######## intc ########
intc, placement by cell class:
The bar under the picture is 20 um long.
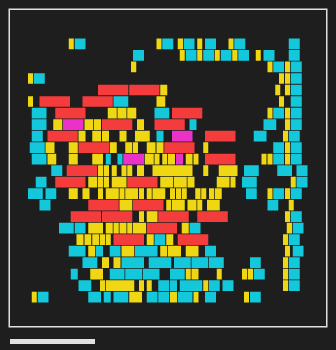
intc, drive-strength map:
The bar under the picture is 20 um long.
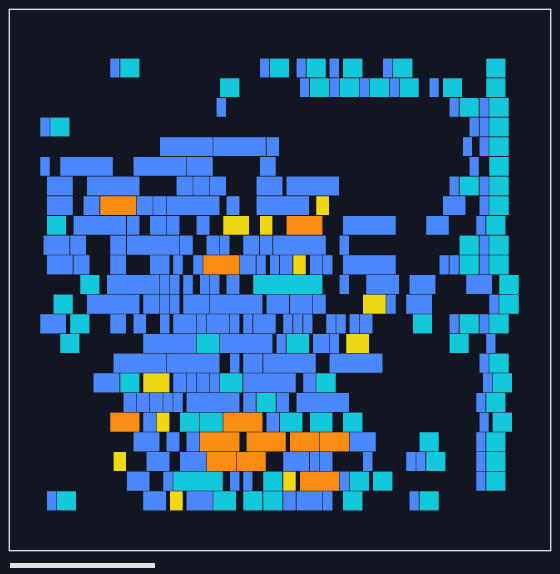
### src/rtl/intc.sv
// External interrupt controller: edge-latches irq lines, applies Status IE/IM,
// and raises one prioritised request with a Cause word toward CP0.
module intc #(
  parameter int NIRQ       = 6,
  parameter int STATUS_ADR = 12
) (
  input  logic            clk,
  input  logic            rst,
  input  logic [NIRQ-1:0] irq,
  input  logic            w,
  input  logic [4:0]      adr,
  input  logic [31:0]     wd,
  output logic [31:0]     rd,
  output logic            int_req,
  output logic [31:0]     ca,
  output logic [2:0]      irq_id,
  input  logic            taken,
  input  logic            ex_other,
  input  logic            eret
);

  typedef enum logic [1:0] {
    IDLE    = 2'd0,
    REQ     = 2'd1,
    SERVICE = 2'd2
  } state_t;

  state_t          state_q, state_d;
  logic [NIRQ-1:0] irq_q;
  logic [NIRQ-1:0] pend_q, pend_d;
  logic            ie_q, ie_d;
  logic [NIRQ-1:0] im_q, im_d;
  logic [2:0]      id_q, id_d;
  logic            req_q;

  logic [NIRQ-1:0] elig;
  logic [NIRQ-1:0] rise;
  logic [NIRQ-1:0] clr;
  logic [2:0]      win;
  logic            sw_wr;

  assign rise  = irq & ~irq_q;
  assign elig  = pend_q & im_q;
  assign sw_wr = w && (adr == 5'(STATUS_ADR));

  // Later iterations overwrite, so the highest eligible index wins.
  always_comb begin
    win = '0;
    for (int i = 0; i < NIRQ; i++) begin
      if (elig[i]) win = 3'(i);
    end
  end

  always_comb begin
    ie_d = ie_q;
    im_d = im_q;
    if (sw_wr) begin
      ie_d = wd[0];
      im_d = wd[10 +: NIRQ];
    end
  end

  always_comb begin
    state_d = state_q;
    id_d    = id_q;
    clr     = '0;
    unique case (state_q)
      IDLE: begin
        if (ex_other) begin
          state_d = SERVICE;
        end else if (ie_q && (elig != '0)) begin
          state_d = REQ;
          id_d    = win;
        end
      end
      REQ: begin
        if (ex_other) begin
          state_d = SERVICE;
        end else if (taken) begin
          state_d = SERVICE;
          for (int i = 0; i < NIRQ; i++) begin
            clr[i] = (id_q == 3'(i));
          end
        end else if (!ie_q || (elig == '0)) begin
          state_d = IDLE;
        end else begin
          id_d = win;
        end
      end
      SERVICE: begin
        if (eret) state_d = IDLE;
      end
      default: state_d = IDLE;
    endcase
    // A new edge in the same cycle as the clear keeps the line pending.
    pend_d = (pend_q & ~clr) | rise;
  end

  always_ff @(posedge clk) begin
    if (rst) begin
      state_q <= IDLE;
      irq_q   <= '0;
      pend_q  <= '0;
      ie_q    <= 1'b0;
      im_q    <= '0;
      id_q    <= '0;
      req_q   <= 1'b0;
    end else begin
      state_q <= state_d;
      irq_q   <= irq;
      pend_q  <= pend_d;
      ie_q    <= ie_d;
      im_q    <= im_d;
      id_q    <= id_d;
      req_q   <= (state_d == REQ);
    end
  end

  assign int_req = req_q;
  assign irq_id  = id_q;

  always_comb begin
    ca = '0;
    if (state_q == REQ) ca[10 +: NIRQ] = elig;
  end

  always_comb begin
    rd = '0;
    if (adr == 5'(STATUS_ADR)) begin
      rd[0]           = ie_q;
      rd[10 +: NIRQ]  = im_q;
    end
  end

endmodule

### config.mk
export PLATFORM = sky130hd
export DESIGN_NAME = intc
export DESIGN_NICKNAME = d
export VERILOG_FILES = /design/src/rtl/intc.sv
export SDC_FILE = /design/constraint.sdc
export NUM_CORES = 1
export LEC_CHECK = 0
export CORE_MARGIN = 4
export CORE_UTILIZATION = 33
export CTS_CLUSTER_SIZE = 25
export DETAILED_ROUTE_END_ITERATION = 10
export GPL_TIMING_DRIVEN = 0
export PLACE_DENSITY = 0.92
export SETUP_SLACK_MARGIN = 0.05
export SYNTH_ARGS = -nofsm -noshare
export SYNTH_HDL_FRONTEND = slang
export SYNTH_SLANG_ARGS = --single-unit
### constraint.sdc
create_clock -name clk -period 1.6 [get_ports clk]
set_input_delay 0.24 -clock clk [delete_from_list [all_inputs] [get_ports clk]]
set_output_delay 0.24 -clock clk [all_outputs]
set_load 0.05 [all_outputs]
==> changes_impl.md <==
## Implementation

* Internal reg-to-reg setup slack at 200 ps
* DR vias at 1342
* Final Cycle Share at 0.926
* Hold Slack at 307 ps
* CP peak stage delay at 560 ps
* Critical path origin: irq_id[2]
* Yosys xor share at 0
* Rel. slew slack at 0.663
* Sequential share of power at 0.439
* Wire length per cell at 11.2 um
* Met3 Use GR at 0.0414
* Dominant comb cell: buffers and inverters
* Outcome: finished clean
* Fp_density at 0.354
* Pwr dens at 682 mW/mm^2
* Clock-cell share at 0.0210
Notes on 'placement by cell class' of intc above:
| class | colour | cells | share of their area |
|---|---|---|---|
| combinational and other logic | yellow | 149 | 37% |
| clock drivers and dummy loads | magenta | 4 | 2.2% |
| remaining buffers and delay cells | cyan | 98 | 38% |
| sequential cells | red | 25 | 23% |
Seq area share: 0.227
Rows: 23
Layout Utilization: 0.531

Notes on 'drive-strength map' of intc above:
| size | colour | cells | share | most used |
|---|---|---|---|---|
| _2 cells | yellow | 11 | 4.0% | clkbuf_2 |
| _0 and _1 cells | blue | 184 | 67% | conb_1 |
| _3 and _4 cells | cyan | 69 | 25% | buf_4 |
| _6 and larger | orange | 12 | 4.3% | buf_6 |
Non-Clock Buffer Count: 98
Area growth, synth to finish: 50.2%


######## ssd_octal_feeder ########
`config.mk`:
```
export PLATFORM = sky130hd
export DESIGN_NAME = ssd_octal_feeder
export DESIGN_NICKNAME = d
export VERILOG_FILES = /design/src/rtl/ssd_pkg.sv /design/src/rtl/ssd_tick_gen.sv /design/src/rtl/ssd_octal_feeder.sv
export SDC_FILE = /design/constraint.sdc
export NUM_CORES = 1
export LEC_CHECK = 0
export ABC_AREA = 1
export CORE_UTILIZATION = 30
export DETAILED_ROUTE_END_ITERATION = 16
export PLACE_DENSITY = 0.51
export RECOVER_POWER = 100
export SLEW_MARGIN = 0
export SYNTH_ARGS = -nofsm -noshare
export SYNTH_HDL_FRONTEND = slang
export SYNTH_HIERARCHICAL = 1
export SYNTH_SLANG_ARGS = --single-unit
```
`constraint.sdc`:
```
create_clock -name clk -period 5.54 [get_ports clk]
set_clock_uncertainty 0.1 [all_clocks]
set_input_delay 1.108 -clock clk [delete_from_list [all_inputs] [get_ports clk]]
set_output_delay 1.108 -clock clk [all_outputs]
set_load 0.005 [all_outputs]
```
`src/rtl/ssd_pkg.sv`:
```
// ssd_pkg: shared constants, FSM state type and digit-extraction helper for the
// octal seven-segment feeder.
package ssd_pkg;

   localparam int unsigned DIGITS  = 4;
   localparam int unsigned DIGIT_W = 3;
   localparam int unsigned VALUE_W = 12;
   localparam int unsigned SEL_W   = $clog2(DIGITS);

   typedef enum logic [2:0] {
      StIdle,
      StWr0,
      StWr1,
      StWr2,
      StWr3
   } state_t;

   // Octal digit n of a 12-bit word; n = 0 is the least significant digit.
   function automatic logic [DIGIT_W-1:0] get_digit(input logic [VALUE_W-1:0] word,
                                                    input logic [SEL_W-1:0]   n);
      return word[DIGIT_W*n +: DIGIT_W];
   endfunction

endpackage

```
`src/rtl/ssd_tick_gen.sv`:
```
// ssd_tick_gen: prescaler producing a one-cycle tick every TICK_DIV enabled clocks.
// Ports:
//   clk   - system clock
//   reset - synchronous active-high reset (prescaler <= 0)
//   en    - count enable; the prescaler holds while low
//   clear - synchronous restart of the prescaler from 0
//   tick  - high for the cycle in which the prescaler sits at TICK_DIV-1 with en high
module ssd_tick_gen #(
   parameter int unsigned TICK_DIV = 50000000,
   parameter int unsigned PRE_W    = 26
) (
   input  logic clk,
   input  logic reset,
   input  logic en,
   input  logic clear,
   output logic tick
);

   localparam logic [PRE_W-1:0] PreLast = PRE_W'(TICK_DIV - 1);

   logic [PRE_W-1:0] pre_q;

   assign tick = en && (pre_q == PreLast);

   always_ff @(posedge clk) begin
      if (reset || clear) begin
         pre_q <= '0;
      end else if (en) begin
         pre_q <= tick ? '0 : pre_q + 1'b1;
      end
   end

endmodule

```
`src/rtl/ssd_octal_feeder.sv`:
```
// ssd_octal_feeder: 12-bit up/down counter whose value is streamed as four octal
// digits into a seven-segment display write port after every value change.
// Ports:
//   clk, reset        - clock, synchronous active-high reset
//   en, up            - count enable and direction for prescaled ticks
//   load, load_val    - one-cycle parallel load (wins over a same-cycle tick)
//   num, sel, wr      - display write port (digit, digit index, write strobe)
//   busy              - high while a four-cycle digit-write sequence runs
//   value             - current counter value
// Build option: define SSD_FEEDER_CHANGED_ONLY_EN to strobe wr only for digits
// that differ from the previously written value.
module ssd_octal_feeder
   import ssd_pkg::*;
#(
   parameter int unsigned TICK_DIV = 50000000,
   parameter int unsigned PRE_W    = 26
) (
   input  logic               clk,
   input  logic               reset,
   input  logic               en,
   input  logic               up,
   input  logic               load,
   input  logic [VALUE_W-1:0] load_val,
   output logic [DIGIT_W-1:0] num,
   output logic [SEL_W-1:0]   sel,
   output logic               wr,
   output logic               busy,
   output logic [VALUE_W-1:0] value
);

   state_t             state_q;
   logic [VALUE_W-1:0] shadow_q;
   logic               pending_q;
   logic               tick;

   logic [SEL_W-1:0]   nxt_sel;
   logic [VALUE_W-1:0] src_word;
   logic [DIGIT_W-1:0] nxt_num;
   logic               nxt_wr;

`ifdef SSD_FEEDER_CHANGED_ONLY_EN
   logic [VALUE_W-1:0] last_q;
   logic               last_valid_q;
`endif

   ssd_tick_gen #(
      .TICK_DIV (TICK_DIV),
      .PRE_W    (PRE_W)
   ) u_tick_gen (
      .clk   (clk),
      .reset (reset),
      .en    (en),
      .clear (load),
      .tick  (tick)
   );

   // Digit presented on the edge that enters the next write state. Leaving IDLE
   // the shadow is being loaded this edge, so the digit comes from value directly.
   always_comb begin
      nxt_sel  = '0;
      src_word = shadow_q;
      unique case (state_q)
         StIdle:  src_word = value;
         StWr0:   nxt_sel  = 2'd1;
         StWr1:   nxt_sel  = 2'd2;
         StWr2:   nxt_sel  = 2'd3;
         default: nxt_sel  = '0;
      endcase
      nxt_num = get_digit(src_word, nxt_sel);
`ifdef SSD_FEEDER_CHANGED_ONLY_EN
      nxt_wr  = !last_valid_q || (nxt_num != get_digit(last_q, nxt_sel));
`else
      nxt_wr  = 1'b1;
`endif
   end

   always_ff @(posedge clk) begin
      if (reset) begin
         value     <= '0;
         pending_q <= 1'b1;  // forces an all-zero flush after reset
         state_q   <= StIdle;
         shadow_q  <= '0;
         num       <= '0;
         sel       <= '0;
         wr        <= 1'b0;
         busy      <= 1'b0;
`ifdef SSD_FEEDER_CHANGED_ONLY_EN
         last_q       <= '0;
         last_valid_q <= 1'b0;
`endif
      end else begin
         unique case (state_q)
            StIdle: begin
               if (pending_q) begin
                  shadow_q  <= value;
                  pending_q <= 1'b0;
                  state_q   <= StWr0;
                  busy      <= 1'b1;
                  wr        <= nxt_wr;
                  sel       <= nxt_sel;
                  num       <= nxt_num;
               end
            end
            StWr0, StWr1, StWr2: begin
               state_q <= (state_q == StWr0) ? StWr1 :
                          (state_q == StWr1) ? StWr2 : StWr3;
               wr      <= nxt_wr;
               sel     <= nxt_sel;
               num     <= nxt_num;
            end
            StWr3: begin
               state_q <= StIdle;
               wr      <= 1'b0;
               busy    <= 1'b0;
`ifdef SSD_FEEDER_CHANGED_ONLY_EN
               last_q       <= shadow_q;
               last_valid_q <= 1'b1;
`endif
            end
            default: state_q <= StIdle;
         endcase

         // Placed after the FSM so a same-edge update re-arms pending even when
         // IDLE is consuming the previous request.
         if (load) begin
            value     <= load_val;
            pending_q <= 1'b1;
         end else if (tick) begin
            value     <= up ? value + 12'd1 : value - 12'd1;
            pending_q <= 1'b1;
         end
      end
   end

endmodule

```
ssd_octal_feeder, clock wiring as the flow saved it:
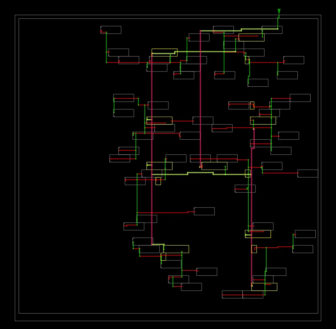
CTS sink cnt: 58
CTS buffer count: 9
clock buf count: 11

ssd_octal_feeder, drive-strength map:
The bar under the picture is 20 um long.
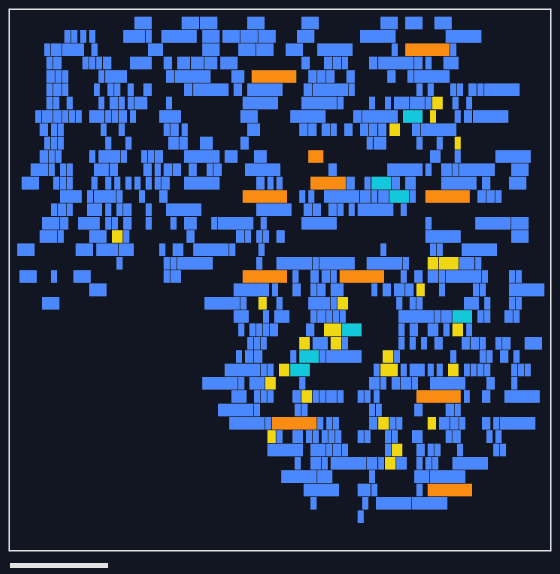
| size | colour | cells | share | most used |
|---|---|---|---|---|
| _2 cells | yellow | 25 | 4.4% | nor2_2 |
| _0 and _1 cells | blue | 523 | 92% | nand2_1 |
| _6 and larger | orange | 11 | 1.9% | clkbuf_16 |
| _3 and _4 cells | cyan | 7 | 1.2% | nor2_4 |
Design Area, Final: 0.00423 sq mm
Area growth, synth to finish: 20.7%
Non-Clock Buffer Count: 36
final worst setup slack: 2060 ps

==> changes_impl.md <==
## Implementation

* Outcome: finished clean
* Log Warnings at 26
* Final min period at 3480 ps
* Seq area share at 0.274
* Synth mux share at 0
* Layout Utilization at 0.370
* Biggest register: u_tick_gen/pre_q
* Worst Tran Pin Value at 1230 ps
* Simple-gate share of the synthesized area at 0.389
* Post-Route M1 WL at 4710 um
* Number of DRC markers in iteration 0 at 189
* Top flop regs: u_tick_gen/pre_q (26), value (12), shadow_q (9)
* Post-synth top cells: nand2_1 (138), inv_1 (63), nor2_1 (60)
* Placed cell area at 0.00399 sq mm
* Top Layer Used: met4
* Setup Buffers After CTS at 0
* Yosys cell types at 38
* Internal reg-to-reg setup slack at 2930 ps
* Comb pwr at 164 uW
* Final Net Count at 591
* Worst setup SP type: input pin
* DRT Pass-1 Iters at 4
* Min-Delay Path Depth at 2
* Fin Setup TNS at 0 ps
* CP peak stage delay at 900 ps
* Sw Share at 0.273
* Slowest cell on the critical path: clkbuf_1
* Most used cell, CP: nor2_1
* Dominant comb cell: simple AND/OR/NAND/NOR gates

######## imem_fetch_unit ########
**src/rtl/imem_fetch_unit_pkg.sv**
```systemverilog
// Shared processor package for the instruction fetch path:
// the fetch FSM state encoding and the default NOP instruction word.
package imem_fetch_unit_pkg;

    // The fetch unit has two modes.
    // In CLEAR it wipes the program memory.
    // In RUN it serves fetches and program loads.
    typedef enum logic {
        ST_CLEAR = 1'b0,
        ST_RUN   = 1'b1
    } fetch_state_e;

    // ARM "MOV r0, r0". It fills cleared memory and is returned for invalid fetches.
    localparam logic [31:0] NOP_WORD_DEFAULT = 32'hE1A00000;

endpackage

```
**src/rtl/imem_fetch_unit_array.sv**
```systemverilog
// Single-write, single-read synchronous RAM with a registered read port.
// A read and a write to the same address in one cycle return the new data.
module imem_array #(
    parameter int                DATA_W     = 32,
    parameter int                DEPTH      = 16,
    parameter int                ADDR_W     = 4,
    parameter logic [DATA_W-1:0] RESET_WORD = '0
) (
    input  logic              clk,
    input  logic              rst_n,
    input  logic              we,
    input  logic [ADDR_W-1:0] waddr,
    input  logic [DATA_W-1:0] wdata,
    input  logic              re,
    input  logic [ADDR_W-1:0] raddr,
    output logic [DATA_W-1:0] rdata
);

    logic [DATA_W-1:0] mem [DEPTH];
    logic [DATA_W-1:0] rdata_q;

    // The storage array has no reset; the owner must initialise it explicitly.
    always_ff @(posedge clk) begin
        if (we) begin
            mem[waddr] <= wdata;
        end
    end

    // Registered read that bypasses a same-cycle write (write-first).
    // The read register holds its value when no read is requested.
    always_ff @(posedge clk or negedge rst_n) begin
        if (!rst_n) begin
            rdata_q <= RESET_WORD;
        end else if (re) begin
            rdata_q <= (we && (waddr == raddr)) ? wdata : mem[raddr];
        end
    end

    assign rdata = rdata_q;

endmodule

```
**src/rtl/imem_fetch_unit.sv**
```systemverilog
// Instruction memory fetch unit.
// After reset it clears the program RAM to NOP, then serves 1-cycle-latency
// fetches with consumer back-pressure and accepts program loads.
module imem_fetch_unit
    import imem_fetch_unit_pkg::*;
#(
    parameter int                DATA_W   = 32,
    parameter int                DEPTH    = 16,
    parameter int                ADDR_W   = 4,
    parameter logic [DATA_W-1:0] NOP_WORD = DATA_W'(NOP_WORD_DEFAULT)
) (
    input  logic              clk,
    input  logic              rst_n,
    input  logic              load_en,
    input  logic [ADDR_W-1:0] load_addr,
    input  logic [DATA_W-1:0] load_data,
    input  logic              fetch_req,
    input  logic [ADDR_W-1:0] fetch_addr,
    output logic              fetch_ready,
    input  logic              stall,
    output logic              instr_valid,
    output logic [DATA_W-1:0] instr_out,
    output logic [ADDR_W-1:0] instr_addr,
    output logic              addr_fault,
    output logic              busy
);

    fetch_state_e      state_q, state_d;
    logic [ADDR_W-1:0] clr_cnt_q, clr_cnt_d;
    logic              instr_valid_q, instr_valid_d;
    logic [ADDR_W-1:0] instr_addr_q, instr_addr_d;
    logic              addr_fault_q, addr_fault_d;

    logic              loadInRange;
    logic              fetchInRange;
    logic              fetchAccept;
    logic              memWe;
    logic [ADDR_W-1:0] memWaddr;
    logic [DATA_W-1:0] memWdata;
    logic              memRe;
    logic [DATA_W-1:0] memRdata;

    assign loadInRange  = (32'(load_addr)  < DEPTH);
    assign fetchInRange = (32'(fetch_addr) < DEPTH);
    assign fetchAccept  = fetch_req && fetch_ready;

    // State and clear-counter registers; reset restarts the clear sweep from 0.
    always_ff @(posedge clk or negedge rst_n) begin
        if (!rst_n) begin
            state_q   <= ST_CLEAR;
            clr_cnt_q <= '0;
        end else begin
            state_q   <= state_d;
            clr_cnt_q <= clr_cnt_d;
        end
    end

    // The clear sweep stops on the last location and hands over to RUN without wrapping.
    always_comb begin
        state_d   = state_q;
        clr_cnt_d = clr_cnt_q;
        if (state_q == ST_CLEAR) begin
            if (clr_cnt_q == ADDR_W'(DEPTH - 1)) begin
                state_d = ST_RUN;
            end else begin
                clr_cnt_d = clr_cnt_q + 1'b1;
            end
        end
    end

    // FSM outputs: busy while clearing; in RUN, fetch_ready drops only when a held word is stalled.
    always_comb begin
        busy        = (state_q == ST_CLEAR);
        fetch_ready = (state_q == ST_RUN) && !(instr_valid_q && stall);
    end

    // RAM port steering.
    // The clear sweep owns the write port in CLEAR.
    // Out-of-range loads and fetches never reach the array.
    always_comb begin
        memWe    = 1'b0;
        memWaddr = load_addr;
        memWdata = load_data;
        memRe    = fetchAccept && fetchInRange;
        if (state_q == ST_CLEAR) begin
            memWe    = 1'b1;
            memWaddr = clr_cnt_q;
            memWdata = NOP_WORD;
        end else begin
            memWe    = load_en && loadInRange;
        end
    end

    // Output register control.
    // An accepted fetch loads it.
    // A stalled valid word is held.
    // Otherwise valid drops while the address and data stay put.
    always_comb begin
        instr_valid_d = instr_valid_q;
        instr_addr_d  = instr_addr_q;
        addr_fault_d  = addr_fault_q;
        if (fetchAccept) begin
            instr_valid_d = 1'b1;
            instr_addr_d  = fetch_addr;
            addr_fault_d  = !fetchInRange;
        end else if (!(instr_valid_q && stall)) begin
            instr_valid_d = 1'b0;
        end
    end

    // Output register update.
    always_ff @(posedge clk or negedge rst_n) begin
        if (!rst_n) begin
            instr_valid_q <= 1'b0;
            instr_addr_q  <= '0;
            addr_fault_q  <= 1'b0;
        end else begin
            instr_valid_q <= instr_valid_d;
            instr_addr_q  <= instr_addr_d;
            addr_fault_q  <= addr_fault_d;
        end
    end

    imem_array #(
        .DATA_W     (DATA_W),
        .DEPTH      (DEPTH),
        .ADDR_W     (ADDR_W),
        .RESET_WORD (NOP_WORD)
    ) u_array (
        .clk   (clk),
        .rst_n (rst_n),
        .we    (memWe),
        .waddr (memWaddr),
        .wdata (memWdata),
        .re    (memRe),
        .raddr (fetch_addr),
        .rdata (memRdata)
    );

    assign instr_valid = instr_valid_q;
    assign instr_addr  = instr_addr_q;
    assign addr_fault  = addr_fault_q;
    assign instr_out   = addr_fault_q ? NOP_WORD : memRdata;

endmodule

```
**config.mk**
```make
export PLATFORM = sky130hd
export DESIGN_NAME = imem_fetch_unit
export DESIGN_NICKNAME = d
export VERILOG_FILES = /design/src/rtl/imem_fetch_unit_pkg.sv /design/src/rtl/imem_fetch_unit_array.sv /design/src/rtl/imem_fetch_unit.sv
export SDC_FILE = /design/constraint.sdc
export NUM_CORES = 1
export LEC_CHECK = 0
export CAP_MARGIN = 20
export CELL_PAD_IN_SITES_DETAIL_PLACEMENT = 1
export CELL_PAD_IN_SITES_GLOBAL_PLACEMENT = 1
export CORE_MARGIN = 2
export CORE_UTILIZATION = 48
export CTS_CLUSTER_SIZE = 24
export DETAILED_ROUTE_END_ITERATION = 8
export HOLD_SLACK_MARGIN = 0.02
export PLACE_DENSITY = 0.76
export SETUP_SLACK_MARGIN = 0.3
export SLEW_MARGIN = 15
export SYNTH_ARGS = -nofsm -noshare
export SYNTH_HDL_FRONTEND = slang
export SYNTH_SLANG_ARGS = --single-unit
```
**constraint.sdc**
```tcl
create_clock -name clk -period 3.2 [get_ports clk]
set_input_delay 0.8 -clock clk [delete_from_list [all_inputs] [get_ports clk]]
set_output_delay 0.8 -clock clk [all_outputs]
set_load 0.02 [all_outputs]
```
==> changes_impl.md <==
## Implementation

* Worst slack at placement at 76.6 ps
* Vias per cell at 6.20
* # Cells Yosys at 989
* Yosys cell types at 43
* CTS tree: built
* Yosys stat area at 0.0214 sq mm
* Post-Syn Area at 0.0214 sq mm
* Area growth, synth to finish at 17.9%
* Met2 wire length at 27600 um
* Clock-cell share at 0.0671
* Seq share, synth at 0.767
* Final Cycle Share at 0.834
* Critical path origin: stall
* CP endpoint kind: output port
* Mapped Cells at 989
* CP required at 2400 ps
* Most numerous logic cell after layout: edfxtp_1
* Leading area contributor after synthesis: edfxtp_1
* Total power at 15.4 mW
* Flop area at 0.0164 sq mm
* R2R Path End: u_array.rdata[15]
* Post-synth regs at 554
* Design Area, Final at 0.0253 sq mm
* FF-to-FF Start: state_q
* Worst setup SP type: input pin
* Fin cells at 1758
* Comb power frac at 0.076
* Seq. pwr at 8.13 mW
* Outcome: finished clean
* Post-synth EDFFs at 512
imem_fetch_unit, clock network drawn from the DEF:
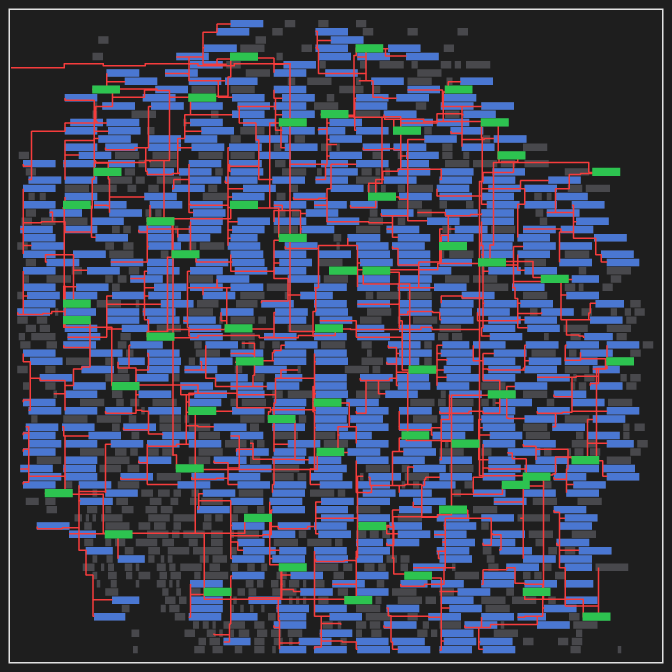
[flip-flops] blue | count: 554
[clock drivers] green | count: 54
[clock wires] red | length: 6420 um
routed clock nets: 55
flops lie: all over the die
P_clk: 6.14 mW
Late-Pin Clk Latency: 610 ps
clock share of power: 0.398

imem_fetch_unit, M4 wires:
The bar under the picture is 50 um long.
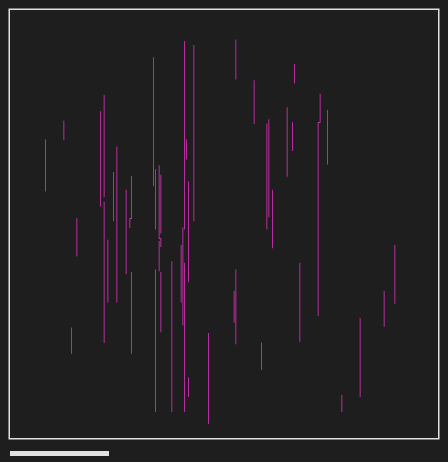
wire length on this layer: 1860 um
share of all routed wire: 3.4%
nets with wire on the layer: 27
Routed WL: 54100 um
DR vias: 10900

imem_fetch_unit, clock wiring as the flow saved it:
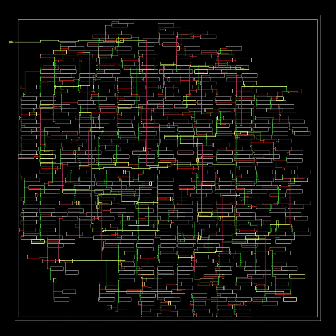
CTS buffer count: 54
Final Skew: 30.5 ps
CTS sink cnt: 554
clock buf count: 78
registers: 554


######## axi4_lite_regfile_v3 ########
<file path="src/rtl/axi4_lite_regfile_v3.sv">
// AXI4-Lite slave register file: byte-strobed writes, independent AW/W slots,
// read-only registers mapped to status inputs, SLVERR on bad accesses.
module axi4_lite_regfile_v3 #(
  parameter int ADDRESS_SIZE = 32,
  parameter int DATA_SIZE    = 32,
  parameter int REGISTERS    = 16,
  parameter logic [REGISTERS-1:0] RO_MASK = '0,
  localparam int BYTES = DATA_SIZE / 8,
  localparam int OFS   = $clog2(BYTES),
  localparam int IDX_W = (REGISTERS > 1) ? $clog2(REGISTERS) : 1
) (
  input  logic                           aclk,
  input  logic                           areset,
  input  logic [ADDRESS_SIZE-1:0]        s_axi_araddr,
  input  logic                           s_axi_arvalid,
  output logic                           s_axi_arready,
  output logic [DATA_SIZE-1:0]           s_axi_rdata,
  output logic [1:0]                     s_axi_rresp,
  output logic                           s_axi_rvalid,
  input  logic                           s_axi_rready,
  input  logic [ADDRESS_SIZE-1:0]        s_axi_awaddr,
  input  logic                           s_axi_awvalid,
  output logic                           s_axi_awready,
  input  logic [DATA_SIZE-1:0]           s_axi_wdata,
  input  logic [BYTES-1:0]               s_axi_wstrb,
  input  logic                           s_axi_wvalid,
  output logic                           s_axi_wready,
  output logic [1:0]                     s_axi_bresp,
  output logic                           s_axi_bvalid,
  input  logic                           s_axi_bready,
  output logic [REGISTERS*DATA_SIZE-1:0] reg_o,
  input  logic [REGISTERS*DATA_SIZE-1:0] status_i,
  output logic                           wr_pulse_o,
  output logic [IDX_W-1:0]               wr_index_o
);

  localparam logic [1:0] RESP_OKAY   = 2'b00;
  localparam logic [1:0] RESP_SLVERR = 2'b10;

  logic [DATA_SIZE-1:0] regs [REGISTERS];

  logic                 aw_full;
  logic                 aw_err;
  logic [IDX_W-1:0]     aw_idx;
  logic                 w_full;
  logic [DATA_SIZE-1:0] w_data;
  logic [BYTES-1:0]     w_strb;

  logic [IDX_W-1:0] awaddr_idx;
  logic [IDX_W-1:0] araddr_idx;
  logic             aw_hs;
  logic             w_hs;
  logic             ar_hs;
  logic             commit;

  function automatic logic in_range(input logic [IDX_W-1:0] idx);
    return int'(idx) < REGISTERS;
  endfunction

  // A transfer happens on a rising edge where valid && ready are both high.
  // Every ready is a pure function of local registers, so no valid/ready
  // input ever reaches a ready output combinationally.
  assign s_axi_awready = !aw_full;
  assign s_axi_wready  = !w_full;
  assign s_axi_arready = !s_axi_rvalid;

  assign awaddr_idx = s_axi_awaddr[OFS +: IDX_W];
  assign araddr_idx = s_axi_araddr[OFS +: IDX_W];
  assign aw_hs      = s_axi_awvalid && !aw_full;
  assign w_hs       = s_axi_wvalid && !w_full;
  assign ar_hs      = s_axi_arvalid && !s_axi_rvalid;
  assign commit     = aw_full && w_full && (!s_axi_bvalid || s_axi_bready);

  always_ff @(posedge aclk) begin
    if (areset) begin
      for (int i = 0; i < REGISTERS; i++) regs[i] <= '0;
      aw_full      <= 1'b0;
      aw_err       <= 1'b0;
      aw_idx       <= '0;
      w_full       <= 1'b0;
      w_data       <= '0;
      w_strb       <= '0;
      s_axi_bvalid <= 1'b0;
      s_axi_bresp  <= RESP_OKAY;
      s_axi_rvalid <= 1'b0;
      s_axi_rresp  <= RESP_OKAY;
      s_axi_rdata  <= '0;
      wr_pulse_o   <= 1'b0;
      wr_index_o   <= '0;
    end else begin
      wr_pulse_o <= 1'b0;

      // Error status is resolved at AW acceptance so commit only checks a flag.
      if (aw_hs) begin
        aw_full <= 1'b1;
        aw_idx  <= awaddr_idx;
        aw_err  <= !in_range(awaddr_idx) || RO_MASK[awaddr_idx];
      end
      if (w_hs) begin
        w_full <= 1'b1;
        w_data <= s_axi_wdata;
        w_strb <= s_axi_wstrb;
      end

      if (commit) begin
        aw_full      <= 1'b0;
        w_full       <= 1'b0;
        s_axi_bvalid <= 1'b1;
        s_axi_bresp  <= aw_err ? RESP_SLVERR : RESP_OKAY;
        if (!aw_err) begin
          for (int b = 0; b < BYTES; b++) begin
            if (w_strb[b]) regs[aw_idx][8*b +: 8] <= w_data[8*b +: 8];
          end
          wr_pulse_o <= 1'b1;
          wr_index_o <= aw_idx;
        end
      end else if (s_axi_bvalid && s_axi_bready) begin
        s_axi_bvalid <= 1'b0;
      end

      // Reads sample regs before any same-edge commit lands: old value wins.
      if (ar_hs) begin
        s_axi_rvalid <= 1'b1;
        if (!in_range(araddr_idx)) begin
          s_axi_rdata <= '0;
          s_axi_rresp <= RESP_SLVERR;
        end else if (RO_MASK[araddr_idx]) begin
          s_axi_rdata <= status_i[int'(araddr_idx)*DATA_SIZE +: DATA_SIZE];
          s_axi_rresp <= RESP_OKAY;
        end else begin
          s_axi_rdata <= regs[araddr_idx];
          s_axi_rresp <= RESP_OKAY;
        end
      end else if (s_axi_rvalid && s_axi_rready) begin
        s_axi_rvalid <= 1'b0;
      end
    end
  end

  for (genvar g = 0; g < REGISTERS; g++) begin : g_reg_o
    assign reg_o[g*DATA_SIZE +: DATA_SIZE] = regs[g];
  end

  // Address bits outside the decoded index are deliberately ignored.
  logic unused_addr_bits;
  assign unused_addr_bits = ^{s_axi_araddr, s_axi_awaddr};

endmodule

</file>
<file path="config.mk">
export PLATFORM = sky130hd
export DESIGN_NAME = axi4_lite_regfile_v3
export DESIGN_NICKNAME = d
export VERILOG_FILES = /design/src/rtl/axi4_lite_regfile_v3.sv
export SDC_FILE = /design/constraint.sdc
export NUM_CORES = 1
export LEC_CHECK = 0
export ABC_AREA = 1
export CAP_MARGIN = 15
export CORE_AREA = 3 3 453 455
export CTS_BUF_LIST = sky130_fd_sc_hd__clkbuf_4
export CTS_CLUSTER_DIAMETER = 120
export DETAILED_ROUTE_END_ITERATION = 6
export DIE_AREA = 0 0 456 458
export HOLD_SLACK_MARGIN = 0.03
export PLACE_DENSITY = 0.38
export SLEW_MARGIN = 20
export SYNTH_ARGS = -nofsm -noshare
export SYNTH_HDL_FRONTEND = slang
export SYNTH_SLANG_ARGS = --single-unit
</file>
<file path="constraint.sdc">
create_clock -name aclk -period 5.4 [get_ports aclk]
set_input_delay 1.35 -clock aclk [delete_from_list [all_inputs] [get_ports aclk]]
set_output_delay 1.35 -clock aclk [all_outputs]
set_load 0.005 [all_outputs]
</file>
axi4_lite_regfile_v3, clock network drawn from the DEF:
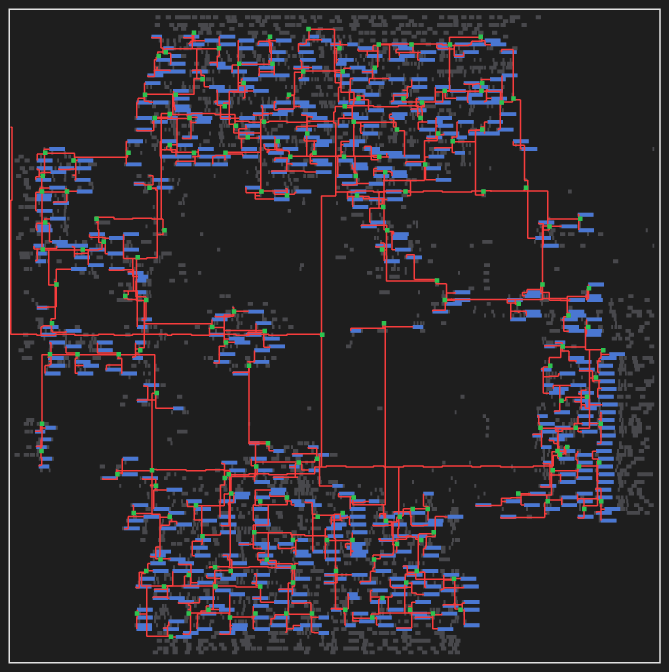
[clock drivers] green | count: 184
[flip-flops] blue | count: 593
[clock wires] red | length: 11700 um
flops lie: all over the die
routed clock nets: 185
P_clk: 4.82 mW
Late-Pin Clk Latency: 1190 ps
Final Skew: 102 ps
clock share of power: 0.420

axi4_lite_regfile_v3, ports around the boundary:
Pins as bars across the die edge, other pins in grey.
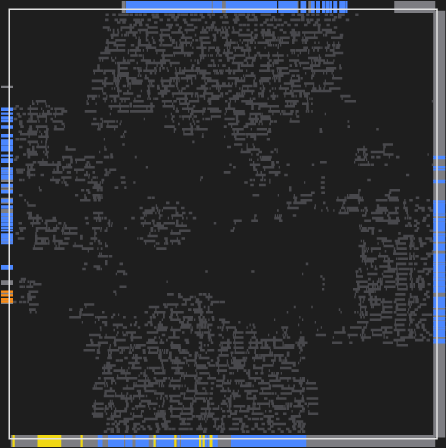
| port | colour | pins | direction | edge |
|---|---|---|---|---|
| `reg_o` | blue | 512 | output | 199 top, 173 bottom, 86 right, 54 left |
| `s_axi_awaddr` | yellow | 32 | input | bottom |
| `wr_index_o` | orange | 4 | output | left |
all pins by edge: 492 bottom, 335 right, 269 top, 81 left
Buffers on Ports: 604
die y size: 458 um

axi4_lite_regfile_v3, clock wiring as the flow saved it:
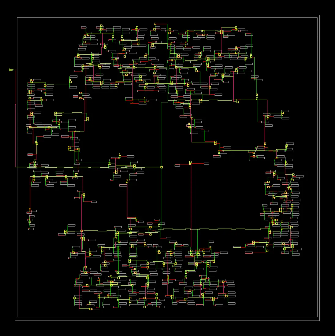
CTS buffer count: 184
CTS sink cnt: 593
clock buf count: 288

==> changes_impl.md <==
## Implementation

* Outcome: finished clean
* Top flop regs: regs (512), s_axi_rdata (32), w_data (32)
* Yosys xor share at 0
* # Taps at 2672
* Logic share of the area at 0.214
* Max power group: sequential cells
* Critical path origin: regs[8][23]
* DRT Pass-1 Iters at 5
* Final Cycle Share at 0.707
* Worst hold path endpoint: wr_index_o[3]
* Biggest register: regs
* Seq area share at 0.449
* Non-Clock Buffer Count at 655
* CP required at 4050 ps
* Fin. max-slew vios at 0
* Post-synth regs at 593
* Routed WL at 155000 um
* Hold Slack at 500 ps
* Slowest cell on the critical path: clkdlybuf4s50_1
* Crit-path max FO at 2
* Rel. slew slack at 0.239
* Leak Pwr at 13.9 nW
* Clock-cell share at 0.0655
* R2R Path End: regs[7][27]

######## mem_port_arbiter ########
mem_port_arbiter, ports around the boundary:
Pins as bars across the die edge, other pins in grey.
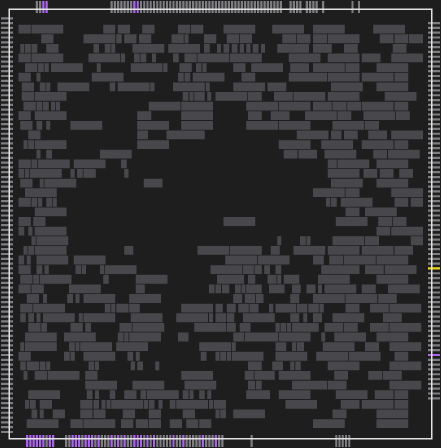
mem_port_arbiter, placement by cell class:
The bar under the picture is 20 um long.
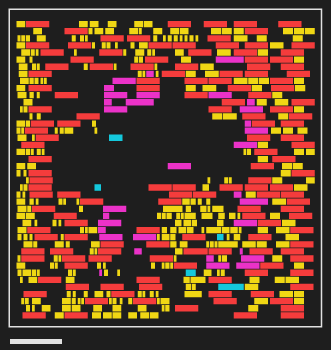
==> config.mk <==
export PLATFORM = sky130hd
export DESIGN_NAME = mem_port_arbiter
export DESIGN_NICKNAME = d
export VERILOG_FILES = /design/src/rtl/mem_port_arbiter.sv
export SDC_FILE = /design/constraint.sdc
export NUM_CORES = 1
export LEC_CHECK = 0
export CAP_MARGIN = 30
export CORE_AREA = 2 2 117 119
export CTS_BUF_LIST = sky130_fd_sc_hd__clkbuf_16
export DETAILED_ROUTE_END_ITERATION = 8
export DIE_AREA = 0 0 119 121
export DONT_BUFFER_PORTS = 1
export PLACE_DENSITY = 0.65
export RECOVER_POWER = 50
export SETUP_SLACK_MARGIN = 0.1
export SLEW_MARGIN = 40
export SYNTH_ARGS = -nofsm -noshare
export SYNTH_HDL_FRONTEND = slang
export SYNTH_SLANG_ARGS = --single-unit
==> constraint.sdc <==
create_clock -name clk -period 4.1 [get_ports clk]
set_input_delay 0.41 -clock clk [delete_from_list [all_inputs] [get_ports clk]]
set_output_delay 0.41 -clock clk [all_outputs]
set_load 0.01 [all_outputs]
==> src/rtl/mem_port_arbiter.sv <==
// Two-port arbiter sharing one main-memory port between the I-cache (port 0) and D-cache (port 1).
// Round-robin on ties, fixed memory latency, one-cycle stop pulse per completed access.
module mem_port_arbiter #(
    parameter int MEM_LATENCY = 4
) (
    input  logic            clk,
    input  logic            reset,
    input  logic            start0,
    input  logic            start1,
    input  logic [31:0]     addr0,
    input  logic [31:0]     addr1,
    input  logic            we0,
    input  logic            we1,
    input  logic [3:0][7:0] wdata0,
    input  logic [3:0][7:0] wdata1,
    output logic            stop0,
    output logic            stop1,
    output logic [3:0][7:0] rdata0,
    output logic [3:0][7:0] rdata1,
    output logic [31:0]     mem_addr,
    output logic            mem_we,
    output logic [3:0][7:0] mem_data_in,
    input  logic [3:0][7:0] mem_data_out,
    output logic            busy
);
    localparam logic [1:0] IDLE   = 2'd0;
    localparam logic [1:0] ACCESS = 2'd1;
    localparam logic [1:0] DONE   = 2'd2;
    localparam logic [7:0] CNT_INIT = 8'(MEM_LATENCY - 1);

    logic [1:0]      state_q, state_d;
    logic [7:0]      cnt_q, cnt_d;
    logic            last_q, last_d;
    logic            gnt_q, gnt_d;
    logic            rd_q, rd_d;
    logic            stop0_q, stop0_d, stop1_q, stop1_d;
    logic [3:0][7:0] rdata0_q, rdata0_d, rdata1_q, rdata1_d;
    logic [31:0]     addr_q, addr_d;
    logic            we_q, we_d;
    logic [3:0][7:0] wdata_q, wdata_d;
    logic            busy_q, busy_d;
    logic            win;

    always_comb begin
        state_d  = state_q;
        cnt_d    = cnt_q;
        last_d   = last_q;
        gnt_d    = gnt_q;
        rd_d     = rd_q;
        stop0_d  = stop0_q;
        stop1_d  = stop1_q;
        rdata0_d = rdata0_q;
        rdata1_d = rdata1_q;
        addr_d   = addr_q;
        we_d     = we_q;
        wdata_d  = wdata_q;
        busy_d   = busy_q;
        // On a tie the port that did not win last time goes next.
        win      = (start0 && start1) ? ~last_q : start1;
        case (state_q)
            IDLE: begin
                if (start0 || start1) begin
                    gnt_d   = win;
                    last_d  = win;
                    addr_d  = win ? addr1 : addr0;
                    wdata_d = win ? wdata1 : wdata0;
                    we_d    = win ? we1 : we0;
                    rd_d    = ~(win ? we1 : we0);
                    cnt_d   = CNT_INIT;
                    busy_d  = 1'b1;
                    state_d = ACCESS;
                end
            end
            ACCESS: begin
                we_d = 1'b0;
                if (cnt_q != 8'd0) begin
                    cnt_d = cnt_q - 8'd1;
                end else begin
                    if (rd_q) begin
                        if (gnt_q) rdata1_d = mem_data_out;
                        else       rdata0_d = mem_data_out;
                    end
                    stop0_d = ~gnt_q;
                    stop1_d = gnt_q;
                    state_d = DONE;
                end
            end
            DONE: begin
                stop0_d = 1'b0;
                stop1_d = 1'b0;
                busy_d  = 1'b0;
                state_d = IDLE;
            end
            default: state_d = IDLE;
        endcase
    end

    always_ff @(posedge clk or negedge reset) begin
        if (!reset) begin
            state_q  <= IDLE;
            cnt_q    <= 8'd0;
            last_q   <= 1'b1;
            gnt_q    <= 1'b0;
            rd_q     <= 1'b0;
            stop0_q  <= 1'b0;
            stop1_q  <= 1'b0;
            rdata0_q <= '0;
            rdata1_q <= '0;
            addr_q   <= '0;
            we_q     <= 1'b0;
            wdata_q  <= '0;
            busy_q   <= 1'b0;
        end else begin
            state_q  <= state_d;
            cnt_q    <= cnt_d;
            last_q   <= last_d;
            gnt_q    <= gnt_d;
            rd_q     <= rd_d;
            stop0_q  <= stop0_d;
            stop1_q  <= stop1_d;
            rdata0_q <= rdata0_d;
            rdata1_q <= rdata1_d;
            addr_q   <= addr_d;
            we_q     <= we_d;
            wdata_q  <= wdata_d;
            busy_q   <= busy_d;
        end
    end

    assign stop0       = stop0_q;
    assign stop1       = stop1_q;
    assign rdata0      = rdata0_q;
    assign rdata1      = rdata1_q;
    assign mem_addr    = addr_q;
    assign mem_we      = we_q;
    assign mem_data_in = wdata_q;
    assign busy        = busy_q;
endmodule

==> changes_impl.md <==
## Implementation

* CTS tree: built
* Delay-heaviest family, CP: simple AND/OR/NAND/NOR gates
* Wire length per cell at 20.2 um
* Final ANT Viol Nets at 0
* GR Layer Usage met1 at 0.220
* Comb power frac at 0.035
* Sequential share of power at 0.465
* Flop area at 0.00363 sq mm
* GR peak layer: met2
* Clk pin slew, worst setup/hold paths at 60 ps
* Gp weighted congestion at 0.771
* # Cells Yosys at 492
* Outcome: complete, but fails checks
* Pin count of the biggest net entering global routing at 146
* Post-synth top cells: dfrtp_1 (144), nand2_1 (72), o21ai_0 (69)
* Clock root buffer: clkbuf_16
* Worst Path Buf+Inv at 1
* Cells after DPL at 643
* Leading area contributor after synthesis: dfrtp_1
* Final hold vios at 9
* FF-to-FF Start: cnt_q[0]
* Failing checks: negative hold slack
* Synth top cell by count: dfrtp_1
* Avg Cell Area, Syn at 12.6 sq um
* Grt total ovfl at 0
* Vias in the first global route at 3828
* Hold Slack at -32.9 ps
Notes on 'ports around the boundary' of mem_port_arbiter above:
| port | colour | pins | direction | edge |
|---|---|---|---|---|
| `wdata1` | purple | 32 | input | 27 bottom, 4 top, 1 right |
| `stop1` | yellow | 1 | output | right |
Buffers on Ports: 0
Die Wd: 119 um
die y size: 121 um

Notes on 'placement by cell class' of mem_port_arbiter above:
| class | colour | cells | share of their area |
|---|---|---|---|
| remaining buffers and delay cells | cyan | 5 | 1.0% |
| sequential cells | red | 145 | 54% |
| clock drivers and dummy loads | magenta | 32 | 9.0% |
| combinational and other logic | yellow | 318 | 36% |
Design Area, Final: 0.00699 sq mm
Layout Utilization: 0.534
Seq area share: 0.520


######## valid_ready_arbiter ########
### src/rtl/valid_ready_arbiter.sv
// Packet-granular arbiter sharing one valid/ready channel among NUM_REQ masters.
// Define ARB_FIXED_PRIO_EN for lowest-index-wins; default is round-robin.
module valid_ready_arbiter #(
   parameter int NUM_REQ   = 4,
   parameter int DATA_W    = 32,
   parameter int MAX_BURST = 16
) (
   input  logic                      clk,
   input  logic                      rst,
   input  logic [NUM_REQ-1:0]        s_valid,
   output logic [NUM_REQ-1:0]        s_ready,
   input  logic [NUM_REQ*DATA_W-1:0] s_data,
   input  logic [NUM_REQ-1:0]        s_last,
   output logic                      m_valid,
   input  logic                      m_ready,
   output logic [DATA_W-1:0]         m_data,
   output logic                      m_last,
   output logic [NUM_REQ-1:0]        grant,
   output logic                      busy
);
   localparam int IDX_W = $clog2(NUM_REQ);
   localparam int CNT_W = $clog2(MAX_BURST + 1);
   localparam logic [CNT_W-1:0] LAST_BEAT = CNT_W'(MAX_BURST - 1);

   typedef enum logic {IDLE, GRANT} state_t;

   state_t             state_reg;
   logic [NUM_REQ-1:0] grant_reg;
   logic               busy_reg;
   logic [CNT_W-1:0]   beat_cnt_reg;
   logic [NUM_REQ-1:0] winner;
   logic               found;
   logic [DATA_W-1:0]  data_masked [NUM_REQ];
   logic               xfer;

`ifdef ARB_FIXED_PRIO_EN
   always_comb begin
      winner = '0;
      found  = 1'b0;
      for (int k = 0; k < NUM_REQ; k++) begin
         if (!found && s_valid[k]) begin
            winner[k] = 1'b1;
            found     = 1'b1;
         end
      end
   end
`else
   logic [IDX_W-1:0] rr_ptr_reg;
   logic [IDX_W-1:0] next_ptr;
   logic [IDX_W:0]   idx_sum;
   logic [IDX_W-1:0] idx;

   // Search from rr_ptr upward; the extra sum bit lets non-power-of-two counts wrap.
   always_comb begin
      winner  = '0;
      found   = 1'b0;
      idx_sum = '0;
      idx     = '0;
      for (int k = 0; k < NUM_REQ; k++) begin
         idx_sum = {1'b0, rr_ptr_reg} + (IDX_W+1)'(k);
         if (idx_sum >= (IDX_W+1)'(NUM_REQ))
            idx_sum = idx_sum - (IDX_W+1)'(NUM_REQ);
         idx = idx_sum[IDX_W-1:0];
         if (!found && s_valid[idx]) begin
            winner[idx] = 1'b1;
            found       = 1'b1;
         end
      end
   end

   always_comb begin
      next_ptr = '0;
      for (int k = 0; k < NUM_REQ; k++) begin
         if (grant_reg[k])
            next_ptr = (k == NUM_REQ - 1) ? '0 : IDX_W'(k + 1);
      end
   end
`endif

   for (genvar gi = 0; gi < NUM_REQ; gi++) begin : g_mask
      assign data_masked[gi] = grant_reg[gi] ? s_data[gi*DATA_W +: DATA_W] : '0;
   end

   always_comb begin
      m_data = '0;
      for (int k = 0; k < NUM_REQ; k++)
         m_data = m_data | data_masked[k];
   end

   // grant_reg is all-zero while idle, so these collapse to their idle values.
   assign m_valid = |(s_valid & grant_reg);
   assign m_last  = busy_reg & ((|(s_last & grant_reg)) | (beat_cnt_reg == LAST_BEAT));
   assign s_ready = grant_reg & {NUM_REQ{m_ready}};
   assign xfer    = m_valid & m_ready;
   assign grant   = grant_reg;
   assign busy    = busy_reg;

   always_ff @(posedge clk or posedge rst) begin
      if (rst) begin
         state_reg    <= IDLE;
         grant_reg    <= '0;
         busy_reg     <= 1'b0;
         beat_cnt_reg <= '0;
`ifndef ARB_FIXED_PRIO_EN
         rr_ptr_reg   <= '0;
`endif
      end else begin
         case (state_reg)
            IDLE: begin
               if (found) begin
                  grant_reg    <= winner;
                  busy_reg     <= 1'b1;
                  beat_cnt_reg <= '0;
                  state_reg    <= GRANT;
               end
            end
            GRANT: begin
               if (xfer) begin
                  beat_cnt_reg <= beat_cnt_reg + 1'b1;
                  if (m_last) begin
                     state_reg <= IDLE;
                     grant_reg <= '0;
                     busy_reg  <= 1'b0;
`ifndef ARB_FIXED_PRIO_EN
                     rr_ptr_reg <= next_ptr;
`endif
                  end
               end
            end
            default: state_reg <= IDLE;
         endcase
      end
   end
endmodule

### config.mk
export PLATFORM = sky130hd
export DESIGN_NAME = valid_ready_arbiter
export DESIGN_NICKNAME = d
export VERILOG_FILES = /design/src/rtl/valid_ready_arbiter.sv
export SDC_FILE = /design/constraint.sdc
export NUM_CORES = 1
export LEC_CHECK = 0
export CORE_AREA = 4 4 95 70
export DETAILED_ROUTE_END_ITERATION = 7
export DIE_AREA = 0 0 99 74
export GPL_TIMING_DRIVEN = 0
export HOLD_SLACK_MARGIN = 0.06
export PLACE_DENSITY = 0.95
export SETUP_SLACK_MARGIN = 0.5
export SYNTH_ARGS = -nofsm -noshare
export SYNTH_HDL_FRONTEND = slang
export SYNTH_SLANG_ARGS = --single-unit
### constraint.sdc
create_clock -name clk -period 4.8 [get_ports clk]
set_input_delay 1.44 -clock clk [delete_from_list [all_inputs] [get_ports clk]]
set_output_delay 1.44 -clock clk [all_outputs]
set_load 0.02 [all_outputs]
valid_ready_arbiter, ports around the boundary:
Pins as bars across the die edge, other pins in grey.
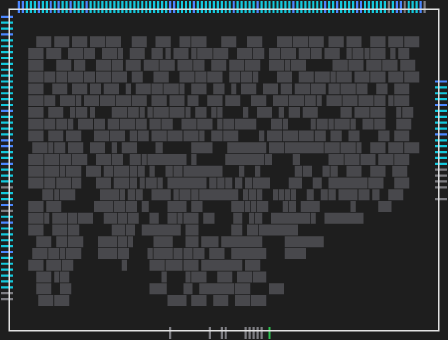
| port | colour | pins | direction | edge |
|---|---|---|---|---|
| `s_data` | cyan | 128 | input | 80 top, 36 left, 12 right |
| `m_valid` | green | 1 | output | bottom |
| `m_data` | blue | 32 | output | 20 top, 9 left, 3 right |
all pins by edge: 103 top, 49 left, 20 right, 10 bottom
die y size: 74 um
Die Wd: 99 um

==> changes_impl.md <==
## Implementation

* Final min period at 4210 ps
* Grt total ovfl at 0
* Cells after DPL at 490
* Outcome: finished clean
* Registers at 13
* Log Warnings at 33
* CP endpoint kind: output port
* Fin Setup TNS at 0 ps
* Maximum clock insertion buffer count at 2
* Post-synthesis async set-or-reset flop share at 1.00
* Met3 routed WL at 895 um
* Kind of critical path: in2out
* Initial antenna violation count at 0
* Sequential share of power at 0.106
* Logic Gate Count at 194
* Number of DRC markers in iteration 0 at 153
* Most frequently placed logic cells in the final layout: clkdlybuf4s50_1 (178), a22oi_1 (71), nand2_1 (46)
* Final Net Count at 569
* N_diodes at 0
* # setup viols final at 0
* Yosys stat area at 0.00181 sq mm
* Min-Delay Path Depth at 1
* CP peak stage delay at 640 ps
* Top cells by area, synth: a22oi_1 (29%), dfrtp_1 (18%), nand2_1 (9.6%)
* Rows at 23
* Synth Area in Compound Gates at 0.406
* Core area at 0.00567 sq mm
* Internal reg-to-reg setup slack at 2140 ps
* CP required at 3360 ps
* Met2 wire length at 4920 um
valid_ready_arbiter, clock network drawn from the DEF:
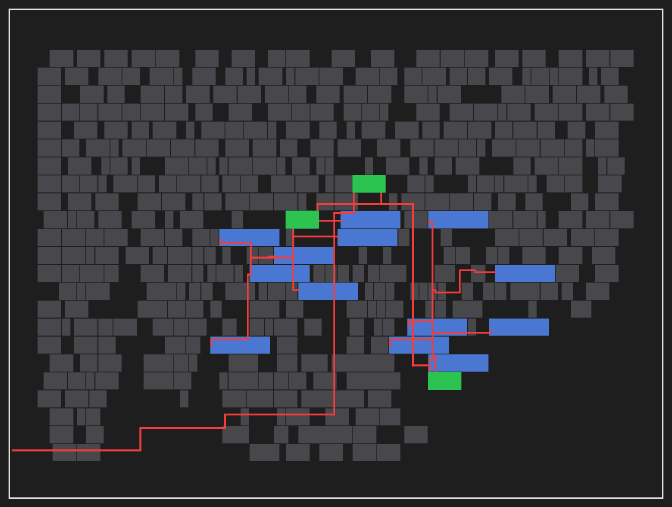
[clock drivers] green | count: 3
[flip-flops] blue | count: 13
[clock wires] red | length: 271 um
routed clock nets: 4
Late-Pin Clk Latency: 250 ps
clock share of power: 0.059
P_clk: 101 uW
Final Skew: 0.955 ps


######## sel_rr_mux ########
sel_rr_mux, clock network drawn from the DEF:
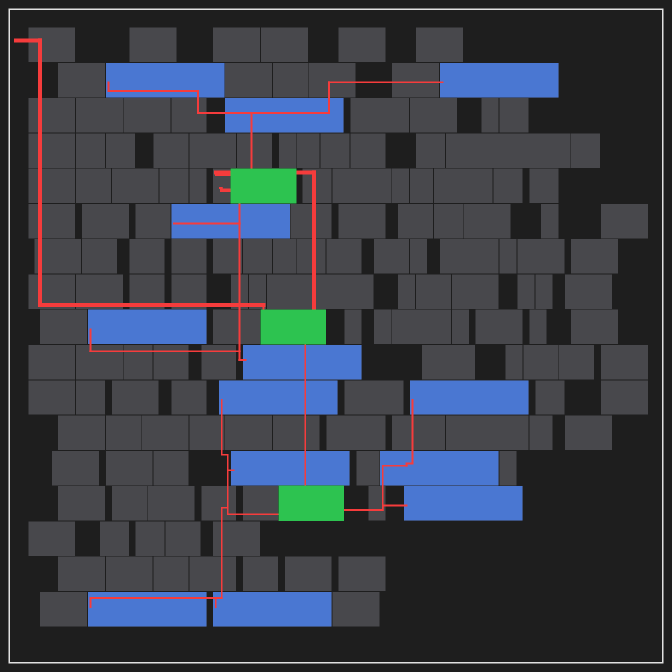
sel_rr_mux, clock wiring as the flow saved it:
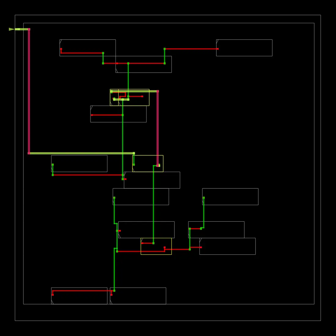
sel_rr_mux, ports around the boundary:
Pins as bars across the die edge, other pins in grey.
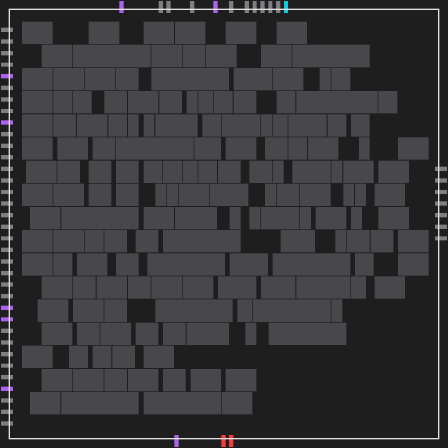
$ cat src/rtl/sel_pkg.sv
// Shared definitions for the rotating/fixed channel selector.
//   clog2      : constant function giving the channel-index width (never below 1).
//   MODE_FIXED : MODE value for external-select operation.
//   MODE_RR    : MODE value for round-robin operation.
package sel_pkg;

  localparam logic MODE_FIXED = 1'b0;
  localparam logic MODE_RR    = 1'b1;

  // Ceiling log2 with a floor of 1 so a 2-channel build still gets a 1-bit index.
  function automatic int clog2(input int n);
    int r;
    r = 1;
    while ((1 << r) < n) r++;
    return r;
  endfunction

endpackage

$ cat src/rtl/sel_rr_arb.sv
// Combinational round-robin arbiter.
//   valid        : per-channel request vector.
//   ptr          : highest-priority channel for this cycle.
//   grant        : first requesting channel found scanning ptr, ptr+1, ... wrapping.
//   grant_exists : high when any channel requests.
module sel_rr_arb
  import sel_pkg::*;
#(
  parameter  int N  = 4,
  localparam int CW = clog2(N)
) (
  input  logic [N-1:0]  valid,
  input  logic [CW-1:0] ptr,
  output logic [CW-1:0] grant,
  output logic          grant_exists
);

  logic [CW:0]   sum;
  logic [CW-1:0] idx;

  // Scan offsets from farthest to nearest so the nearest requester wins.
  always_comb begin
    grant        = '0;
    grant_exists = 1'b0;
    sum          = '0;
    idx          = '0;
    for (int i = N - 1; i >= 0; i--) begin
      sum = {1'b0, ptr} + (CW + 1)'(i);
      if (sum >= (CW + 1)'(N)) sum = sum - (CW + 1)'(N);
      idx = sum[CW-1:0];
      if (valid[idx]) begin
        grant        = idx;
        grant_exists = 1'b1;
      end
    end
  end

endmodule

$ cat src/rtl/sel_rr_mux.sv
// N-channel selector with valid/ready handshakes and a one-entry output register.
//   CLK, RST   : clock, asynchronous active-high reset.
//   MODE       : 0 = fixed (SEL picks the channel), 1 = round-robin.
//   SEL        : channel index used in fixed mode.
//   IN_DATA    : packed channel data, channel k at [k*W +: W].
//   IN_VALID   : per-channel valid.
//   IN_READY   : per-channel ready, combinational, at most one bit set.
//   OUT_DATA   : registered selected word.
//   OUT_CH     : registered index of the channel that supplied OUT_DATA.
//   OUT_VALID  : registered output valid.
//   OUT_READY  : downstream ready.
module sel_rr_mux
  import sel_pkg::*;
#(
  parameter  int N  = 4,
  parameter  int W  = 8,
  localparam int CW = clog2(N)
) (
  input  logic          CLK,
  input  logic          RST,
  input  logic          MODE,
  input  logic [CW-1:0] SEL,
  input  logic [N*W-1:0] IN_DATA,
  input  logic [N-1:0]  IN_VALID,
  output logic [N-1:0]  IN_READY,
  output logic [W-1:0]  OUT_DATA,
  output logic [CW-1:0] OUT_CH,
  output logic          OUT_VALID,
  input  logic          OUT_READY
);

  logic [CW-1:0] ptr_q, ptr_d;
  logic [W-1:0]  out_data_q, out_data_d;
  logic [CW-1:0] out_ch_q, out_ch_d;
  logic          out_valid_q, out_valid_d;

  logic [CW-1:0] rr_grant, grant;
  logic          rr_exists, grant_exists;
  logic          load, xfer;
  logic [W-1:0]  ch_data [N];
  logic [W-1:0]  grant_data;

  sel_rr_arb #(.N(N)) u_arb (
    .valid        (IN_VALID),
    .ptr          (ptr_q),
    .grant        (rr_grant),
    .grant_exists (rr_exists)
  );

  // Register can accept a new word when empty or being popped this cycle.
  assign load = ~out_valid_q | OUT_READY;

  // Fixed mode grants SEL regardless of its valid; out-of-range SEL grants nothing.
  always_comb begin
    if (MODE == MODE_RR) begin
      grant        = rr_grant;
      grant_exists = rr_exists;
    end else begin
      grant        = SEL;
      grant_exists = ({1'b0, SEL} < (CW + 1)'(N));
    end
  end

  for (genvar gi = 0; gi < N; gi++) begin : g_ch
    assign ch_data[gi]  = IN_DATA[gi*W +: W];
    // RST gate keeps producers from seeing a handshake while the register is held in reset.
    assign IN_READY[gi] = load & grant_exists & ~RST & (grant == CW'(gi));
  end

  always_comb begin
    grant_data = '0;
    for (int k = 0; k < N; k++) begin
      if (grant == CW'(k)) grant_data = ch_data[k];
    end
  end

  assign xfer = |(IN_VALID & IN_READY);

  always_comb begin
    ptr_d       = ptr_q;
    out_data_d  = out_data_q;
    out_ch_d    = out_ch_q;
    out_valid_d = out_valid_q;
    if (xfer) begin
      out_data_d  = grant_data;
      out_ch_d    = grant;
      out_valid_d = 1'b1;
      if (MODE == MODE_RR) begin
        ptr_d = (grant == CW'(N - 1)) ? '0 : grant + CW'(1);
      end
    end else if (load) begin
      // Popped (or empty) with nothing new: invalidate but keep the last word visible.
      out_valid_d = 1'b0;
    end
  end

  always_ff @(posedge CLK or posedge RST) begin
    if (RST) begin
      ptr_q       <= '0;
      out_data_q  <= '0;
      out_ch_q    <= '0;
      out_valid_q <= 1'b0;
    end else begin
      ptr_q       <= ptr_d;
      out_data_q  <= out_data_d;
      out_ch_q    <= out_ch_d;
      out_valid_q <= out_valid_d;
    end
  end

  assign OUT_DATA  = out_data_q;
  assign OUT_CH    = out_ch_q;
  assign OUT_VALID = out_valid_q;

endmodule

$ cat config.mk
export PLATFORM = sky130hd
export DESIGN_NAME = sel_rr_mux
export DESIGN_NICKNAME = d
export VERILOG_FILES = /design/src/rtl/sel_pkg.sv /design/src/rtl/sel_rr_arb.sv /design/src/rtl/sel_rr_mux.sv
export SDC_FILE = /design/constraint.sdc
export NUM_CORES = 1
export LEC_CHECK = 0
export CAP_MARGIN = 5
export CORE_UTILIZATION = 41
export CTS_BUF_LIST = sky130_fd_sc_hd__clkbuf_8
export DETAILED_ROUTE_END_ITERATION = 10
export HOLD_SLACK_MARGIN = 0.12
export PLACE_DENSITY = 0.95
export SLEW_MARGIN = 20
export SYNTH_ARGS = -nofsm -noshare
export SYNTH_HDL_FRONTEND = slang
export SYNTH_HIERARCHICAL = 1
export SYNTH_SLANG_ARGS = --single-unit
$ cat constraint.sdc
create_clock -name CLK -period 4.1 [get_ports CLK]
set_input_delay 0.82 -clock CLK [delete_from_list [all_inputs] [get_ports CLK]]
set_output_delay 0.82 -clock CLK [all_outputs]
set_load 0.01 [all_outputs]
==> changes_impl.md <==
## Implementation

* CTS tree: built
* Internal power at 492 uW
* Worst slack at placement at 55.6 ps
* Min-delay src: OUT_DATA[0]
* Pwr dens at 484 mW/mm^2
* Most common reg cell: dfrtp_1
* Pin count of the biggest net entering global routing at 22
* Final Net Count at 209
* Sw Pwr at 287 uW
* Top cells by area, synth: dfrtp_1 (34%), a211oi_1 (6.3%), a21o_1 (5.5%)
* Final ANT Viol Nets at 0
* CP endpoint kind: output port
* Yosys xor share at 0
* Wire length per cell at 15.4 um
* # Cells Yosys at 102
* CP required at 3280 ps
* Sequential share of power at 0.294
* Routed WL at 2920 um
* Rows at 17
* Seq. pwr at 229 uW
* Outcome: finished clean
* GR peak layer: met2
* Remaining DRCs at 0
* Avg Cell Area, Syn at 9.37 sq um
* CP Capture Point: IN_READY[0]
* Final hold vios at 0
* # setup viols final at 0
* Setup Buffers After CTS at 0
* Met2 Track Usage GR at 0.440
## Picture notes: 'clock network drawn from the DEF' of sel_rr_mux
[flip-flops] blue | count: 13
[clock wires] red | length: 209 um
[clock drivers] green | count: 3
routed clock nets: 4
Final Skew: 5.66 ps
clock share of power: 0.147
P_clk: 115 uW

## Picture notes: 'clock wiring as the flow saved it' of sel_rr_mux
CTS sink cnt: 13
CTS buffer count: 3
Late-Pin Clk Latency: 250 ps

## Picture notes: 'ports around the boundary' of sel_rr_mux
| port | colour | pins | direction | edge |
|---|---|---|---|---|
| `OUT_DATA` | purple | 8 | output | 5 left, 2 top, 1 bottom |
| `OUT_CH` | red | 2 | output | bottom |
| `OUT_VALID` | cyan | 1 | output | top |
Die Wd: 50.3 um
die y size: 50.3 um
Buffers on Ports: 56


######## pipelined_addsub ########
### src/rtl/pipelined_addsub.sv
// pipelined_addsub: carry-chunked pipelined adder/subtractor with valid/ready flow control
module pipelined_addsub #(
    parameter int WIDTH  = 16,
    parameter int STAGES = 4
) (
    input  logic             clk,
    input  logic             rst,
    input  logic             in_valid,
    output logic             in_ready,
    input  logic [WIDTH-1:0] a,
    input  logic [WIDTH-1:0] b,
    input  logic             cin,
    input  logic             sub,
    output logic             out_valid,
    input  logic             out_ready,
    output logic [WIDTH-1:0] sum,
    output logic             cout,
    output logic             ovf
);
    localparam int CHUNK = WIDTH / STAGES;
    localparam int L = STAGES - 1;
    logic             r_v  [STAGES];
    logic [WIDTH-1:0] r_a  [STAGES];
    logic [WIDTH-1:0] r_b  [STAGES];
    logic [WIDTH-1:0] r_s  [STAGES];
    logic             r_c  [STAGES];
    logic             r_cm;
    logic             w_rdy[STAGES+1];
    logic             w_vi [STAGES];
    logic [WIDTH-1:0] w_ai [STAGES];
    logic [WIDTH-1:0] w_bi [STAGES];
    logic [WIDTH-1:0] w_si [STAGES];
    logic [WIDTH-1:0] w_sn [STAGES];
    logic             w_ci [STAGES];
    logic             w_cn [STAGES];
    logic [CHUNK:0]   w_t;
    logic             w_cm;
    // Ready ripples back from the consumer; an empty stage is always ready
    always_comb begin
        w_rdy[STAGES] = out_ready;
        for (int k = L; k >= 0; k--) w_rdy[k] = !r_v[k] || w_rdy[k+1];
    end
    // Stage inputs, per-stage chunk addition and carry into the MSB
    always_comb begin
        w_t      = '0;
        w_vi[0]  = in_valid;
        w_ai[0]  = a;
        w_bi[0]  = sub ? ~b : b;
        w_ci[0]  = sub | cin;
        w_si[0]  = '0;
        for (int k = 1; k < STAGES; k++) begin
            w_vi[k] = r_v[k-1];
            w_ai[k] = r_a[k-1];
            w_bi[k] = r_b[k-1];
            w_ci[k] = r_c[k-1];
            w_si[k] = r_s[k-1];
        end
        for (int k = 0; k < STAGES; k++) begin
            w_t = {1'b0, w_ai[k][k*CHUNK +: CHUNK]} + {1'b0, w_bi[k][k*CHUNK +: CHUNK]}
                + (CHUNK+1)'(w_ci[k]);
            w_sn[k] = w_si[k];
            w_sn[k][k*CHUNK +: CHUNK] = w_t[CHUNK-1:0];
            w_cn[k] = w_t[CHUNK];
        end
        w_cm = w_ai[L][WIDTH-1] ^ w_bi[L][WIDTH-1] ^ w_sn[L][WIDTH-1];
    end
    // Each ready stage takes its upstream; data only loads with a valid transaction
    always_ff @(posedge clk or posedge rst) begin
        if (rst) begin
            for (int k = 0; k < STAGES; k++) begin
                r_v[k] <= 1'b0;
                r_a[k] <= '0;
                r_b[k] <= '0;
                r_s[k] <= '0;
                r_c[k] <= 1'b0;
            end
            r_cm <= 1'b0;
        end else begin
            for (int k = 0; k < STAGES; k++) begin
                if (w_rdy[k]) begin
                    r_v[k] <= w_vi[k];
                    if (w_vi[k]) begin
                        r_a[k] <= w_ai[k];
                        r_b[k] <= w_bi[k];
                        r_s[k] <= w_sn[k];
                        r_c[k] <= w_cn[k];
                    end
                end
            end
            if (w_rdy[L] && w_vi[L]) r_cm <= w_cm;
        end
    end
    assign in_ready  = w_rdy[0];
    assign out_valid = r_v[L];
    assign sum       = r_s[L];
    assign cout      = r_c[L];
    assign ovf       = r_cm ^ r_c[L];
endmodule

### config.mk
export PLATFORM = sky130hd
export DESIGN_NAME = pipelined_addsub
export DESIGN_NICKNAME = d
export VERILOG_FILES = /design/src/rtl/pipelined_addsub.sv
export SDC_FILE = /design/constraint.sdc
export NUM_CORES = 1
export LEC_CHECK = 0
export CAP_MARGIN = 20
export CORE_ASPECT_RATIO = 0.75
export CORE_MARGIN = 4
export CORE_UTILIZATION = 49
export CTS_CLUSTER_DIAMETER = 100
export DETAILED_ROUTE_END_ITERATION = 8
export PLACE_DENSITY = 0.87
export SETUP_SLACK_MARGIN = 0.4
export SYNTH_ARGS = -nofsm -noshare
export SYNTH_HDL_FRONTEND = slang
export SYNTH_SLANG_ARGS = --single-unit
### constraint.sdc
create_clock -name clk -period 3.36 [get_ports clk]
set_input_delay 0.672 -clock clk [delete_from_list [all_inputs] [get_ports clk]]
set_output_delay 0.672 -clock clk [all_outputs]
set_load 0.01 [all_outputs]
pipelined_addsub, clock wiring as the flow saved it:
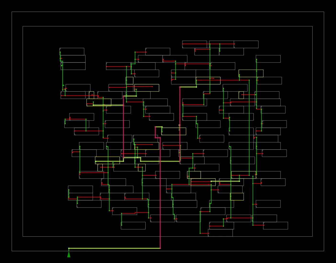
registers: 97
Late-Pin Clk Latency: 340 ps

pipelined_addsub, clock network drawn from the DEF:
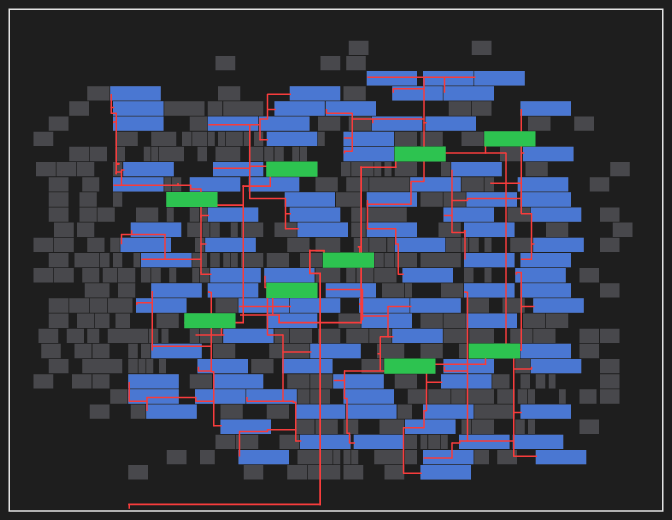
[flip-flops] blue | count: 97
[clock drivers] green | count: 9
[clock wires] red | length: 984 um
routed clock nets: 10
P_clk: 938 uW
Final Skew: 7.01 ps
clock share of power: 0.233

==> changes_impl.md <==
## Implementation

* Signal buffers share of area at 0.123
* Area growth, synth to finish at 19.7%
* Flop area at 0.00243 sq mm
* Fillcell total at 658
* Final hold vios at 0
* Cells after DPL at 474
* F_max at 349 MHz
* Synth mux share at 0.170
* Clock-cell share at 0.0541
* Cell Chain, Critical Path: clkdlybuf4s50_1 > nand4b_2 > or2_2 > clkdlybuf4s50_1
* Final ANT Viol Nets at 0
* Gp weighted congestion at 0.768
* Met2 Track Usage GR at 0.241
* Logic area at 0.00170 sq mm
* Design Area, Final at 0.00523 sq mm
* Outcome: finished clean
* Top Layer Used: met4
* Sw Pwr at 1.18 mW
* Sequential share of power at 0.453
* DRT Pass-1 Iters at 4
* Worst vdd ir at 0.278 mV
* Seq share, synth at 0.556
* Cts repair resizes at 0
* # Taps at 108
* Post-synthesis async set-or-reset flop share at 1.00
* Final worst setup slack at 493 ps
* Hold WC Path Type: reg2reg
* Post-synth regs at 97
* GR Layer Usage met1 at 0.216
* Core area at 0.00856 sq mm

######## controller_op_stack ########
controller_op_stack, ports around the boundary:
Pins as bars across the die edge, other pins in grey.
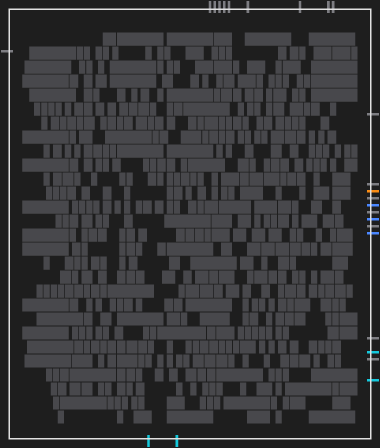
controller_op_stack, clock network drawn from the DEF:
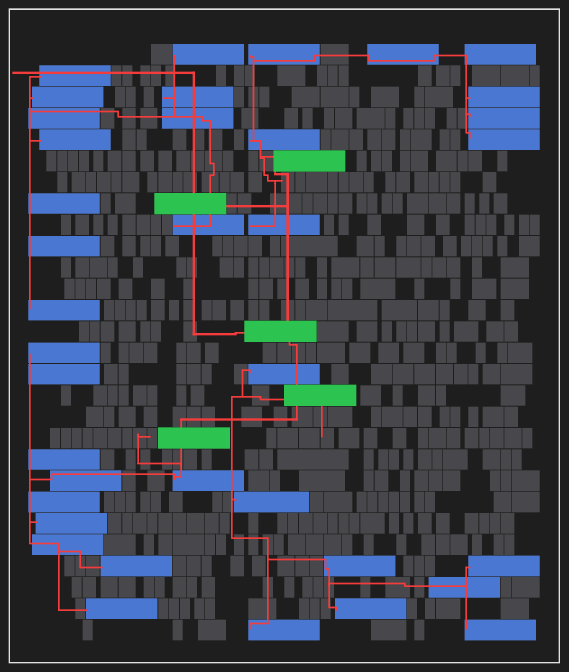
controller_op_stack, drive-strength map:
The bar under the picture is 20 um long.
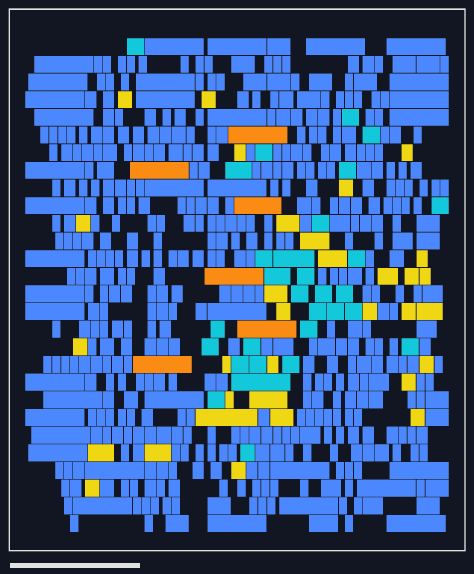
`config.mk`:
```
export PLATFORM = sky130hd
export DESIGN_NAME = controller_op_stack
export DESIGN_NICKNAME = d
export VERILOG_FILES = /design/src/rtl/controller_op_stack.sv
export SDC_FILE = /design/constraint.sdc
export NUM_CORES = 1
export LEC_CHECK = 0
export ABC_AREA = 1
export CAP_MARGIN = 5
export CORE_ASPECT_RATIO = 1.2
export CORE_MARGIN = 2
export CORE_UTILIZATION = 59
export CTS_BUF_LIST = sky130_fd_sc_hd__clkbuf_16
export CTS_CLUSTER_DIAMETER = 100
export DETAILED_ROUTE_END_ITERATION = 12
export PLACE_DENSITY = 0.81
export SETUP_SLACK_MARGIN = 0.02
export SYNTH_ARGS = -nofsm -noshare
export SYNTH_HDL_FRONTEND = slang
export SYNTH_SLANG_ARGS = --single-unit
```
`constraint.sdc`:
```
create_clock -name clk -period 2.9 [get_ports clk]
set_input_delay 0.58 -clock clk [delete_from_list [all_inputs] [get_ports clk]]
set_output_delay 0.58 -clock clk [all_outputs]
set_load 0.02 [all_outputs]
```
`src/rtl/controller_op_stack.sv`:
```
// ---------------------------------------------------------------------------
// controller_op_stack
//
// Operator-stack sequencer for the calculator controller. It takes decoded
// keypad commands and keeps a LIFO of pending operators. Precedence and
// parentheses are resolved by issuing reduce requests to the ALU/number-stack
// side over a valid/ready handshake.
//
// Ports:
//   clk, rst     rising-edge clock, asynchronous active-high reset
//   cmd_valid    command offered
//   cmd_ready    command accepted when high together with cmd_valid
//   cmd          0 ADD, 1 SUB, 2 MUL, 3 DIV, 4 LP, 5 RP, 6 EQ, 7 CLR
//                (other codes are accepted and ignored)
//   red_valid    reduce request pending
//   red_ready    ALU side consumes the reduce
//   red_op       operator to apply: 0 AD, 1 SB, 2 MU, 3 DI
//   done         one-cycle pulse after an EQ has fully drained
//   err          high while in the error state, until CLR
//   err_code     0 none, 1 overflow, 2 unmatched RP, 3 unmatched LP
//   depth        stack occupancy, 0..DEPTH
//   top_op       operator on top of the stack, 0 when empty (LP reads as 4)
// ---------------------------------------------------------------------------
module controller_op_stack #(
  parameter int CMD_W = 5,
  parameter int OP_W  = 3,
  parameter int DEPTH = 8,
  parameter int PTR_W = 3
) (
  input  logic             clk,
  input  logic             rst,
  input  logic             cmd_valid,
  output logic             cmd_ready,
  input  logic [CMD_W-1:0] cmd,
  output logic             red_valid,
  input  logic             red_ready,
  output logic [OP_W-1:0]  red_op,
  output logic             done,
  output logic             err,
  output logic [1:0]       err_code,
  output logic [PTR_W:0]   depth,
  output logic [OP_W-1:0]  top_op
);

  typedef enum logic [2:0] {
    IDLE,
    DRAIN_OP,
    DRAIN_RP,
    DRAIN_EQ,
    ERROR
  } state_t;

  localparam logic [CMD_W-1:0] CMD_LP  = CMD_W'(4);
  localparam logic [CMD_W-1:0] CMD_RP  = CMD_W'(5);
  localparam logic [CMD_W-1:0] CMD_EQ  = CMD_W'(6);
  localparam logic [CMD_W-1:0] CMD_CLR = CMD_W'(7);
  localparam logic [OP_W-1:0]  OP_LP   = OP_W'(4);
  localparam logic [PTR_W:0]   FULL_DEPTH = (PTR_W+1)'(DEPTH);

  state_t                          state_q, state_d;
  logic [PTR_W:0]                  depth_q, depth_d;
  logic [DEPTH-1:0][OP_W-1:0]      stack_q, stack_d;
  logic [OP_W-1:0]                 pending_q, pending_d;
  logic [1:0]                      err_code_q, err_code_d;
  logic                            done_q, done_d;

  logic                            empty;
  logic                            full;
  logic [PTR_W-1:0]                top_idx;
  logic [PTR_W-1:0]                wr_idx;
  logic [OP_W-1:0]                 top;
  logic                            accept;
  logic                            cmd_is_op;
  logic [OP_W-1:0]                 cmd_op;

  // Operator codes 2 and 3 (MU/DI) have bit 1 set, so precedence is
  // just that bit: a >= b unless a is additive while b is multiplicative.
  function automatic logic outranks(input logic [OP_W-1:0] a,
                                    input logic [OP_W-1:0] b);
    return a[1] || !b[1];
  endfunction

  // True when the current top may be reduced ahead of operator x.
  function automatic logic top_reducible(input logic             is_empty,
                                         input logic [OP_W-1:0]  cur_top,
                                         input logic [OP_W-1:0]  x);
    return !is_empty && (cur_top != OP_LP) && outranks(cur_top, x);
  endfunction

  assign empty     = (depth_q == '0);
  assign full      = (depth_q == FULL_DEPTH);
  assign top_idx   = PTR_W'(depth_q - 1'b1);
  assign wr_idx    = depth_q[PTR_W-1:0];
  assign top       = empty ? '0 : stack_q[top_idx];
  assign cmd_ready = (state_q == IDLE) || (state_q == ERROR);
  assign accept    = cmd_valid && cmd_ready;
  assign cmd_is_op = (cmd < CMD_W'(4));
  assign cmd_op    = cmd[OP_W-1:0];

  assign err      = (state_q == ERROR);
  assign err_code = err_code_q;
  assign done     = done_q;
  assign depth    = depth_q;
  assign top_op   = top;

  // Next-state and output logic. Reduce requests are driven straight from
  // the registered state and top of stack, so they stay stable while the
  // ALU side stalls and only advance on the edge where red_ready is seen.
  always_comb begin
    state_d    = state_q;
    depth_d    = depth_q;
    stack_d    = stack_q;
    pending_d  = pending_q;
    err_code_d = err_code_q;
    done_d     = 1'b0;
    red_valid  = 1'b0;
    red_op     = '0;

    unique case (state_q)
      IDLE: begin
        if (accept) begin
          if (cmd_is_op) begin
            if (top_reducible(empty, top, cmd_op)) begin
              pending_d = cmd_op;
              state_d   = DRAIN_OP;
            end else if (full) begin
              err_code_d = 2'd1;
              state_d    = ERROR;
            end else begin
              stack_d[wr_idx] = cmd_op;
              depth_d         = depth_q + 1'b1;
            end
          end else if (cmd == CMD_LP) begin
            if (full) begin
              err_code_d = 2'd1;
              state_d    = ERROR;
            end else begin
              stack_d[wr_idx] = OP_LP;
              depth_d         = depth_q + 1'b1;
            end
          end else if (cmd == CMD_RP) begin
            state_d = DRAIN_RP;
          end else if (cmd == CMD_EQ) begin
            state_d = DRAIN_EQ;
          end else if (cmd == CMD_CLR) begin
            depth_d = '0;
          end
        end
      end

      // The final push cannot overflow: entering this state implies at
      // least one pop will happen first.
      DRAIN_OP: begin
        if (top_reducible(empty, top, pending_q)) begin
          red_valid = 1'b1;
          red_op    = top;
          if (red_ready) depth_d = depth_q - 1'b1;
        end else begin
          stack_d[wr_idx] = pending_q;
          depth_d         = depth_q + 1'b1;
          state_d         = IDLE;
        end
      end

      DRAIN_RP: begin
        if (empty) begin
          err_code_d = 2'd2;
          state_d    = ERROR;
        end else if (top == OP_LP) begin
          depth_d = depth_q - 1'b1;
          state_d = IDLE;
        end else begin
          red_valid = 1'b1;
          red_op    = top;
          if (red_ready) depth_d = depth_q - 1'b1;
        end
      end

      DRAIN_EQ: begin
        if (empty) begin
          done_d  = 1'b1;
          state_d = IDLE;
        end else if (top == OP_LP) begin
          err_code_d = 2'd3;
          state_d    = ERROR;
        end else begin
          red_valid = 1'b1;
          red_op    = top;
          if (red_ready) depth_d = depth_q - 1'b1;
        end
      end

      // Everything except CLR is swallowed until the error is cleared.
      ERROR: begin
        if (accept && (cmd == CMD_CLR)) begin
          err_code_d = 2'd0;
          depth_d    = '0;
          state_d    = IDLE;
        end
      end

      default: state_d = IDLE;
    endcase
  end

  // State register with asynchronous reset so a reset mid-drain drops all
  // handshake outputs immediately.
  always_ff @(posedge clk or posedge rst) begin
    if (rst) begin
      state_q    <= IDLE;
      depth_q    <= '0;
      stack_q    <= '0;
      pending_q  <= '0;
      err_code_q <= 2'd0;
      done_q     <= 1'b0;
    end else begin
      state_q    <= state_d;
      depth_q    <= depth_d;
      stack_q    <= stack_d;
      pending_q  <= pending_d;
      err_code_q <= err_code_d;
      done_q     <= done_d;
    end
  end

endmodule

```
==> changes_impl.md <==
## Implementation

* Die Area at 0.00582 sq mm
* Delay-heaviest family, CP: flip-flops
* Routed WL at 8720 um
* Biggest register: stack_q
* Synth Area in Compound Gates at 0.119
* Top Layer Used: met4
* Non-clock inverters at 79
* Initial antenna violation count at 0
* Gr usage total at 0.312
* Simple-gate share of the synthesized area at 0.433
* Outcome: finished clean
* Post-DP HPWL at 6540 um
* Clock-cell share at 0.0378
* Internal power at 2.11 mW
* Yosys cell types at 30
* Clock buf count at 5
* Post-Syn Area at 0.00308 sq mm
* Max power group: combinational cells
## Picture notes: 'ports around the boundary' of controller_op_stack
| port | colour | pins | direction | edge |
|---|---|---|---|---|
| `cmd_ready` | orange | 1 | output | right |
| `red_op` | blue | 3 | output | right |
| `depth` | cyan | 4 | output | 2 bottom, 2 right |
all pins by edge: 13 right, 9 top, 2 bottom, 1 left
Die Wd: 70.0 um
Buffers on Ports: 24

## Picture notes: 'clock network drawn from the DEF' of controller_op_stack
[clock drivers] green | count: 5
[flip-flops] blue | count: 37
[clock wires] red | length: 495 um
routed clock nets: 6
P_clk: 514 uW
clock share of power: 0.118

## Picture notes: 'drive-strength map' of controller_op_stack
| size | colour | cells | share | most used |
|---|---|---|---|---|
| _6 and larger | orange | 6 | 1.1% | clkbuf_16 |
| _2 cells | yellow | 32 | 5.9% | nand2_2 |
| _3 and _4 cells | cyan | 30 | 5.5% | buf_4 |
| _0 and _1 cells | blue | 476 | 88% | nand2_1 |
Non-Clock Buffer Count: 49
Design Area, Final: 0.00367 sq mm
Area growth, synth to finish: 19.2%
final worst setup slack: 169 ps


######## pattern_leds ########
pattern_leds, drive-strength map:
The bar under the picture is 20 um long.
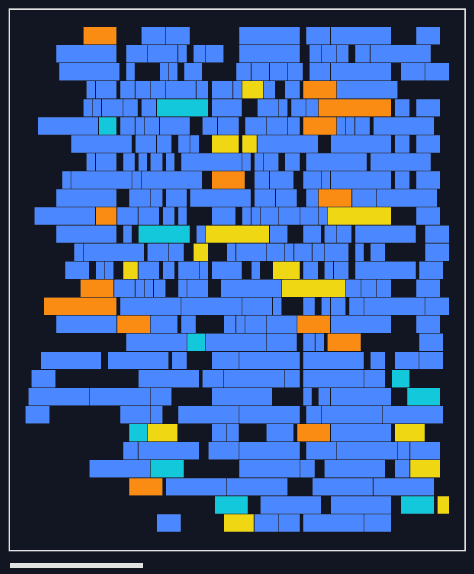
pattern_leds, placement by cell class:
The bar under the picture is 20 um long.
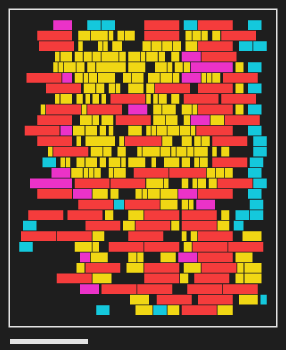
pattern_leds, clock wiring as the flow saved it:
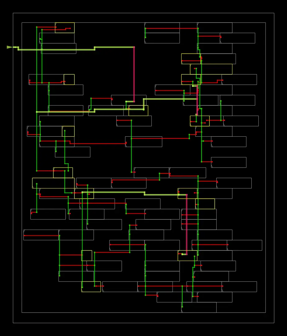
$ cat src/rtl/pattern_leds_pkg.sv
// pattern_leds_pkg: shared encodings and helpers for the RGB LED pattern driver.
//   - mode encoding (SHIFT/FLASH/BOUNCE/FILL) and color encoding (R/G/B)
//   - switch and button bit positions
//   - limit_f(): prescaler compare value for a given speed select
package pattern_leds_pkg;

  // Animation modes, advanced in this order by the mode button
  localparam logic [1:0] MODE_SHIFT  = 2'd0;
  localparam logic [1:0] MODE_FLASH  = 2'd1;
  localparam logic [1:0] MODE_BOUNCE = 2'd2;
  localparam logic [1:0] MODE_FILL   = 2'd3;

  // Active color channel
  localparam logic [1:0] COL_RED   = 2'd0;
  localparam logic [1:0] COL_GREEN = 2'd1;
  localparam logic [1:0] COL_BLUE  = 2'd2;

  // Switch bus map {dir, sel[NB_SEL-1:0], enable}
  localparam int SW_EN      = 0;
  localparam int SW_SEL_LSB = 1;

  // Direction bit sits just above the speed-select field
  function automatic int sw_dir_idx(input int nb_sel);
    return SW_SEL_LSB + nb_sel;
  endfunction

  // Button bus map
  localparam int BTN_MODE  = 0;
  localparam int BTN_RED   = 1;
  localparam int BTN_GREEN = 2;
  localparam int BTN_BLUE  = 3;

  // Prescaler compare value: full-scale count shifted down so that the
  // highest select value gives the slowest rate.
  function automatic logic [31:0] limit_f(input int nb_count, input int nb_sel,
                                          input int s);
    logic [31:0] full;
    full = (nb_count >= 32) ? 32'hFFFF_FFFF : ((32'd1 << nb_count) - 32'd1);
    return full >> ((1 << nb_sel) - 1 - s);
  endfunction

endpackage

$ cat src/rtl/pattern_leds_btn_debounce.sv
// btn_debounce: one raw asynchronous button -> single-cycle press pulse.
//   clk_i   : board clock
//   rst_ni  : asynchronous active-low reset
//   btn_i   : raw button level (asynchronous, may bounce)
//   press_o : 1-cycle pulse on a debounced rising edge
// The stable level moves only after DB_CYCLES consecutive cycles in which
// the synchronised level differs from it; any agreement restarts the count.
module btn_debounce #(
  parameter int DB_CYCLES = 4
) (
  input  logic clk_i,
  input  logic rst_ni,
  input  logic btn_i,
  output logic press_o
);

  localparam int CW = (DB_CYCLES < 1) ? 1 : $clog2(DB_CYCLES + 1);
  localparam logic [CW-1:0] CNT_LAST = CW'(DB_CYCLES - 1);

  logic          sync1_q, sync2_q;
  logic          stable_q, stable_d;
  logic          prev_q;
  logic [CW-1:0] cnt_q, cnt_d;

  always_comb begin
    stable_d = stable_q;
    cnt_d    = cnt_q;
    if (sync2_q == stable_q) begin
      cnt_d = '0;
    end else if (cnt_q == CNT_LAST) begin
      stable_d = sync2_q;
      cnt_d    = '0;
    end else begin
      cnt_d = cnt_q + CW'(1);
    end
  end

  always_ff @(posedge clk_i or negedge rst_ni) begin
    if (!rst_ni) begin
      sync1_q  <= 1'b0;
      sync2_q  <= 1'b0;
      stable_q <= 1'b0;
      prev_q   <= 1'b0;
      cnt_q    <= '0;
    end else begin
      sync1_q  <= btn_i;
      sync2_q  <= sync1_q;
      stable_q <= stable_d;
      prev_q   <= stable_q;
      cnt_q    <= cnt_d;
    end
  end

  // Rising edge of the debounced level only; releases give nothing
  assign press_o = stable_q & ~prev_q;

endmodule

$ cat src/rtl/pattern_leds.sv
// pattern_leds: parametrised RGB LED animation driver.
//   clock   : board clock
//   ck_rst  : asynchronous active-low reset
//   i_sw    : {dir, speed sel, enable}
//   i_btn   : {blue, green, red, next mode}, raw
//   o_led   : one-hot current mode
//   o_led_r/g/b : pattern on the selected color channel, others 0
module pattern_leds
  import pattern_leds_pkg::*;
#(
  parameter int N_LEDS    = 4,
  parameter int NB_SEL    = 2,
  parameter int NB_COUNT  = 14,
  parameter int NB_SW     = 4,
  parameter int NB_BTN    = 4,
  parameter int DB_CYCLES = 4
) (
  input  logic              clock,
  input  logic              ck_rst,
  input  logic [NB_SW-1:0]  i_sw,
  input  logic [NB_BTN-1:0] i_btn,
  output logic [3:0]        o_led,
  output logic [N_LEDS-1:0] o_led_r,
  output logic [N_LEDS-1:0] o_led_g,
  output logic [N_LEDS-1:0] o_led_b
);

  localparam int SwDir = sw_dir_idx(NB_SEL);
  localparam logic [N_LEDS-1:0] PatOne = N_LEDS'(1);
  localparam logic [N_LEDS-1:0] PatAll = {N_LEDS{1'b1}};

  // ---------------------------------------------------------------- buttons
  logic [NB_BTN-1:0] press;

  for (genvar i = 0; i < NB_BTN; i++) begin : g_btn
    btn_debounce #(.DB_CYCLES(DB_CYCLES)) u_db (
      .clk_i  (clock),
      .rst_ni (ck_rst),
      .btn_i  (i_btn[i]),
      .press_o(press[i])
    );
  end

  // --------------------------------------------------------------- switches
  logic              en, dir;
  logic [NB_SEL-1:0] sel;
  logic [NB_COUNT-1:0] limit;

  assign en    = i_sw[SW_EN];
  assign dir   = i_sw[SwDir];
  assign sel   = i_sw[SW_SEL_LSB +: NB_SEL];
  assign limit = NB_COUNT'(limit_f(NB_COUNT, NB_SEL, int'(sel)));

  // ------------------------------------------------------------------ state
  logic [NB_COUNT-1:0] cnt_q, cnt_d;
  logic [1:0]          mode_q, mode_d, mode_nxt;
  logic [1:0]          color_q, color_d;
  logic [N_LEDS-1:0]   pat_q, pat_d;
  logic                bdir_q, bdir_d;   // 0 = left/up, 1 = right/down
  logic                tick;

  assign mode_nxt = mode_q + 2'd1;
  // Compare with >= so a select change that lowers the limit below the
  // running count still produces a tick instead of waiting for wrap.
  assign tick     = en && (cnt_q >= limit);

  always_comb begin
    cnt_d   = cnt_q;
    mode_d  = mode_q;
    pat_d   = pat_q;
    bdir_d  = bdir_q;
    color_d = color_q;

    if (press[BTN_MODE]) begin
      // Mode press wins over a coincident tick
      mode_d = mode_nxt;
      cnt_d  = '0;
      bdir_d = 1'b0;
      case (mode_nxt)
        MODE_FLASH: pat_d = PatAll;
        MODE_FILL:  pat_d = '0;
        default:    pat_d = PatOne;
      endcase
    end else if (en) begin
      if (tick) begin
        cnt_d = '0;
        case (mode_q)
          MODE_SHIFT: begin
            if (!dir) pat_d = {pat_q[N_LEDS-2:0], pat_q[N_LEDS-1]};
            else      pat_d = {pat_q[0], pat_q[N_LEDS-1:1]};
          end
          MODE_FLASH: begin
            pat_d = (pat_q == PatAll) ? '0 : PatAll;
          end
          MODE_BOUNCE: begin
            // At an end the tick reverses and steps back in one go
            if (!bdir_q) begin
              if (pat_q[N_LEDS-1]) begin
                bdir_d = 1'b1;
                pat_d  = pat_q >> 1;
              end else begin
                pat_d  = pat_q << 1;
              end
            end else begin
              if (pat_q[0]) begin
                bdir_d = 1'b0;
                pat_d  = pat_q << 1;
              end else begin
                pat_d  = pat_q >> 1;
              end
            end
          end
          default: begin  // MODE_FILL
            if (pat_q == PatAll) pat_d = '0;
            else if (!dir)       pat_d = {pat_q[N_LEDS-2:0], 1'b1};
            else                 pat_d = {1'b1, pat_q[N_LEDS-1:1]};
          end
        endcase
      end else begin
        cnt_d = cnt_q + NB_COUNT'(1);
      end
    end

    // Exclusive color select, priority R > G > B
    if (press[BTN_RED])        color_d = COL_RED;
    else if (press[BTN_GREEN]) color_d = COL_GREEN;
    else if (press[BTN_BLUE])  color_d = COL_BLUE;
  end

  always_ff @(posedge clock or negedge ck_rst) begin
    if (!ck_rst) begin
      cnt_q   <= '0;
      mode_q  <= MODE_SHIFT;
      color_q <= COL_RED;
      pat_q   <= PatOne;
      bdir_q  <= 1'b0;
    end else begin
      cnt_q   <= cnt_d;
      mode_q  <= mode_d;
      color_q <= color_d;
      pat_q   <= pat_d;
      bdir_q  <= bdir_d;
    end
  end

  // ---------------------------------------------------------------- outputs
  // Registered from the state registers: one cycle behind them.
  logic [3:0]        led_q;
  logic [N_LEDS-1:0] r_q, g_q, b_q;

  always_ff @(posedge clock or negedge ck_rst) begin
    if (!ck_rst) begin
      led_q <= 4'b0001;
      r_q   <= PatOne;
      g_q   <= '0;
      b_q   <= '0;
    end else begin
      led_q <= 4'b0001 << mode_q;
      r_q   <= (color_q == COL_RED)   ? pat_q : '0;
      g_q   <= (color_q == COL_GREEN) ? pat_q : '0;
      b_q   <= (color_q == COL_BLUE)  ? pat_q : '0;
    end
  end

  assign o_led   = led_q;
  assign o_led_r = r_q;
  assign o_led_g = g_q;
  assign o_led_b = b_q;

endmodule

$ cat config.mk
export PLATFORM = sky130hd
export DESIGN_NAME = pattern_leds
export DESIGN_NICKNAME = d
export VERILOG_FILES = /design/src/rtl/pattern_leds_pkg.sv /design/src/rtl/pattern_leds_btn_debounce.sv /design/src/rtl/pattern_leds.sv
export SDC_FILE = /design/constraint.sdc
export NUM_CORES = 1
export LEC_CHECK = 0
export CAP_MARGIN = 10
export CORE_ASPECT_RATIO = 1.2
export CORE_MARGIN = 2
export CORE_UTILIZATION = 62
export DETAILED_ROUTE_END_ITERATION = 10
export PLACE_DENSITY = 0.89
export SYNTH_ARGS = -nofsm -noshare
export SYNTH_HDL_FRONTEND = slang
export SYNTH_HIERARCHICAL = 1
export SYNTH_SLANG_ARGS = --single-unit
export TNS_END_PERCENT = 50
$ cat constraint.sdc
create_clock -name clock -period 3.5 [get_ports clock]
set_input_delay 0.7 -clock clock [delete_from_list [all_inputs] [get_ports clock]]
set_output_delay 0.7 -clock clock [all_outputs]
set_load 0.01 [all_outputs]
==> changes_impl.md <==
## Implementation

* Outcome: finished clean
* Worst Path Buf+Inv at 1
* Cell Chain, Critical Path: clkdlybuf4s50_1 > nand2_1 > ha_1 > nand4_1 > nor4_4 > or3_1 > o21ai_0
* Setup Buffers After CTS at 0
* Fin Setup TNS at 0 ps
* GR Layer Usage met1 at 0.265
* Vias in the first global route at 2067
* Biggest register: cnt_q
* Seq share, synth at 0.543
* Ys Warns at 6
* Dominant comb cell: simple AND/OR/NAND/NOR gates
* Clock-cell share at 0.0660
* Seq. pwr at 1.19 mW
* Log Warnings at 30
* Rel. slew slack at 0.520
About 'drive-strength map' of pattern_leds:
| size | colour | cells | share | most used |
|---|---|---|---|---|
| _2 cells | yellow | 14 | 4.7% | nor3b_2 |
| _3 and _4 cells | cyan | 10 | 3.4% | nor2b_4 |
| _6 and larger | orange | 14 | 4.7% | clkbuf_8 |
| _0 and _1 cells | blue | 257 | 87% | dfrtp_1 |
Design Area, Final: 0.00357 sq mm
Non-Clock Buffer Count: 27

About 'placement by cell class' of pattern_leds:
| class | colour | cells | share of their area |
|---|---|---|---|
| clock drivers and dummy loads | magenta | 16 | 6.7% |
| sequential cells | red | 67 | 48% |
| combinational and other logic | yellow | 185 | 38% |
| remaining buffers and delay cells | cyan | 27 | 7.5% |
core area: 0.00487 sq mm
Rows: 28
Seq area share: 0.471
Layout Utilization: 0.732

About 'clock wiring as the flow saved it' of pattern_leds:
P_clk: 736 uW
CTS buffer count: 9
CTS sink cnt: 67
registers: 67
Late-Pin Clk Latency: 340 ps


######## fnd_scan ########
fnd_scan, ports around the boundary:
Pins as bars across the die edge, other pins in grey.
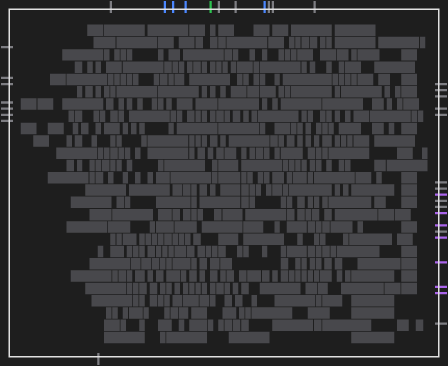
fnd_scan, clock network drawn from the DEF:
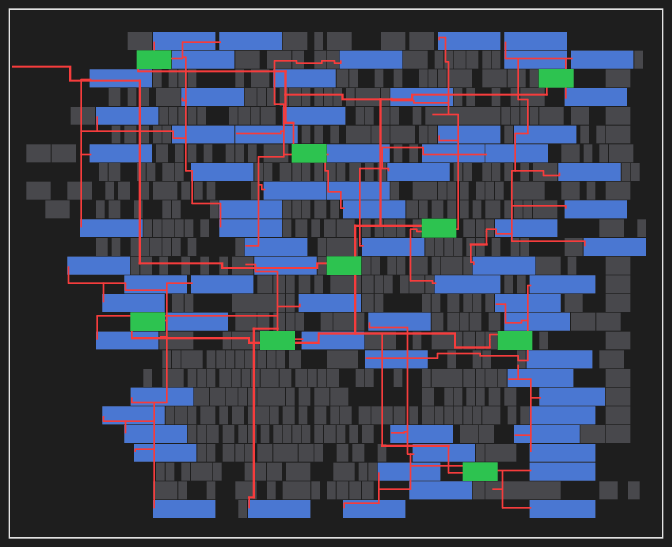
## src/rtl/fnd_pkg.sv

```systemverilog
// fnd_pkg: shared constants and helpers for the multiplexed seven-segment
// display scanner.
//   SEG_TABLE : 16-entry hex-to-segment table, active-low, bits g..a
//   SEG_BLANK : all segments dark
//   idx_width : counter/index width for a modulus of n (minimum 1 bit)
package fnd_pkg;

  localparam logic [6:0] SEG_BLANK = 7'h7F;

  // Entry [15] is listed first: F, E, d, C, b, A, 9 .. 0
  localparam logic [15:0][6:0] SEG_TABLE = {
    7'h0E, 7'h04, 7'h21, 7'h46, 7'h03, 7'h08, 7'h10, 7'h00,
    7'h58, 7'h02, 7'h12, 7'h19, 7'h30, 7'h24, 7'h79, 7'h40
  };

  function automatic int idx_width(input int n);
    if (n <= 1) begin
      return 1;
    end else begin
      return $clog2(n);
    end
  endfunction

endpackage

```

## src/rtl/fnd_hex7.sv

```systemverilog
// fnd_hex7: combinational hex nibble to seven-segment decoder.
//   nib   : 4-bit hex value
//   seg_n : active-low segments, bit6..bit0 = g,f,e,d,c,b,a
module fnd_hex7
  import fnd_pkg::*;
(
  input  logic [3:0] nib,
  output logic [6:0] seg_n
);

  assign seg_n = SEG_TABLE[nib];

endmodule

```

## src/rtl/fnd_scan.sv

```systemverilog
// fnd_scan: time-multiplexed seven-segment display scanner with a
// frame-synchronous load handshake (no mid-frame tearing).
//   clk, rst_n  : clock, asynchronous active-low reset
//   en          : scan enable (0 = dark, prescaler/index hold)
//   load        : one-cycle strobe capturing din / dp_in
//   din, dp_in  : hex nibbles (digit 0 = din[3:0]) and decimal points
//   seg_n, dp_n : registered active-low segments / decimal point
//   an_n        : registered active-low digit select
//   frame_done  : one-cycle pulse after each full scan
// Optional build macro FND_LZB_EN: blank leading zero digits (digit 0
// always shown, decimal points unaffected).
module fnd_scan
  import fnd_pkg::*;
#(
  parameter int NUM_DIGITS = 4,
  parameter int SCAN_DIV   = 50000
) (
  input  logic                    clk,
  input  logic                    rst_n,
  input  logic                    en,
  input  logic                    load,
  input  logic [4*NUM_DIGITS-1:0] din,
  input  logic [NUM_DIGITS-1:0]   dp_in,
  output logic [6:0]              seg_n,
  output logic                    dp_n,
  output logic [NUM_DIGITS-1:0]   an_n,
  output logic                    frame_done
);

  localparam int IW = idx_width(NUM_DIGITS);
  localparam int PW = idx_width(SCAN_DIV);
  localparam logic [PW-1:0] PRESC_MAX = PW'(SCAN_DIV - 1);
  localparam logic [IW-1:0] IDX_MAX   = IW'(NUM_DIGITS - 1);

  logic [PW-1:0]           presc_r;
  logic [IW-1:0]           idx_r;
  logic [4*NUM_DIGITS-1:0] disp_r;
  logic [4*NUM_DIGITS-1:0] pend_r;
  logic [NUM_DIGITS-1:0]   disp_dp_r;
  logic [NUM_DIGITS-1:0]   pend_dp_r;
  logic                    pend_flag_r;
  logic [6:0]              seg_n_r;
  logic                    dp_n_r;
  logic [NUM_DIGITS-1:0]   an_n_r;
  logic                    frame_done_r;

  logic                    tc_s;
  logic                    wrap_s;
  logic [3:0]              nib_s;
  logic                    dp_sel_s;
  logic [NUM_DIGITS-1:0]   an_s;
  logic [6:0]              hex_seg_s;
  logic [6:0]              seg_s;
  logic                    blank_s;

  assign tc_s   = en && (presc_r == PRESC_MAX);
  assign wrap_s = tc_s && (idx_r == IDX_MAX);

  // Prescaler and digit index; both freeze while en is low
  always_ff @(posedge clk or negedge rst_n) begin
    if (!rst_n) begin
      presc_r <= '0;
      idx_r   <= '0;
    end else if (tc_s) begin
      presc_r <= '0;
      idx_r   <= (idx_r == IDX_MAX) ? '0 : idx_r + IW'(1);
    end else if (en) begin
      presc_r <= presc_r + PW'(1);
    end
  end

  // Load handshake: pending data only reaches the display at a frame wrap;
  // a load landing exactly on the wrap bypasses the pending stage.
  always_ff @(posedge clk or negedge rst_n) begin
    if (!rst_n) begin
      disp_r      <= '0;
      disp_dp_r   <= '0;
      pend_r      <= '0;
      pend_dp_r   <= '0;
      pend_flag_r <= 1'b0;
    end else if (wrap_s && load) begin
      disp_r      <= din;
      disp_dp_r   <= dp_in;
      pend_flag_r <= 1'b0;
    end else if (wrap_s) begin
      if (pend_flag_r) begin
        disp_r    <= pend_r;
        disp_dp_r <= pend_dp_r;
      end
      pend_flag_r <= 1'b0;
    end else if (load) begin
      pend_r      <= din;
      pend_dp_r   <= dp_in;
      pend_flag_r <= 1'b1;
    end
  end

  // Select the current digit's nibble, decimal point and anode
  always_comb begin
    nib_s    = 4'h0;
    dp_sel_s = 1'b0;
    an_s     = '1;
    for (int i = 0; i < NUM_DIGITS; i++) begin
      if (idx_r == IW'(i)) begin
        nib_s    = disp_r[4*i +: 4];
        dp_sel_s = disp_dp_r[i];
        an_s[i]  = 1'b0;
      end else begin
        an_s[i]  = 1'b1;
      end
    end
  end

  fnd_hex7 u_hex7 (
    .nib   (nib_s),
    .seg_n (hex_seg_s)
  );

`ifdef FND_LZB_EN
  logic [IW-1:0] msd_s;

  // Locate the most significant nonzero digit; anything above it is blank
  always_comb begin
    msd_s = '0;
    for (int i = 1; i < NUM_DIGITS; i++) begin
      msd_s = (disp_r[4*i +: 4] != 4'h0) ? IW'(i) : msd_s;
    end
    if (idx_r > msd_s) begin
      blank_s = 1'b1;
    end else begin
      blank_s = 1'b0;
    end
  end
`else
  assign blank_s = 1'b0;
`endif

  assign seg_s = blank_s ? SEG_BLANK : hex_seg_s;

  // Output registers: one clock behind the index, forced dark when disabled
  always_ff @(posedge clk or negedge rst_n) begin
    if (!rst_n) begin
      seg_n_r      <= SEG_BLANK;
      dp_n_r       <= 1'b1;
      an_n_r       <= '1;
      frame_done_r <= 1'b0;
    end else begin
      frame_done_r <= wrap_s;
      if (en) begin
        seg_n_r <= seg_s;
        dp_n_r  <= ~dp_sel_s;
        an_n_r  <= an_s;
      end else begin
        seg_n_r <= SEG_BLANK;
        dp_n_r  <= 1'b1;
        an_n_r  <= '1;
      end
    end
  end

  assign seg_n      = seg_n_r;
  assign dp_n       = dp_n_r;
  assign an_n       = an_n_r;
  assign frame_done = frame_done_r;

endmodule

```

## config.mk

```make
export PLATFORM = sky130hd
export DESIGN_NAME = fnd_scan
export DESIGN_NICKNAME = d
export VERILOG_FILES = /design/src/rtl/fnd_pkg.sv /design/src/rtl/fnd_hex7.sv /design/src/rtl/fnd_scan.sv
export SDC_FILE = /design/constraint.sdc
export NUM_CORES = 1
export LEC_CHECK = 0
export ABC_AREA = 1
export CAP_MARGIN = 20
export CORE_ASPECT_RATIO = 0.8
export CORE_MARGIN = 2
export CORE_UTILIZATION = 60
export CTS_BUF_LIST = sky130_fd_sc_hd__clkbuf_4 sky130_fd_sc_hd__clkbuf_8
export DETAILED_ROUTE_END_ITERATION = 16
export GPL_ROUTABILITY_DRIVEN = 0
export GPL_TIMING_DRIVEN = 1
export HOLD_SLACK_MARGIN = 0.12
export PLACE_DENSITY = 0.91
export SLEW_MARGIN = 20
export SYNTH_ARGS = -nofsm -noshare
export SYNTH_HDL_FRONTEND = slang
export SYNTH_SLANG_ARGS = --single-unit
```

## constraint.sdc

```tcl
create_clock -name clk -period 5.3 [get_ports clk]
set_input_delay 1.06 -clock clk [delete_from_list [all_inputs] [get_ports clk]]
set_output_delay 1.06 -clock clk [all_outputs]
set_load 0.05 [all_outputs]
```

==> changes_impl.md <==
## Implementation

* Total power at 1.37 mW
* Max power group: sequential cells
* Critical path origin: en
* Global-route wire length before repair at 14700 um
* Number of DRC markers in iteration 0 at 275
* Seq share, synth at 0.460
* Yosys cell types at 35
* DRT Pass-1 Iters at 5
* Post-Route M1 WL at 3700 um
* Vias per cell at 5.54
* Comb pwr at 212 uW
* Max-Cap Viols at 0
* Sequential share of power at 0.478
* Kind of critical path: in2reg
* Vias in the first global route at 3227
* Fillcell total at 493
* # setup viols final at 0
* Wire length per cell at 14.1 um
* Grt total ovfl at 0
* Top cells by area, synth: dfrtp_1 (38%), nand2_1 (14%), dfstp_2 (8.0%)
* Slowest cell on the critical path: clkdlybuf4s50_1
* Comb power frac at 0.155
* Non-Clock Buffer Count at 39
* Die Area at 0.00725 sq mm
* Clk pin slew, worst setup/hold paths at 80 ps
* CP endpoint kind: register
* Synth top cell by count: nand2_1
* Cts repair resizes at 0
* Outcome: finished clean
* Seq area share at 0.407
Notes on 'ports around the boundary' of fnd_scan above:
| port | colour | pins | direction | edge |
|---|---|---|---|---|
| `dp_in` | blue | 4 | input | top |
| `seg_n` | purple | 7 | output | right |
| `load` | green | 1 | input | top |
Buffers on Ports: 36
die y size: 76.6 um

Notes on 'clock network drawn from the DEF' of fnd_scan above:
[clock drivers] green | count: 9
[clock wires] red | length: 941 um
[flip-flops] blue | count: 72
routed clock nets: 10
flops lie: all over the die
P_clk: 503 uW
clock share of power: 0.368
Final Skew: 9.81 ps
Late-Pin Clk Latency: 360 ps


######## lsm_transfer_unit ########
## config.mk

```make
export PLATFORM = sky130hd
export DESIGN_NAME = lsm_transfer_unit
export DESIGN_NICKNAME = d
export VERILOG_FILES = /design/src/rtl/lsm_transfer_unit.sv
export SDC_FILE = /design/constraint.sdc
export NUM_CORES = 1
export LEC_CHECK = 0
export ABC_AREA = 1
export CAP_MARGIN = 10
export CORE_ASPECT_RATIO = 1.4
export CORE_UTILIZATION = 35
export DETAILED_ROUTE_END_ITERATION = 16
export PLACE_DENSITY_LB_ADDON = 0.05
export SLEW_MARGIN = 0
export SYNTH_ARGS = -nofsm -noshare
export SYNTH_HDL_FRONTEND = slang
export SYNTH_SLANG_ARGS = --single-unit
```

## constraint.sdc

```tcl
create_clock -name clk -period 3.9 [get_ports clk]
set_input_delay 0.585 -clock clk [delete_from_list [all_inputs] [get_ports clk]]
set_output_delay 0.585 -clock clk [all_outputs]
set_load 0.02 [all_outputs]
```

## src/rtl/lsm_transfer_unit.sv

```systemverilog
`default_nettype none
// ============================================================================
//  Module   : lsm_transfer_unit
//  Purpose  : Mask-driven load-multiple / store-multiple sequencer. Walks the
//             selected registers in ascending order and moves one word per
//             memory handshake between the register file and memory.
//             Unselected registers cost no cycles. Memory latency is absorbed
//             through a req/ack handshake.
//  Revision : 1.0 - initial release
// ----------------------------------------------------------------------------
//  Ports
//    clk         in   rising-edge clock for all state
//    reset       in   synchronous active-high reset; also gates strobes
//    start       in   one-cycle request, accepted only while idle
//    is_store    in   1 = store-multiple (reg->mem), 0 = load-multiple
//    mask        in   register select mask, bit i = register i
//    base_addr   in   first memory word address
//    busy        out  operation in flight (cycle after accept .. done)
//    done        out  one-cycle completion pulse
//    xfer_count  out  transfers completed in current / last operation
//    rf_raddr    out  register read index (store)
//    rf_rdata    in   combinational read data for rf_raddr
//    rf_waddr    out  register write index (load)
//    rf_wdata    out  register write data (load)
//    rf_wen      out  register write strobe (load)
//    mem_req     out  memory access request
//    mem_we      out  memory write enable, valid with mem_req
//    mem_addr    out  memory word address, valid with mem_req
//    mem_wdata   out  memory write data, valid with mem_req & mem_we
//    mem_ack     in   access complete; mem_rdata valid this cycle on reads
//    mem_rdata   in   memory read data
// ============================================================================
module lsm_transfer_unit #(
   parameter int DATA_W = 16,
   parameter int ADDR_W = 16,
   parameter int NREG   = 8,
   parameter int REG_AW = $clog2(NREG),
   parameter int CNT_W  = $clog2(NREG + 1)
) (
   input  logic              clk,
   input  logic              reset,
   input  logic              start,
   input  logic              is_store,
   input  logic [NREG-1:0]   mask,
   input  logic [ADDR_W-1:0] base_addr,
   output logic              busy,
   output logic              done,
   output logic [CNT_W-1:0]  xfer_count,
   output logic [REG_AW-1:0] rf_raddr,
   input  logic [DATA_W-1:0] rf_rdata,
   output logic [REG_AW-1:0] rf_waddr,
   output logic [DATA_W-1:0] rf_wdata,
   output logic              rf_wen,
   output logic              mem_req,
   output logic              mem_we,
   output logic [ADDR_W-1:0] mem_addr,
   output logic [DATA_W-1:0] mem_wdata,
   input  logic              mem_ack,
   input  logic [DATA_W-1:0] mem_rdata
);

   localparam logic [1:0] IDLE   = 2'd0;
   localparam logic [1:0] ACCESS = 2'd1;
   localparam logic [1:0] DONE   = 2'd2;

   logic [1:0]        state;
   logic [NREG-1:0]   rem_mask;
   logic [ADDR_W-1:0] base;
   logic              store;

   logic [REG_AW-1:0] idx;
   logic [NREG-1:0]   rem_clr;
   logic              access;
   logic              in_sm;
   logic              in_lm;
   logic [ADDR_W-1:0] cur_addr;

   // ------------------------------------------------------------------------
   // Lowest set bit of the remaining mask. Scanning downwards lets the last
   // (lowest) hit win, giving ascending register order.
   // ------------------------------------------------------------------------
   always_comb begin
      idx = '0;
      for (int i = NREG - 1; i >= 0; i--) begin
         if (rem_mask[i]) begin
            idx = REG_AW'(i);
         end
      end
   end

   // x & (x-1) removes exactly the lowest set bit, i.e. bit idx.
   assign rem_clr = rem_mask & (rem_mask - NREG'(1));

   // The completed-transfer count doubles as the address offset k: both
   // clear on accept and advance together on every acknowledged access.
   assign cur_addr = base + ADDR_W'(xfer_count);

   assign access = (state == ACCESS);
   assign in_sm  = access &&  store;
   assign in_lm  = access && !store;

   // ------------------------------------------------------------------------
   // Sequencer state
   // ------------------------------------------------------------------------
   always_ff @(posedge clk) begin
      if (reset) begin
         state      <= IDLE;
         rem_mask   <= '0;
         base       <= '0;
         store      <= 1'b0;
         xfer_count <= '0;
      end else begin
         case (state)
            IDLE: begin
               if (start) begin
                  rem_mask   <= mask;
                  base       <= base_addr;
                  store      <= is_store;
                  xfer_count <= '0;
                  state      <= (mask != '0) ? ACCESS : DONE;
               end
            end
            ACCESS: begin
               // mem_req is always high here, so any ack belongs to us.
               if (mem_ack) begin
                  rem_mask   <= rem_clr;
                  xfer_count <= xfer_count + CNT_W'(1);
                  if (rem_clr == '0) begin
                     state <= DONE;
                  end
               end
            end
            DONE: begin
               state <= IDLE;
            end
            default: begin
               state <= IDLE;
            end
         endcase
      end
   end

   // ------------------------------------------------------------------------
   // Port outputs. Strobes are additionally masked by reset so that a reset
   // landing mid-operation never lets a partial access or write escape.
   // ------------------------------------------------------------------------
   always_comb begin
      busy      = (state != IDLE);
      done      = (state == DONE) && !reset;

      mem_req   = access && !reset;
      mem_we    = in_sm;
      mem_addr  = access ? cur_addr : '0;
      mem_wdata = in_sm  ? rf_rdata : '0;

      rf_raddr  = in_sm  ? idx : '0;
      rf_waddr  = in_lm  ? idx : '0;
      rf_wdata  = in_lm  ? mem_rdata : '0;
      rf_wen    = in_lm && mem_ack && !reset;
   end

endmodule
`default_nettype wire

```

lsm_transfer_unit, drive-strength map:
The bar under the picture is 20 um long.
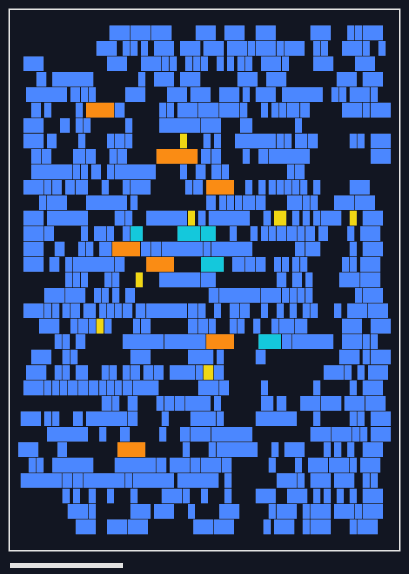
| size | colour | cells | share | most used |
|---|---|---|---|---|
| _3 and _4 cells | cyan | 5 | 1.0% | nor2_4 |
| _0 and _1 cells | blue | 472 | 96% | clkdlybuf4s50_1 |
| _6 and larger | orange | 7 | 1.4% | clkbuf_8 |
| _2 cells | yellow | 7 | 1.4% | inv_2 |
Design Area, Final: 0.00352 sq mm
Non-Clock Buffer Count: 124
final worst setup slack: 750 ps

lsm_transfer_unit, ports around the boundary:
Pins as bars across the die edge, other pins in grey.
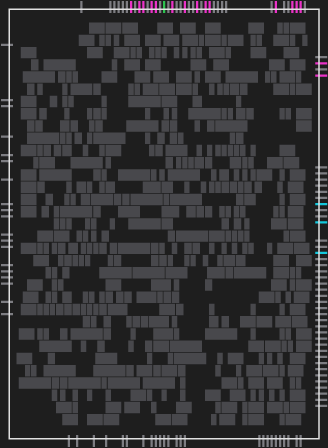
| port | colour | pins | direction | edge |
|---|---|---|---|---|
| `start` | green | 1 | input | top |
| `rf_waddr` | cyan | 3 | output | right |
| `rf_rdata` | magenta | 16 | input | 14 top, 2 right |
die y size: 95.2 um
Buffers on Ports: 123
Die Wd: 68.5 um

==> changes_impl.md <==
## Implementation

* Outcome: finished clean
* Initial antenna violation count at 0
* Pwr dens at 299 mW/mm^2
* Crit path depth at 12
* Total power at 1.05 mW
* Worst slack at placement at 1080 ps
* CTS buffer count at 5
* Yosys cell types at 26
* Comb pwr at 395 uW
* Registers at 31
* GR Layer Usage met1 at 0.229
* Leak Pwr at 1.54 nW
* # setup viols final at 0
* Rel. slew slack at 0.559
* Synth Area in Compound Gates at 0.176
* Yosys xor share at 0
* Min-Delay Path Depth at 2
* Syn Nets at 439
* Post-synth regs at 31
* Most numerous logic cell after layout: clkdlybuf4s50_1
* Routed WL at 6900 um
* Top flop regs: base (16), rem_mask (8), xfer_count (4)
* Biggest register: base
lsm_transfer_unit, placement by cell class:
The bar under the picture is 20 um long.
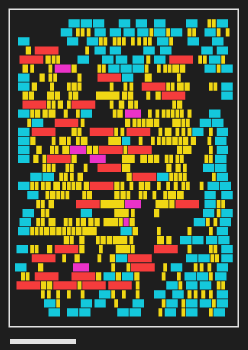
| class | colour | cells | share of their area |
|---|---|---|---|
| combinational and other logic | yellow | 329 | 43% |
| sequential cells | red | 31 | 18% |
| remaining buffers and delay cells | cyan | 124 | 36% |
| clock drivers and dummy loads | magenta | 7 | 2.6% |
Rows: 33
Seq area share: 0.176
Layout Utilization: 0.596


######## vga_timing_gen ########
$ cat src/rtl/vga_pkg.sv
// Shared VGA timing types, the stock 640x480 mode and raster-size helpers.
package vga_pkg;

    typedef struct packed {
        int unsigned hactive;
        int unsigned hfp;
        int unsigned hsyn;
        int unsigned hbp;
        int unsigned vactive;
        int unsigned vfp;
        int unsigned vsyn;
        int unsigned vbp;
    } timing_t;

    // Raw raster flags that travel together through the render-alignment delay.
    typedef struct packed {
        logic hs;
        logic vs;
        logic active;
    } raster_t;

    localparam timing_t VGA_640X480 = '{
        hactive: 640, hfp: 16, hsyn: 96, hbp: 48,
        vactive: 480, vfp: 11, vsyn: 2,  vbp: 32
    };

    function automatic int unsigned h_max(timing_t t);
        return t.hactive + t.hfp + t.hsyn + t.hbp;
    endfunction

    function automatic int unsigned v_max(timing_t t);
        return t.vactive + t.vfp + t.vsyn + t.vbp;
    endfunction

endpackage

$ cat src/rtl/vga_delay_line.sv
// Enable-gated shift register; every stage resets to INIT. DEPTH=0 is a wire.
module vga_delay_line #(
    parameter int          W     = 1,
    parameter int          DEPTH = 1,
    parameter logic [W-1:0] INIT = '0
) (
    input  logic         clk,
    input  logic         reset,
    input  logic         en,
    input  logic [W-1:0] d,
    output logic [W-1:0] q
);

    if (DEPTH == 0) begin : g_bypass
        assign q = d;
    end else begin : g_stages
        logic [W-1:0] stage_q [DEPTH];
        logic [W-1:0] stage_d [DEPTH];

        always_comb begin
            for (int i = 0; i < DEPTH; i++) stage_d[i] = stage_q[i];
            if (en) begin
                stage_d[0] = d;
                for (int i = 1; i < DEPTH; i++) stage_d[i] = stage_q[i-1];
            end
        end

        // NOTE: these stages are reset, unlike a plain data memory, so sync and
        // blank sit at their inactive level until real raster data has shifted through.
        always_ff @(posedge clk) begin
            for (int i = 0; i < DEPTH; i++) begin
                if (reset) stage_q[i] <= INIT;
                else       stage_q[i] <= stage_d[i];
            end
        end

        assign q = stage_q[DEPTH-1];
    end

endmodule

$ cat src/rtl/vga_timing_gen.sv
// Parametrised VGA raster timing generator with pixel-tick divider and sync/blank delay.
// Optional completed-frame counter port enabled by defining VGA_FRAME_CNT_EN.
module vga_timing_gen
    import vga_pkg::*;
#(
    parameter int unsigned DIV       = 2,
    parameter int unsigned HACTIVE   = VGA_640X480.hactive,
    parameter int unsigned HFP       = VGA_640X480.hfp,
    parameter int unsigned HSYN      = VGA_640X480.hsyn,
    parameter int unsigned HBP       = VGA_640X480.hbp,
    parameter int unsigned VACTIVE   = VGA_640X480.vactive,
    parameter int unsigned VFP       = VGA_640X480.vfp,
    parameter int unsigned VSYN      = VGA_640X480.vsyn,
    parameter int unsigned VBP       = VGA_640X480.vbp,
    parameter bit          HSYNC_POL = 1'b0,
    parameter bit          VSYNC_POL = 1'b0,
    parameter int unsigned PIPE_DLY  = 0,
    parameter int unsigned CW        = 10,
    parameter int unsigned FCW       = 16
) (
    input  logic          clk,
    input  logic          reset,
    output logic          pix_en,
    output logic [CW-1:0] x,
    output logic [CW-1:0] y,
    output logic          active,
    output logic          line_start,
    output logic          frame_start,
    output logic          hsync,
    output logic          vsync,
    output logic          sync_b,
    output logic          blank_b
`ifdef VGA_FRAME_CNT_EN
    ,
    output logic [FCW-1:0] frame_cnt
`endif
);

    localparam timing_t TIM = '{
        hactive: HACTIVE, hfp: HFP, hsyn: HSYN, hbp: HBP,
        vactive: VACTIVE, vfp: VFP, vsyn: VSYN, vbp: VBP
    };
    localparam int unsigned HMAX     = h_max(TIM);
    localparam int unsigned VMAX     = v_max(TIM);
    localparam int unsigned HS_START = HACTIVE + HFP;
    localparam int unsigned VS_START = VACTIVE + VFP;
    localparam int          DW       = (DIV > 1) ? $clog2(DIV) : 1;

    localparam logic [DW-1:0] DIV_LAST = DW'(DIV - 1);
    localparam logic [CW-1:0] X_LAST   = CW'(HMAX - 1);
    localparam logic [CW-1:0] Y_LAST   = CW'(VMAX - 1);
    localparam raster_t       RAW_IDLE = '{hs: ~HSYNC_POL, vs: ~VSYNC_POL, active: 1'b0};

    if (DIV < 1) begin : g_div_check
        $error("vga_timing_gen: DIV must be at least 1");
    end
    if (HMAX > 2**CW || VMAX > 2**CW) begin : g_cw_check
        $error("vga_timing_gen: HMAX or VMAX does not fit in CW bits");
    end
    if (PIPE_DLY > 15) begin : g_dly_check
        $error("vga_timing_gen: PIPE_DLY must be 0..15");
    end
    if (FCW < 1) begin : g_fcw_check
        $error("vga_timing_gen: FCW must be at least 1");
    end

    logic [DW-1:0] div_cnt_q, div_cnt_d;
    logic          pix_en_q, pix_en_d;
    logic [CW-1:0] x_q, x_d;
    logic [CW-1:0] y_q, y_d;
    logic          line_start_q, line_start_d;
    logic          frame_start_q, frame_start_d;
    raster_t       raw_q, raw_d;
    raster_t       dly;

    // x/y step on the clk that ends a pix_en pulse, so the pulse itself shows the
    // position it belongs to; strobes and raw flags are derived from the next x/y.
    always_comb begin
        // NOTE: every _d gets its hold value first, so no path through this block infers a latch.
        div_cnt_d = (div_cnt_q == DIV_LAST) ? '0 : div_cnt_q + 1'b1;
        pix_en_d  = (div_cnt_q == DIV_LAST);
        x_d       = x_q;
        y_d       = y_q;
        if (pix_en_q) begin
            if (x_q == X_LAST) begin
                x_d = '0;
                y_d = (y_q == Y_LAST) ? '0 : y_q + 1'b1;
            end else begin
                x_d = x_q + 1'b1;
            end
        end
        line_start_d  = pix_en_d && (x_d == '0);
        frame_start_d = line_start_d && (y_d == '0);
        raw_d.active  = (32'(x_d) < HACTIVE) && (32'(y_d) < VACTIVE);
        raw_d.hs      = (32'(x_d) >= HS_START && 32'(x_d) < HS_START + HSYN) ? HSYNC_POL : ~HSYNC_POL;
        raw_d.vs      = (32'(y_d) >= VS_START && 32'(y_d) < VS_START + VSYN) ? VSYNC_POL : ~VSYNC_POL;
    end

    // NOTE: sequential state is written with <= only; next-state math above uses = .
    always_ff @(posedge clk) begin
        if (reset) begin
            div_cnt_q     <= '0;
            pix_en_q      <= 1'b0;
            x_q           <= '0;
            y_q           <= '0;
            line_start_q  <= 1'b0;
            frame_start_q <= 1'b0;
            raw_q         <= RAW_IDLE;
        end else begin
            div_cnt_q     <= div_cnt_d;
            pix_en_q      <= pix_en_d;
            x_q           <= x_d;
            y_q           <= y_d;
            line_start_q  <= line_start_d;
            frame_start_q <= frame_start_d;
            raw_q         <= raw_d;
        end
    end

    vga_delay_line #(
        .W     ($bits(raster_t)),
        .DEPTH (PIPE_DLY),
        .INIT  (RAW_IDLE)
    ) u_dly (
        .clk   (clk),
        .reset (reset),
        .en    (pix_en_q),
        .d     (raw_q),
        .q     (dly)
    );

`ifdef VGA_FRAME_CNT_EN
    logic [FCW-1:0] frame_cnt_q, frame_cnt_d;
    logic           seen_first_q, seen_first_d;

    // The first frame after reset is the one in progress, not a completed one.
    always_comb begin
        seen_first_d = seen_first_q | frame_start_d;
        frame_cnt_d  = (frame_start_d && seen_first_q) ? frame_cnt_q + 1'b1 : frame_cnt_q;
    end

    always_ff @(posedge clk) begin
        if (reset) begin
            frame_cnt_q  <= '0;
            seen_first_q <= 1'b0;
        end else begin
            frame_cnt_q  <= frame_cnt_d;
            seen_first_q <= seen_first_d;
        end
    end

    assign frame_cnt = frame_cnt_q;
`endif

    assign pix_en      = pix_en_q;
    assign x           = x_q;
    assign y           = y_q;
    assign active      = raw_q.active;
    assign line_start  = line_start_q;
    assign frame_start = frame_start_q;
    assign hsync       = dly.hs;
    assign vsync       = dly.vs;
    assign blank_b     = dly.active;
    assign sync_b      = 1'b0;

endmodule

$ cat config.mk
export PLATFORM = sky130hd
export DESIGN_NAME = vga_timing_gen
export DESIGN_NICKNAME = d
export VERILOG_FILES = /design/src/rtl/vga_pkg.sv /design/src/rtl/vga_delay_line.sv /design/src/rtl/vga_timing_gen.sv
export SDC_FILE = /design/constraint.sdc
export NUM_CORES = 1
export LEC_CHECK = 0
export CAP_MARGIN = 20
export CORE_MARGIN = 4
export CORE_UTILIZATION = 56
export DETAILED_ROUTE_END_ITERATION = 10
export PLACE_DENSITY = 0.92
export SYNTH_ARGS = -nofsm -noshare
export SYNTH_HDL_FRONTEND = slang
export SYNTH_SLANG_ARGS = --single-unit
export TNS_END_PERCENT = 1
$ cat constraint.sdc
create_clock -name clk -period 4.3 [get_ports clk]
set_clock_uncertainty 0.15 [all_clocks]
set_input_delay 1.29 -clock clk [delete_from_list [all_inputs] [get_ports clk]]
set_output_delay 1.29 -clock clk [all_outputs]
set_load 0.05 [all_outputs]
==> changes_impl.md <==
## Implementation

* Non-clock inverters at 9
* Pwr dens at 225 mW/mm^2
* Fp_density at 0.584
* Rows at 19
* Max-area cell share at 0.336
* Yosys stat area at 0.00161 sq mm
* CTS buffer count at 3
* Logic Gate Count at 160
* Cts repair resizes at 0
* Max power group: sequential cells
* Worst hold path endpoint: div_cnt_q
* Top Layer Used: met4
* Post-synthesis async set-or-reset flop share at 0
* Crit-path max FO at 11
* Met3 routed WL at 309 um
* # setup viols final at 0
* Outcome: finished clean
* Post-Route M1 WL at 1840 um
* R2R Path End: active
* Grt total ovfl at 0
* Dominant comb cell: simple AND/OR/NAND/NOR gates
* Post-DP HPWL at 2970 um
* Final hold vios at 0
* Leak Pwr at 0.611 nW
* Most frequently placed logic cells in the final layout: nor2_1 (30), clkdlybuf4s50_1 (28), dfxtp_1 (27)
* # IOs at 30
* Maximum clock insertion buffer count at 2
vga_timing_gen, placement by cell class:
The bar under the picture is 20 um long.
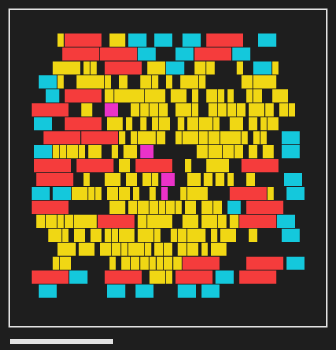
| class | colour | cells | share of their area |
|---|---|---|---|
| sequential cells | red | 27 | 29% |
| remaining buffers and delay cells | cyan | 30 | 16% |
| clock drivers and dummy loads | magenta | 4 | 1.4% |
| combinational and other logic | yellow | 169 | 54% |
Layout Utilization: 0.689
core area: 0.00276 sq mm

vga_timing_gen, drive-strength map:
The bar under the picture is 20 um long.
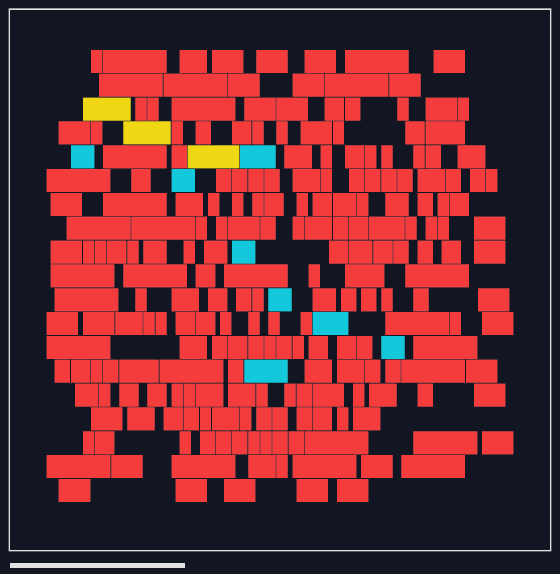
| size | colour | cells | share | most used |
|---|---|---|---|---|
| _0 and _1 cells | red | 219 | 95% | nor2_1 |
| _2 cells | yellow | 3 | 1.3% | nor4b_2 |
| _3 and _4 cells | cyan | 8 | 3.5% | clkbuf_4 |
Area growth, synth to finish: 18.0%
final worst setup slack: 1100 ps
Design Area, Final: 0.00190 sq mm
Non-Clock Buffer Count: 30


######## kiwi_dense_layer_seq ########
kiwi_dense_layer_seq, clock network drawn from the DEF:
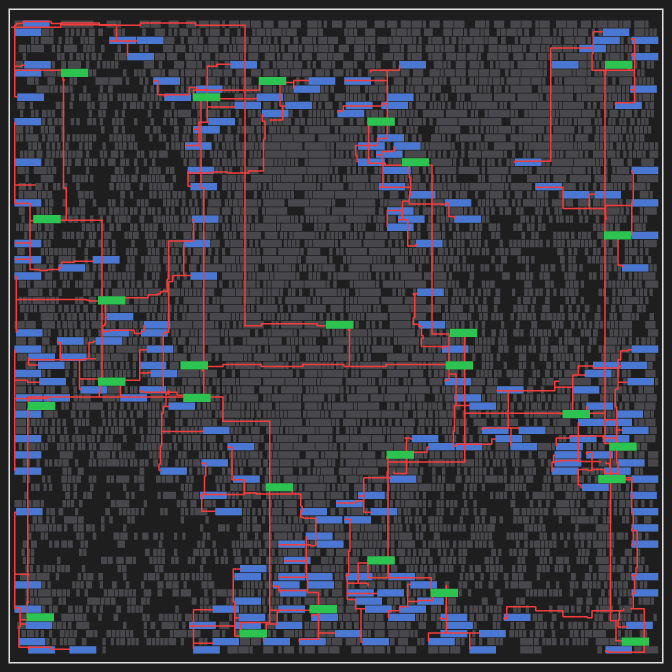
kiwi_dense_layer_seq, clock wiring as the flow saved it:
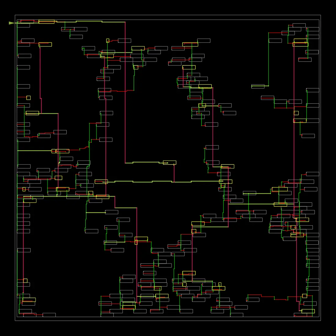
`src/rtl/kiwi_dense_layer_seq.sv`:
```
`default_nettype none
// +--------------------------------------------------------------------------+
// | kiwi_dense_layer_seq : time-multiplexed dense layer, OUT_SIZE MACs over  |
// | IN_SIZE inputs, valid/ready on both sides. Optional ReLU: KIWI_RELU_EN   |
// | Rev 1.0                                                                  |
// +--------------------------------------------------------------------------+
module kiwi_dense_layer_seq #(
    parameter int IN_SIZE    = 4,
    parameter int OUT_SIZE   = 4,
    parameter int DATA_WIDTH = 8,
    parameter int ACC_WIDTH  = 32,
    parameter int FRAC_BITS  = 0
) (
    input  logic                                   clk,
    input  logic                                   rst_n,
    input  logic                                   in_valid,
    output logic                                   in_ready,
    input  logic [IN_SIZE*DATA_WIDTH-1:0]          in_vec,
    input  logic [OUT_SIZE*IN_SIZE*DATA_WIDTH-1:0] weights_flat,
    input  logic [OUT_SIZE*DATA_WIDTH-1:0]         biases_flat,
    output logic                                   out_valid,
    input  logic                                   out_ready,
    output logic [OUT_SIZE*DATA_WIDTH-1:0]         out_vec,
    output logic [OUT_SIZE-1:0]                    sat_mask,
    output logic                                   busy
);

    localparam int c_IDX_W  = (IN_SIZE > 1) ? $clog2(IN_SIZE) : 1;
    localparam int c_PROD_W = 2 * DATA_WIDTH;
    localparam logic [c_IDX_W-1:0] c_LAST_IDX = c_IDX_W'(IN_SIZE - 1);
    localparam logic signed [ACC_WIDTH-1:0] c_SAT_MAX =
        {{(ACC_WIDTH-DATA_WIDTH+1){1'b0}}, {(DATA_WIDTH-1){1'b1}}};
    localparam logic signed [ACC_WIDTH-1:0] c_SAT_MIN =
        {{(ACC_WIDTH-DATA_WIDTH+1){1'b1}}, {(DATA_WIDTH-1){1'b0}}};

    generate
        if (ACC_WIDTH < 2*DATA_WIDTH + $clog2(IN_SIZE) + 1) begin : g_acc_width_check
            $fatal(1, "kiwi_dense_layer_seq: ACC_WIDTH too small for IN_SIZE/DATA_WIDTH");
        end
    endgenerate

    typedef enum logic [1:0] {
        ST_IDLE = 2'd0,
        ST_MAC  = 2'd1,
        ST_OUT  = 2'd2
    } state_t;

    state_t                          r_state;
    logic                            r_in_ready;
    logic                            r_out_valid;
    logic                            r_busy;
    logic [c_IDX_W-1:0]              r_idx;
    logic signed [DATA_WIDTH-1:0]    r_x [IN_SIZE];
    logic signed [ACC_WIDTH-1:0]     r_acc [OUT_SIZE];
    logic [OUT_SIZE*DATA_WIDTH-1:0]  r_out_vec;
    logic [OUT_SIZE-1:0]             r_sat_mask;

    logic signed [DATA_WIDTH-1:0]    w_weight [OUT_SIZE][IN_SIZE];
    logic signed [ACC_WIDTH-1:0]     w_bias_ext [OUT_SIZE];
    logic signed [ACC_WIDTH-1:0]     w_acc_next [OUT_SIZE];
    logic [OUT_SIZE*DATA_WIDTH-1:0]  w_result;
    logic [OUT_SIZE-1:0]             w_sat;

    for (genvar gi = 0; gi < OUT_SIZE; gi++) begin : g_row
        logic signed [c_PROD_W-1:0]   w_prod;
        logic signed [ACC_WIDTH-1:0]  w_shift;
        logic [DATA_WIDTH-1:0]        w_row_y;
        logic                         w_row_sat;

        for (genvar gj = 0; gj < IN_SIZE; gj++) begin : g_col
            assign w_weight[gi][gj] = weights_flat[(gi*IN_SIZE+gj)*DATA_WIDTH +: DATA_WIDTH];
        end

        assign w_bias_ext[gi] = {{(ACC_WIDTH-DATA_WIDTH){biases_flat[(gi+1)*DATA_WIDTH-1]}},
                                 biases_flat[gi*DATA_WIDTH +: DATA_WIDTH]};

        // One MAC per output row; the shared index walks the input vector.
        assign w_prod         = w_weight[gi][r_idx] * r_x[r_idx];
        assign w_acc_next[gi] = r_acc[gi] + {{(ACC_WIDTH-c_PROD_W){w_prod[c_PROD_W-1]}}, w_prod};
        assign w_shift        = w_acc_next[gi] >>> FRAC_BITS;

        always_comb begin
            w_row_sat = 1'b0;
            w_row_y   = w_shift[DATA_WIDTH-1:0];
            if (w_shift > c_SAT_MAX) begin
                w_row_sat = 1'b1;
                w_row_y   = c_SAT_MAX[DATA_WIDTH-1:0];
            end else if (w_shift < c_SAT_MIN) begin
                w_row_sat = 1'b1;
                w_row_y   = c_SAT_MIN[DATA_WIDTH-1:0];
            end
`ifdef KIWI_RELU_EN
            // Saturation flag is kept even when ReLU clears the value.
            if (w_row_y[DATA_WIDTH-1]) begin
                w_row_y = '0;
            end
`endif
        end

        assign w_result[gi*DATA_WIDTH +: DATA_WIDTH] = w_row_y;
        assign w_sat[gi] = w_row_sat;
    end

    always_ff @(posedge clk or negedge rst_n) begin
        if (!rst_n) begin
            r_state     <= ST_IDLE;
            r_in_ready  <= 1'b0;
            r_out_valid <= 1'b0;
            r_busy      <= 1'b0;
            r_idx       <= '0;
            r_out_vec   <= '0;
            r_sat_mask  <= '0;
            for (int i = 0; i < OUT_SIZE; i++) r_acc[i] <= '0;
            for (int j = 0; j < IN_SIZE; j++)  r_x[j]   <= '0;
        end else begin
            case (r_state)
                ST_IDLE: begin
                    if (in_valid && r_in_ready) begin
                        for (int j = 0; j < IN_SIZE; j++)  r_x[j]   <= in_vec[j*DATA_WIDTH +: DATA_WIDTH];
                        for (int i = 0; i < OUT_SIZE; i++) r_acc[i] <= w_bias_ext[i];
                        r_idx      <= '0;
                        r_in_ready <= 1'b0;
                        r_busy     <= 1'b1;
                        r_state    <= ST_MAC;
                    end else begin
                        r_in_ready <= 1'b1;
                    end
                end
                ST_MAC: begin
                    for (int i = 0; i < OUT_SIZE; i++) r_acc[i] <= w_acc_next[i];
                    r_idx <= r_idx + c_IDX_W'(1);
                    if (r_idx == c_LAST_IDX) begin
                        r_out_vec   <= w_result;
                        r_sat_mask  <= w_sat;
                        r_out_valid <= 1'b1;
                        r_state     <= ST_OUT;
                    end
                end
                ST_OUT: begin
                    if (out_ready) begin
                        r_out_valid <= 1'b0;
                        r_in_ready  <= 1'b1;
                        r_busy      <= 1'b0;
                        r_state     <= ST_IDLE;
                    end
                end
                default: begin
                    r_state <= ST_IDLE;
                end
            endcase
        end
    end

    assign in_ready  = r_in_ready;
    assign out_valid = r_out_valid;
    assign out_vec   = r_out_vec;
    assign sat_mask  = r_sat_mask;
    assign busy      = r_busy;

endmodule
`default_nettype wire

```
`config.mk`:
```
export PLATFORM = sky130hd
export DESIGN_NAME = kiwi_dense_layer_seq
export DESIGN_NICKNAME = d
export VERILOG_FILES = /design/src/rtl/kiwi_dense_layer_seq.sv
export SDC_FILE = /design/constraint.sdc
export NUM_CORES = 1
export LEC_CHECK = 0
export ABC_AREA = 1
export CAP_MARGIN = 10
export CORE_UTILIZATION = 65
export DETAILED_ROUTE_END_ITERATION = 7
export PLACE_DENSITY_LB_ADDON = 0.25
export SETUP_SLACK_MARGIN = 0.5
export SYNTH_ARGS = -nofsm -noshare
export SYNTH_HDL_FRONTEND = slang
export SYNTH_SLANG_ARGS = --single-unit
```
`constraint.sdc`:
```
create_clock -name clk -period 19.45 [get_ports clk]
set_input_delay 1.945 -clock clk [delete_from_list [all_inputs] [get_ports clk]]
set_output_delay 1.945 -clock clk [all_outputs]
set_load 0.1 [all_outputs]
```
==> changes_impl.md <==
## Implementation

* Seq share, synth at 0.167
* Crit path depth at 36
* Most used cell, CP: nand2_1
* Pin count of the biggest net entering global routing at 87
* Setup Buffers After CTS at 0
* Clock-cell share at 0.0277
* Worst slack at placement at 9280 ps
* Die Wd at 218 um
* Hold Slack at 478 ps
* Dominant comb cell: simple AND/OR/NAND/NOR gates
* Rows at 78
* Non-Clock Buffer Count at 254
* Outcome: finished clean
* Syn Nets at 5460
* Kind of critical path: in2reg
* Met3 routed WL at 7340 um
* Fin cells at 5590
* Crit-path max FO at 20
* Delay-heaviest family, CP: adder cells
* Worst EP arrival at 10280 ps
* Min-Delay Path Depth at 2
* FF-to-FF Start: r_idx[1]
Notes on 'clock network drawn from the DEF' of kiwi_dense_layer_seq above:
[flip-flops] blue | count: 203
[clock wires] red | length: 3730 um
[clock drivers] green | count: 27
flops lie: all over the die
Late-Pin Clk Latency: 580 ps
Final Skew: 12.4 ps

Notes on 'clock wiring as the flow saved it' of kiwi_dense_layer_seq above:
CTS sink cnt: 203
registers: 203
clock buf count: 30
CTS buffer count: 27


######## uart_irq_ctrl ########
uart_irq_ctrl, ports around the boundary:
Pins as bars across the die edge, other pins in grey.
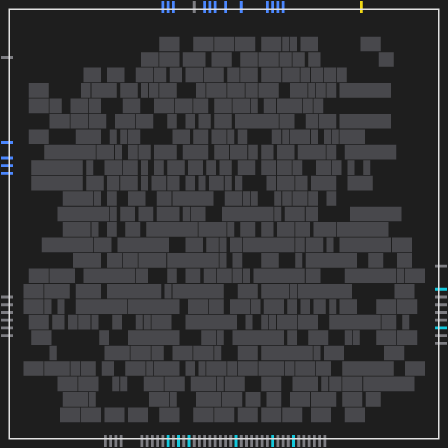
uart_irq_ctrl, drive-strength map:
The bar under the picture is 20 um long.
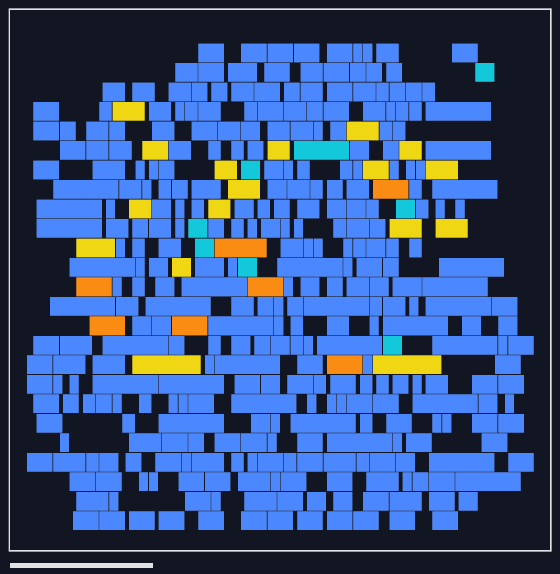
===== src/rtl/uart_pkg.sv =====
// Shared constants and types for the UART soft IP interrupt path.
package uart_pkg;

    localparam int UFIFO_USED_WIDTH = 5;
    localparam int DFIFO_USED_WIDTH = 5;

    localparam int IRQ_EVENTS_NUM = 8;

    localparam int IRQ_UFIFO_THR   = 0;
    localparam int IRQ_DFIFO_THR   = 1;
    localparam int IRQ_UFIFO_FULL  = 2;
    localparam int IRQ_DFIFO_EMPTY = 3;
    localparam int IRQ_RX_TIMEOUT  = 4;
    localparam int IRQ_UFIFO_OVF   = 5;
    localparam int IRQ_PARITY_ERR  = 6;
    localparam int IRQ_FRAME_ERR   = 7;

    typedef logic [IRQ_EVENTS_NUM-1:0] uart_irq_vec_t;

endpackage


===== src/rtl/uart_irq_timeout.sv =====
// RX idle-timeout: counts clocks since the last FIFO strobe while the upstream
// FIFO holds data, and emits one registered event pulse per idle period.
module uart_irq_timeout #(
    parameter int TIMEOUT_WIDTH = 16
) (
    input  logic                     i_apb_pclk,
    input  logic                     i_apb_presetn,
    input  logic                     i_ufifo_empty,
    input  logic                     i_ufifo_wr_req,
    input  logic                     i_ufifo_rd_req,
    input  logic [TIMEOUT_WIDTH-1:0] i_rx_timeout,
    output logic                     o_timeout_event
);

    localparam logic [1:0] ST_IDLE  = 2'b00;
    localparam logic [1:0] ST_COUNT = 2'b01;
    localparam logic [1:0] ST_FIRED = 2'b10;

    logic [1:0]               state;
    logic [TIMEOUT_WIDTH-1:0] cnt;
    logic                     strobe;
    logic                     disarm;
    logic                     terminal;

    assign strobe   = i_ufifo_wr_req | i_ufifo_rd_req;
    assign disarm   = i_ufifo_empty | (i_rx_timeout == '0);
    // Compare one bit wider so cnt+1 cannot wrap at all-ones.
    assign terminal = ({1'b0, cnt} + 1'b1) == {1'b0, i_rx_timeout};

    always_ff @(posedge i_apb_pclk or negedge i_apb_presetn) begin
        if (!i_apb_presetn) begin
            state           <= ST_IDLE;
            cnt             <= '0;
            o_timeout_event <= 1'b0;
        end else begin
            o_timeout_event <= 1'b0;
            if (disarm) begin
                state <= ST_IDLE;
                cnt   <= '0;
            end else begin
                case (state)
                    ST_IDLE: begin
                        state <= ST_COUNT;
                        cnt   <= '0;
                    end
                    ST_COUNT: begin
                        if (strobe) begin
                            cnt <= '0;
                        end else if (terminal) begin
                            o_timeout_event <= 1'b1;
                            state           <= ST_FIRED;
                        end else if (cnt != '1) begin
                            cnt <= cnt + 1'b1;
                        end
                    end
                    ST_FIRED: begin
                        if (strobe) begin
                            state <= ST_COUNT;
                            cnt   <= '0;
                        end
                    end
                    default: begin
                        state <= ST_IDLE;
                        cnt   <= '0;
                    end
                endcase
            end
        end
    end

endmodule


===== src/rtl/uart_irq_ctrl.sv =====
// UART interrupt controller: turns FIFO/RX status into sticky pending bits
// and one registered, masked level interrupt.
module uart_irq_ctrl
    import uart_pkg::*;
#(
    parameter int TIMEOUT_WIDTH = 16
) (
    input  logic                        i_apb_pclk,
    input  logic                        i_apb_presetn,
    input  uart_irq_vec_t               i_irq_mask,
    input  uart_irq_vec_t               i_irq_clear,
    input  logic [UFIFO_USED_WIDTH:0]   i_ufifo_used,
    input  logic                        i_ufifo_full,
    input  logic                        i_ufifo_empty,
    input  logic                        i_ufifo_wr_req,
    input  logic                        i_ufifo_rd_req,
    input  logic [DFIFO_USED_WIDTH:0]   i_dfifo_used,
    input  logic                        i_dfifo_empty,
    input  logic [UFIFO_USED_WIDTH:0]   i_ufifo_thresh,
    input  logic [DFIFO_USED_WIDTH:0]   i_dfifo_thresh,
    input  logic                        i_rx_parity_err,
    input  logic                        i_rx_frame_err,
    input  logic [TIMEOUT_WIDTH-1:0]    i_rx_timeout,
    output uart_irq_vec_t               o_irq_pending,
    output logic                        o_irq
);

    // Level conditions whose rising edges are events 0..3.
    logic [3:0]    lvl;
    logic [3:0]    lvl_q;
    logic          timeout_event;
    uart_irq_vec_t events;

    always_comb begin
        lvl                  = '0;
        lvl[IRQ_UFIFO_THR]   = i_ufifo_used >= i_ufifo_thresh;
        lvl[IRQ_DFIFO_THR]   = i_dfifo_used <= i_dfifo_thresh;
        lvl[IRQ_UFIFO_FULL]  = i_ufifo_full;
        lvl[IRQ_DFIFO_EMPTY] = i_dfifo_empty;
    end

    always_comb begin
        events                 = '0;
        events[3:0]            = lvl & ~lvl_q;
        events[IRQ_RX_TIMEOUT] = timeout_event;
        events[IRQ_UFIFO_OVF]  = i_ufifo_wr_req & i_ufifo_full;
        events[IRQ_PARITY_ERR] = i_rx_parity_err;
        events[IRQ_FRAME_ERR]  = i_rx_frame_err;
    end

    // Previous-value reset of 1 on the downstream bits keeps an empty
    // downstream FIFO from raising events on reset exit.
    always_ff @(posedge i_apb_pclk or negedge i_apb_presetn) begin
        if (!i_apb_presetn) begin
            lvl_q         <= 4'b1010;
            o_irq_pending <= '0;
            o_irq         <= 1'b0;
        end else begin
            lvl_q         <= lvl;
            o_irq_pending <= (o_irq_pending & ~i_irq_clear) | events;
            o_irq         <= |(o_irq_pending & i_irq_mask);
        end
    end

    uart_irq_timeout #(
        .TIMEOUT_WIDTH (TIMEOUT_WIDTH)
    ) u_timeout (
        .i_apb_pclk      (i_apb_pclk),
        .i_apb_presetn   (i_apb_presetn),
        .i_ufifo_empty   (i_ufifo_empty),
        .i_ufifo_wr_req  (i_ufifo_wr_req),
        .i_ufifo_rd_req  (i_ufifo_rd_req),
        .i_rx_timeout    (i_rx_timeout),
        .o_timeout_event (timeout_event)
    );

endmodule


===== config.mk =====
export PLATFORM = sky130hd
export DESIGN_NAME = uart_irq_ctrl
export DESIGN_NICKNAME = d
export VERILOG_FILES = /design/src/rtl/uart_pkg.sv /design/src/rtl/uart_irq_timeout.sv /design/src/rtl/uart_irq_ctrl.sv
export SDC_FILE = /design/constraint.sdc
export NUM_CORES = 1
export LEC_CHECK = 0
export CAP_MARGIN = 10
export CORE_MARGIN = 2
export CORE_UTILIZATION = 48
export DETAILED_ROUTE_END_ITERATION = 12
export PLACE_DENSITY = 0.9
export SLEW_MARGIN = 20
export SYNTH_ARGS = -nofsm -noshare
export SYNTH_HDL_FRONTEND = slang
export SYNTH_SLANG_ARGS = --single-unit

===== constraint.sdc =====
create_clock -name i_apb_pclk -period 3.3 [get_ports i_apb_pclk]
set_clock_uncertainty 0.2 [all_clocks]
set_input_delay 0.66 -clock i_apb_pclk [delete_from_list [all_inputs] [get_ports i_apb_pclk]]
set_output_delay 0.66 -clock i_apb_pclk [all_outputs]
set_load 0.005 [all_outputs]

==> changes_impl.md <==
## Implementation

* Hold Slack at 235 ps
* Synth Area in Compound Gates at 0.230
* GR Layer Usage met1 at 0.319
* Worst setup SP type: register
* N_diodes at 0
* Kind of critical path: reg2reg
* Internal power at 708 uW
* Flop area at 803 sq um
* Syn Nets at 355
* Maximum clock insertion buffer count at 2
* Cell Chain, Critical Path: ha_1 > nand2_1 > nor2_1 > and4_1 > a211oi_1 > nor3b_2 > a21o_2 > or3_1 > o21ai_1
* Worst EP arrival at 3060 ps
* Yosys stat area at 0.00244 sq mm
* Sw Share at 0.236
* Clock-cell share at 0.0269
* Post-Syn Area at 0.00244 sq mm
* Sequential share of power at 0.456
* Post-DP HPWL at 5500 um
* Rows at 25
* Met2 Track Usage GR at 0.449
* Critical path origin: u_timeout.cnt[0]
* Clock root buffer: clkbuf_8
* Met3 routed WL at 476 um
* Largest register FFs at 16
* Simple-gate share of the synthesized area at 0.219
* Logic area at 0.00146 sq mm
* Post-synthesis async set-or-reset flop share at 1.00
* Outcome: finished clean
* Grt total ovfl at 0
* F_max at 327 MHz
About 'ports around the boundary' of uart_irq_ctrl:
| port | colour | pins | direction | edge |
|---|---|---|---|---|
| `i_irq_clear` | cyan | 8 | input | 6 bottom, 2 right |
| `i_apb_presetn` | yellow | 1 | input | top |
| `i_rx_timeout` | blue | 16 | input | 12 top, 4 left |
Buffers on Ports: 73
die y size: 75.4 um
Die Wd: 75.4 um

About 'drive-strength map' of uart_irq_ctrl:
| size | colour | cells | share | most used |
|---|---|---|---|---|
| _0 and _1 cells | blue | 322 | 91% | clkdlybuf4s50_1 |
| _3 and _4 cells | cyan | 8 | 2.3% | buf_4 |
| _6 and larger | orange | 7 | 2.0% | clkbuf_8 |
| _2 cells | yellow | 17 | 4.8% | o22ai_2 |
Non-Clock Buffer Count: 81
final worst setup slack: 244 ps
Area growth, synth to finish: 37.0%


######## mc_control ########
$ cat src/rtl/mc_pkg.sv
// Shared encodings for the multi-cycle MIPS main control unit:
// opcodes, ALU operation codes, FSM states and instruction classes.
package mc_pkg;

    localparam logic [5:0] OP_RTYPE  = 6'b000000;
    localparam logic [5:0] OP_REGIMM = 6'b000001;
    localparam logic [5:0] OP_J      = 6'b000010;
    localparam logic [5:0] OP_JAL    = 6'b000011;
    localparam logic [5:0] OP_BEQ    = 6'b000100;
    localparam logic [5:0] OP_BNE    = 6'b000101;
    localparam logic [5:0] OP_BLEZ   = 6'b000110;
    localparam logic [5:0] OP_BGTZ   = 6'b000111;
    localparam logic [5:0] OP_ADDIU  = 6'b001001;
    localparam logic [5:0] OP_SLTI   = 6'b001010;
    localparam logic [5:0] OP_SLTIU  = 6'b001011;
    localparam logic [5:0] OP_ANDI   = 6'b001100;
    localparam logic [5:0] OP_ORI    = 6'b001101;
    localparam logic [5:0] OP_XORI   = 6'b001110;
    localparam logic [5:0] OP_LUI    = 6'b001111;
    localparam logic [5:0] OP_LB     = 6'b100000;
    localparam logic [5:0] OP_LW     = 6'b100011;
    localparam logic [5:0] OP_LBU    = 6'b100100;
    localparam logic [5:0] OP_SB     = 6'b101000;
    localparam logic [5:0] OP_SW     = 6'b101011;

    localparam logic [4:0] ALU_ADD  = 5'b00000;
    localparam logic [4:0] ALU_SUB  = 5'b00001;
    localparam logic [4:0] ALU_SLT  = 5'b00010;
    localparam logic [4:0] ALU_AND  = 5'b00011;
    localparam logic [4:0] ALU_OR   = 5'b00101;
    localparam logic [4:0] ALU_XOR  = 5'b00110;
    localparam logic [4:0] ALU_SLTU = 5'b01000;
    localparam logic [4:0] ALU_LUI  = 5'b01010;
    localparam logic [4:0] ALU_BGEZ = 5'b10000;
    localparam logic [4:0] ALU_BGTZ = 5'b10001;
    localparam logic [4:0] ALU_BLEZ = 5'b10010;
    localparam logic [4:0] ALU_BLTZ = 5'b10011;
    localparam logic [4:0] ALU_PASS = 5'b11111;

    typedef enum logic [2:0] {
        ST_BOOT, ST_FETCH, ST_DECODE, ST_EXEC, ST_MEM, ST_WB
    } state_t;

    typedef enum logic [2:0] {
        CL_RTYPE, CL_ALUI, CL_LOAD, CL_STORE, CL_BRANCH, CL_JUMP, CL_JAL, CL_ILLEGAL
    } iclass_t;

endpackage

$ cat src/rtl/mc_opdecode.sv
// Combinational opcode decoder: maps (op, rt) to instruction class and
// the EXEC-stage ALU controls.
module mc_opdecode
    import mc_pkg::*;
#(
    parameter int ALUOP_W = 5
) (
    input  logic [5:0]         i_op,
    input  logic [4:0]         i_rt,
    output iclass_t            o_class,
    output logic [ALUOP_W-1:0] o_aluop,
    output logic               o_extop,
    output logic               o_alusrc
);

    logic [4:0] w_alu;
    logic       w_unused_rt;

    // Only rt[0] distinguishes BGEZ from BLTZ.
    assign w_unused_rt = ^i_rt[4:1];

    always_comb begin
        o_class  = CL_ILLEGAL;
        w_alu    = ALU_PASS;
        o_extop  = 1'b0;
        o_alusrc = 1'b0;
        case (i_op)
            OP_RTYPE:  o_class = CL_RTYPE;
            OP_J:      o_class = CL_JUMP;
            OP_JAL:    o_class = CL_JAL;
            OP_REGIMM: begin
                o_class = CL_BRANCH;
                w_alu   = i_rt[0] ? ALU_BGEZ : ALU_BLTZ;
            end
            OP_BEQ, OP_BNE: begin
                o_class = CL_BRANCH;
                w_alu   = ALU_SUB;
            end
            OP_BLEZ: begin o_class = CL_BRANCH; w_alu = ALU_BLEZ; end
            OP_BGTZ: begin o_class = CL_BRANCH; w_alu = ALU_BGTZ; end
            OP_ADDIU: begin o_class = CL_ALUI; w_alu = ALU_ADD;  o_extop = 1'b1; o_alusrc = 1'b1; end
            OP_SLTI:  begin o_class = CL_ALUI; w_alu = ALU_SLT;  o_extop = 1'b1; o_alusrc = 1'b1; end
            OP_SLTIU: begin o_class = CL_ALUI; w_alu = ALU_SLTU; o_extop = 1'b1; o_alusrc = 1'b1; end
            OP_ANDI:  begin o_class = CL_ALUI; w_alu = ALU_AND;  o_alusrc = 1'b1; end
            OP_ORI:   begin o_class = CL_ALUI; w_alu = ALU_OR;   o_alusrc = 1'b1; end
            OP_XORI:  begin o_class = CL_ALUI; w_alu = ALU_XOR;  o_alusrc = 1'b1; end
            OP_LUI:   begin o_class = CL_ALUI; w_alu = ALU_LUI;  o_alusrc = 1'b1; end
            OP_LB, OP_LW, OP_LBU: begin
                o_class = CL_LOAD; w_alu = ALU_ADD; o_extop = 1'b1; o_alusrc = 1'b1;
            end
            OP_SB, OP_SW: begin
                o_class = CL_STORE; w_alu = ALU_ADD; o_extop = 1'b1; o_alusrc = 1'b1;
            end
            default: ;
        endcase
    end

    assign o_aluop = ALUOP_W'(w_alu);

endmodule

$ cat src/rtl/mc_control.sv
// Multi-cycle main control FSM: sequences FETCH/DECODE/EXEC/MEM/WB, handshakes
// with variable-latency memory and aborts a stalled request after WAIT_MAX cycles.
module mc_control
    import mc_pkg::*;
#(
    parameter int ALUOP_W  = 5,
    parameter int WAIT_MAX = 15
) (
    input  logic               clk,
    input  logic               rst_n,
    input  logic [5:0]         op,
    input  logic [4:0]         rt,
    input  logic               mem_ready,
    output logic               PCWr,
    output logic               IRWr,
    output logic               MemRd,
    output logic               MemWr,
    output logic               RegWr,
    output logic               RegDst,
    output logic               MemtoReg,
    output logic               ALUSrc,
    output logic               ExtOp,
    output logic               Link,
    output logic               B,
    output logic               J,
    output logic [ALUOP_W-1:0] ALUop,
    output logic               illegal,
    output logic               bus_err
);

    localparam int CNT_W = $clog2(WAIT_MAX + 1);

    state_t             r_state;
    state_t             w_next;
    logic [5:0]         r_op_q;
    logic [4:0]         r_rt_q;
    logic [CNT_W-1:0]   r_cnt;
    logic [5:0]         w_dec_op;
    logic [4:0]         w_dec_rt;
    iclass_t            w_cls;
    logic [ALUOP_W-1:0] w_aluop;
    logic               w_extop;
    logic               w_alusrc;
    logic               w_wait;
    logic               w_tout;

    // DECODE acts on the live IR fields; later states use the latched copy.
    assign w_dec_op = (r_state == ST_DECODE) ? op : r_op_q;
    assign w_dec_rt = (r_state == ST_DECODE) ? rt : r_rt_q;

    mc_opdecode #(.ALUOP_W(ALUOP_W)) u_dec (
        .i_op     (w_dec_op),
        .i_rt     (w_dec_rt),
        .o_class  (w_cls),
        .o_aluop  (w_aluop),
        .o_extop  (w_extop),
        .o_alusrc (w_alusrc)
    );

    assign w_wait = ((r_state == ST_FETCH) || (r_state == ST_MEM)) && !mem_ready;
    assign w_tout = w_wait && (r_cnt == CNT_W'(WAIT_MAX));

    always_comb begin
        w_next = r_state;
        case (r_state)
            ST_BOOT:  w_next = ST_FETCH;
            ST_FETCH: if (mem_ready) w_next = ST_DECODE;
                      else if (w_tout) w_next = ST_FETCH;
            ST_DECODE: case (w_cls)
                CL_JUMP, CL_ILLEGAL: w_next = ST_FETCH;
                CL_JAL:              w_next = ST_WB;
                default:             w_next = ST_EXEC;
            endcase
            ST_EXEC: case (w_cls)
                CL_RTYPE, CL_ALUI:  w_next = ST_WB;
                CL_LOAD, CL_STORE:  w_next = ST_MEM;
                default:            w_next = ST_FETCH;
            endcase
            ST_MEM: if (mem_ready) w_next = (w_cls == CL_LOAD) ? ST_WB : ST_FETCH;
                    else if (w_tout) w_next = ST_FETCH;
            ST_WB:   w_next = ST_FETCH;
            default: w_next = ST_BOOT;
        endcase
    end

    // Every non-waiting cycle enters a state (possibly FETCH again), so the counter clears there.
    always_ff @(posedge clk or negedge rst_n) begin
        if (!rst_n) begin
            r_state <= ST_BOOT;
            r_op_q  <= '0;
            r_rt_q  <= '0;
            r_cnt   <= '0;
        end else begin
            r_state <= w_next;
            r_cnt   <= (w_wait && !w_tout) ? r_cnt + CNT_W'(1) : '0;
            if (r_state == ST_DECODE) begin
                r_op_q <= op;
                r_rt_q <= rt;
            end
        end
    end

    // Outputs decode the registered state; FETCH strobes and bus_err also see mem_ready.
    always_comb begin
        PCWr     = 1'b0;
        IRWr     = 1'b0;
        MemRd    = 1'b0;
        MemWr    = 1'b0;
        RegWr    = 1'b0;
        RegDst   = 1'b0;
        MemtoReg = 1'b0;
        ALUSrc   = 1'b0;
        ExtOp    = 1'b0;
        Link     = 1'b0;
        B        = 1'b0;
        J        = 1'b0;
        illegal  = 1'b0;
        bus_err  = 1'b0;
        ALUop    = ALUOP_W'(ALU_PASS);
        case (r_state)
            ST_BOOT: ALUop = '0;
            ST_FETCH: begin
                MemRd   = 1'b1;
                IRWr    = mem_ready;
                PCWr    = mem_ready;
                bus_err = w_tout;
            end
            ST_DECODE: case (w_cls)
                CL_JUMP, CL_JAL: begin J = 1'b1; PCWr = 1'b1; end
                CL_ILLEGAL:      illegal = 1'b1;
                default: ;
            endcase
            ST_EXEC: begin
                ALUop  = w_aluop;
                ALUSrc = w_alusrc;
                ExtOp  = w_extop;
                if (w_cls == CL_BRANCH) begin
                    B    = 1'b1;
                    PCWr = 1'b1;
                end
            end
            ST_MEM: begin
                MemRd   = (w_cls == CL_LOAD);
                MemWr   = (w_cls == CL_STORE);
                bus_err = w_tout;
            end
            ST_WB: begin
                RegWr    = 1'b1;
                RegDst   = (w_cls == CL_RTYPE);
                MemtoReg = (w_cls == CL_LOAD);
                Link     = (w_cls == CL_JAL);
            end
            default: ;
        endcase
    end

endmodule

$ cat config.mk
export PLATFORM = sky130hd
export DESIGN_NAME = mc_control
export DESIGN_NICKNAME = d
export VERILOG_FILES = /design/src/rtl/mc_pkg.sv /design/src/rtl/mc_opdecode.sv /design/src/rtl/mc_control.sv
export SDC_FILE = /design/constraint.sdc
export NUM_CORES = 1
export LEC_CHECK = 0
export CORE_MARGIN = 4
export CORE_UTILIZATION = 54
export CTS_CLUSTER_SIZE = 8
export DETAILED_ROUTE_END_ITERATION = 12
export HOLD_SLACK_MARGIN = 0.08
export PLACE_DENSITY = 0.87
export SETUP_SLACK_MARGIN = 0.1
export SLEW_MARGIN = 20
export SYNTH_ARGS = -nofsm -noshare
export SYNTH_HDL_FRONTEND = slang
export SYNTH_HIERARCHICAL = 1
export SYNTH_SLANG_ARGS = --single-unit
$ cat constraint.sdc
create_clock -name clk -period 7.01 [get_ports clk]
set_input_delay 1.402 -clock clk [delete_from_list [all_inputs] [get_ports clk]]
set_output_delay 1.402 -clock clk [all_outputs]
set_load 0.05 [all_outputs]
mc_control, clock wiring as the flow saved it:
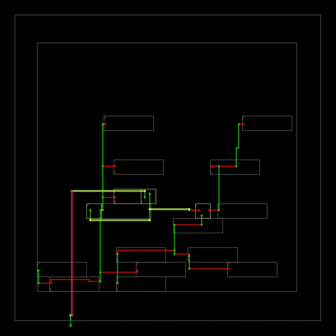
CTS sink cnt: 14
registers: 14
CTS buffer count: 3

==> changes_impl.md <==
## Implementation

* Outcome: finished clean
* Fin Setup TNS at 0 ps
* Post-Route M1 WL at 1400 um
* R2R Path End: r_state[2]
* Final Skew at 1.22 ps
* Clock root buffer: clkbuf_4
* Maximum clock insertion buffer count at 2
* Kind of critical path: in2out
* Fraction of layout cells with a size suffix above 1 at 0.129
* Hold WC Path Type: reg2reg
* Cts repair resizes at 0
* Biggest register: r_op_q
* Late-Pin Clk Latency at 280 ps
* Reg2reg path depth at 8

######## matrix_sram_ctrl ########
### src/rtl/matrix_sram_ctrl.sv
// Burst controller between a command/stream interface and a single-port SRAM.
// Write bursts stream straight into the SRAM; read bursts go through a 2-entry skid FIFO.
module matrix_sram_ctrl #(
  parameter int AW = 9,
  parameter int DW = 32
) (
  input  logic          clk,
  input  logic          rst,
  input  logic          cmd_valid,
  output logic          cmd_ready,
  input  logic          cmd_op,
  input  logic [AW-1:0] cmd_addr,
  input  logic [AW-1:0] cmd_len,
  input  logic          wd_valid,
  output logic          wd_ready,
  input  logic [DW-1:0] wd_data,
  output logic          rd_valid,
  input  logic          rd_ready,
  output logic [DW-1:0] rd_data,
  output logic          rd_last,
  output logic          busy,
  output logic [AW-1:0] sram_addr,
  output logic [DW-1:0] sram_din,
  output logic [DW-1:0] sram_bm,
  output logic          sram_men,
  output logic          sram_wen,
  output logic          sram_ren,
  input  logic [DW-1:0] sram_dout
);

  typedef enum logic [1:0] {IDLE, WRITE, READ, DRAIN} state_t;

  localparam logic [AW-1:0] ONE = AW'(1);

  state_t        state_q, state_d;
  logic [AW-1:0] addr_q, addr_d;
  logic [AW-1:0] cnt_q, cnt_d;
  logic          inFlight_q, inFlight_d;
  logic          inFlightLast_q, inFlightLast_d;
  logic          armed_q;

  logic [DW-1:0] fifoData_q [2];
  logic [1:0]    fifoLast_q;
  logic          wrPtr_q, rdPtr_q;
  logic [1:0]    occ_q;

  logic          push, pop, wrHs, issue;
  logic [2:0]    pending;

  assign push = inFlight_q;
  assign pop  = (occ_q != 2'd0) && rd_ready;
  assign wrHs = (state_q == WRITE) && wd_valid;

  // A slot freed by this cycle's pop can be reused at once, which keeps reads at one word per cycle
  assign pending = 3'(occ_q) - 3'(pop) + 3'(inFlight_q);
  assign issue   = (state_q == READ) && (pending < 3'd2);

  always_comb begin
    state_d        = state_q;
    addr_d         = addr_q;
    cnt_d          = cnt_q;
    inFlight_d     = 1'b0;
    inFlightLast_d = inFlightLast_q;
    case (state_q)
      IDLE: begin
        if (cmd_valid && armed_q) begin
          addr_d  = cmd_addr;
          cnt_d   = cmd_len;
          state_d = cmd_op ? READ : WRITE;
        end
      end
      WRITE: begin
        if (wrHs) begin
          addr_d = addr_q + ONE;
          cnt_d  = cnt_q - ONE;
          if (cnt_q == '0) state_d = IDLE;
        end
      end
      READ: begin
        if (issue) begin
          inFlight_d     = 1'b1;
          inFlightLast_d = (cnt_q == '0);
          addr_d         = addr_q + ONE;
          cnt_d          = cnt_q - ONE;
          if (cnt_q == '0) state_d = DRAIN;
        end
      end
      DRAIN: begin
        if ((occ_q == 2'd0) && !inFlight_q) state_d = IDLE;
      end
      default: state_d = IDLE;
    endcase
  end

  always_ff @(posedge clk or posedge rst) begin
    if (rst) begin
      state_q        <= IDLE;
      addr_q         <= '0;
      cnt_q          <= '0;
      inFlight_q     <= 1'b0;
      inFlightLast_q <= 1'b0;
      armed_q        <= 1'b0;
    end else begin
      state_q        <= state_d;
      addr_q         <= addr_d;
      cnt_q          <= cnt_d;
      inFlight_q     <= inFlight_d;
      inFlightLast_q <= inFlightLast_d;
      armed_q        <= 1'b1;
    end
  end

  // Returning SRAM words are captured one cycle after issue; reset drops anything still in flight
  always_ff @(posedge clk or posedge rst) begin
    if (rst) begin
      fifoData_q[0] <= '0;
      fifoData_q[1] <= '0;
      fifoLast_q    <= '0;
      wrPtr_q       <= 1'b0;
      rdPtr_q       <= 1'b0;
      occ_q         <= 2'd0;
    end else begin
      if (push) begin
        fifoData_q[wrPtr_q] <= sram_dout;
        fifoLast_q[wrPtr_q] <= inFlightLast_q;
        wrPtr_q             <= ~wrPtr_q;
      end
      if (pop) rdPtr_q <= ~rdPtr_q;
      occ_q <= occ_q + 2'(push) - 2'(pop);
    end
  end

  assign cmd_ready = (state_q == IDLE) && armed_q;
  assign wd_ready  = (state_q == WRITE);
  assign busy      = (state_q != IDLE);
  assign rd_valid  = (occ_q != 2'd0);
  assign rd_data   = fifoData_q[rdPtr_q];
  assign rd_last   = fifoLast_q[rdPtr_q];
  assign sram_addr = addr_q;
  assign sram_din  = wrHs ? wd_data : '0;
  assign sram_bm   = '1;
  assign sram_wen  = wrHs;
  assign sram_ren  = issue;
  assign sram_men  = wrHs | issue;

endmodule

### config.mk
export PLATFORM = sky130hd
export DESIGN_NAME = matrix_sram_ctrl
export DESIGN_NICKNAME = d
export VERILOG_FILES = /design/src/rtl/matrix_sram_ctrl.sv
export SDC_FILE = /design/constraint.sdc
export NUM_CORES = 1
export LEC_CHECK = 0
export CAP_MARGIN = 25
export CORE_ASPECT_RATIO = 1.2
export CORE_UTILIZATION = 42
export CTS_BUF_LIST = sky130_fd_sc_hd__clkbuf_4 sky130_fd_sc_hd__clkbuf_8 sky130_fd_sc_hd__clkbuf_16
export DETAILED_ROUTE_END_ITERATION = 8
export GPL_TIMING_DRIVEN = 0
export PLACE_DENSITY = 0.77
export SYNTH_ARGS = -nofsm -noshare
export SYNTH_HDL_FRONTEND = slang
export SYNTH_SLANG_ARGS = --single-unit
### constraint.sdc
create_clock -name clk -period 7.92 [get_ports clk]
set_input_delay 0.792 -clock clk [delete_from_list [all_inputs] [get_ports clk]]
set_output_delay 0.792 -clock clk [all_outputs]
set_load 0.01 [all_outputs]
matrix_sram_ctrl, drive-strength map:
The bar under the picture is 20 um long.
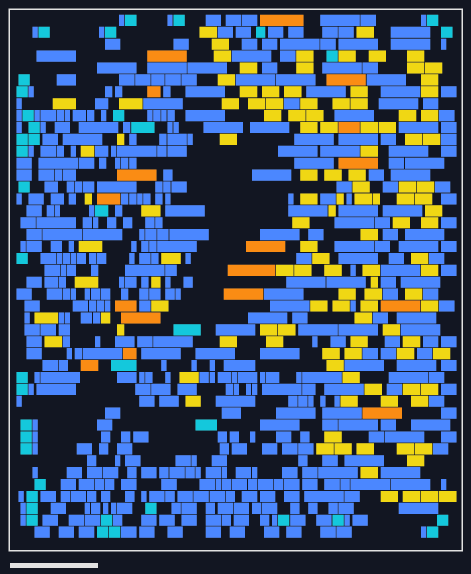
| size | colour | cells | share | most used |
|---|---|---|---|---|
| _0 and _1 cells | blue | 489 | 73% | clkdlybuf4s50_1 |
| _3 and _4 cells | cyan | 40 | 6.0% | buf_4 |
| _2 cells | yellow | 121 | 18% | mux2_2 |
| _6 and larger | orange | 17 | 2.5% | clkbuf_16 |
final worst setup slack: 3860 ps
Non-Clock Buffer Count: 226
Area growth, synth to finish: 45.3%
Design Area, Final: 0.00750 sq mm

==> changes_impl.md <==
## Implementation

* Outcome: finished clean
* Cell Chain, Critical Path: clkdlybuf4s50_1 > and2_1 > ha_1 > inv_1 > ha_1 > fa_1 > xnor2_1 > nor2_1 > nand2_1 > inv_1 > clkdlybuf4s50_1
* Worst Path Buf+Inv at 4
* Late-Pin Clk Latency at 350 ps
* Fa+ha+maj area frac at 0.0281
* Gp weighted congestion at 0.857
* Comb power frac at 0.567
* Synth top cell by count: mux2_2
* Post-synthesis async set-or-reset flop share at 1.00
* N_diodes at 0
* Reg2reg path depth at 12
* Delay-heaviest family, CP: buffers and inverters
* # IOs at 201
* Largest register FFs at 64
* Buffers on Ports at 168
* Final ANT Viol Nets at 0
* DR vias at 4164

######## qspi_line_fill ########
## config.mk

```make
export PLATFORM = sky130hd
export DESIGN_NAME = qspi_line_fill
export DESIGN_NICKNAME = d
export VERILOG_FILES = /design/src/rtl/qspi_line_fill.sv
export SDC_FILE = /design/constraint.sdc
export NUM_CORES = 1
export LEC_CHECK = 0
export CAP_MARGIN = 10
export CORE_UTILIZATION = 30
export CTS_BUF_LIST = sky130_fd_sc_hd__clkbuf_16
export CTS_CLUSTER_DIAMETER = 100
export DETAILED_ROUTE_END_ITERATION = 8
export GPL_ROUTABILITY_DRIVEN = 0
export GPL_TIMING_DRIVEN = 1
export PLACE_DENSITY = 0.72
export SLEW_MARGIN = 20
export SYNTH_ARGS = -nofsm -noshare
export SYNTH_HDL_FRONTEND = slang
export SYNTH_SLANG_ARGS = --single-unit
```

## constraint.sdc

```tcl
create_clock -name clk -period 4.9 [get_ports clk]
set_clock_uncertainty 0.1 [all_clocks]
set_input_delay 0.98 -clock clk [delete_from_list [all_inputs] [get_ports clk]]
set_output_delay 0.98 -clock clk [all_outputs]
set_load 0.05 [all_outputs]
```

## src/rtl/qspi_line_fill.sv

```systemverilog
// ============================================================================
//  Module   : qspi_line_fill
//  Purpose  : Cache-line transfer sequencer in front of the QSPI pin
//             controller. Arbitrates I-cache fills against D-cache
//             fills/write-backs, presents request fields to the controller,
//             assembles fill nibbles into a line and serves write-back
//             nibbles. Transfers end by nibble count.
//  Options  : QSPI_FILL_RR_EN - round-robin I/D arbitration when defined,
//             fixed D-priority otherwise.
//  Revision : 1.0 - initial release
// ============================================================================
`default_nettype none

module qspi_line_fill #(
  parameter int LINE_LENGTH = 4,
  parameter int PA          = 24
) (
  input  logic                               clk,
  input  logic                               reset,
  input  logic                               i_req,
  input  logic [1:0]                         i_mem,
  input  logic [PA-$clog2(LINE_LENGTH)-1:0]  i_addr,
  output logic                               i_ack,
  input  logic                               d_req,
  input  logic                               d_write,
  input  logic [1:0]                         d_mem,
  input  logic [PA-$clog2(LINE_LENGTH)-1:0]  d_addr,
  input  logic [8*LINE_LENGTH-1:0]           d_wdata,
  output logic                               d_ack,
  output logic [8*LINE_LENGTH-1:0]           rdata,
  output logic                               req,
  output logic                               i_d,
  output logic                               write,
  output logic [1:0]                         mem,
  output logic [PA-$clog2(LINE_LENGTH)-1:0]  paddr,
  output logic [3:0]                         dwrite,
  input  logic                               rstrobe_d,
  input  logic                               wstrobe_i,
  input  logic                               wstrobe_d,
  input  logic [3:0]                         uio_in
);

  localparam int NIBBLES = 2 * LINE_LENGTH;
  localparam int IW      = $clog2(NIBBLES);
  localparam int OW      = $clog2(8 * LINE_LENGTH);

  localparam logic [IW-1:0] LAST_IDX = IW'(NIBBLES - 1);

  localparam logic [1:0] S_IDLE = 2'd0;
  localparam logic [1:0] S_FILL = 2'd1;
  localparam logic [1:0] S_WB   = 2'd2;
  localparam logic [1:0] S_ACK  = 2'd3;

  logic [1:0]    state;
  logic [IW-1:0] idx;
  logic [OW-1:0] nib_off;
  logic          grant_d;
  logic          fill_strobe;
  logic          any_req;

  // Bit offset of nibble idx: byte idx>>1, high nibble first within a byte.
  assign nib_off     = {idx[IW-1:1], ~idx[0], 2'b00};
  assign any_req     = i_req | d_req;
  assign fill_strobe = i_d ? wstrobe_i : wstrobe_d;

`ifdef QSPI_FILL_RR_EN
  logic last;  // 1 = D side was granted most recently

  // On a tie, grant the side that was not granted last.
  always_comb begin
    grant_d = d_req & ~(i_req & last);
  end

  // Remember the winner of every grant for the next tie.
  always_ff @(posedge clk) begin
    if (reset) begin
      last <= 1'b0;
    end else if (state == S_IDLE && any_req) begin
      last <= grant_d;
    end
  end
`else
  // Fixed priority: D wins whenever it requests.
  always_comb begin
    grant_d = d_req;
  end
`endif

  // Transfer sequencer: grant, count nibbles, ack, return to idle.
  always_ff @(posedge clk) begin
    if (reset) begin
      state <= S_IDLE;
      idx   <= '0;
      req   <= 1'b0;
      i_d   <= 1'b0;
      write <= 1'b0;
      mem   <= 2'd0;
      paddr <= '0;
      rdata <= '0;
    end else begin
      case (state)
        S_IDLE: begin
          if (any_req) begin
            req   <= 1'b1;
            idx   <= '0;
            i_d   <= ~grant_d;
            write <= grant_d & d_write;
            mem   <= grant_d ? d_mem  : i_mem;
            paddr <= grant_d ? d_addr : i_addr;
            state <= (grant_d && d_write) ? S_WB : S_FILL;
          end
        end
        S_FILL: begin
          if (fill_strobe) begin
            rdata[nib_off +: 4] <= uio_in;
            req <= 1'b0;
            idx <= idx + IW'(1);
            if (idx == LAST_IDX) state <= S_ACK;
          end
        end
        S_WB: begin
          if (rstrobe_d) begin
            req <= 1'b0;
            idx <= idx + IW'(1);
            if (idx == LAST_IDX) state <= S_ACK;
          end
        end
        default: begin
          req   <= 1'b0;
          state <= S_IDLE;
        end
      endcase
    end
  end

  // Write-back nibble is served combinationally; quiet outside WB.
  always_comb begin
    dwrite = 4'd0;
    if (state == S_WB) dwrite = d_wdata[nib_off +: 4];
  end

  assign i_ack = (state == S_ACK) &  i_d;
  assign d_ack = (state == S_ACK) & ~i_d;

endmodule

`default_nettype wire
```

==> changes_impl.md <==
## Implementation

* Outcome: finished clean
* Comb power frac at 0.432
* CP Capture Point: dwrite[1]
* Final Cycle Share at 0.803
* Worst slack at placement at 959 ps
* CTS tree: built
* RSZ-0062 raised after global routing: no
* # IOs at 157
* Worst setup SP type: input pin
* Leading area contributor after synthesis: dfxtp_1
* Crit path depth at 4
* Clock buf count at 9
* Core area at 0.0103 sq mm
* Synth mux share at 0.221
* Leak Pwr at 2.07 nW
* Fa+ha+maj area frac at 0.0510
* Max-area cell share at 0.402
* Biggest register: rdata
* DR vias at 2966
* CP required at 3820 ps
* Met2 Track Usage GR at 0.272
* Clk pin slew, worst setup/hold paths at 50 ps
qspi_line_fill, drive-strength map:
The bar under the picture is 20 um long.
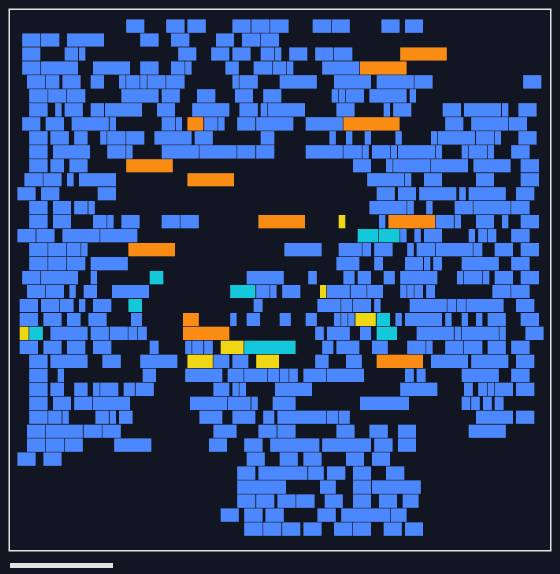
| size | colour | cells | share | most used |
|---|---|---|---|---|
| _6 and larger | orange | 12 | 2.5% | clkbuf_16 |
| _0 and _1 cells | blue | 448 | 94% | clkdlybuf4s50_1 |
| _3 and _4 cells | cyan | 9 | 1.9% | nand2_4 |
| _2 cells | yellow | 7 | 1.5% | inv_2 |
Area growth, synth to finish: 61.3%
Non-Clock Buffer Count: 158

qspi_line_fill, placement by cell class:
The bar under the picture is 20 um long.
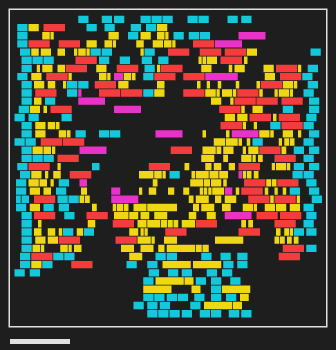
| class | colour | cells | share of their area |
|---|---|---|---|
| sequential cells | red | 64 | 26% |
| remaining buffers and delay cells | cyan | 158 | 32% |
| clock drivers and dummy loads | magenta | 16 | 5.9% |
| combinational and other logic | yellow | 238 | 37% |
Layout Utilization: 0.498
Design Area, Final: 0.00514 sq mm
Seq area share: 0.249

qspi_line_fill, clock network drawn from the DEF:
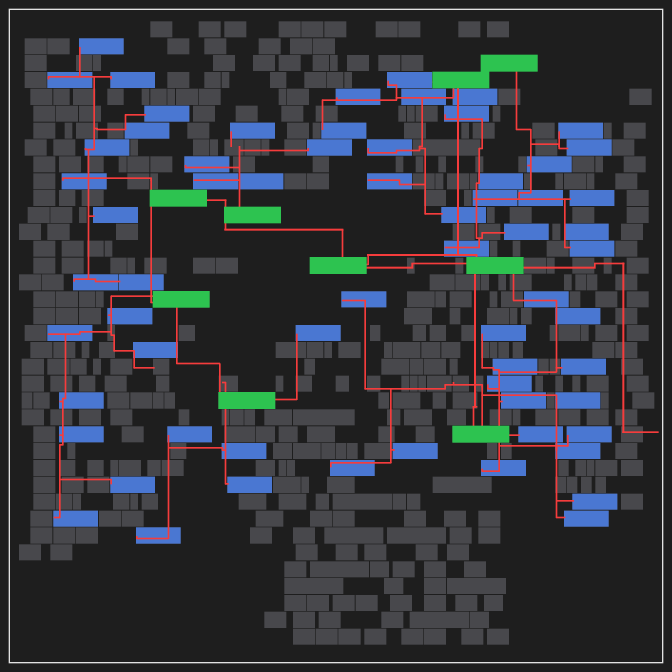
[clock drivers] green | count: 9
[clock wires] red | length: 918 um
[flip-flops] blue | count: 64
routed clock nets: 10
clock share of power: 0.272
Late-Pin Clk Latency: 330 ps


######## spi_target_mmio ########
spi_target_mmio, ports around the boundary:
Pins as bars across the die edge, other pins in grey.
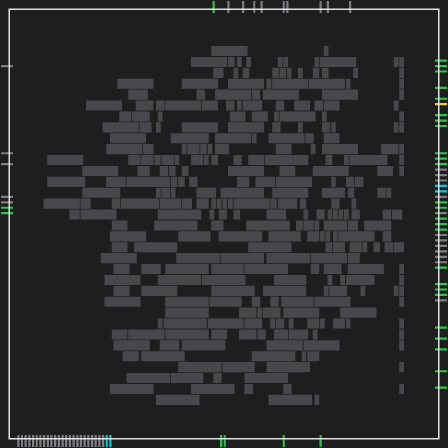
$ cat config.mk
export PLATFORM = sky130hd
export DESIGN_NAME = spi_target_mmio
export DESIGN_NICKNAME = d
export VERILOG_FILES = /design/src/rtl/spi_target_mmio.sv
export SDC_FILE = /design/constraint.sdc
export NUM_CORES = 1
export LEC_CHECK = 0
export CORE_MARGIN = 8
export CORE_UTILIZATION = 45
export CTS_CLUSTER_SIZE = 30
export DETAILED_ROUTE_END_ITERATION = 10
export DONT_BUFFER_PORTS = 1
export GPL_ROUTABILITY_DRIVEN = 0
export PLACE_DENSITY_LB_ADDON = 0.3
export SYNTH_ARGS = -nofsm -noshare
export SYNTH_HDL_FRONTEND = slang
export SYNTH_SLANG_ARGS = --single-unit
$ cat constraint.sdc
create_clock -name clk -period 3.75 [get_ports clk]
set_input_delay 0.75 -clock clk [delete_from_list [all_inputs] [get_ports clk]]
set_output_delay 0.75 -clock clk [all_outputs]
set_load 0.03 [all_outputs]
$ cat src/rtl/spi_target_mmio.sv
// spi_target_mmio
// ---------------
// SPI target (slave) with an MMIO register front-end. SCLK, MOSI and CS_N are
// oversampled in the clk domain, so the whole block runs on clk. Received
// bytes land in an RX FIFO. The byte to send is staged in a single holding
// register.
//
// Parameters
//   RX_DEPTH  RX FIFO entries (power of two, 2..16)
//   TX_IDLE   byte shifted out when nothing is staged
//   ADDR_W    MMIO address width (>= 8; only addr[7:2] is decoded)
//
// Ports
//   clk, rst_n              system clock, asynchronous active-low reset
//   spi_sclk/mosi/cs_n      pins from the external controller
//   spi_miso, spi_miso_oe   MISO data and pad enable
//   mmio_*                  valid/we/addr/wdata/wstrb in, rdata/ready out
//   irq_o                   interrupt (level)
//
// Register map
//   0x00 STATUS  R/W1C  [0] RX_NE [1] RX_FULL [2] TX_EMPTY [3] OVR [4] SEL
//                       [12:8] RX_COUNT
//   0x04 CTRL    RW     [0] CPHA [8] EN [9] FLUSH (self-clearing)
//                       [16] IRQ_RX_EN [17] IRQ_OVR_EN
//   0x08 TXDATA  W      stage a byte
//   0x0C RXDATA  R      pop the head byte
//
// Build option
//   SPI_TGT_IRQ_EN  when defined, enables irq_o and CTRL[17:16]. When it is
//                   undefined, irq_o is tied to 0 and CTRL[17:16] read as 0.
module spi_target_mmio #(
   parameter int unsigned RX_DEPTH = 4,
   parameter logic [7:0]  TX_IDLE  = 8'hFF,
   parameter int unsigned ADDR_W   = 8
) (
   input  logic              clk,
   input  logic              rst_n,
   input  logic              spi_sclk,
   input  logic              spi_mosi,
   input  logic              spi_cs_n,
   output logic              spi_miso,
   output logic              spi_miso_oe,
   input  logic              mmio_valid,
   input  logic              mmio_we,
   input  logic [ADDR_W-1:0] mmio_addr,
   input  logic [31:0]       mmio_wdata,
   input  logic [3:0]        mmio_wstrb,
   output logic [31:0]       mmio_rdata,
   output logic              mmio_ready,
   output logic              irq_o
);

   localparam int unsigned PTR_W = $clog2(RX_DEPTH);
   localparam int unsigned CNT_W = PTR_W + 1;

   localparam logic [7:0] ADDR_STATUS = 8'h00;
   localparam logic [7:0] ADDR_CTRL   = 8'h04;
   localparam logic [7:0] ADDR_TXDATA = 8'h08;
   localparam logic [7:0] ADDR_RXDATA = 8'h0C;

   typedef enum logic {ST_IDLE, ST_SEL} state_e;

   state_e           state_q, state_d;
   logic [2:0]       sclk_sync_q, sclk_sync_d;
   logic [2:0]       cs_sync_q, cs_sync_d;
   logic [1:0]       mosi_sync_q, mosi_sync_d;
   logic [2:0]       bit_cnt_q, bit_cnt_d;
   logic [6:0]       shift_in_q, shift_in_d;
   logic [7:0]       tx_shift_q, tx_shift_d;
   logic             skip_q, skip_d;
   logic [7:0]       tx_hold_q, tx_hold_d;
   logic             tx_valid_q, tx_valid_d;
   logic             cpha_q, cpha_d;
   logic             en_q, en_d;
   logic             ovr_q, ovr_d;
   logic [PTR_W-1:0] wr_ptr_q, wr_ptr_d;
   logic [PTR_W-1:0] rd_ptr_q, rd_ptr_d;
   logic [CNT_W-1:0] rx_cnt_q, rx_cnt_d;
   logic             spi_miso_q, spi_miso_d;
   logic             irq_q, irq_d;
   logic [7:0]       rx_mem [RX_DEPTH];

   logic [7:0] addr8;
   logic       rd_fire, wr_fire;
   logic       sclk_rise, sclk_fall, cs_rise, cs_fall;
   logic       sample_edge, shift_edge;
   logic [7:0] load_byte, push_byte;
   logic       tx_load, push, push_ok, pop, flush, rx_full, rx_ne;
   logic       ctrl_wr, status_wr, txdata_wr;
   logic [31:0] status_word, ctrl_word;
   logic       unused_bits;

   assign addr8     = {mmio_addr[7:2], 2'b00};
   assign rd_fire   = mmio_valid & ~mmio_we;
   assign wr_fire   = mmio_valid & mmio_we;
   assign ctrl_wr   = wr_fire && (addr8 == ADDR_CTRL);
   assign status_wr = wr_fire && (addr8 == ADDR_STATUS);
   assign txdata_wr = wr_fire && (addr8 == ADDR_TXDATA) && mmio_wstrb[0];
   assign flush     = ctrl_wr & mmio_wstrb[1] & mmio_wdata[9];

   // Edges are taken between the 2nd sync stage and the extra history flop.
   assign sclk_rise   = sclk_sync_q[1] & ~sclk_sync_q[2];
   assign sclk_fall   = ~sclk_sync_q[1] & sclk_sync_q[2];
   assign cs_rise     = cs_sync_q[1] & ~cs_sync_q[2];
   assign cs_fall     = ~cs_sync_q[1] & cs_sync_q[2];
   assign sample_edge = cpha_q ? sclk_fall : sclk_rise;
   assign shift_edge  = cpha_q ? sclk_rise : sclk_fall;

   // The reload always sees the pre-write holding state.
   assign load_byte = tx_valid_q ? tx_hold_q : TX_IDLE;
   assign push_byte = {shift_in_q, mosi_sync_q[1]};

   assign rx_full = (rx_cnt_q == CNT_W'(RX_DEPTH));
   assign rx_ne   = (rx_cnt_q != '0);
   assign push_ok = push & ~rx_full;
   assign pop     = rd_fire && (addr8 == ADDR_RXDATA) && rx_ne;

   assign status_word = {19'h0, 5'(rx_cnt_q), 3'h0, ~cs_sync_q[1], ovr_q,
                         ~tx_valid_q, rx_full, rx_ne};

`ifdef SPI_TGT_IRQ_EN
   logic irq_rx_en_q, irq_rx_en_d;
   logic irq_ovr_en_q, irq_ovr_en_d;
   assign ctrl_word = {14'h0, irq_ovr_en_q, irq_rx_en_q, 6'h0, 1'b0, en_q, 7'h0, cpha_q};
`else
   assign ctrl_word = {16'h0, 6'h0, 1'b0, en_q, 7'h0, cpha_q};
`endif

   assign mmio_ready  = 1'b1;
   assign spi_miso    = spi_miso_q;
   assign spi_miso_oe = ~cs_sync_q[1] & en_q;
   assign irq_o       = irq_q;
   assign unused_bits = ^{mmio_wdata, mmio_wstrb, mmio_addr};

   always_comb begin
      mmio_rdata = '0;
      if (rd_fire) begin
         case (addr8)
            ADDR_STATUS: mmio_rdata = status_word;
            ADDR_CTRL:   mmio_rdata = ctrl_word;
            ADDR_RXDATA: if (rx_ne) mmio_rdata = {24'h0, rx_mem[rd_ptr_q]};
            default:     mmio_rdata = '0;
         endcase
      end
   end

   always_comb begin
      // NOTE: every signal gets a default first so no path leaves it unassigned (no latches).
      state_d     = state_q;
      sclk_sync_d = {sclk_sync_q[1:0], spi_sclk};
      cs_sync_d   = {cs_sync_q[1:0], spi_cs_n};
      mosi_sync_d = {mosi_sync_q[0], spi_mosi};
      bit_cnt_d   = bit_cnt_q;
      shift_in_d  = shift_in_q;
      tx_shift_d  = tx_shift_q;
      skip_d      = skip_q;
      tx_hold_d   = tx_hold_q;
      tx_valid_d  = tx_valid_q;
      cpha_d      = cpha_q;
      en_d        = en_q;
      ovr_d       = ovr_q;
      wr_ptr_d    = wr_ptr_q;
      rd_ptr_d    = rd_ptr_q;
      rx_cnt_d    = rx_cnt_q;
      tx_load     = 1'b0;
      push        = 1'b0;

      // Frame engine
      case (state_q)
         ST_IDLE: begin
            if (cs_fall && en_q) begin
               state_d    = ST_SEL;
               bit_cnt_d  = '0;
               tx_shift_d = load_byte;
               tx_load    = 1'b1;
               // CPHA=1 opens with a shift edge that must not move bit 7.
               skip_d     = cpha_q;
            end
         end
         ST_SEL: begin
            if (cs_rise || !en_q) begin
               state_d = ST_IDLE;
            end else if (sample_edge) begin
               shift_in_d = push_byte[6:0];
               bit_cnt_d  = bit_cnt_q + 3'd1;
               if (bit_cnt_q == 3'd7) begin
                  push       = 1'b1;
                  tx_shift_d = load_byte;
                  tx_load    = 1'b1;
                  // The shift edge right after a byte boundary would drop the new bit 7.
                  skip_d     = 1'b1;
               end
            end else if (shift_edge) begin
               if (skip_q) skip_d = 1'b0;
               else        tx_shift_d = {tx_shift_q[6:0], 1'b0};
            end
         end
         default: state_d = ST_IDLE;
      endcase

      // Holding register: a bus write wins over the valid-clear from a reload.
      if (tx_load)   tx_valid_d = 1'b0;
      if (txdata_wr) begin
         tx_valid_d = 1'b1;
         tx_hold_d  = mmio_wdata[7:0];
      end

      if (ctrl_wr) begin
         if (mmio_wstrb[0]) cpha_d = mmio_wdata[0];
         if (mmio_wstrb[1]) en_d   = mmio_wdata[8];
      end

      // A new overflow in the clearing cycle stays visible.
      if (status_wr && mmio_wstrb[0] && mmio_wdata[3]) ovr_d = 1'b0;
      if (push && rx_full) ovr_d = 1'b1;

      if (flush) begin
         wr_ptr_d = '0;
         rd_ptr_d = '0;
         rx_cnt_d = '0;
      end else begin
         if (push_ok) wr_ptr_d = wr_ptr_q + PTR_W'(1);
         if (pop)     rd_ptr_d = rd_ptr_q + PTR_W'(1);
         rx_cnt_d = rx_cnt_q + CNT_W'(push_ok) - CNT_W'(pop);
      end

      spi_miso_d = (state_q == ST_SEL) & tx_shift_q[7];
   end

`ifdef SPI_TGT_IRQ_EN
   always_comb begin
      irq_rx_en_d  = irq_rx_en_q;
      irq_ovr_en_d = irq_ovr_en_q;
      if (ctrl_wr && mmio_wstrb[2]) begin
         irq_rx_en_d  = mmio_wdata[16];
         irq_ovr_en_d = mmio_wdata[17];
      end
      irq_d = (irq_rx_en_q & rx_ne) | (irq_ovr_en_q & ovr_q);
   end
`else
   assign irq_d = 1'b0;
`endif

   // NOTE: sequential state uses non-blocking assignments only.
   always_ff @(posedge clk or negedge rst_n) begin
      if (!rst_n) begin
         state_q     <= ST_IDLE;
         sclk_sync_q <= 3'b000;
         cs_sync_q   <= 3'b111;
         mosi_sync_q <= 2'b00;
         bit_cnt_q   <= '0;
         shift_in_q  <= '0;
         tx_shift_q  <= '0;
         skip_q      <= 1'b0;
         tx_hold_q   <= '0;
         tx_valid_q  <= 1'b0;
         cpha_q      <= 1'b0;
         en_q        <= 1'b1;
         ovr_q       <= 1'b0;
         wr_ptr_q    <= '0;
         rd_ptr_q    <= '0;
         rx_cnt_q    <= '0;
         spi_miso_q  <= 1'b0;
         irq_q       <= 1'b0;
`ifdef SPI_TGT_IRQ_EN
         irq_rx_en_q  <= 1'b0;
         irq_ovr_en_q <= 1'b0;
`endif
      end else begin
         state_q     <= state_d;
         sclk_sync_q <= sclk_sync_d;
         cs_sync_q   <= cs_sync_d;
         mosi_sync_q <= mosi_sync_d;
         bit_cnt_q   <= bit_cnt_d;
         shift_in_q  <= shift_in_d;
         tx_shift_q  <= tx_shift_d;
         skip_q      <= skip_d;
         tx_hold_q   <= tx_hold_d;
         tx_valid_q  <= tx_valid_d;
         cpha_q      <= cpha_d;
         en_q        <= en_d;
         ovr_q       <= ovr_d;
         wr_ptr_q    <= wr_ptr_d;
         rd_ptr_q    <= rd_ptr_d;
         rx_cnt_q    <= rx_cnt_d;
         spi_miso_q  <= spi_miso_d;
         irq_q       <= irq_d;
`ifdef SPI_TGT_IRQ_EN
         irq_rx_en_q  <= irq_rx_en_d;
         irq_ovr_en_q <= irq_ovr_en_d;
`endif
      end
   end

   // NOTE: FIFO storage has no reset; the pointers and count alone define its contents.
   always_ff @(posedge clk) begin
      if (push_ok) rx_mem[wr_ptr_q] <= push_byte;
   end

endmodule

==> changes_impl.md <==
## Implementation

* Leading area contributor after synthesis: dfrtp_1
* Vias per cell at 5.14
* Post-synth regs at 80
* Wire length per cell at 16.2 um
* FF-to-FF Start: cpha_q
* Outcome: finished clean
* Sw Pwr at 429 uW
* Worst EP arrival at 2490 ps
* Post-synth EDFFs at 32
* Pin count of the biggest net entering global routing at 49
* Most frequently placed logic cells in the final layout: dfrtp_1 (44), edfxtp_1 (32), nor2_1 (27)
* Total power at 1.90 mW
* Internal reg-to-reg setup slack at 810 ps
* Signal buffers share of area at 0.00940
* Post-Syn Area at 0.00371 sq mm
* CTS sink cnt at 80
* Worst slack at placement at 506 ps
* Placed cell area at 0.00374 sq mm
## Picture notes: 'ports around the boundary' of spi_target_mmio
| port | colour | pins | direction | edge |
|---|---|---|---|---|
| `mmio_wstrb` | cyan | 4 | input | 2 right, 2 bottom |
| `mmio_rdata` | green | 32 | output | 25 right, 4 bottom, 2 left, 1 top |
| `irq_o` | yellow | 1 | output | right |
Buffers on Ports: 0
die y size: 107 um
Die Wd: 107 um


######## ram8 ########
ram8, ports around the boundary:
Pins as bars across the die edge, other pins in grey.
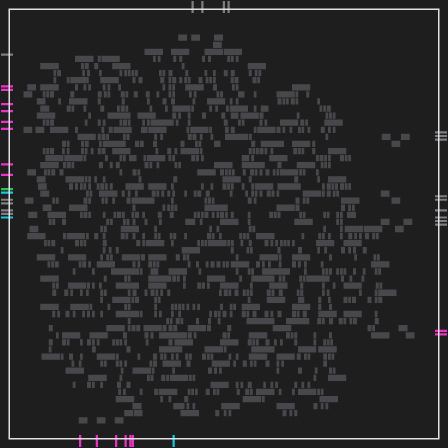
ram8, M4 wires:
The bar under the picture is 50 um long.
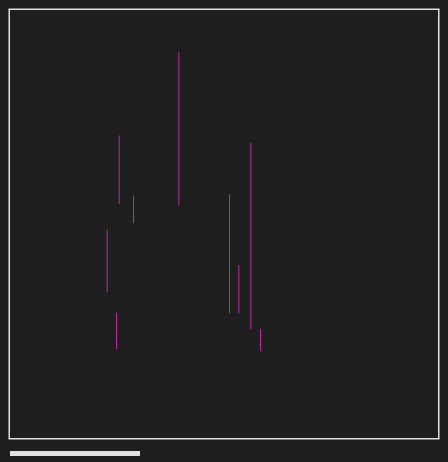
`src/rtl/ram8_pkg.sv`:
```
// ============================================================================
//  Module      : ram8_pkg
//  Description : Shared sizing constants and word type for the 8 x 16 RAM.
//  Revision    : 1.0 - initial release
// ============================================================================
`default_nettype none

package ram8_pkg;

    localparam int WORD_W = 16;
    localparam int ADDR_W = 3;
    localparam int DEPTH  = 8;

    typedef logic [WORD_W-1:0] word_t;

endpackage : ram8_pkg

`default_nettype wire

```
`src/rtl/dmux8way.sv`:
```
// ============================================================================
//  Module      : dmux8way
//  Description : 1-to-8 demultiplexer; routes i_in onto the selected output.
//  Revision    : 1.0 - initial release
// ============================================================================
`default_nettype none

module dmux8way
    import ram8_pkg::*;
(
    input  logic              i_in,
    input  logic [ADDR_W-1:0] i_sel,
    output logic [DEPTH-1:0]  o_out
);

    always_comb begin
        o_out        = '0;
        o_out[i_sel] = i_in;
    end

endmodule : dmux8way

`default_nettype wire

```
`src/rtl/mux8way16.sv`:
```
// ============================================================================
//  Module      : mux8way16
//  Description : 8-to-1 multiplexer of 16-bit words.
//  Revision    : 1.0 - initial release
// ============================================================================
`default_nettype none

module mux8way16
    import ram8_pkg::*;
(
    input  logic [DEPTH-1:0][WORD_W-1:0] i_in,
    input  logic [ADDR_W-1:0]            i_sel,
    output logic [WORD_W-1:0]            o_out
);

    assign o_out = i_in[i_sel];

endmodule : mux8way16

`default_nettype wire

```
`src/rtl/register16.sv`:
```
// ============================================================================
//  Module      : register16
//  Description : 16-bit register with synchronous active-low clear and load.
//  Revision    : 1.0 - initial release
// ============================================================================
`default_nettype none

module register16
    import ram8_pkg::*;
(
    input  logic              clk,
    input  logic              rst_n,
    input  logic [WORD_W-1:0] in,
    input  logic              load,
    output logic [WORD_W-1:0] out
);

    word_t r_q;

    always_ff @(posedge clk) begin
        if (!rst_n) begin
            r_q <= '0;
        end else if (load) begin
            r_q <= in;
        end
    end

    assign out = r_q;

endmodule : register16

`default_nettype wire

```
`src/rtl/ram8.sv`:
```
// ============================================================================
//  Module      : ram8
//  Description : 8-word x 16-bit RAM, synchronous write, combinational read.
//  Revision    : 1.0 - initial release
// ============================================================================
`default_nettype none

module ram8
    import ram8_pkg::*;
#(
    parameter int WIDTH = 16
) (
    input  logic              clk,
    input  logic              rst_n,
    input  logic [WIDTH-1:0]  in,
    input  logic              load,
    input  logic [ADDR_W-1:0] address,
    output logic [WIDTH-1:0]  out
);

    logic [DEPTH-1:0]             w_load;
    logic [DEPTH-1:0][WORD_W-1:0] w_words;

    // Only the address present at the clock edge matters; glitches between
    // edges merely move the one-hot load around without touching state.
    dmux8way u_dmux (
        .i_in  (load),
        .i_sel (address),
        .o_out (w_load)
    );

    for (genvar gi = 0; gi < DEPTH; gi++) begin : g_reg
        register16 u_reg (
            .clk   (clk),
            .rst_n (rst_n),
            .in    (in),
            .load  (w_load[gi]),
            .out   (w_words[gi])
        );
    end

    mux8way16 u_mux (
        .i_in  (w_words),
        .i_sel (address),
        .o_out (out)
    );

endmodule : ram8

`default_nettype wire

```
`config.mk`:
```
export PLATFORM = sky130hd
export DESIGN_NAME = ram8
export DESIGN_NICKNAME = d
export VERILOG_FILES = /design/src/rtl/ram8_pkg.sv /design/src/rtl/dmux8way.sv /design/src/rtl/mux8way16.sv /design/src/rtl/register16.sv /design/src/rtl/ram8.sv
export SDC_FILE = /design/constraint.sdc
export NUM_CORES = 1
export LEC_CHECK = 0
export ABC_AREA = 1
export CAP_MARGIN = 20
export CORE_MARGIN = 5
export CORE_UTILIZATION = 25
export CTS_BUF_LIST = sky130_fd_sc_hd__clkbuf_4 sky130_fd_sc_hd__clkbuf_8 sky130_fd_sc_hd__clkbuf_16
export DETAILED_ROUTE_END_ITERATION = 16
export GPL_TIMING_DRIVEN = 0
export PLACE_DENSITY = 0.42
export RECOVER_POWER = 25
export SYNTH_ARGS = -nofsm -noshare
export SYNTH_HDL_FRONTEND = slang
export SYNTH_SLANG_ARGS = --single-unit
```
`constraint.sdc`:
```
create_clock -name clk -period 6.6 [get_ports clk]
set_clock_uncertainty 0.1 [all_clocks]
set_input_delay 1.98 -clock clk [delete_from_list [all_inputs] [get_ports clk]]
set_output_delay 1.98 -clock clk [all_outputs]
set_load 0.005 [all_outputs]
```
==> changes_impl.md <==
## Implementation

* CP endpoint kind: output port
* Worst EP arrival at 4300 ps
* Min-Delay Path Depth at 2
* Layout Utilization at 0.311
* Crit path depth at 9
* Rows at 56
* Log Warnings at 26
* Outcome: finished clean
* Synth mux share at 0
* Clock buf count at 18
* Final hold vios at 0
* Clock-cell share at 0.0855
* Synth top cell by count: nand2_1
* Wire length per cell at 16.5 um
* Internal reg-to-reg setup slack at 5860 ps
* Post-DP HPWL at 15800 um
About 'ports around the boundary' of ram8:
| port | colour | pins | direction | edge |
|---|---|---|---|---|
| `in` | magenta | 16 | input | 8 left, 6 bottom, 2 right |
| `address` | cyan | 3 | input | 2 left, 1 bottom |
| `load` | green | 1 | input | left |
all pins by edge: 16 left, 11 right, 7 bottom, 4 top
Die Wd: 164 um
Buffers on Ports: 36
die y size: 164 um

About 'M4 wires' of ram8:
main direction: vertical
nets with wire on the layer: 6
longest straight run: 71.4 um
wire length on this layer: 275 um
share of all routed wire: 1.2%
Routed WL: 22200 um
DR vias: 5911


######## ripple_carry_adder ########
ripple_carry_adder, placement by cell class:
The bar under the picture is 10 um long.
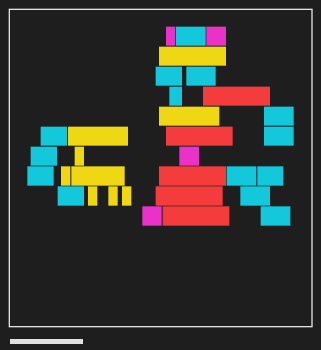
ripple_carry_adder, ports around the boundary:
Pins as bars across the die edge, other pins in grey.
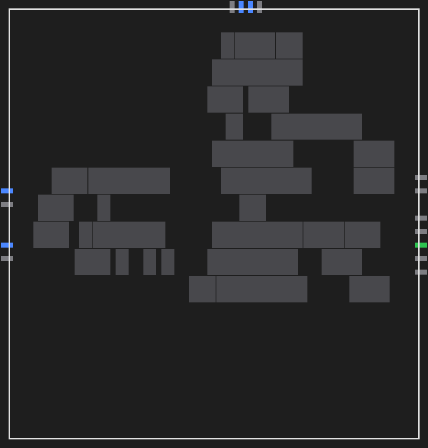
ripple_carry_adder, clock network drawn from the DEF:
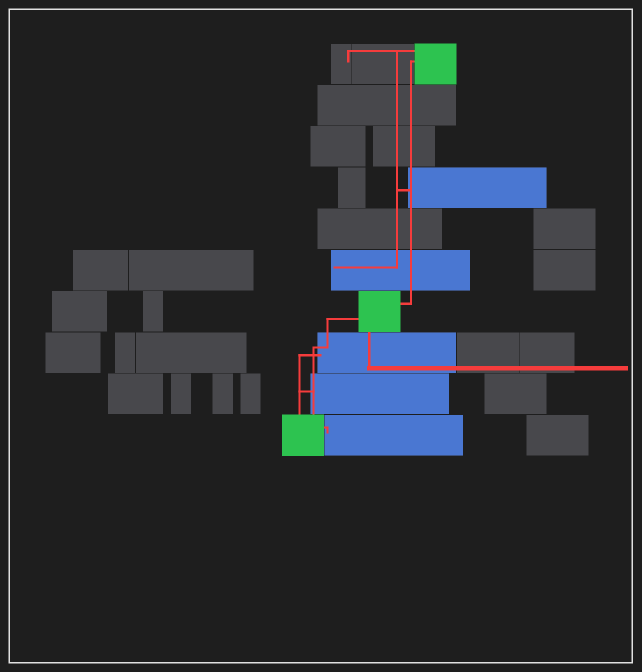
<file path="config.mk">
export PLATFORM = sky130hd
export DESIGN_NAME = ripple_carry_adder
export DESIGN_NICKNAME = d
export VERILOG_FILES = /design/src/rtl/ripple_carry_adder.sv
export SDC_FILE = /design/constraint.sdc
export NUM_CORES = 1
export LEC_CHECK = 0
export CAP_MARGIN = 10
export CORE_AREA = 2 2 39 41
export DETAILED_ROUTE_END_ITERATION = 10
export DIE_AREA = 0 0 41 43
export PLACE_DENSITY = 0.42
export SKIP_LAST_GASP = 1
export SYNTH_ARGS = -nofsm -noshare
export SYNTH_HDL_FRONTEND = slang
export SYNTH_SLANG_ARGS = --single-unit
</file>
<file path="constraint.sdc">
create_clock -name clk -period 0.8 [get_ports clk]
set_input_delay 0.24 -clock clk [delete_from_list [all_inputs] [get_ports clk]]
set_output_delay 0.24 -clock clk [all_outputs]
set_load 0.02 [all_outputs]
</file>
<file path="src/rtl/ripple_carry_adder.sv">
// Registered unsigned adder built from a structural chain of one-bit full-adder cells.
// The carry ripples from bit 0 to the MSB, and the result is registered for one cycle of latency.

module ripple_carry_adder_cell (
    input  logic a,
    input  logic b,
    input  logic ci,
    output logic s,
    output logic co
);
    logic p;

    assign p  = a ^ b;
    assign s  = p ^ ci;
    assign co = (a & b) | (ci & p);
endmodule

module ripple_carry_adder #(
    parameter int WIDTH = 4
) (
    input  logic             clk,
    input  logic             rst_n,
    input  logic [WIDTH-1:0] a,
    input  logic [WIDTH-1:0] b,
    output logic [WIDTH-1:0] sum,
    output logic             cout
);
    logic [WIDTH:0]   c;
    logic [WIDTH-1:0] s;

    // No carry-in port: the chain always starts from zero.
    assign c[0] = 1'b0;

    for (genvar i = 0; i < WIDTH; i++) begin : g_cell
        ripple_carry_adder_cell u_cell (
            .a  (a[i]),
            .b  (b[i]),
            .ci (c[i]),
            .s  (s[i]),
            .co (c[i+1])
        );
    end

    always_ff @(posedge clk or negedge rst_n) begin
        if (!rst_n) begin
            sum  <= '0;
            cout <= 1'b0;
        end else begin
            sum  <= s;
            cout <= c[WIDTH];
        end
    end
endmodule

</file>
==> changes_impl.md <==
## Implementation

* Post-synth EDFFs at 0
* Most common reg cell: dfrtp_1
* Seq. pwr at 305 uW
* Internal power at 606 uW
* Outcome: complete, but fails checks
* # setup viols final at 9
* Fin Setup TNS at -2480 ps
* Failing checks: negative setup slack
* CTS sink cnt at 5
* Max power group: sequential cells
* Post-synth top cells: dfrtp_1 (5), inv_1 (5), fa_1 (3)
* Logic area at 90.1 sq um
* Top cells by area, synth: dfrtp_1 (58%), fa_1 (28%), inv_1 (8.7%)
* Largest cell class by area: non-clock buffers
* Worst slack at placement at -1390 ps
* Final worst setup slack at -737 ps
* Remaining DRCs at 0
* Yosys stat area at 216 sq um
Notes on 'placement by cell class' of ripple_carry_adder above:
| class | colour | cells | share of their area |
|---|---|---|---|
| sequential cells | red | 5 | 31% |
| combinational and other logic | yellow | 9 | 27% |
| clock drivers and dummy loads | magenta | 4 | 6.5% |
| remaining buffers and delay cells | cyan | 14 | 36% |
Design Area, Final: 424 sq um
Rows: 14
core area: 0.00138 sq mm
Seq area share: 0.295
Layout Utilization: 0.307

Notes on 'ports around the boundary' of ripple_carry_adder above:
| port | colour | pins | direction | edge |
|---|---|---|---|---|
| `clk` | green | 1 | input | right |
| `b` | blue | 4 | input | 2 top, 2 left |
Die Wd: 41 um
die y size: 43 um
Buffers on Ports: 14

Notes on 'clock network drawn from the DEF' of ripple_carry_adder above:
[clock wires] red | length: 86.0 um
[flip-flops] blue | count: 5
[clock drivers] green | count: 3
routed clock nets: 4
clock share of power: 0.351
P_clk: 287 uW


######## keypad_scan ########
==> config.mk <==
export PLATFORM = sky130hd
export DESIGN_NAME = keypad_scan
export DESIGN_NICKNAME = d
export VERILOG_FILES = /design/src/rtl/keypad_scan.sv
export SDC_FILE = /design/constraint.sdc
export NUM_CORES = 1
export LEC_CHECK = 0
export CAP_MARGIN = 20
export CELL_PAD_IN_SITES_DETAIL_PLACEMENT = 1
export CELL_PAD_IN_SITES_GLOBAL_PLACEMENT = 2
export CORE_MARGIN = 5
export CORE_UTILIZATION = 41
export CTS_CLUSTER_DIAMETER = 40
export DETAILED_ROUTE_END_ITERATION = 16
export PLACE_DENSITY_LB_ADDON = 0.1
export SYNTH_ARGS = -nofsm -noshare
export SYNTH_HDL_FRONTEND = slang
export SYNTH_SLANG_ARGS = --single-unit
==> constraint.sdc <==
create_clock -name clk -period 6.5 [get_ports clk]
set_input_delay 0.65 -clock clk [delete_from_list [all_inputs] [get_ports clk]]
set_output_delay 0.65 -clock clk [all_outputs]
set_load 0.01 [all_outputs]
==> src/rtl/keypad_scan.sv <==
// 4x4 matrix hex keypad scanner: column drive, frame-level debounce and
// two-digit entry register.
module keypad_scan #(
    parameter int CLK_HZ         = 100_000_000,
    parameter int SCAN_HZ        = 1000,
    parameter int DEBOUNCE_SCANS = 4
) (
    input  logic       clk,
    input  logic       clr,
    input  logic [3:0] row,
    output logic [3:0] col,
    output logic [3:0] key_code,
    output logic       key_valid,
    output logic       key_held,
    output logic [7:0] data
);
    // state   | meaning
    // IDLE    | no key accepted, waiting for a single-key frame
    // CONFIRM | candidate seen, counting identical frames before accepting
    // PRESSED | key accepted, counting non-matching frames before release
    typedef enum logic [1:0] {IDLE, CONFIRM, PRESSED} state_t;

    localparam int DIV = CLK_HZ / SCAN_HZ;
    localparam int DIV_W = (DIV > 1) ? $clog2(DIV) : 1;
    localparam logic [DIV_W-1:0] DIV_LAST = DIV_W'(DIV - 1);
    localparam logic [3:0] DB = 4'(DEBOUNCE_SCANS);

    logic [3:0]       row_meta, row_sync;
    logic [DIV_W-1:0] div_cnt;
    logic             tick;
    logic [1:0]       col_idx;
    logic [1:0]       acc_hits;
    logic [3:0]       acc_code;

    logic [3:0] row_low;
    logic [2:0] col_hits;
    logic [1:0] row_sel;
    logic [1:0] base_hits;
    logic [3:0] base_code;
    logic [2:0] hit_sum;
    logic [1:0] frame_hits;
    logic [3:0] frame_code;
    logic       frame_end;
    logic       frame_single;

    state_t     state, state_next;
    logic [3:0] cand, cand_next;
    logic [3:0] cnt, cnt_next, cnt_inc;
    logic       accept, release_key;
    logic       valid_next, held_next;
    logic [3:0] code_next;
    logic [7:0] data_next;

    function automatic logic [3:0] key_map(input logic [1:0] r, input logic [1:0] c);
        logic [3:0] k;
        case ({r, c})
            4'h0: k = 4'h1;  4'h1: k = 4'h2;  4'h2: k = 4'h3;  4'h3: k = 4'hA;
            4'h4: k = 4'h4;  4'h5: k = 4'h5;  4'h6: k = 4'h6;  4'h7: k = 4'hB;
            4'h8: k = 4'h7;  4'h9: k = 4'h8;  4'hA: k = 4'h9;  4'hB: k = 4'hC;
            4'hC: k = 4'hE;  4'hD: k = 4'h0;  4'hE: k = 4'hF;  default: k = 4'hD;
        endcase
        return k;
    endfunction

    always_ff @(posedge clk or negedge clr) begin
        if (!clr) begin
            row_meta <= 4'hF;
            row_sync <= 4'hF;
        end else begin
            row_meta <= row;
            row_sync <= row_meta;
        end
    end

    assign tick = (div_cnt == DIV_LAST);

    always_ff @(posedge clk or negedge clr) begin
        if (!clr) begin
            div_cnt  <= '0;
            col_idx  <= 2'd0;
            acc_hits <= 2'd0;
            acc_code <= 4'd0;
        end else begin
            div_cnt <= tick ? '0 : div_cnt + DIV_W'(1);
            if (tick) begin
                col_idx  <= col_idx + 2'd1;
                acc_hits <= frame_hits;
                acc_code <= frame_code;
            end
        end
    end

    assign col = ~(4'b0001 << col_idx);

    always_comb begin
        row_low  = ~row_sync;
        col_hits = 3'd0;
        row_sel  = 2'd0;
        for (int r = 0; r < 4; r++) begin
            if (row_low[r]) begin
                col_hits = col_hits + 3'd1;
                row_sel  = 2'(r);
            end
        end
    end

    // Column 0 starts a fresh frame; hit count saturates at 2 (MULTI).
    always_comb begin
        base_hits    = (col_idx == 2'd0) ? 2'd0 : acc_hits;
        base_code    = (col_idx == 2'd0) ? 4'd0 : acc_code;
        hit_sum      = {1'b0, base_hits} + col_hits;
        frame_hits   = (hit_sum >= 3'd2) ? 2'd2 : hit_sum[1:0];
        frame_code   = (col_hits == 3'd1) ? key_map(row_sel, col_idx) : base_code;
        frame_end    = tick && (col_idx == 2'd3);
        frame_single = frame_end && (frame_hits == 2'd1);
    end

    always_ff @(posedge clk or negedge clr) begin
        if (!clr) begin
            state     <= IDLE;
            cand      <= 4'd0;
            cnt       <= 4'd0;
            key_code  <= 4'd0;
            key_valid <= 1'b0;
            key_held  <= 1'b0;
            data      <= 8'h00;
        end else begin
            state     <= state_next;
            cand      <= cand_next;
            cnt       <= cnt_next;
            key_code  <= code_next;
            key_valid <= valid_next;
            key_held  <= held_next;
            data      <= data_next;
        end
    end

    always_comb begin
        state_next  = state;
        cand_next   = cand;
        cnt_next    = cnt;
        cnt_inc     = cnt + 4'd1;
        accept      = 1'b0;
        release_key = 1'b0;
        if (frame_end) begin
            case (state)
                IDLE: begin
                    if (frame_single) begin
                        cand_next = frame_code;
                        if (DB == 4'd1) begin
                            accept     = 1'b1;
                            state_next = PRESSED;
                            cnt_next   = 4'd0;
                        end else begin
                            state_next = CONFIRM;
                            cnt_next   = 4'd1;
                        end
                    end
                end
                CONFIRM: begin
                    if (frame_single && frame_code == cand) begin
                        if (cnt_inc == DB) begin
                            accept     = 1'b1;
                            state_next = PRESSED;
                            cnt_next   = 4'd0;
                        end else begin
                            cnt_next = cnt_inc;
                        end
                    end else begin
                        state_next = IDLE;
                        cnt_next   = 4'd0;
                    end
                end
                PRESSED: begin
                    // cnt doubles as the release counter while a key is held
                    if (frame_single && frame_code == key_code) begin
                        cnt_next = 4'd0;
                    end else if (cnt_inc == DB) begin
                        release_key = 1'b1;
                        state_next  = IDLE;
                        cnt_next    = 4'd0;
                    end else begin
                        cnt_next = cnt_inc;
                    end
                end
                default: begin
                    state_next = IDLE;
                    cnt_next   = 4'd0;
                end
            endcase
        end
    end

    always_comb begin
        valid_next = accept;
        held_next  = key_held;
        code_next  = key_code;
        data_next  = data;
        if (accept) begin
            held_next = 1'b1;
            code_next = cand_next;
            data_next = {data[3:0], cand_next};
        end else if (release_key) begin
            held_next = 1'b0;
        end
    end
endmodule

keypad_scan, placement by cell class:
The bar under the picture is 20 um long.
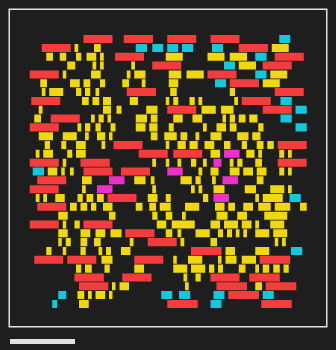
| class | colour | cells | share of their area |
|---|---|---|---|
| clock drivers and dummy loads | magenta | 7 | 2.7% |
| combinational and other logic | yellow | 245 | 51% |
| remaining buffers and delay cells | cyan | 24 | 6.9% |
| sequential cells | red | 53 | 40% |
Seq area share: 0.383
Design Area, Final: 0.00349 sq mm

keypad_scan, clock wiring as the flow saved it:
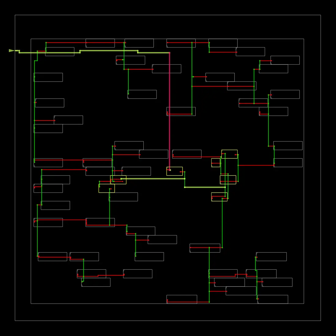
registers: 53
CTS buffer count: 5
clock buf count: 6
Final Skew: 9.36 ps

keypad_scan, ports around the boundary:
Pins as bars across the die edge, other pins in grey.
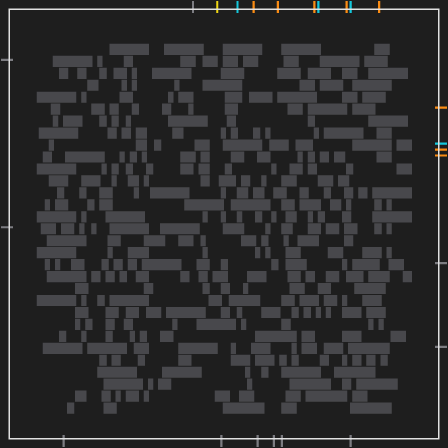
| port | colour | pins | direction | edge |
|---|---|---|---|---|
| `key_code` | cyan | 4 | output | 3 top, 1 right |
| `key_valid` | yellow | 1 | output | top |
| `data` | orange | 8 | output | 5 top, 3 right |
all pins by edge: 10 top, 6 bottom, 6 right, 2 left
die y size: 97.4 um
Die Wd: 97.4 um
Buffers on Ports: 23

==> changes_impl.md <==
## Implementation

* Largest cell class by area: logic gates
* Final Cycle Share at 0.686
* Comb power frac at 0.078
* Cell Chain, Critical Path: inv_1 > ha_1 > xnor2_1 > xnor2_1 > ha_1 > inv_1 > fa_1 > nand3_1 > nor4_1 > o2111ai_1 > nor4b_1 > and3b_2 > nand2b_1 > mux2_4
* Global-route wire length before repair at 11900 um
* Flop area at 0.00134 sq mm
* Critical path origin: row_sync[1]
* Log Warnings at 35
* Mapped Cells at 311
* Sequential share of power at 0.583
* Top flop regs: div_cnt (17), data (5)
* Simple-gate share of the synthesized area at 0.206
* Syn Nets at 332
* Fp_density at 0.427
* GR Layer Usage met1 at 0.210
* Final min period at 4460 ps
* Yosys xor share at 0.0644
* Outcome: finished clean
* Post-Route M1 WL at 3460 um
* Top Layer Used: met4

######## pipeline_hazard_ctrl ########
### config.mk
export PLATFORM = sky130hd
export DESIGN_NAME = pipeline_hazard_ctrl
export DESIGN_NICKNAME = d
export VERILOG_FILES = /design/src/rtl/pipeline_hazard_ctrl.sv
export SDC_FILE = /design/constraint.sdc
export NUM_CORES = 1
export LEC_CHECK = 0
export CAP_MARGIN = 20
export CORE_UTILIZATION = 25
export CTS_BUF_LIST = sky130_fd_sc_hd__clkbuf_8
export DETAILED_ROUTE_END_ITERATION = 10
export GPL_ROUTABILITY_DRIVEN = 0
export GPL_TIMING_DRIVEN = 0
export HOLD_SLACK_MARGIN = 0.08
export PLACE_DENSITY = 0.6
export SLEW_MARGIN = 10
export SYNTH_ARGS = -nofsm -noshare
export SYNTH_HDL_FRONTEND = slang
export SYNTH_SLANG_ARGS = --single-unit
export TNS_END_PERCENT = 10
### constraint.sdc
create_clock -name clk -period 3.3 [get_ports clk]
set_input_delay 0.66 -clock clk [delete_from_list [all_inputs] [get_ports clk]]
set_output_delay 0.66 -clock clk [all_outputs]
set_load 0.02 [all_outputs]
### src/rtl/pipeline_hazard_ctrl.sv
// Hazard and debug run-control unit for the 5-stage RV32 pipeline: forwarding, load-use stall,
// halt/drain/step FSM. Optional perf counters enabled by defining HAZ_PERF_CNT_EN.
module pipeline_hazard_ctrl #(
   parameter int unsigned REG_AW  = 5,
   parameter int unsigned STEP_W  = 8,
   parameter int unsigned DRAIN_N = 4
) (
   input  logic              clk,
   input  logic              rst_i,
   input  logic [REG_AW-1:0] rs1_d,
   input  logic [REG_AW-1:0] rs2_d,
   input  logic [REG_AW-1:0] rs1_e,
   input  logic [REG_AW-1:0] rs2_e,
   input  logic [REG_AW-1:0] rd_e,
   input  logic [REG_AW-1:0] rd_m,
   input  logic [REG_AW-1:0] rd_w,
   input  logic              pcsrc_e,
   input  logic              resultsrc_e0,
   input  logic              regwrite_m,
   input  logic              regwrite_w,
   input  logic              halt_req_i,
   input  logic              resume_i,
   input  logic              step_i,
   input  logic [STEP_W-1:0] step_cnt_i,
   output logic              stall_f_o,
   output logic              stall_d_o,
   output logic              flush_d_o,
   output logic              flush_e_o,
   output logic [1:0]        forward_ae_o,
   output logic [1:0]        forward_be_o,
   output logic              halted_o
`ifdef HAZ_PERF_CNT_EN
   ,
   output logic [31:0]       lu_stall_cnt_o,
   output logic [31:0]       flush_cnt_o
`endif
);

   localparam int unsigned DCW = $clog2(DRAIN_N + 1);

   typedef enum logic [1:0] {StRun, StDrain, StHalted, StStep} state_e;

   state_e            r_state;
   logic [DCW-1:0]    r_drain_cnt;
   logic [STEP_W-1:0] r_step_rem;
   logic              w_lw;
   logic [1:0]        w_fwd_a;
   logic [1:0]        w_fwd_b;

   // A taken branch flushes the load's consumer anyway, so it never needs a stall.
   assign w_lw = resultsrc_e0 && (rd_e != '0) && ((rs1_d == rd_e) || (rs2_d == rd_e)) && !pcsrc_e;

   always_comb begin
      w_fwd_a = 2'b00;
      if ((rs1_e != '0) && (rs1_e == rd_m) && regwrite_m)      w_fwd_a = 2'b10;
      else if ((rs1_e != '0) && (rs1_e == rd_w) && regwrite_w) w_fwd_a = 2'b01;
      w_fwd_b = 2'b00;
      if ((rs2_e != '0) && (rs2_e == rd_m) && regwrite_m)      w_fwd_b = 2'b10;
      else if ((rs2_e != '0) && (rs2_e == rd_w) && regwrite_w) w_fwd_b = 2'b01;
   end

   always_comb begin
      stall_f_o    = w_lw;
      stall_d_o    = w_lw;
      flush_d_o    = pcsrc_e;
      flush_e_o    = w_lw | pcsrc_e;
      forward_ae_o = w_fwd_a;
      forward_be_o = w_fwd_b;
      halted_o     = 1'b0;
      unique case (r_state)
         StDrain: begin
            stall_f_o = !pcsrc_e;
            flush_d_o = !w_lw;
         end
         StHalted: begin
            stall_f_o = 1'b1;
            stall_d_o = 1'b0;
            flush_d_o = 1'b1;
            flush_e_o = 1'b0;
            halted_o  = 1'b1;
         end
         default: ;
      endcase
      if (rst_i) begin
         stall_f_o    = 1'b0;
         stall_d_o    = 1'b0;
         flush_d_o    = 1'b1;
         flush_e_o    = 1'b1;
         forward_ae_o = 2'b00;
         forward_be_o = 2'b00;
         halted_o     = 1'b0;
      end
   end

   always_ff @(posedge clk) begin
      if (rst_i) begin
         r_state     <= StRun;
         r_drain_cnt <= '0;
         r_step_rem  <= '0;
      end else begin
         unique case (r_state)
            StRun: begin
               if (halt_req_i) begin
                  r_state     <= StDrain;
                  r_drain_cnt <= '0;
               end
            end
            StDrain: begin
               // Only non-stalled cycles move instructions towards retirement.
               if (!w_lw) begin
                  r_drain_cnt <= r_drain_cnt + DCW'(1);
                  if (r_drain_cnt == DCW'(DRAIN_N - 1)) r_state <= StHalted;
               end
            end
            StHalted: begin
               if (resume_i) begin
                  r_state <= StRun;
               end else if (step_i) begin
                  r_state    <= StStep;
                  r_step_rem <= (step_cnt_i == '0) ? STEP_W'(1) : step_cnt_i;
               end
            end
            StStep: begin
               if (halt_req_i) begin
                  r_state     <= StDrain;
                  r_drain_cnt <= '0;
                  r_step_rem  <= '0;
               end else if (!w_lw) begin
                  r_step_rem <= r_step_rem - STEP_W'(1);
                  if (r_step_rem == STEP_W'(1)) begin
                     r_state     <= StDrain;
                     r_drain_cnt <= '0;
                  end
               end
            end
            default: r_state <= StRun;
         endcase
      end
   end

`ifdef HAZ_PERF_CNT_EN
   logic [31:0] r_lu_cnt;
   logic [31:0] r_fl_cnt;

   always_ff @(posedge clk) begin
      if (rst_i) begin
         r_lu_cnt <= '0;
         r_fl_cnt <= '0;
      end else begin
         if (w_lw && (r_lu_cnt != 32'hFFFF_FFFF))    r_lu_cnt <= r_lu_cnt + 32'd1;
         if (pcsrc_e && (r_fl_cnt != 32'hFFFF_FFFF)) r_fl_cnt <= r_fl_cnt + 32'd1;
      end
   end

   assign lu_stall_cnt_o = r_lu_cnt;
   assign flush_cnt_o    = r_fl_cnt;
`else
   // No performance counters in this build.
`endif

endmodule

==> changes_impl.md <==
## Implementation

* FF-to-FF Start: r_state[0]
* Grt total ovfl at 0
* Fin. max-slew vios at 0
* Ys Warns at 0
* Setup Buffers After CTS at 0
* CTS sink cnt at 13
* Global-route wire length before repair at 7100 um
* F_max at 309 MHz
* Logic Gate Count at 155
* Comb power frac at 0.484
* Outcome: finished clean
* Pwr dens at 288 mW/mm^2
* Crit-path max FO at 4
* Worst EP arrival at 2580 ps
* Clock buf count at 3
* # setup viols final at 0
* GR Layer Usage met1 at 0.198
* Most frequently placed logic cells in the final layout: clkdlybuf4s50_1 (53), xnor2_1 (25), nor2_1 (18)
* Pin count of the biggest net entering global routing at 11
* Kind of critical path: in2out
pipeline_hazard_ctrl, clock network drawn from the DEF:
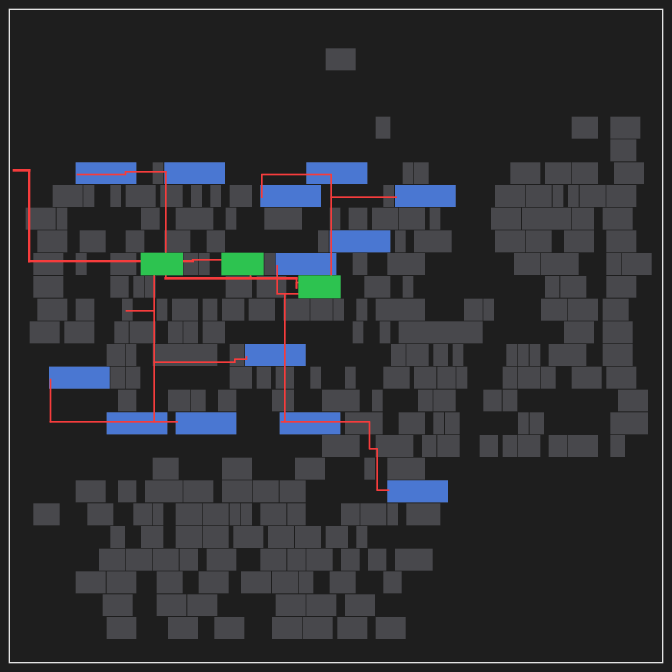
[clock wires] red | length: 219 um
[flip-flops] blue | count: 13
[clock drivers] green | count: 3
routed clock nets: 4
clock share of power: 0.226
Late-Pin Clk Latency: 240 ps
Final Skew: 1.88 ps
P_clk: 142 uW


######## led_pwm_blink_driver ########
led_pwm_blink_driver, clock wiring as the flow saved it:
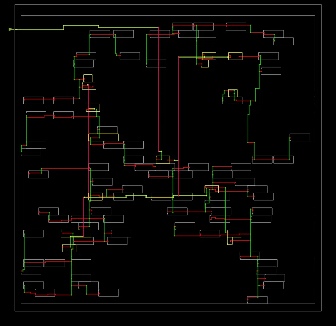
led_pwm_blink_driver, M4 wires:
The bar under the picture is 20 um long.
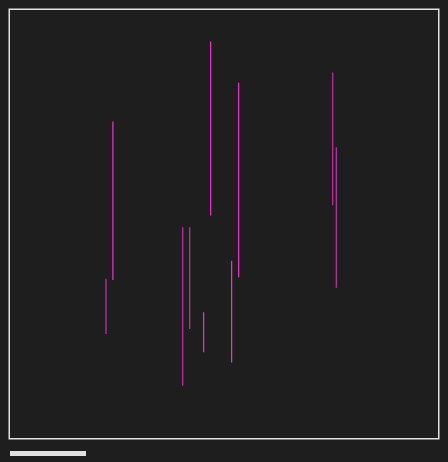
**config.mk**
```make
export PLATFORM = sky130hd
export DESIGN_NAME = led_pwm_blink_driver
export DESIGN_NICKNAME = d
export VERILOG_FILES = /design/src/rtl/led_pwm_blink_driver.sv
export SDC_FILE = /design/constraint.sdc
export NUM_CORES = 1
export LEC_CHECK = 0
export ABC_AREA = 1
export CAP_MARGIN = 20
export CORE_MARGIN = 2
export CORE_UTILIZATION = 40
export CTS_BUF_LIST = sky130_fd_sc_hd__clkbuf_8
export DETAILED_ROUTE_END_ITERATION = 10
export SLEW_MARGIN = 20
export SYNTH_ARGS = -nofsm -noshare
export SYNTH_HDL_FRONTEND = slang
export SYNTH_SLANG_ARGS = --single-unit
```
**constraint.sdc**
```tcl
create_clock -name clk -period 3.93 [get_ports clk]
set_input_delay 0.5895 -clock clk [delete_from_list [all_inputs] [get_ports clk]]
set_output_delay 0.5895 -clock clk [all_outputs]
set_load 0.005 [all_outputs]
```
**src/rtl/led_pwm_blink_driver.sv**
```systemverilog
// led_pwm_blink_driver
//   Takes the 8-bit LED word from the LED controller and drives the 8 board
//   LED pins with a global brightness PWM and per-LED blinking. It has its own
//   register slave using the same bus protocol as the LED controller.
//
// Build option:
//   LED_PWM_FADE_EN  when defined, the effective duty moves one step per PWM
//                    period toward the programmed duty (linear fade). When
//                    undefined, it jumps to the programmed duty at the next
//                    PWM period boundary.
//
// Ports:
//   clk       in   1   clock, all logic on posedge
//   reset     in   1   synchronous, active-high
//   we        in   1   write enable, qualified by cs
//   cs        in   1   chip select
//   reg_sel   in   2   0 DUTY, 1 BLINK_PER, 2 BLINK_MASK, 3 CTRL/STATUS
//   in        in   16  write data
//   out       out 16   read data (combinational), 0 when cs=0
//   led_in    in   8   LED word from the LED controller (1 = LED on)
//   led_pins  out  8   registered LED pin drive
//
// Bus protocol: there is no handshake. A write is the single cycle where
// cs & we are both high; it is accepted unconditionally and its effect is
// visible from the next clock. A read is any cycle with cs high and we low;
// out reflects the selected register in the same cycle. With cs low, we is
// ignored and out is 0.
module led_pwm_blink_driver #(
  parameter int PRESCALE   = 100,
  parameter int BLINK_BITS = 16
) (
  input  logic        clk,
  input  logic        reset,
  input  logic        we,
  input  logic        cs,
  input  logic [1:0]  reg_sel,
  input  logic [15:0] in,
  output logic [15:0] out,
  input  logic [7:0]  led_in,
  output logic [7:0]  led_pins
);

  localparam int PS_W = (PRESCALE > 2) ? $clog2(PRESCALE) : 1;
  localparam logic [PS_W-1:0] PS_LAST = PS_W'(PRESCALE - 1);

  logic [7:0]            duty;
  logic [7:0]            duty_eff;
  logic [7:0]            duty_next;
  logic [7:0]            blink_mask;
  logic [7:0]            pwm_cnt;
  logic [BLINK_BITS-1:0] blink_per;
  logic [BLINK_BITS-1:0] blink_cnt;
  logic                  enable;
  logic                  blink_phase;
  logic [PS_W-1:0]       prescaler;

  logic wr, wr_duty, wr_per, wr_mask, wr_ctrl, restart;
  logic tick, wrap, pwm_on;
  logic [7:0] blink_gate;

  assign wr      = cs & we;
  assign wr_duty = wr & (reg_sel == 2'd0);
  assign wr_per  = wr & (reg_sel == 2'd1);
  assign wr_mask = wr & (reg_sel == 2'd2);
  assign wr_ctrl = wr & (reg_sel == 2'd3);
  // Restart is a strobe carried on the CTRL write; it is never stored.
  assign restart = wr_ctrl & in[1];

  // Counters only advance while enabled, so disabling freezes the pattern.
  assign tick = enable & (prescaler == PS_LAST);
  // A restart in the same cycle cancels the period boundary entirely.
  assign wrap = tick & (pwm_cnt == 8'hFF) & ~restart;

  assign pwm_on = (duty_eff == 8'hFF) | (pwm_cnt < duty_eff);

  // Unmasked LEDs pass through; masked LEDs follow the blink phase.
  assign blink_gate = ~blink_mask | {8{blink_phase}};

  always_comb begin
    duty_next = duty_eff;
`ifdef LED_PWM_FADE_EN
    if (duty_eff < duty) begin
      duty_next = duty_eff + 8'd1;
    end else if (duty_eff > duty) begin
      duty_next = duty_eff - 8'd1;
    end
`else
    duty_next = duty;
`endif
  end

  // Prescaler and PWM step counter.
  always_ff @(posedge clk) begin
    if (reset || restart) begin
      prescaler <= '0;
      pwm_cnt   <= 8'h00;
    end else if (tick) begin
      prescaler <= '0;
      pwm_cnt   <= pwm_cnt + 8'd1;
    end else if (enable) begin
      prescaler <= prescaler + 1'b1;
    end
  end

  // Blink period register, counter and phase.
  always_ff @(posedge clk) begin
    if (reset) begin
      blink_per   <= '0;
      blink_cnt   <= '0;
      blink_phase <= 1'b1;
    end else if (wr_per) begin
      blink_per   <= in[BLINK_BITS-1:0];
      blink_cnt   <= '0;
      blink_phase <= 1'b1;
    end else if (restart || (blink_per == '0)) begin
      blink_cnt   <= '0;
      blink_phase <= 1'b1;
    end else if (wrap) begin
      if (blink_cnt == blink_per - BLINK_BITS'(1)) begin
        blink_cnt   <= '0;
        blink_phase <= ~blink_phase;
      end else begin
        blink_cnt <= blink_cnt + BLINK_BITS'(1);
      end
    end
  end

  // Configuration registers; duty_eff only changes on a period boundary.
  always_ff @(posedge clk) begin
    if (reset) begin
      duty       <= 8'h80;
      duty_eff   <= 8'h80;
      blink_mask <= 8'h00;
      enable     <= 1'b1;
    end else begin
      if (wr_duty) duty       <= in[7:0];
      if (wr_mask) blink_mask <= in[7:0];
      if (wr_ctrl) enable     <= in[0];
      if (wrap)    duty_eff   <= duty_next;
    end
  end

  always_ff @(posedge clk) begin
    if (reset) begin
      led_pins <= 8'h00;
    end else if (enable && pwm_on) begin
      led_pins <= led_in & blink_gate;
    end else begin
      led_pins <= 8'h00;
    end
  end

  always_comb begin
    out = 16'h0000;
    if (cs) begin
      case (reg_sel)
        2'd0:    out = {8'h00, duty};
        2'd1:    out = 16'(blink_per);
        2'd2:    out = {8'h00, blink_mask};
        default: out = {led_pins, 6'h00, blink_phase, enable};
      endcase
    end
  end

endmodule
```
==> changes_impl.md <==
## Implementation

* Dominant comb cell: simple AND/OR/NAND/NOR gates
* R2R Path End: blink_cnt[9]
* Pin count of the biggest net entering global routing at 33
* Non-clock inverters at 115
* Htree depth at 3
* CP peak stage delay at 720 ps
* Post-synthesis async set-or-reset flop share at 0
* Post-synth top cells: nand2_1 (152), inv_1 (112), nor2_1 (92)
* Met3 Use GR at 0.0380
* Cells after DPL at 913
* Fin. max-slew vios at 0
* Layout Utilization at 0.487
* Rows at 39
* Top cells by area, synth: dfxtp_1 (34%), nand2_1 (12%), inv_1 (8.9%)
* Log Warnings at 26
* CTS buffer count at 9
* Outcome: finished clean
* Worst Tran Pin Value at 766 ps
* Met3 routed WL at 457 um
* Cell Chain, Critical Path: clkdlybuf4s50_1 > inv_1 > nor2_4 > clkinv_1 > o22ai_1 > a21oi_1 > a21oi_1 > clkdlybuf4s50_1
* Yosys xor share at 0.0314
* Worst vdd ir at 0.204 mV
* FF-to-FF Start: blink_per[1]
* Die Wd at 113 um
* Maximum clock insertion buffer count at 2
* Worst EP arrival at 2820 ps
* Most numerous logic cell after layout: nand2_1
## Picture notes: 'clock wiring as the flow saved it' of led_pwm_blink_driver
Final Skew: 7.97 ps
P_clk: 680 uW
CTS sink cnt: 81
registers: 81

## Picture notes: 'M4 wires' of led_pwm_blink_driver
main direction: vertical
wire length on this layer: 328 um
nets with wire on the layer: 8
Routed WL: 13100 um
DR vias: 4695


######## display_scanner ########
display_scanner, clock network drawn from the DEF:
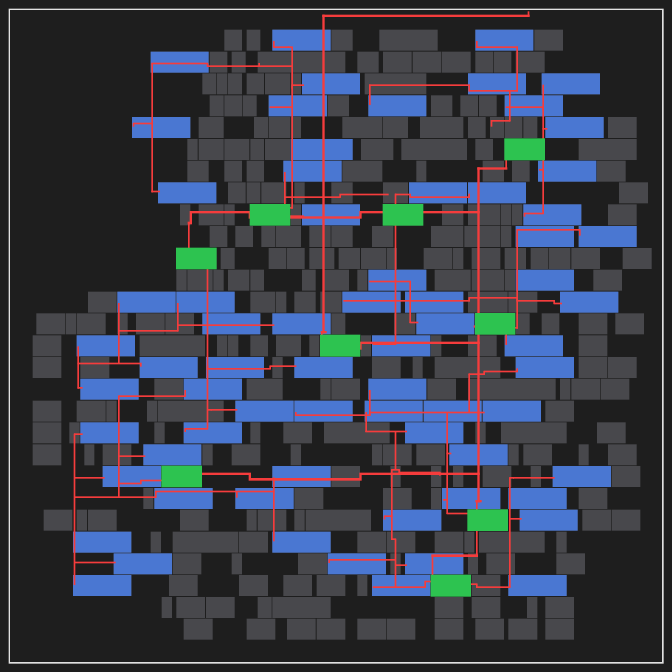
display_scanner, ports around the boundary:
Pins as bars across the die edge, other pins in grey.
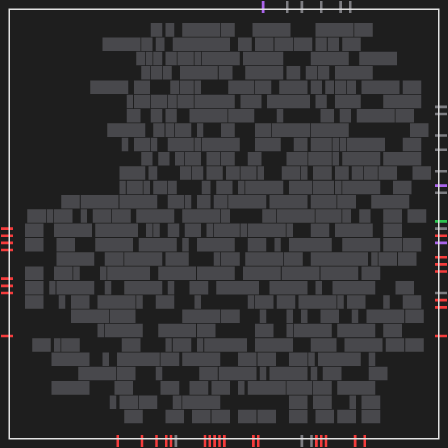
$ cat src/rtl/display_scanner.sv
// Time-multiplexed 7-segment scan driver: shadow register, prescaler, GUARD/DRIVE per-digit FSM.
// Optional leading-zero blanking is enabled by defining DISP_LZB_EN.
module display_scanner #(
  parameter int NDIG        = 8,
  parameter int REFRESH_DIV = 50000,
  localparam int IW         = $clog2(NDIG),
  localparam int PW         = $clog2(REFRESH_DIV)
) (
  input  logic              clk,
  input  logic              rst,
  input  logic              load,
  input  logic [4*NDIG-1:0] value,
  output logic              load_ack,
  output logic [3:0]        dig_val,
  output logic              dig_idle,
  output logic [NDIG-1:0]   an,
  output logic [IW-1:0]     scan_idx
);

  typedef enum logic {GUARD, DRIVE} state_t;

  state_t            state, state_next;
  logic [PW-1:0]     pcnt, pcnt_next;
  logic [IW-1:0]     idx_next;
  logic [4*NDIG-1:0] shadow;
  logic              valid;
  logic              ack_pend;
  logic              tick;
  logic [NDIG-1:0]   an_next;
  logic [NDIG-1:0]   blank;
  logic [3:0]        nib [NDIG];

  assign tick = (pcnt == PW'(REFRESH_DIV - 1));

  always_comb begin
    for (int unsigned i = 0; i < NDIG; i++) begin
      nib[i] = shadow[4*i +: 4];
    end
  end

  always_comb begin
    pcnt_next  = tick ? '0 : pcnt + PW'(1);
    idx_next   = scan_idx;
    state_next = state;
    if (tick) begin
      idx_next = (scan_idx == IW'(NDIG - 1)) ? '0 : scan_idx + IW'(1);
    end
    case (state)
      GUARD:   state_next = DRIVE;
      DRIVE:   state_next = tick ? GUARD : DRIVE;
      default: state_next = GUARD;
    endcase
    // Enables follow the upcoming state/index so the GUARD blank lines up with pcnt==0.
    an_next = '1;
    if (state_next == DRIVE) begin
      an_next[idx_next] = 1'b0;
    end
  end

`ifdef DISP_LZB_EN
  logic zero_run;
  always_comb begin
    zero_run = 1'b1;
    blank    = '0;
    for (int unsigned k = 0; k < NDIG; k++) begin
      zero_run = zero_run & (nib[NDIG-1-k] == 4'h0);
      blank[NDIG-1-k] = zero_run && ((NDIG - 1 - k) != 0);
    end
  end
`else
  assign blank = '0;
`endif

  always_ff @(posedge clk) begin
    if (rst) begin
      state    <= GUARD;
      pcnt     <= '0;
      scan_idx <= '0;
      shadow   <= '0;
      valid    <= 1'b0;
      ack_pend <= 1'b0;
      load_ack <= 1'b0;
      dig_val  <= '0;
      dig_idle <= 1'b1;
      an       <= '1;
    end else begin
      state    <= state_next;
      pcnt     <= pcnt_next;
      scan_idx <= idx_next;
      if (load) begin
        shadow <= value;
        valid  <= 1'b1;
      end
      ack_pend <= load;
      load_ack <= ack_pend;
      dig_val  <= nib[scan_idx];
      dig_idle <= ~valid | blank[scan_idx];
      an       <= an_next;
    end
  end

endmodule

$ cat config.mk
export PLATFORM = sky130hd
export DESIGN_NAME = display_scanner
export DESIGN_NICKNAME = d
export VERILOG_FILES = /design/src/rtl/display_scanner.sv
export SDC_FILE = /design/constraint.sdc
export NUM_CORES = 1
export LEC_CHECK = 0
export CORE_UTILIZATION = 43
export CTS_CLUSTER_DIAMETER = 200
export DETAILED_ROUTE_END_ITERATION = 10
export PLACE_DENSITY = 0.71
export SYNTH_ARGS = -nofsm -noshare
export SYNTH_HDL_FRONTEND = slang
export SYNTH_SLANG_ARGS = --single-unit
$ cat constraint.sdc
create_clock -name clk -period 1.9 [get_ports clk]
set_input_delay 0.285 -clock clk [delete_from_list [all_inputs] [get_ports clk]]
set_output_delay 0.285 -clock clk [all_outputs]
set_load 0.01 [all_outputs]
==> changes_impl.md <==
## Implementation

* Outcome: complete, but fails checks
* Failing checks: negative setup slack
* Min-delay src: valid
* Comb pwr at 244 uW
* Logic area at 0.00128 sq mm
* # IOs at 52
* Reg2reg path depth at 4
* Pwr dens at 827 mW/mm^2
* Crit-path max FO at 5
* Vias in the first global route at 1930
* Final worst setup slack at -99.0 ps
* Rows at 28
* # setup viols final at 8
* Final Net Count at 360
* Synth mux share at 0.230
* Post-Route M1 WL at 2570 um
About 'clock network drawn from the DEF' of display_scanner:
[clock wires] red | length: 808 um
[clock drivers] green | count: 9
[flip-flops] blue | count: 68
routed clock nets: 10
Final Skew: 7.42 ps
clock share of power: 0.424
Late-Pin Clk Latency: 340 ps
P_clk: 1.29 mW

About 'ports around the boundary' of display_scanner:
| port | colour | pins | direction | edge |
|---|---|---|---|---|
| `scan_idx` | purple | 3 | output | 2 right, 1 top |
| `value` | red | 32 | input | 17 bottom, 8 left, 7 right |
| `dig_idle` | green | 1 | output | right |
Die Wd: 81.3 um
Buffers on Ports: 51
die y size: 81.3 um


######## mem_port_arbiter_flat ########
mem_port_arbiter_flat, ports around the boundary:
Pins as bars across the die edge, other pins in grey.
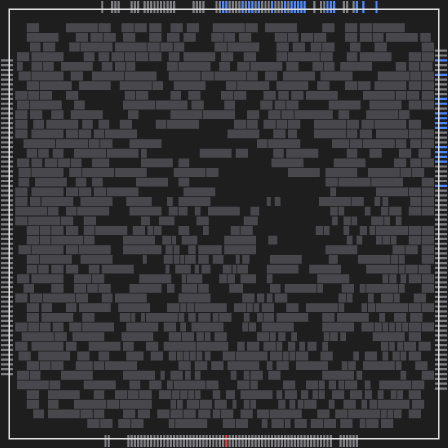
mem_port_arbiter_flat, M4 wires:
The bar under the picture is 20 um long.
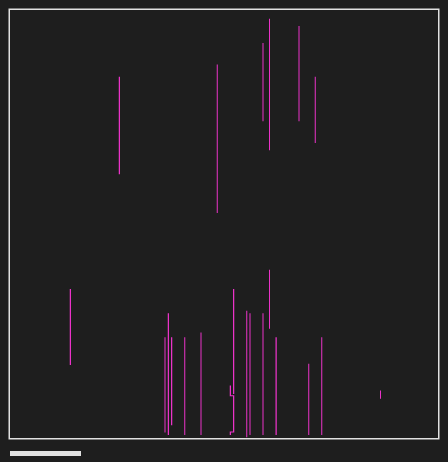
--- src/rtl/mem_port_arbiter_if.sv ---
// mem_port_arbiter_if: fetch, data, shared-memory and hazard signals around the memory port arbiter
interface mem_port_arbiter_if #(
    parameter int ADDR_W = 32,
    parameter int DATA_W = 32
);
    logic              i_req;
    logic [ADDR_W-1:0] i_addr;
    logic [DATA_W-1:0] i_rdata;
    logic              i_ready;
    logic              d_req;
    logic              d_we;
    logic [ADDR_W-1:0] d_addr;
    logic [DATA_W-1:0] d_wdata;
    logic [DATA_W-1:0] d_rdata;
    logic              d_ready;
    logic              mem_req;
    logic              mem_we;
    logic [ADDR_W-1:0] mem_addr;
    logic [DATA_W-1:0] mem_wdata;
    logic [DATA_W-1:0] mem_rdata;
    logic              mem_ack;
    logic              stall_i;
    logic              stall_d;
    logic              timeout_err;

    modport master (
        input  i_req, i_addr, d_req, d_we, d_addr, d_wdata, mem_rdata, mem_ack,
        output i_rdata, i_ready, d_rdata, d_ready, mem_req, mem_we, mem_addr, mem_wdata,
               stall_i, stall_d, timeout_err
    );

    modport slave (
        output i_req, i_addr, d_req, d_we, d_addr, d_wdata, mem_rdata, mem_ack,
        input  i_rdata, i_ready, d_rdata, d_ready, mem_req, mem_we, mem_addr, mem_wdata,
               stall_i, stall_d, timeout_err
    );
endinterface

--- src/rtl/mem_port_arbiter.sv ---
// mem_port_arbiter: shares one single-port memory between fetch and data, data first with a fetch starvation limit
module mem_port_arbiter #(
    parameter int ADDR_W     = 32,
    parameter int DATA_W     = 32,
    parameter int STARVE_LIM = 3,
    parameter int MAX_WAIT   = 15
) (
    input logic                clk,
    input logic                reset,
    mem_port_arbiter_if.master bus
);
    localparam int WW = $clog2(MAX_WAIT + 1);
    localparam int SW = $clog2(STARVE_LIM + 1);
    localparam logic [WW-1:0] WAIT_MAX   = WW'(MAX_WAIT);
    localparam logic [SW-1:0] STARVE_MAX = SW'(STARVE_LIM);

    typedef enum logic [1:0] {IDLE, D_WAIT, I_WAIT} state_t;

    state_t            state, next;
    logic [WW-1:0]     wait_cnt;
    logic [SW-1:0]     starve_cnt;
    logic [ADDR_W-1:0] mem_addr;
    logic [DATA_W-1:0] mem_wdata, i_rdata, d_rdata;
    logic              mem_req, mem_we, i_ready, d_ready, timeout_err;
    logic              grant_d, grant_i, ack, expire, fin;

    assign fin = ack || expire;

    // Arbitrate in IDLE outside ready cycles (the finished requester still holds req then); detect ack or timeout while waiting
    always_comb begin
        next    = state;
        grant_d = 1'b0;
        grant_i = 1'b0;
        ack     = 1'b0;
        expire  = 1'b0;
        case (state)
            IDLE: begin
                if (!i_ready && !d_ready) begin
                    grant_d = bus.d_req && (!bus.i_req || starve_cnt < STARVE_MAX);
                    grant_i = bus.i_req && !grant_d;
                end
                next = grant_d ? D_WAIT : grant_i ? I_WAIT : IDLE;
            end
            D_WAIT, I_WAIT: begin
                ack    = bus.mem_ack;
                expire = !bus.mem_ack && wait_cnt == WAIT_MAX;
                next   = (ack || expire) ? IDLE : state;
            end
            default: next = IDLE;
        endcase
    end

    // State register; reset abandons any access in flight
    always_ff @(posedge clk or negedge reset) begin
        if (!reset) state <= IDLE;
        else        state <= next;
    end

    // Memory-side request: raised on grant, fields latched once and held for the whole access
    always_ff @(posedge clk or negedge reset) begin
        if (!reset) begin
            mem_req   <= 1'b0;
            mem_we    <= 1'b0;
            mem_addr  <= '0;
            mem_wdata <= '0;
        end else begin
            mem_req <= next != IDLE;
            if (grant_d || grant_i) begin
                mem_addr  <= grant_d ? bus.d_addr : bus.i_addr;
                mem_we    <= grant_d && bus.d_we;
                mem_wdata <= grant_d ? bus.d_wdata : '0;
            end
        end
    end

    // Requester-side completion: one-cycle ready, read data captured on ack or zeroed on abort
    always_ff @(posedge clk or negedge reset) begin
        if (!reset) begin
            i_ready     <= 1'b0;
            d_ready     <= 1'b0;
            i_rdata     <= '0;
            d_rdata     <= '0;
            timeout_err <= 1'b0;
        end else begin
            i_ready     <= fin && state == I_WAIT;
            d_ready     <= fin && state == D_WAIT;
            timeout_err <= timeout_err || expire;
            if (fin && state == I_WAIT) i_rdata <= ack ? bus.mem_rdata : '0;
            if (fin && state == D_WAIT) d_rdata <= ack ? bus.mem_rdata : '0;
        end
    end

    // Wait-cycle counter for the timeout, and the run of data grants taken while fetch was waiting
    always_ff @(posedge clk or negedge reset) begin
        if (!reset) begin
            wait_cnt   <= '0;
            starve_cnt <= '0;
        end else begin
            wait_cnt   <= next == IDLE ? '0 : wait_cnt + 1'b1;
            starve_cnt <= (!bus.i_req || grant_i) ? '0
                        : (grant_d && starve_cnt < STARVE_MAX) ? starve_cnt + 1'b1 : starve_cnt;
        end
    end

    assign bus.mem_req     = mem_req;
    assign bus.mem_we      = mem_we;
    assign bus.mem_addr    = mem_addr;
    assign bus.mem_wdata   = mem_wdata;
    assign bus.i_ready     = i_ready;
    assign bus.d_ready     = d_ready;
    assign bus.i_rdata     = i_rdata;
    assign bus.d_rdata     = d_rdata;
    assign bus.timeout_err = timeout_err;
    assign bus.stall_i     = bus.i_req & ~i_ready;
    assign bus.stall_d     = bus.d_req & ~d_ready;
endmodule
--- src/flat_wrapper.sv ---
// flat-port wrapper written by rule: the top's interface ports become plain ports
module mem_port_arbiter_flat 
#(
    parameter int ADDR_W     = 32,
    parameter int DATA_W     = 32,
    parameter int STARVE_LIM = 3,
    parameter int MAX_WAIT   = 15
)
  (clk, reset, bus_i_req, bus_i_addr, bus_d_req, bus_d_we, bus_d_addr, bus_d_wdata, bus_mem_rdata, bus_mem_ack, bus_i_rdata, bus_i_ready, bus_d_rdata, bus_d_ready, bus_mem_req, bus_mem_we, bus_mem_addr, bus_mem_wdata, bus_stall_i, bus_stall_d, bus_timeout_err);
  mem_port_arbiter_if #(.ADDR_W(ADDR_W), .DATA_W(DATA_W)) bus_i ();
  input logic clk;
  input logic reset;
  input wire logic [$bits(bus_i.i_req)-1:0] bus_i_req;
  input wire logic [$bits(bus_i.i_addr)-1:0] bus_i_addr;
  input wire logic [$bits(bus_i.d_req)-1:0] bus_d_req;
  input wire logic [$bits(bus_i.d_we)-1:0] bus_d_we;
  input wire logic [$bits(bus_i.d_addr)-1:0] bus_d_addr;
  input wire logic [$bits(bus_i.d_wdata)-1:0] bus_d_wdata;
  input wire logic [$bits(bus_i.mem_rdata)-1:0] bus_mem_rdata;
  input wire logic [$bits(bus_i.mem_ack)-1:0] bus_mem_ack;
  output wire logic [$bits(bus_i.i_rdata)-1:0] bus_i_rdata;
  output wire logic [$bits(bus_i.i_ready)-1:0] bus_i_ready;
  output wire logic [$bits(bus_i.d_rdata)-1:0] bus_d_rdata;
  output wire logic [$bits(bus_i.d_ready)-1:0] bus_d_ready;
  output wire logic [$bits(bus_i.mem_req)-1:0] bus_mem_req;
  output wire logic [$bits(bus_i.mem_we)-1:0] bus_mem_we;
  output wire logic [$bits(bus_i.mem_addr)-1:0] bus_mem_addr;
  output wire logic [$bits(bus_i.mem_wdata)-1:0] bus_mem_wdata;
  output wire logic [$bits(bus_i.stall_i)-1:0] bus_stall_i;
  output wire logic [$bits(bus_i.stall_d)-1:0] bus_stall_d;
  output wire logic [$bits(bus_i.timeout_err)-1:0] bus_timeout_err;
  assign bus_i.i_req = bus_i_req;
  assign bus_i.i_addr = bus_i_addr;
  assign bus_i.d_req = bus_d_req;
  assign bus_i.d_we = bus_d_we;
  assign bus_i.d_addr = bus_d_addr;
  assign bus_i.d_wdata = bus_d_wdata;
  assign bus_i.mem_rdata = bus_mem_rdata;
  assign bus_i.mem_ack = bus_mem_ack;
  assign bus_i_rdata = bus_i.i_rdata;
  assign bus_i_ready = bus_i.i_ready;
  assign bus_d_rdata = bus_i.d_rdata;
  assign bus_d_ready = bus_i.d_ready;
  assign bus_mem_req = bus_i.mem_req;
  assign bus_mem_we = bus_i.mem_we;
  assign bus_mem_addr = bus_i.mem_addr;
  assign bus_mem_wdata = bus_i.mem_wdata;
  assign bus_stall_i = bus_i.stall_i;
  assign bus_stall_d = bus_i.stall_d;
  assign bus_timeout_err = bus_i.timeout_err;
  mem_port_arbiter #(.ADDR_W(ADDR_W), .DATA_W(DATA_W), .STARVE_LIM(STARVE_LIM), .MAX_WAIT(MAX_WAIT)) u_core (.clk(clk), .reset(reset), .bus(bus_i));
endmodule
--- config.mk ---
export PLATFORM = sky130hd
export DESIGN_NAME = mem_port_arbiter_flat
export DESIGN_NICKNAME = d
export VERILOG_FILES = /design/src/rtl/mem_port_arbiter_if.sv /design/src/rtl/mem_port_arbiter.sv /design/src/flat_wrapper.sv
export SDC_FILE = /design/constraint.sdc
export NUM_CORES = 1
export LEC_CHECK = 0
export CAP_MARGIN = 5
export CORE_UTILIZATION = 40
export DETAILED_ROUTE_END_ITERATION = 10
export PLACE_DENSITY = 0.75
export RECOVER_POWER = 100
export SYNTH_ARGS = -nofsm -noshare
export SYNTH_HDL_FRONTEND = slang
export SYNTH_SLANG_ARGS = --single-unit
--- constraint.sdc ---
create_clock -name clk -period 3.6 [get_ports clk]
set_input_delay 1.08 -clock clk [delete_from_list [all_inputs] [get_ports clk]]
set_output_delay 1.08 -clock clk [all_outputs]
set_load 0.005 [all_outputs]
==> changes_impl.md <==
## Implementation

* # Cells Yosys at 460
* Simple-gate share of the synthesized area at 0.0554
* Seq. pwr at 2.65 mW
* Max-Cap Viols at 2
* Outcome: complete, but fails checks
* Final hold vios at 0
* Post-synth regs at 141
* Failing checks: max-capacitance violations, max-slew violations
* Clock buf count at 22
* Internal power at 5.04 mW
* Fin. max-slew vios at 68
* Dominant comb cell: AND-OR/OR-AND gates
* Registers at 141
* Yosys xor share at 0.00311
* Vias in the first global route at 5211
* Met2 wire length at 8400 um
Notes on 'ports around the boundary' of mem_port_arbiter_flat above:
| port | colour | pins | direction | edge |
|---|---|---|---|---|
| `bus_stall_d` | red | 1 | output | bottom |
| `bus_mem_wdata` | blue | 32 | output | 19 top, 13 right |
die y size: 121 um
Die Wd: 121 um
Buffers on Ports: 268

Notes on 'M4 wires' of mem_port_arbiter_flat above:
nets with wire on the layer: 20
wire length on this layer: 574 um
share of all routed wire: 3.4%
longest straight run: 41.5 um
Routed WL: 17100 um
DR vias: 5059


######## tft_spi_sink ########
tft_spi_sink, drive-strength map:
The bar under the picture is 20 um long.
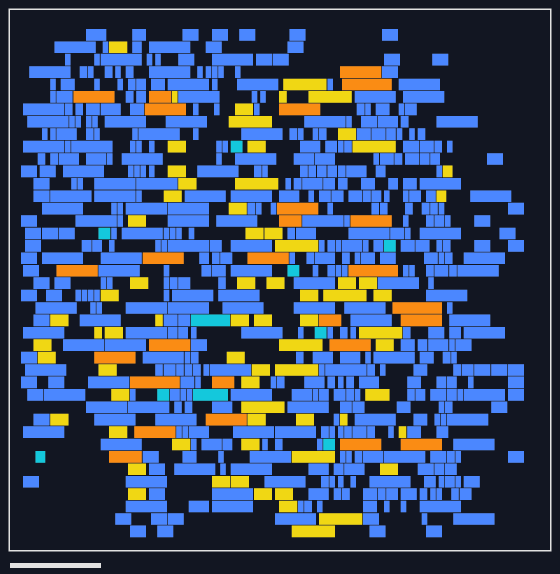
tft_spi_sink, clock network drawn from the DEF:
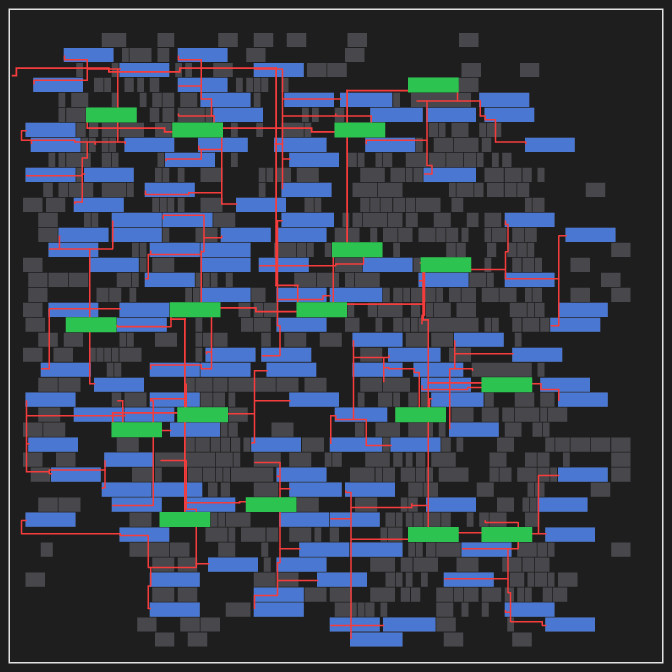
**src/rtl/tft_spi_sink_pkg.sv**
```systemverilog
// tft_spi_sink_pkg: shared command codes, decoder states and widths for the TFT SPI sink.
package tft_spi_sink_pkg;
  localparam int COORD_W = 9;
  localparam int PIXEL_W = 16;
  localparam logic [7:0] CMD_CASET = 8'h2A;
  localparam logic [7:0] CMD_PASET = 8'h2B;
  localparam logic [7:0] CMD_RAMWR = 8'h2C;
  typedef enum logic [2:0] {
    ST_IDLE,
    ST_CASET,
    ST_PASET,
    ST_RAMWR_HI,
    ST_RAMWR_LO
  } dec_state_t;
endpackage

```
**src/rtl/tft_spi_byte_rx.sv**
```systemverilog
// tft_spi_byte_rx: synchronises the snooped SPI pins and assembles MSB-first bytes,
// discarding a partial byte after IDLE_TIMEOUT clk cycles without a tft_clk rise.
module tft_spi_byte_rx #(
  parameter int SYNC_STAGES  = 2,
  parameter int IDLE_TIMEOUT = 64
) (
  input  logic       clk,
  input  logic       rst,
  input  logic       tft_clk,
  input  logic       tft_mosi,
  input  logic       tft_dc,
  output logic       byte_valid,
  output logic [7:0] byte_data,
  output logic       byte_dc,
  output logic       frame_error
);
  localparam int IW = $clog2(IDLE_TIMEOUT + 1);
  logic [SYNC_STAGES-1:0] sc, sm, sd;
  logic clk_q, edge_det, timeout;
  logic [2:0] bit_cnt;
  logic [6:0] shreg;
  logic [IW-1:0] idle;
  assign edge_det = sc[SYNC_STAGES-1] & ~clk_q;
  // Fires on the cycle the idle counter would reach the limit, only with a byte in flight.
  assign timeout = !edge_det && idle == IW'(IDLE_TIMEOUT - 1) && bit_cnt != 3'd0;
  always_ff @(posedge clk or posedge rst) begin
    if (rst) begin
      sc <= '0;
      sm <= '0;
      sd <= '0;
      clk_q <= 1'b0;
      bit_cnt <= 3'd0;
      shreg <= 7'd0;
      idle <= '0;
      byte_valid <= 1'b0;
      byte_data <= 8'd0;
      byte_dc <= 1'b0;
      frame_error <= 1'b0;
    end else begin
      sc <= {sc[SYNC_STAGES-2:0], tft_clk};
      sm <= {sm[SYNC_STAGES-2:0], tft_mosi};
      sd <= {sd[SYNC_STAGES-2:0], tft_dc};
      clk_q <= sc[SYNC_STAGES-1];
      byte_valid <= edge_det && bit_cnt == 3'd7;
      frame_error <= timeout;
      if (edge_det) begin
        shreg <= {shreg[5:0], sm[SYNC_STAGES-1]};
        bit_cnt <= bit_cnt + 3'd1;
        idle <= '0;
        if (bit_cnt == 3'd7) begin
          byte_data <= {shreg, sm[SYNC_STAGES-1]};
          byte_dc <= sd[SYNC_STAGES-1];
        end
      end else begin
        if (idle != IW'(IDLE_TIMEOUT)) idle <= idle + 1'b1;
        if (timeout) bit_cnt <= 3'd0;
      end
    end
  end
endmodule

```
**src/rtl/tft_spi_sink.sv**
```systemverilog
// tft_spi_sink: passive ILI9341 SPI snooper decoding CASET/PASET/RAMWR into
// per-pixel writes with absolute coordinates.
module tft_spi_sink
  import tft_spi_sink_pkg::*;
#(
  parameter int SYNC_STAGES  = 2,
  parameter int IDLE_TIMEOUT = 64,
  parameter int WIDTH        = 240,
  parameter int HEIGHT       = 320
) (
  input  logic               clk,
  input  logic               rst,
  input  logic               tft_clk,
  input  logic               tft_mosi,
  input  logic               tft_dc,
  output logic               byte_valid,
  output logic [7:0]         byte_data,
  output logic               byte_dc,
  output logic               cmd_valid,
  output logic [7:0]         cmd_code,
  output logic               pixel_valid,
  output logic [COORD_W-1:0] pixel_x,
  output logic [COORD_W-1:0] pixel_y,
  output logic [PIXEL_W-1:0] pixel_color,
  output logic               frame_error
);
  dec_state_t state, nstate;
  logic is_cmd, is_dat;
  logic [1:0] idx;
  logic [COORD_W-1:0] xs, xe, ys, ye, x, y, ts;
  logic te;
  logic [7:0] hi, cmd_q;
  tft_spi_byte_rx #(.SYNC_STAGES(SYNC_STAGES), .IDLE_TIMEOUT(IDLE_TIMEOUT)) u_rx (
    .clk(clk), .rst(rst), .tft_clk(tft_clk), .tft_mosi(tft_mosi), .tft_dc(tft_dc),
    .byte_valid(byte_valid), .byte_data(byte_data), .byte_dc(byte_dc),
    .frame_error(frame_error)
  );
  assign is_cmd = byte_valid & ~byte_dc;
  assign is_dat = byte_valid & byte_dc;
  always_ff @(posedge clk or posedge rst) begin
    if (rst) state <= ST_IDLE;
    else state <= nstate;
  end
  always_comb begin
    nstate = state;
    if (is_cmd)
      nstate = byte_data == CMD_CASET ? ST_CASET :
               byte_data == CMD_PASET ? ST_PASET :
               byte_data == CMD_RAMWR ? ST_RAMWR_HI : ST_IDLE;
    else if (is_dat)
      nstate = (state == ST_CASET || state == ST_PASET) ? (idx == 2'd3 ? ST_IDLE : state) :
               state == ST_RAMWR_HI ? ST_RAMWR_LO :
               state == ST_RAMWR_LO ? ST_RAMWR_HI : state;
  end
  always_comb begin
    cmd_valid = is_cmd;
    cmd_code = is_cmd ? byte_data : cmd_q;
    pixel_valid = is_dat && state == ST_RAMWR_LO;
    pixel_x = x;
    pixel_y = y;
    pixel_color = {hi, byte_data};
  end
  // Window values are 16 bits on the wire; only bit 8 of the high byte survives truncation.
  always_ff @(posedge clk or posedge rst) begin
    if (rst) begin
      idx <= 2'd0;
      ts <= '0;
      te <= 1'b0;
      xs <= '0;
      xe <= COORD_W'(WIDTH - 1);
      ys <= '0;
      ye <= COORD_W'(HEIGHT - 1);
      x <= '0;
      y <= '0;
      hi <= 8'd0;
      cmd_q <= 8'd0;
    end else if (is_cmd) begin
      idx <= 2'd0;
      cmd_q <= byte_data;
      if (byte_data == CMD_RAMWR) begin
        x <= xs;
        y <= ys;
      end
    end else if (is_dat) begin
      if (state == ST_CASET || state == ST_PASET) begin
        idx <= idx + 2'd1;
        if (idx == 2'd0) ts[8] <= byte_data[0];
        if (idx == 2'd1) ts[7:0] <= byte_data;
        if (idx == 2'd2) te <= byte_data[0];
        if (idx == 2'd3 && state == ST_CASET) begin
          xs <= ts;
          xe <= {te, byte_data};
        end
        if (idx == 2'd3 && state == ST_PASET) begin
          ys <= ts;
          ye <= {te, byte_data};
        end
      end
      if (state == ST_RAMWR_HI) hi <= byte_data;
      if (state == ST_RAMWR_LO) begin
        if (x == xe || xs > xe) begin
          x <= xs;
          y <= (y == ye || ys > ye) ? ys : y + 1'b1;
        end else begin
          x <= x + 1'b1;
        end
      end
    end
  end
endmodule

```
**config.mk**
```make
export PLATFORM = sky130hd
export DESIGN_NAME = tft_spi_sink
export DESIGN_NICKNAME = d
export VERILOG_FILES = /design/src/rtl/tft_spi_sink_pkg.sv /design/src/rtl/tft_spi_byte_rx.sv /design/src/rtl/tft_spi_sink.sv
export SDC_FILE = /design/constraint.sdc
export NUM_CORES = 1
export LEC_CHECK = 0
export CAP_MARGIN = 20
export CORE_MARGIN = 2
export CORE_UTILIZATION = 45
export DETAILED_ROUTE_END_ITERATION = 12
export PLACE_DENSITY = 0.65
export REMOVE_ABC_BUFFERS = 1
export SLEW_MARGIN = 10
export SYNTH_ARGS = -nofsm -noshare
export SYNTH_HDL_FRONTEND = slang
export SYNTH_SLANG_ARGS = --single-unit
export TNS_END_PERCENT = 100
```
**constraint.sdc**
```tcl
create_clock -name clk -period 3.38 [get_ports clk]
set_input_delay 0.507 -clock clk [delete_from_list [all_inputs] [get_ports clk]]
set_output_delay 0.507 -clock clk [all_outputs]
set_load 0.01 [all_outputs]
```
==> changes_impl.md <==
## Implementation

* Pwr dens at 560 mW/mm^2
* Ys Warns at 0
* Outcome: finished clean
* Max-area cell share at 0.451
* Min-delay src: u_rx.sm[0]
* Total power at 4.06 mW
* CTS buffer count at 17
* Crit path depth at 6
* Die Area at 0.0140 sq mm
* Avg Cell Area, Syn at 10.5 sq um
* Gr usage total at 0.195
* Worst Tran Pin Value at 964 ps
* DRT Pass-1 Iters at 4
* Core area at 0.0127 sq mm
* Top cells by area, synth: dfrtp_1 (45%), mux2_2 (9.0%), dfstp_2 (6.3%)
* CP peak stage delay at 560 ps
* Worst setup SP type: register
* CP Capture Point: cmd_code[7]
* CTS sink cnt at 120
* Worst EP arrival at 2220 ps
* Sequential share of power at 0.425
* DR vias at 4212
* Global-route wire length before repair at 21500 um
* Simple-gate share of the synthesized area at 0.136
* Post-synth regs at 120
* Internal reg-to-reg setup slack at 760 ps
* Non-clock inverters at 42
* Met3 routed WL at 563 um
## Picture notes: 'drive-strength map' of tft_spi_sink
| size | colour | cells | share | most used |
|---|---|---|---|---|
| _6 and larger | orange | 26 | 4.1% | clkbuf_16 |
| _0 and _1 cells | blue | 525 | 83% | dfrtp_1 |
| _2 cells | yellow | 70 | 11% | mux2_2 |
| _3 and _4 cells | cyan | 10 | 1.6% | buf_4 |
final worst setup slack: 656 ps
Design Area, Final: 0.00724 sq mm
Non-Clock Buffer Count: 67
Area growth, synth to finish: 23.1%

## Picture notes: 'clock network drawn from the DEF' of tft_spi_sink
[clock drivers] green | count: 17
[flip-flops] blue | count: 120
[clock wires] red | length: 1510 um
flops lie: all over the die
routed clock nets: 18
Final Skew: 4.39 ps
clock share of power: 0.470



## Gallery

Clock network drawn from the DEF.
panel A
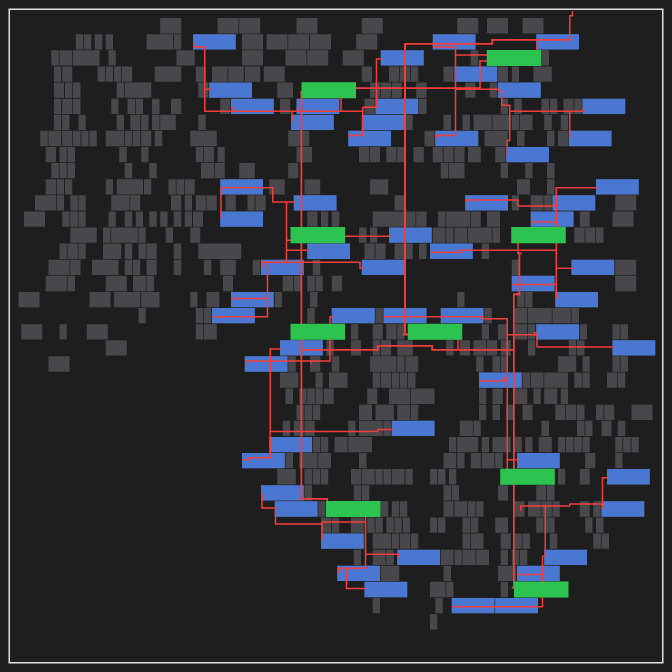
panel B
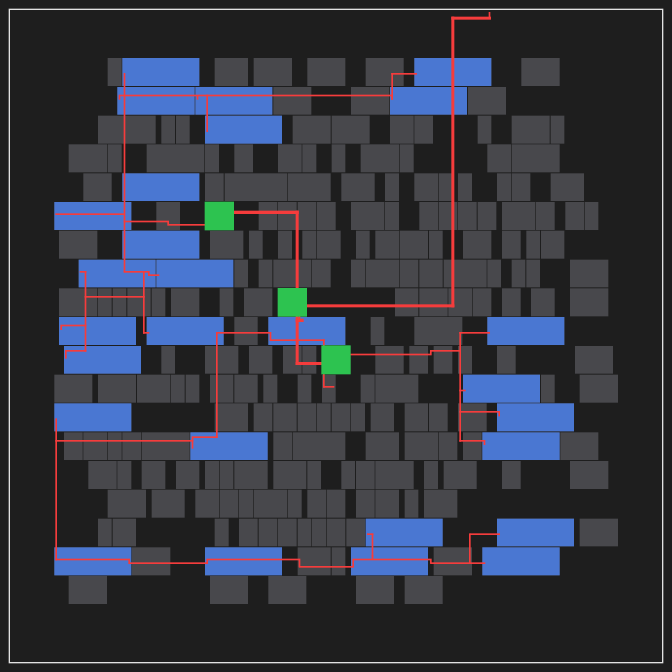
panel C
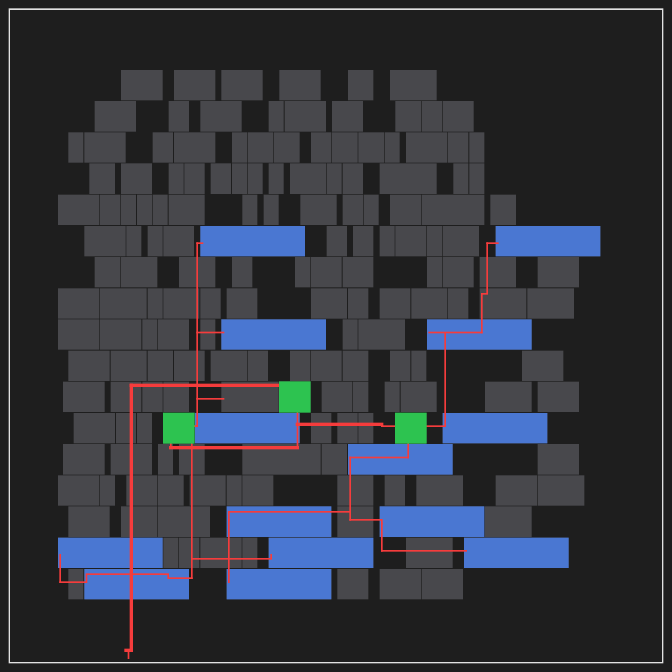
panel D
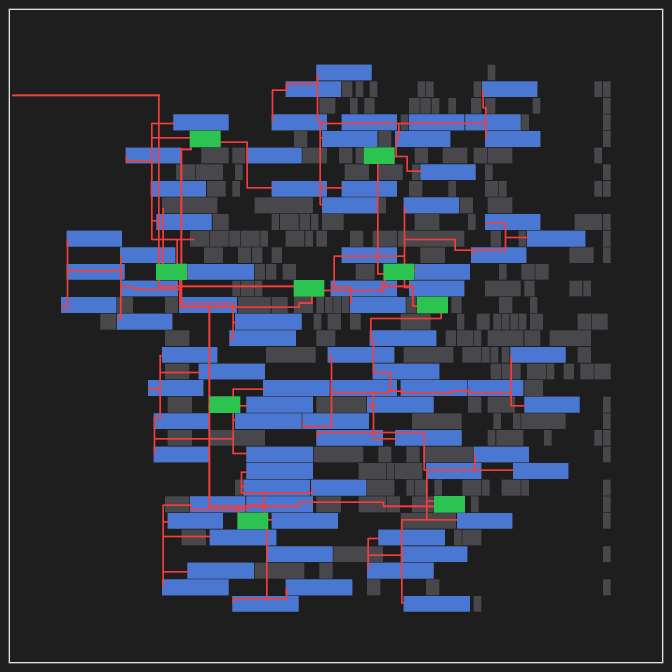
panel E
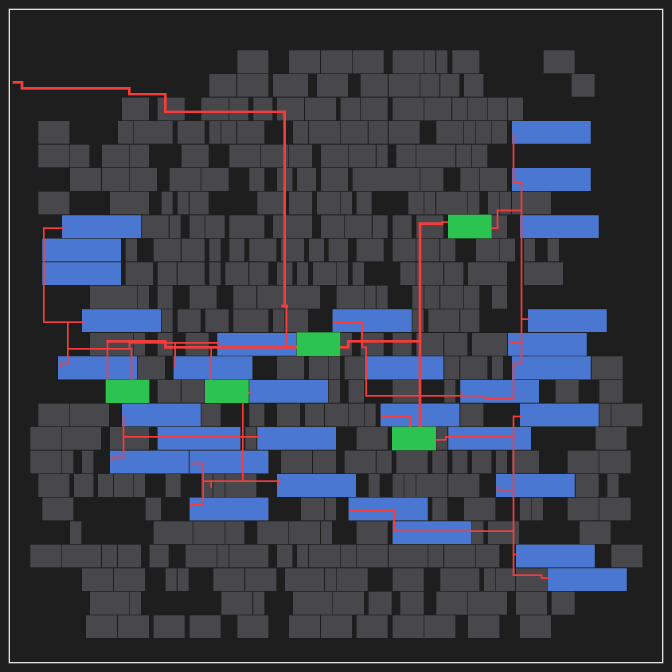
panel F
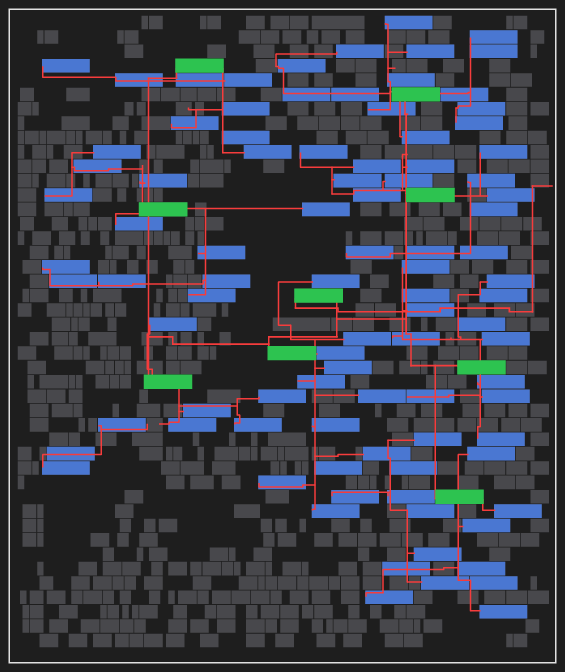
- fewest sequential cells: panel C
panel D: spi_target_mmio
panel C: mc_control
panel E: uart_irq_ctrl
panel F: matrix_sram_ctrl
panel A: ssd_octal_feeder
panel B: vga_timing_gen


==> screenshots <==
Clock wiring as the flow saved it.
picture 1
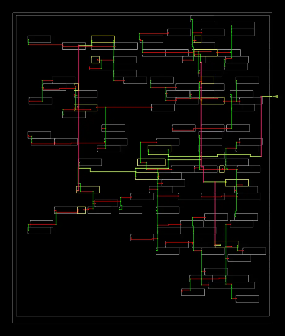
picture 2
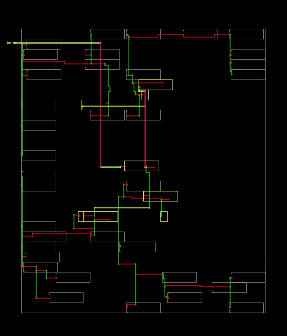
picture 3
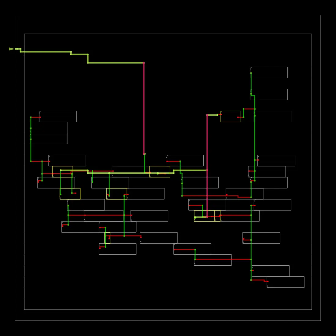
picture 4
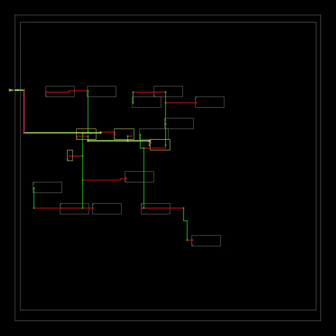
picture 5
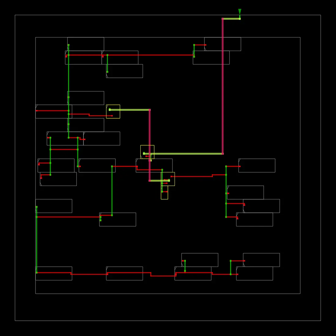
picture 6
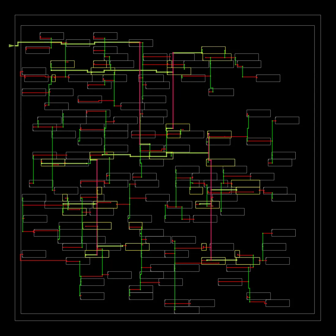
controller_op_stack: picture 2
tft_spi_sink: picture 6
vga_timing_gen: picture 5
uart_irq_ctrl: picture 3
matrix_sram_ctrl: picture 1
pipeline_hazard_ctrl: picture 4
The one with the most sequential cells is picture 6.
The one with the fewest sequential cells is picture 4.

No activity file was given, so power comes from the tool's default toggle rates.
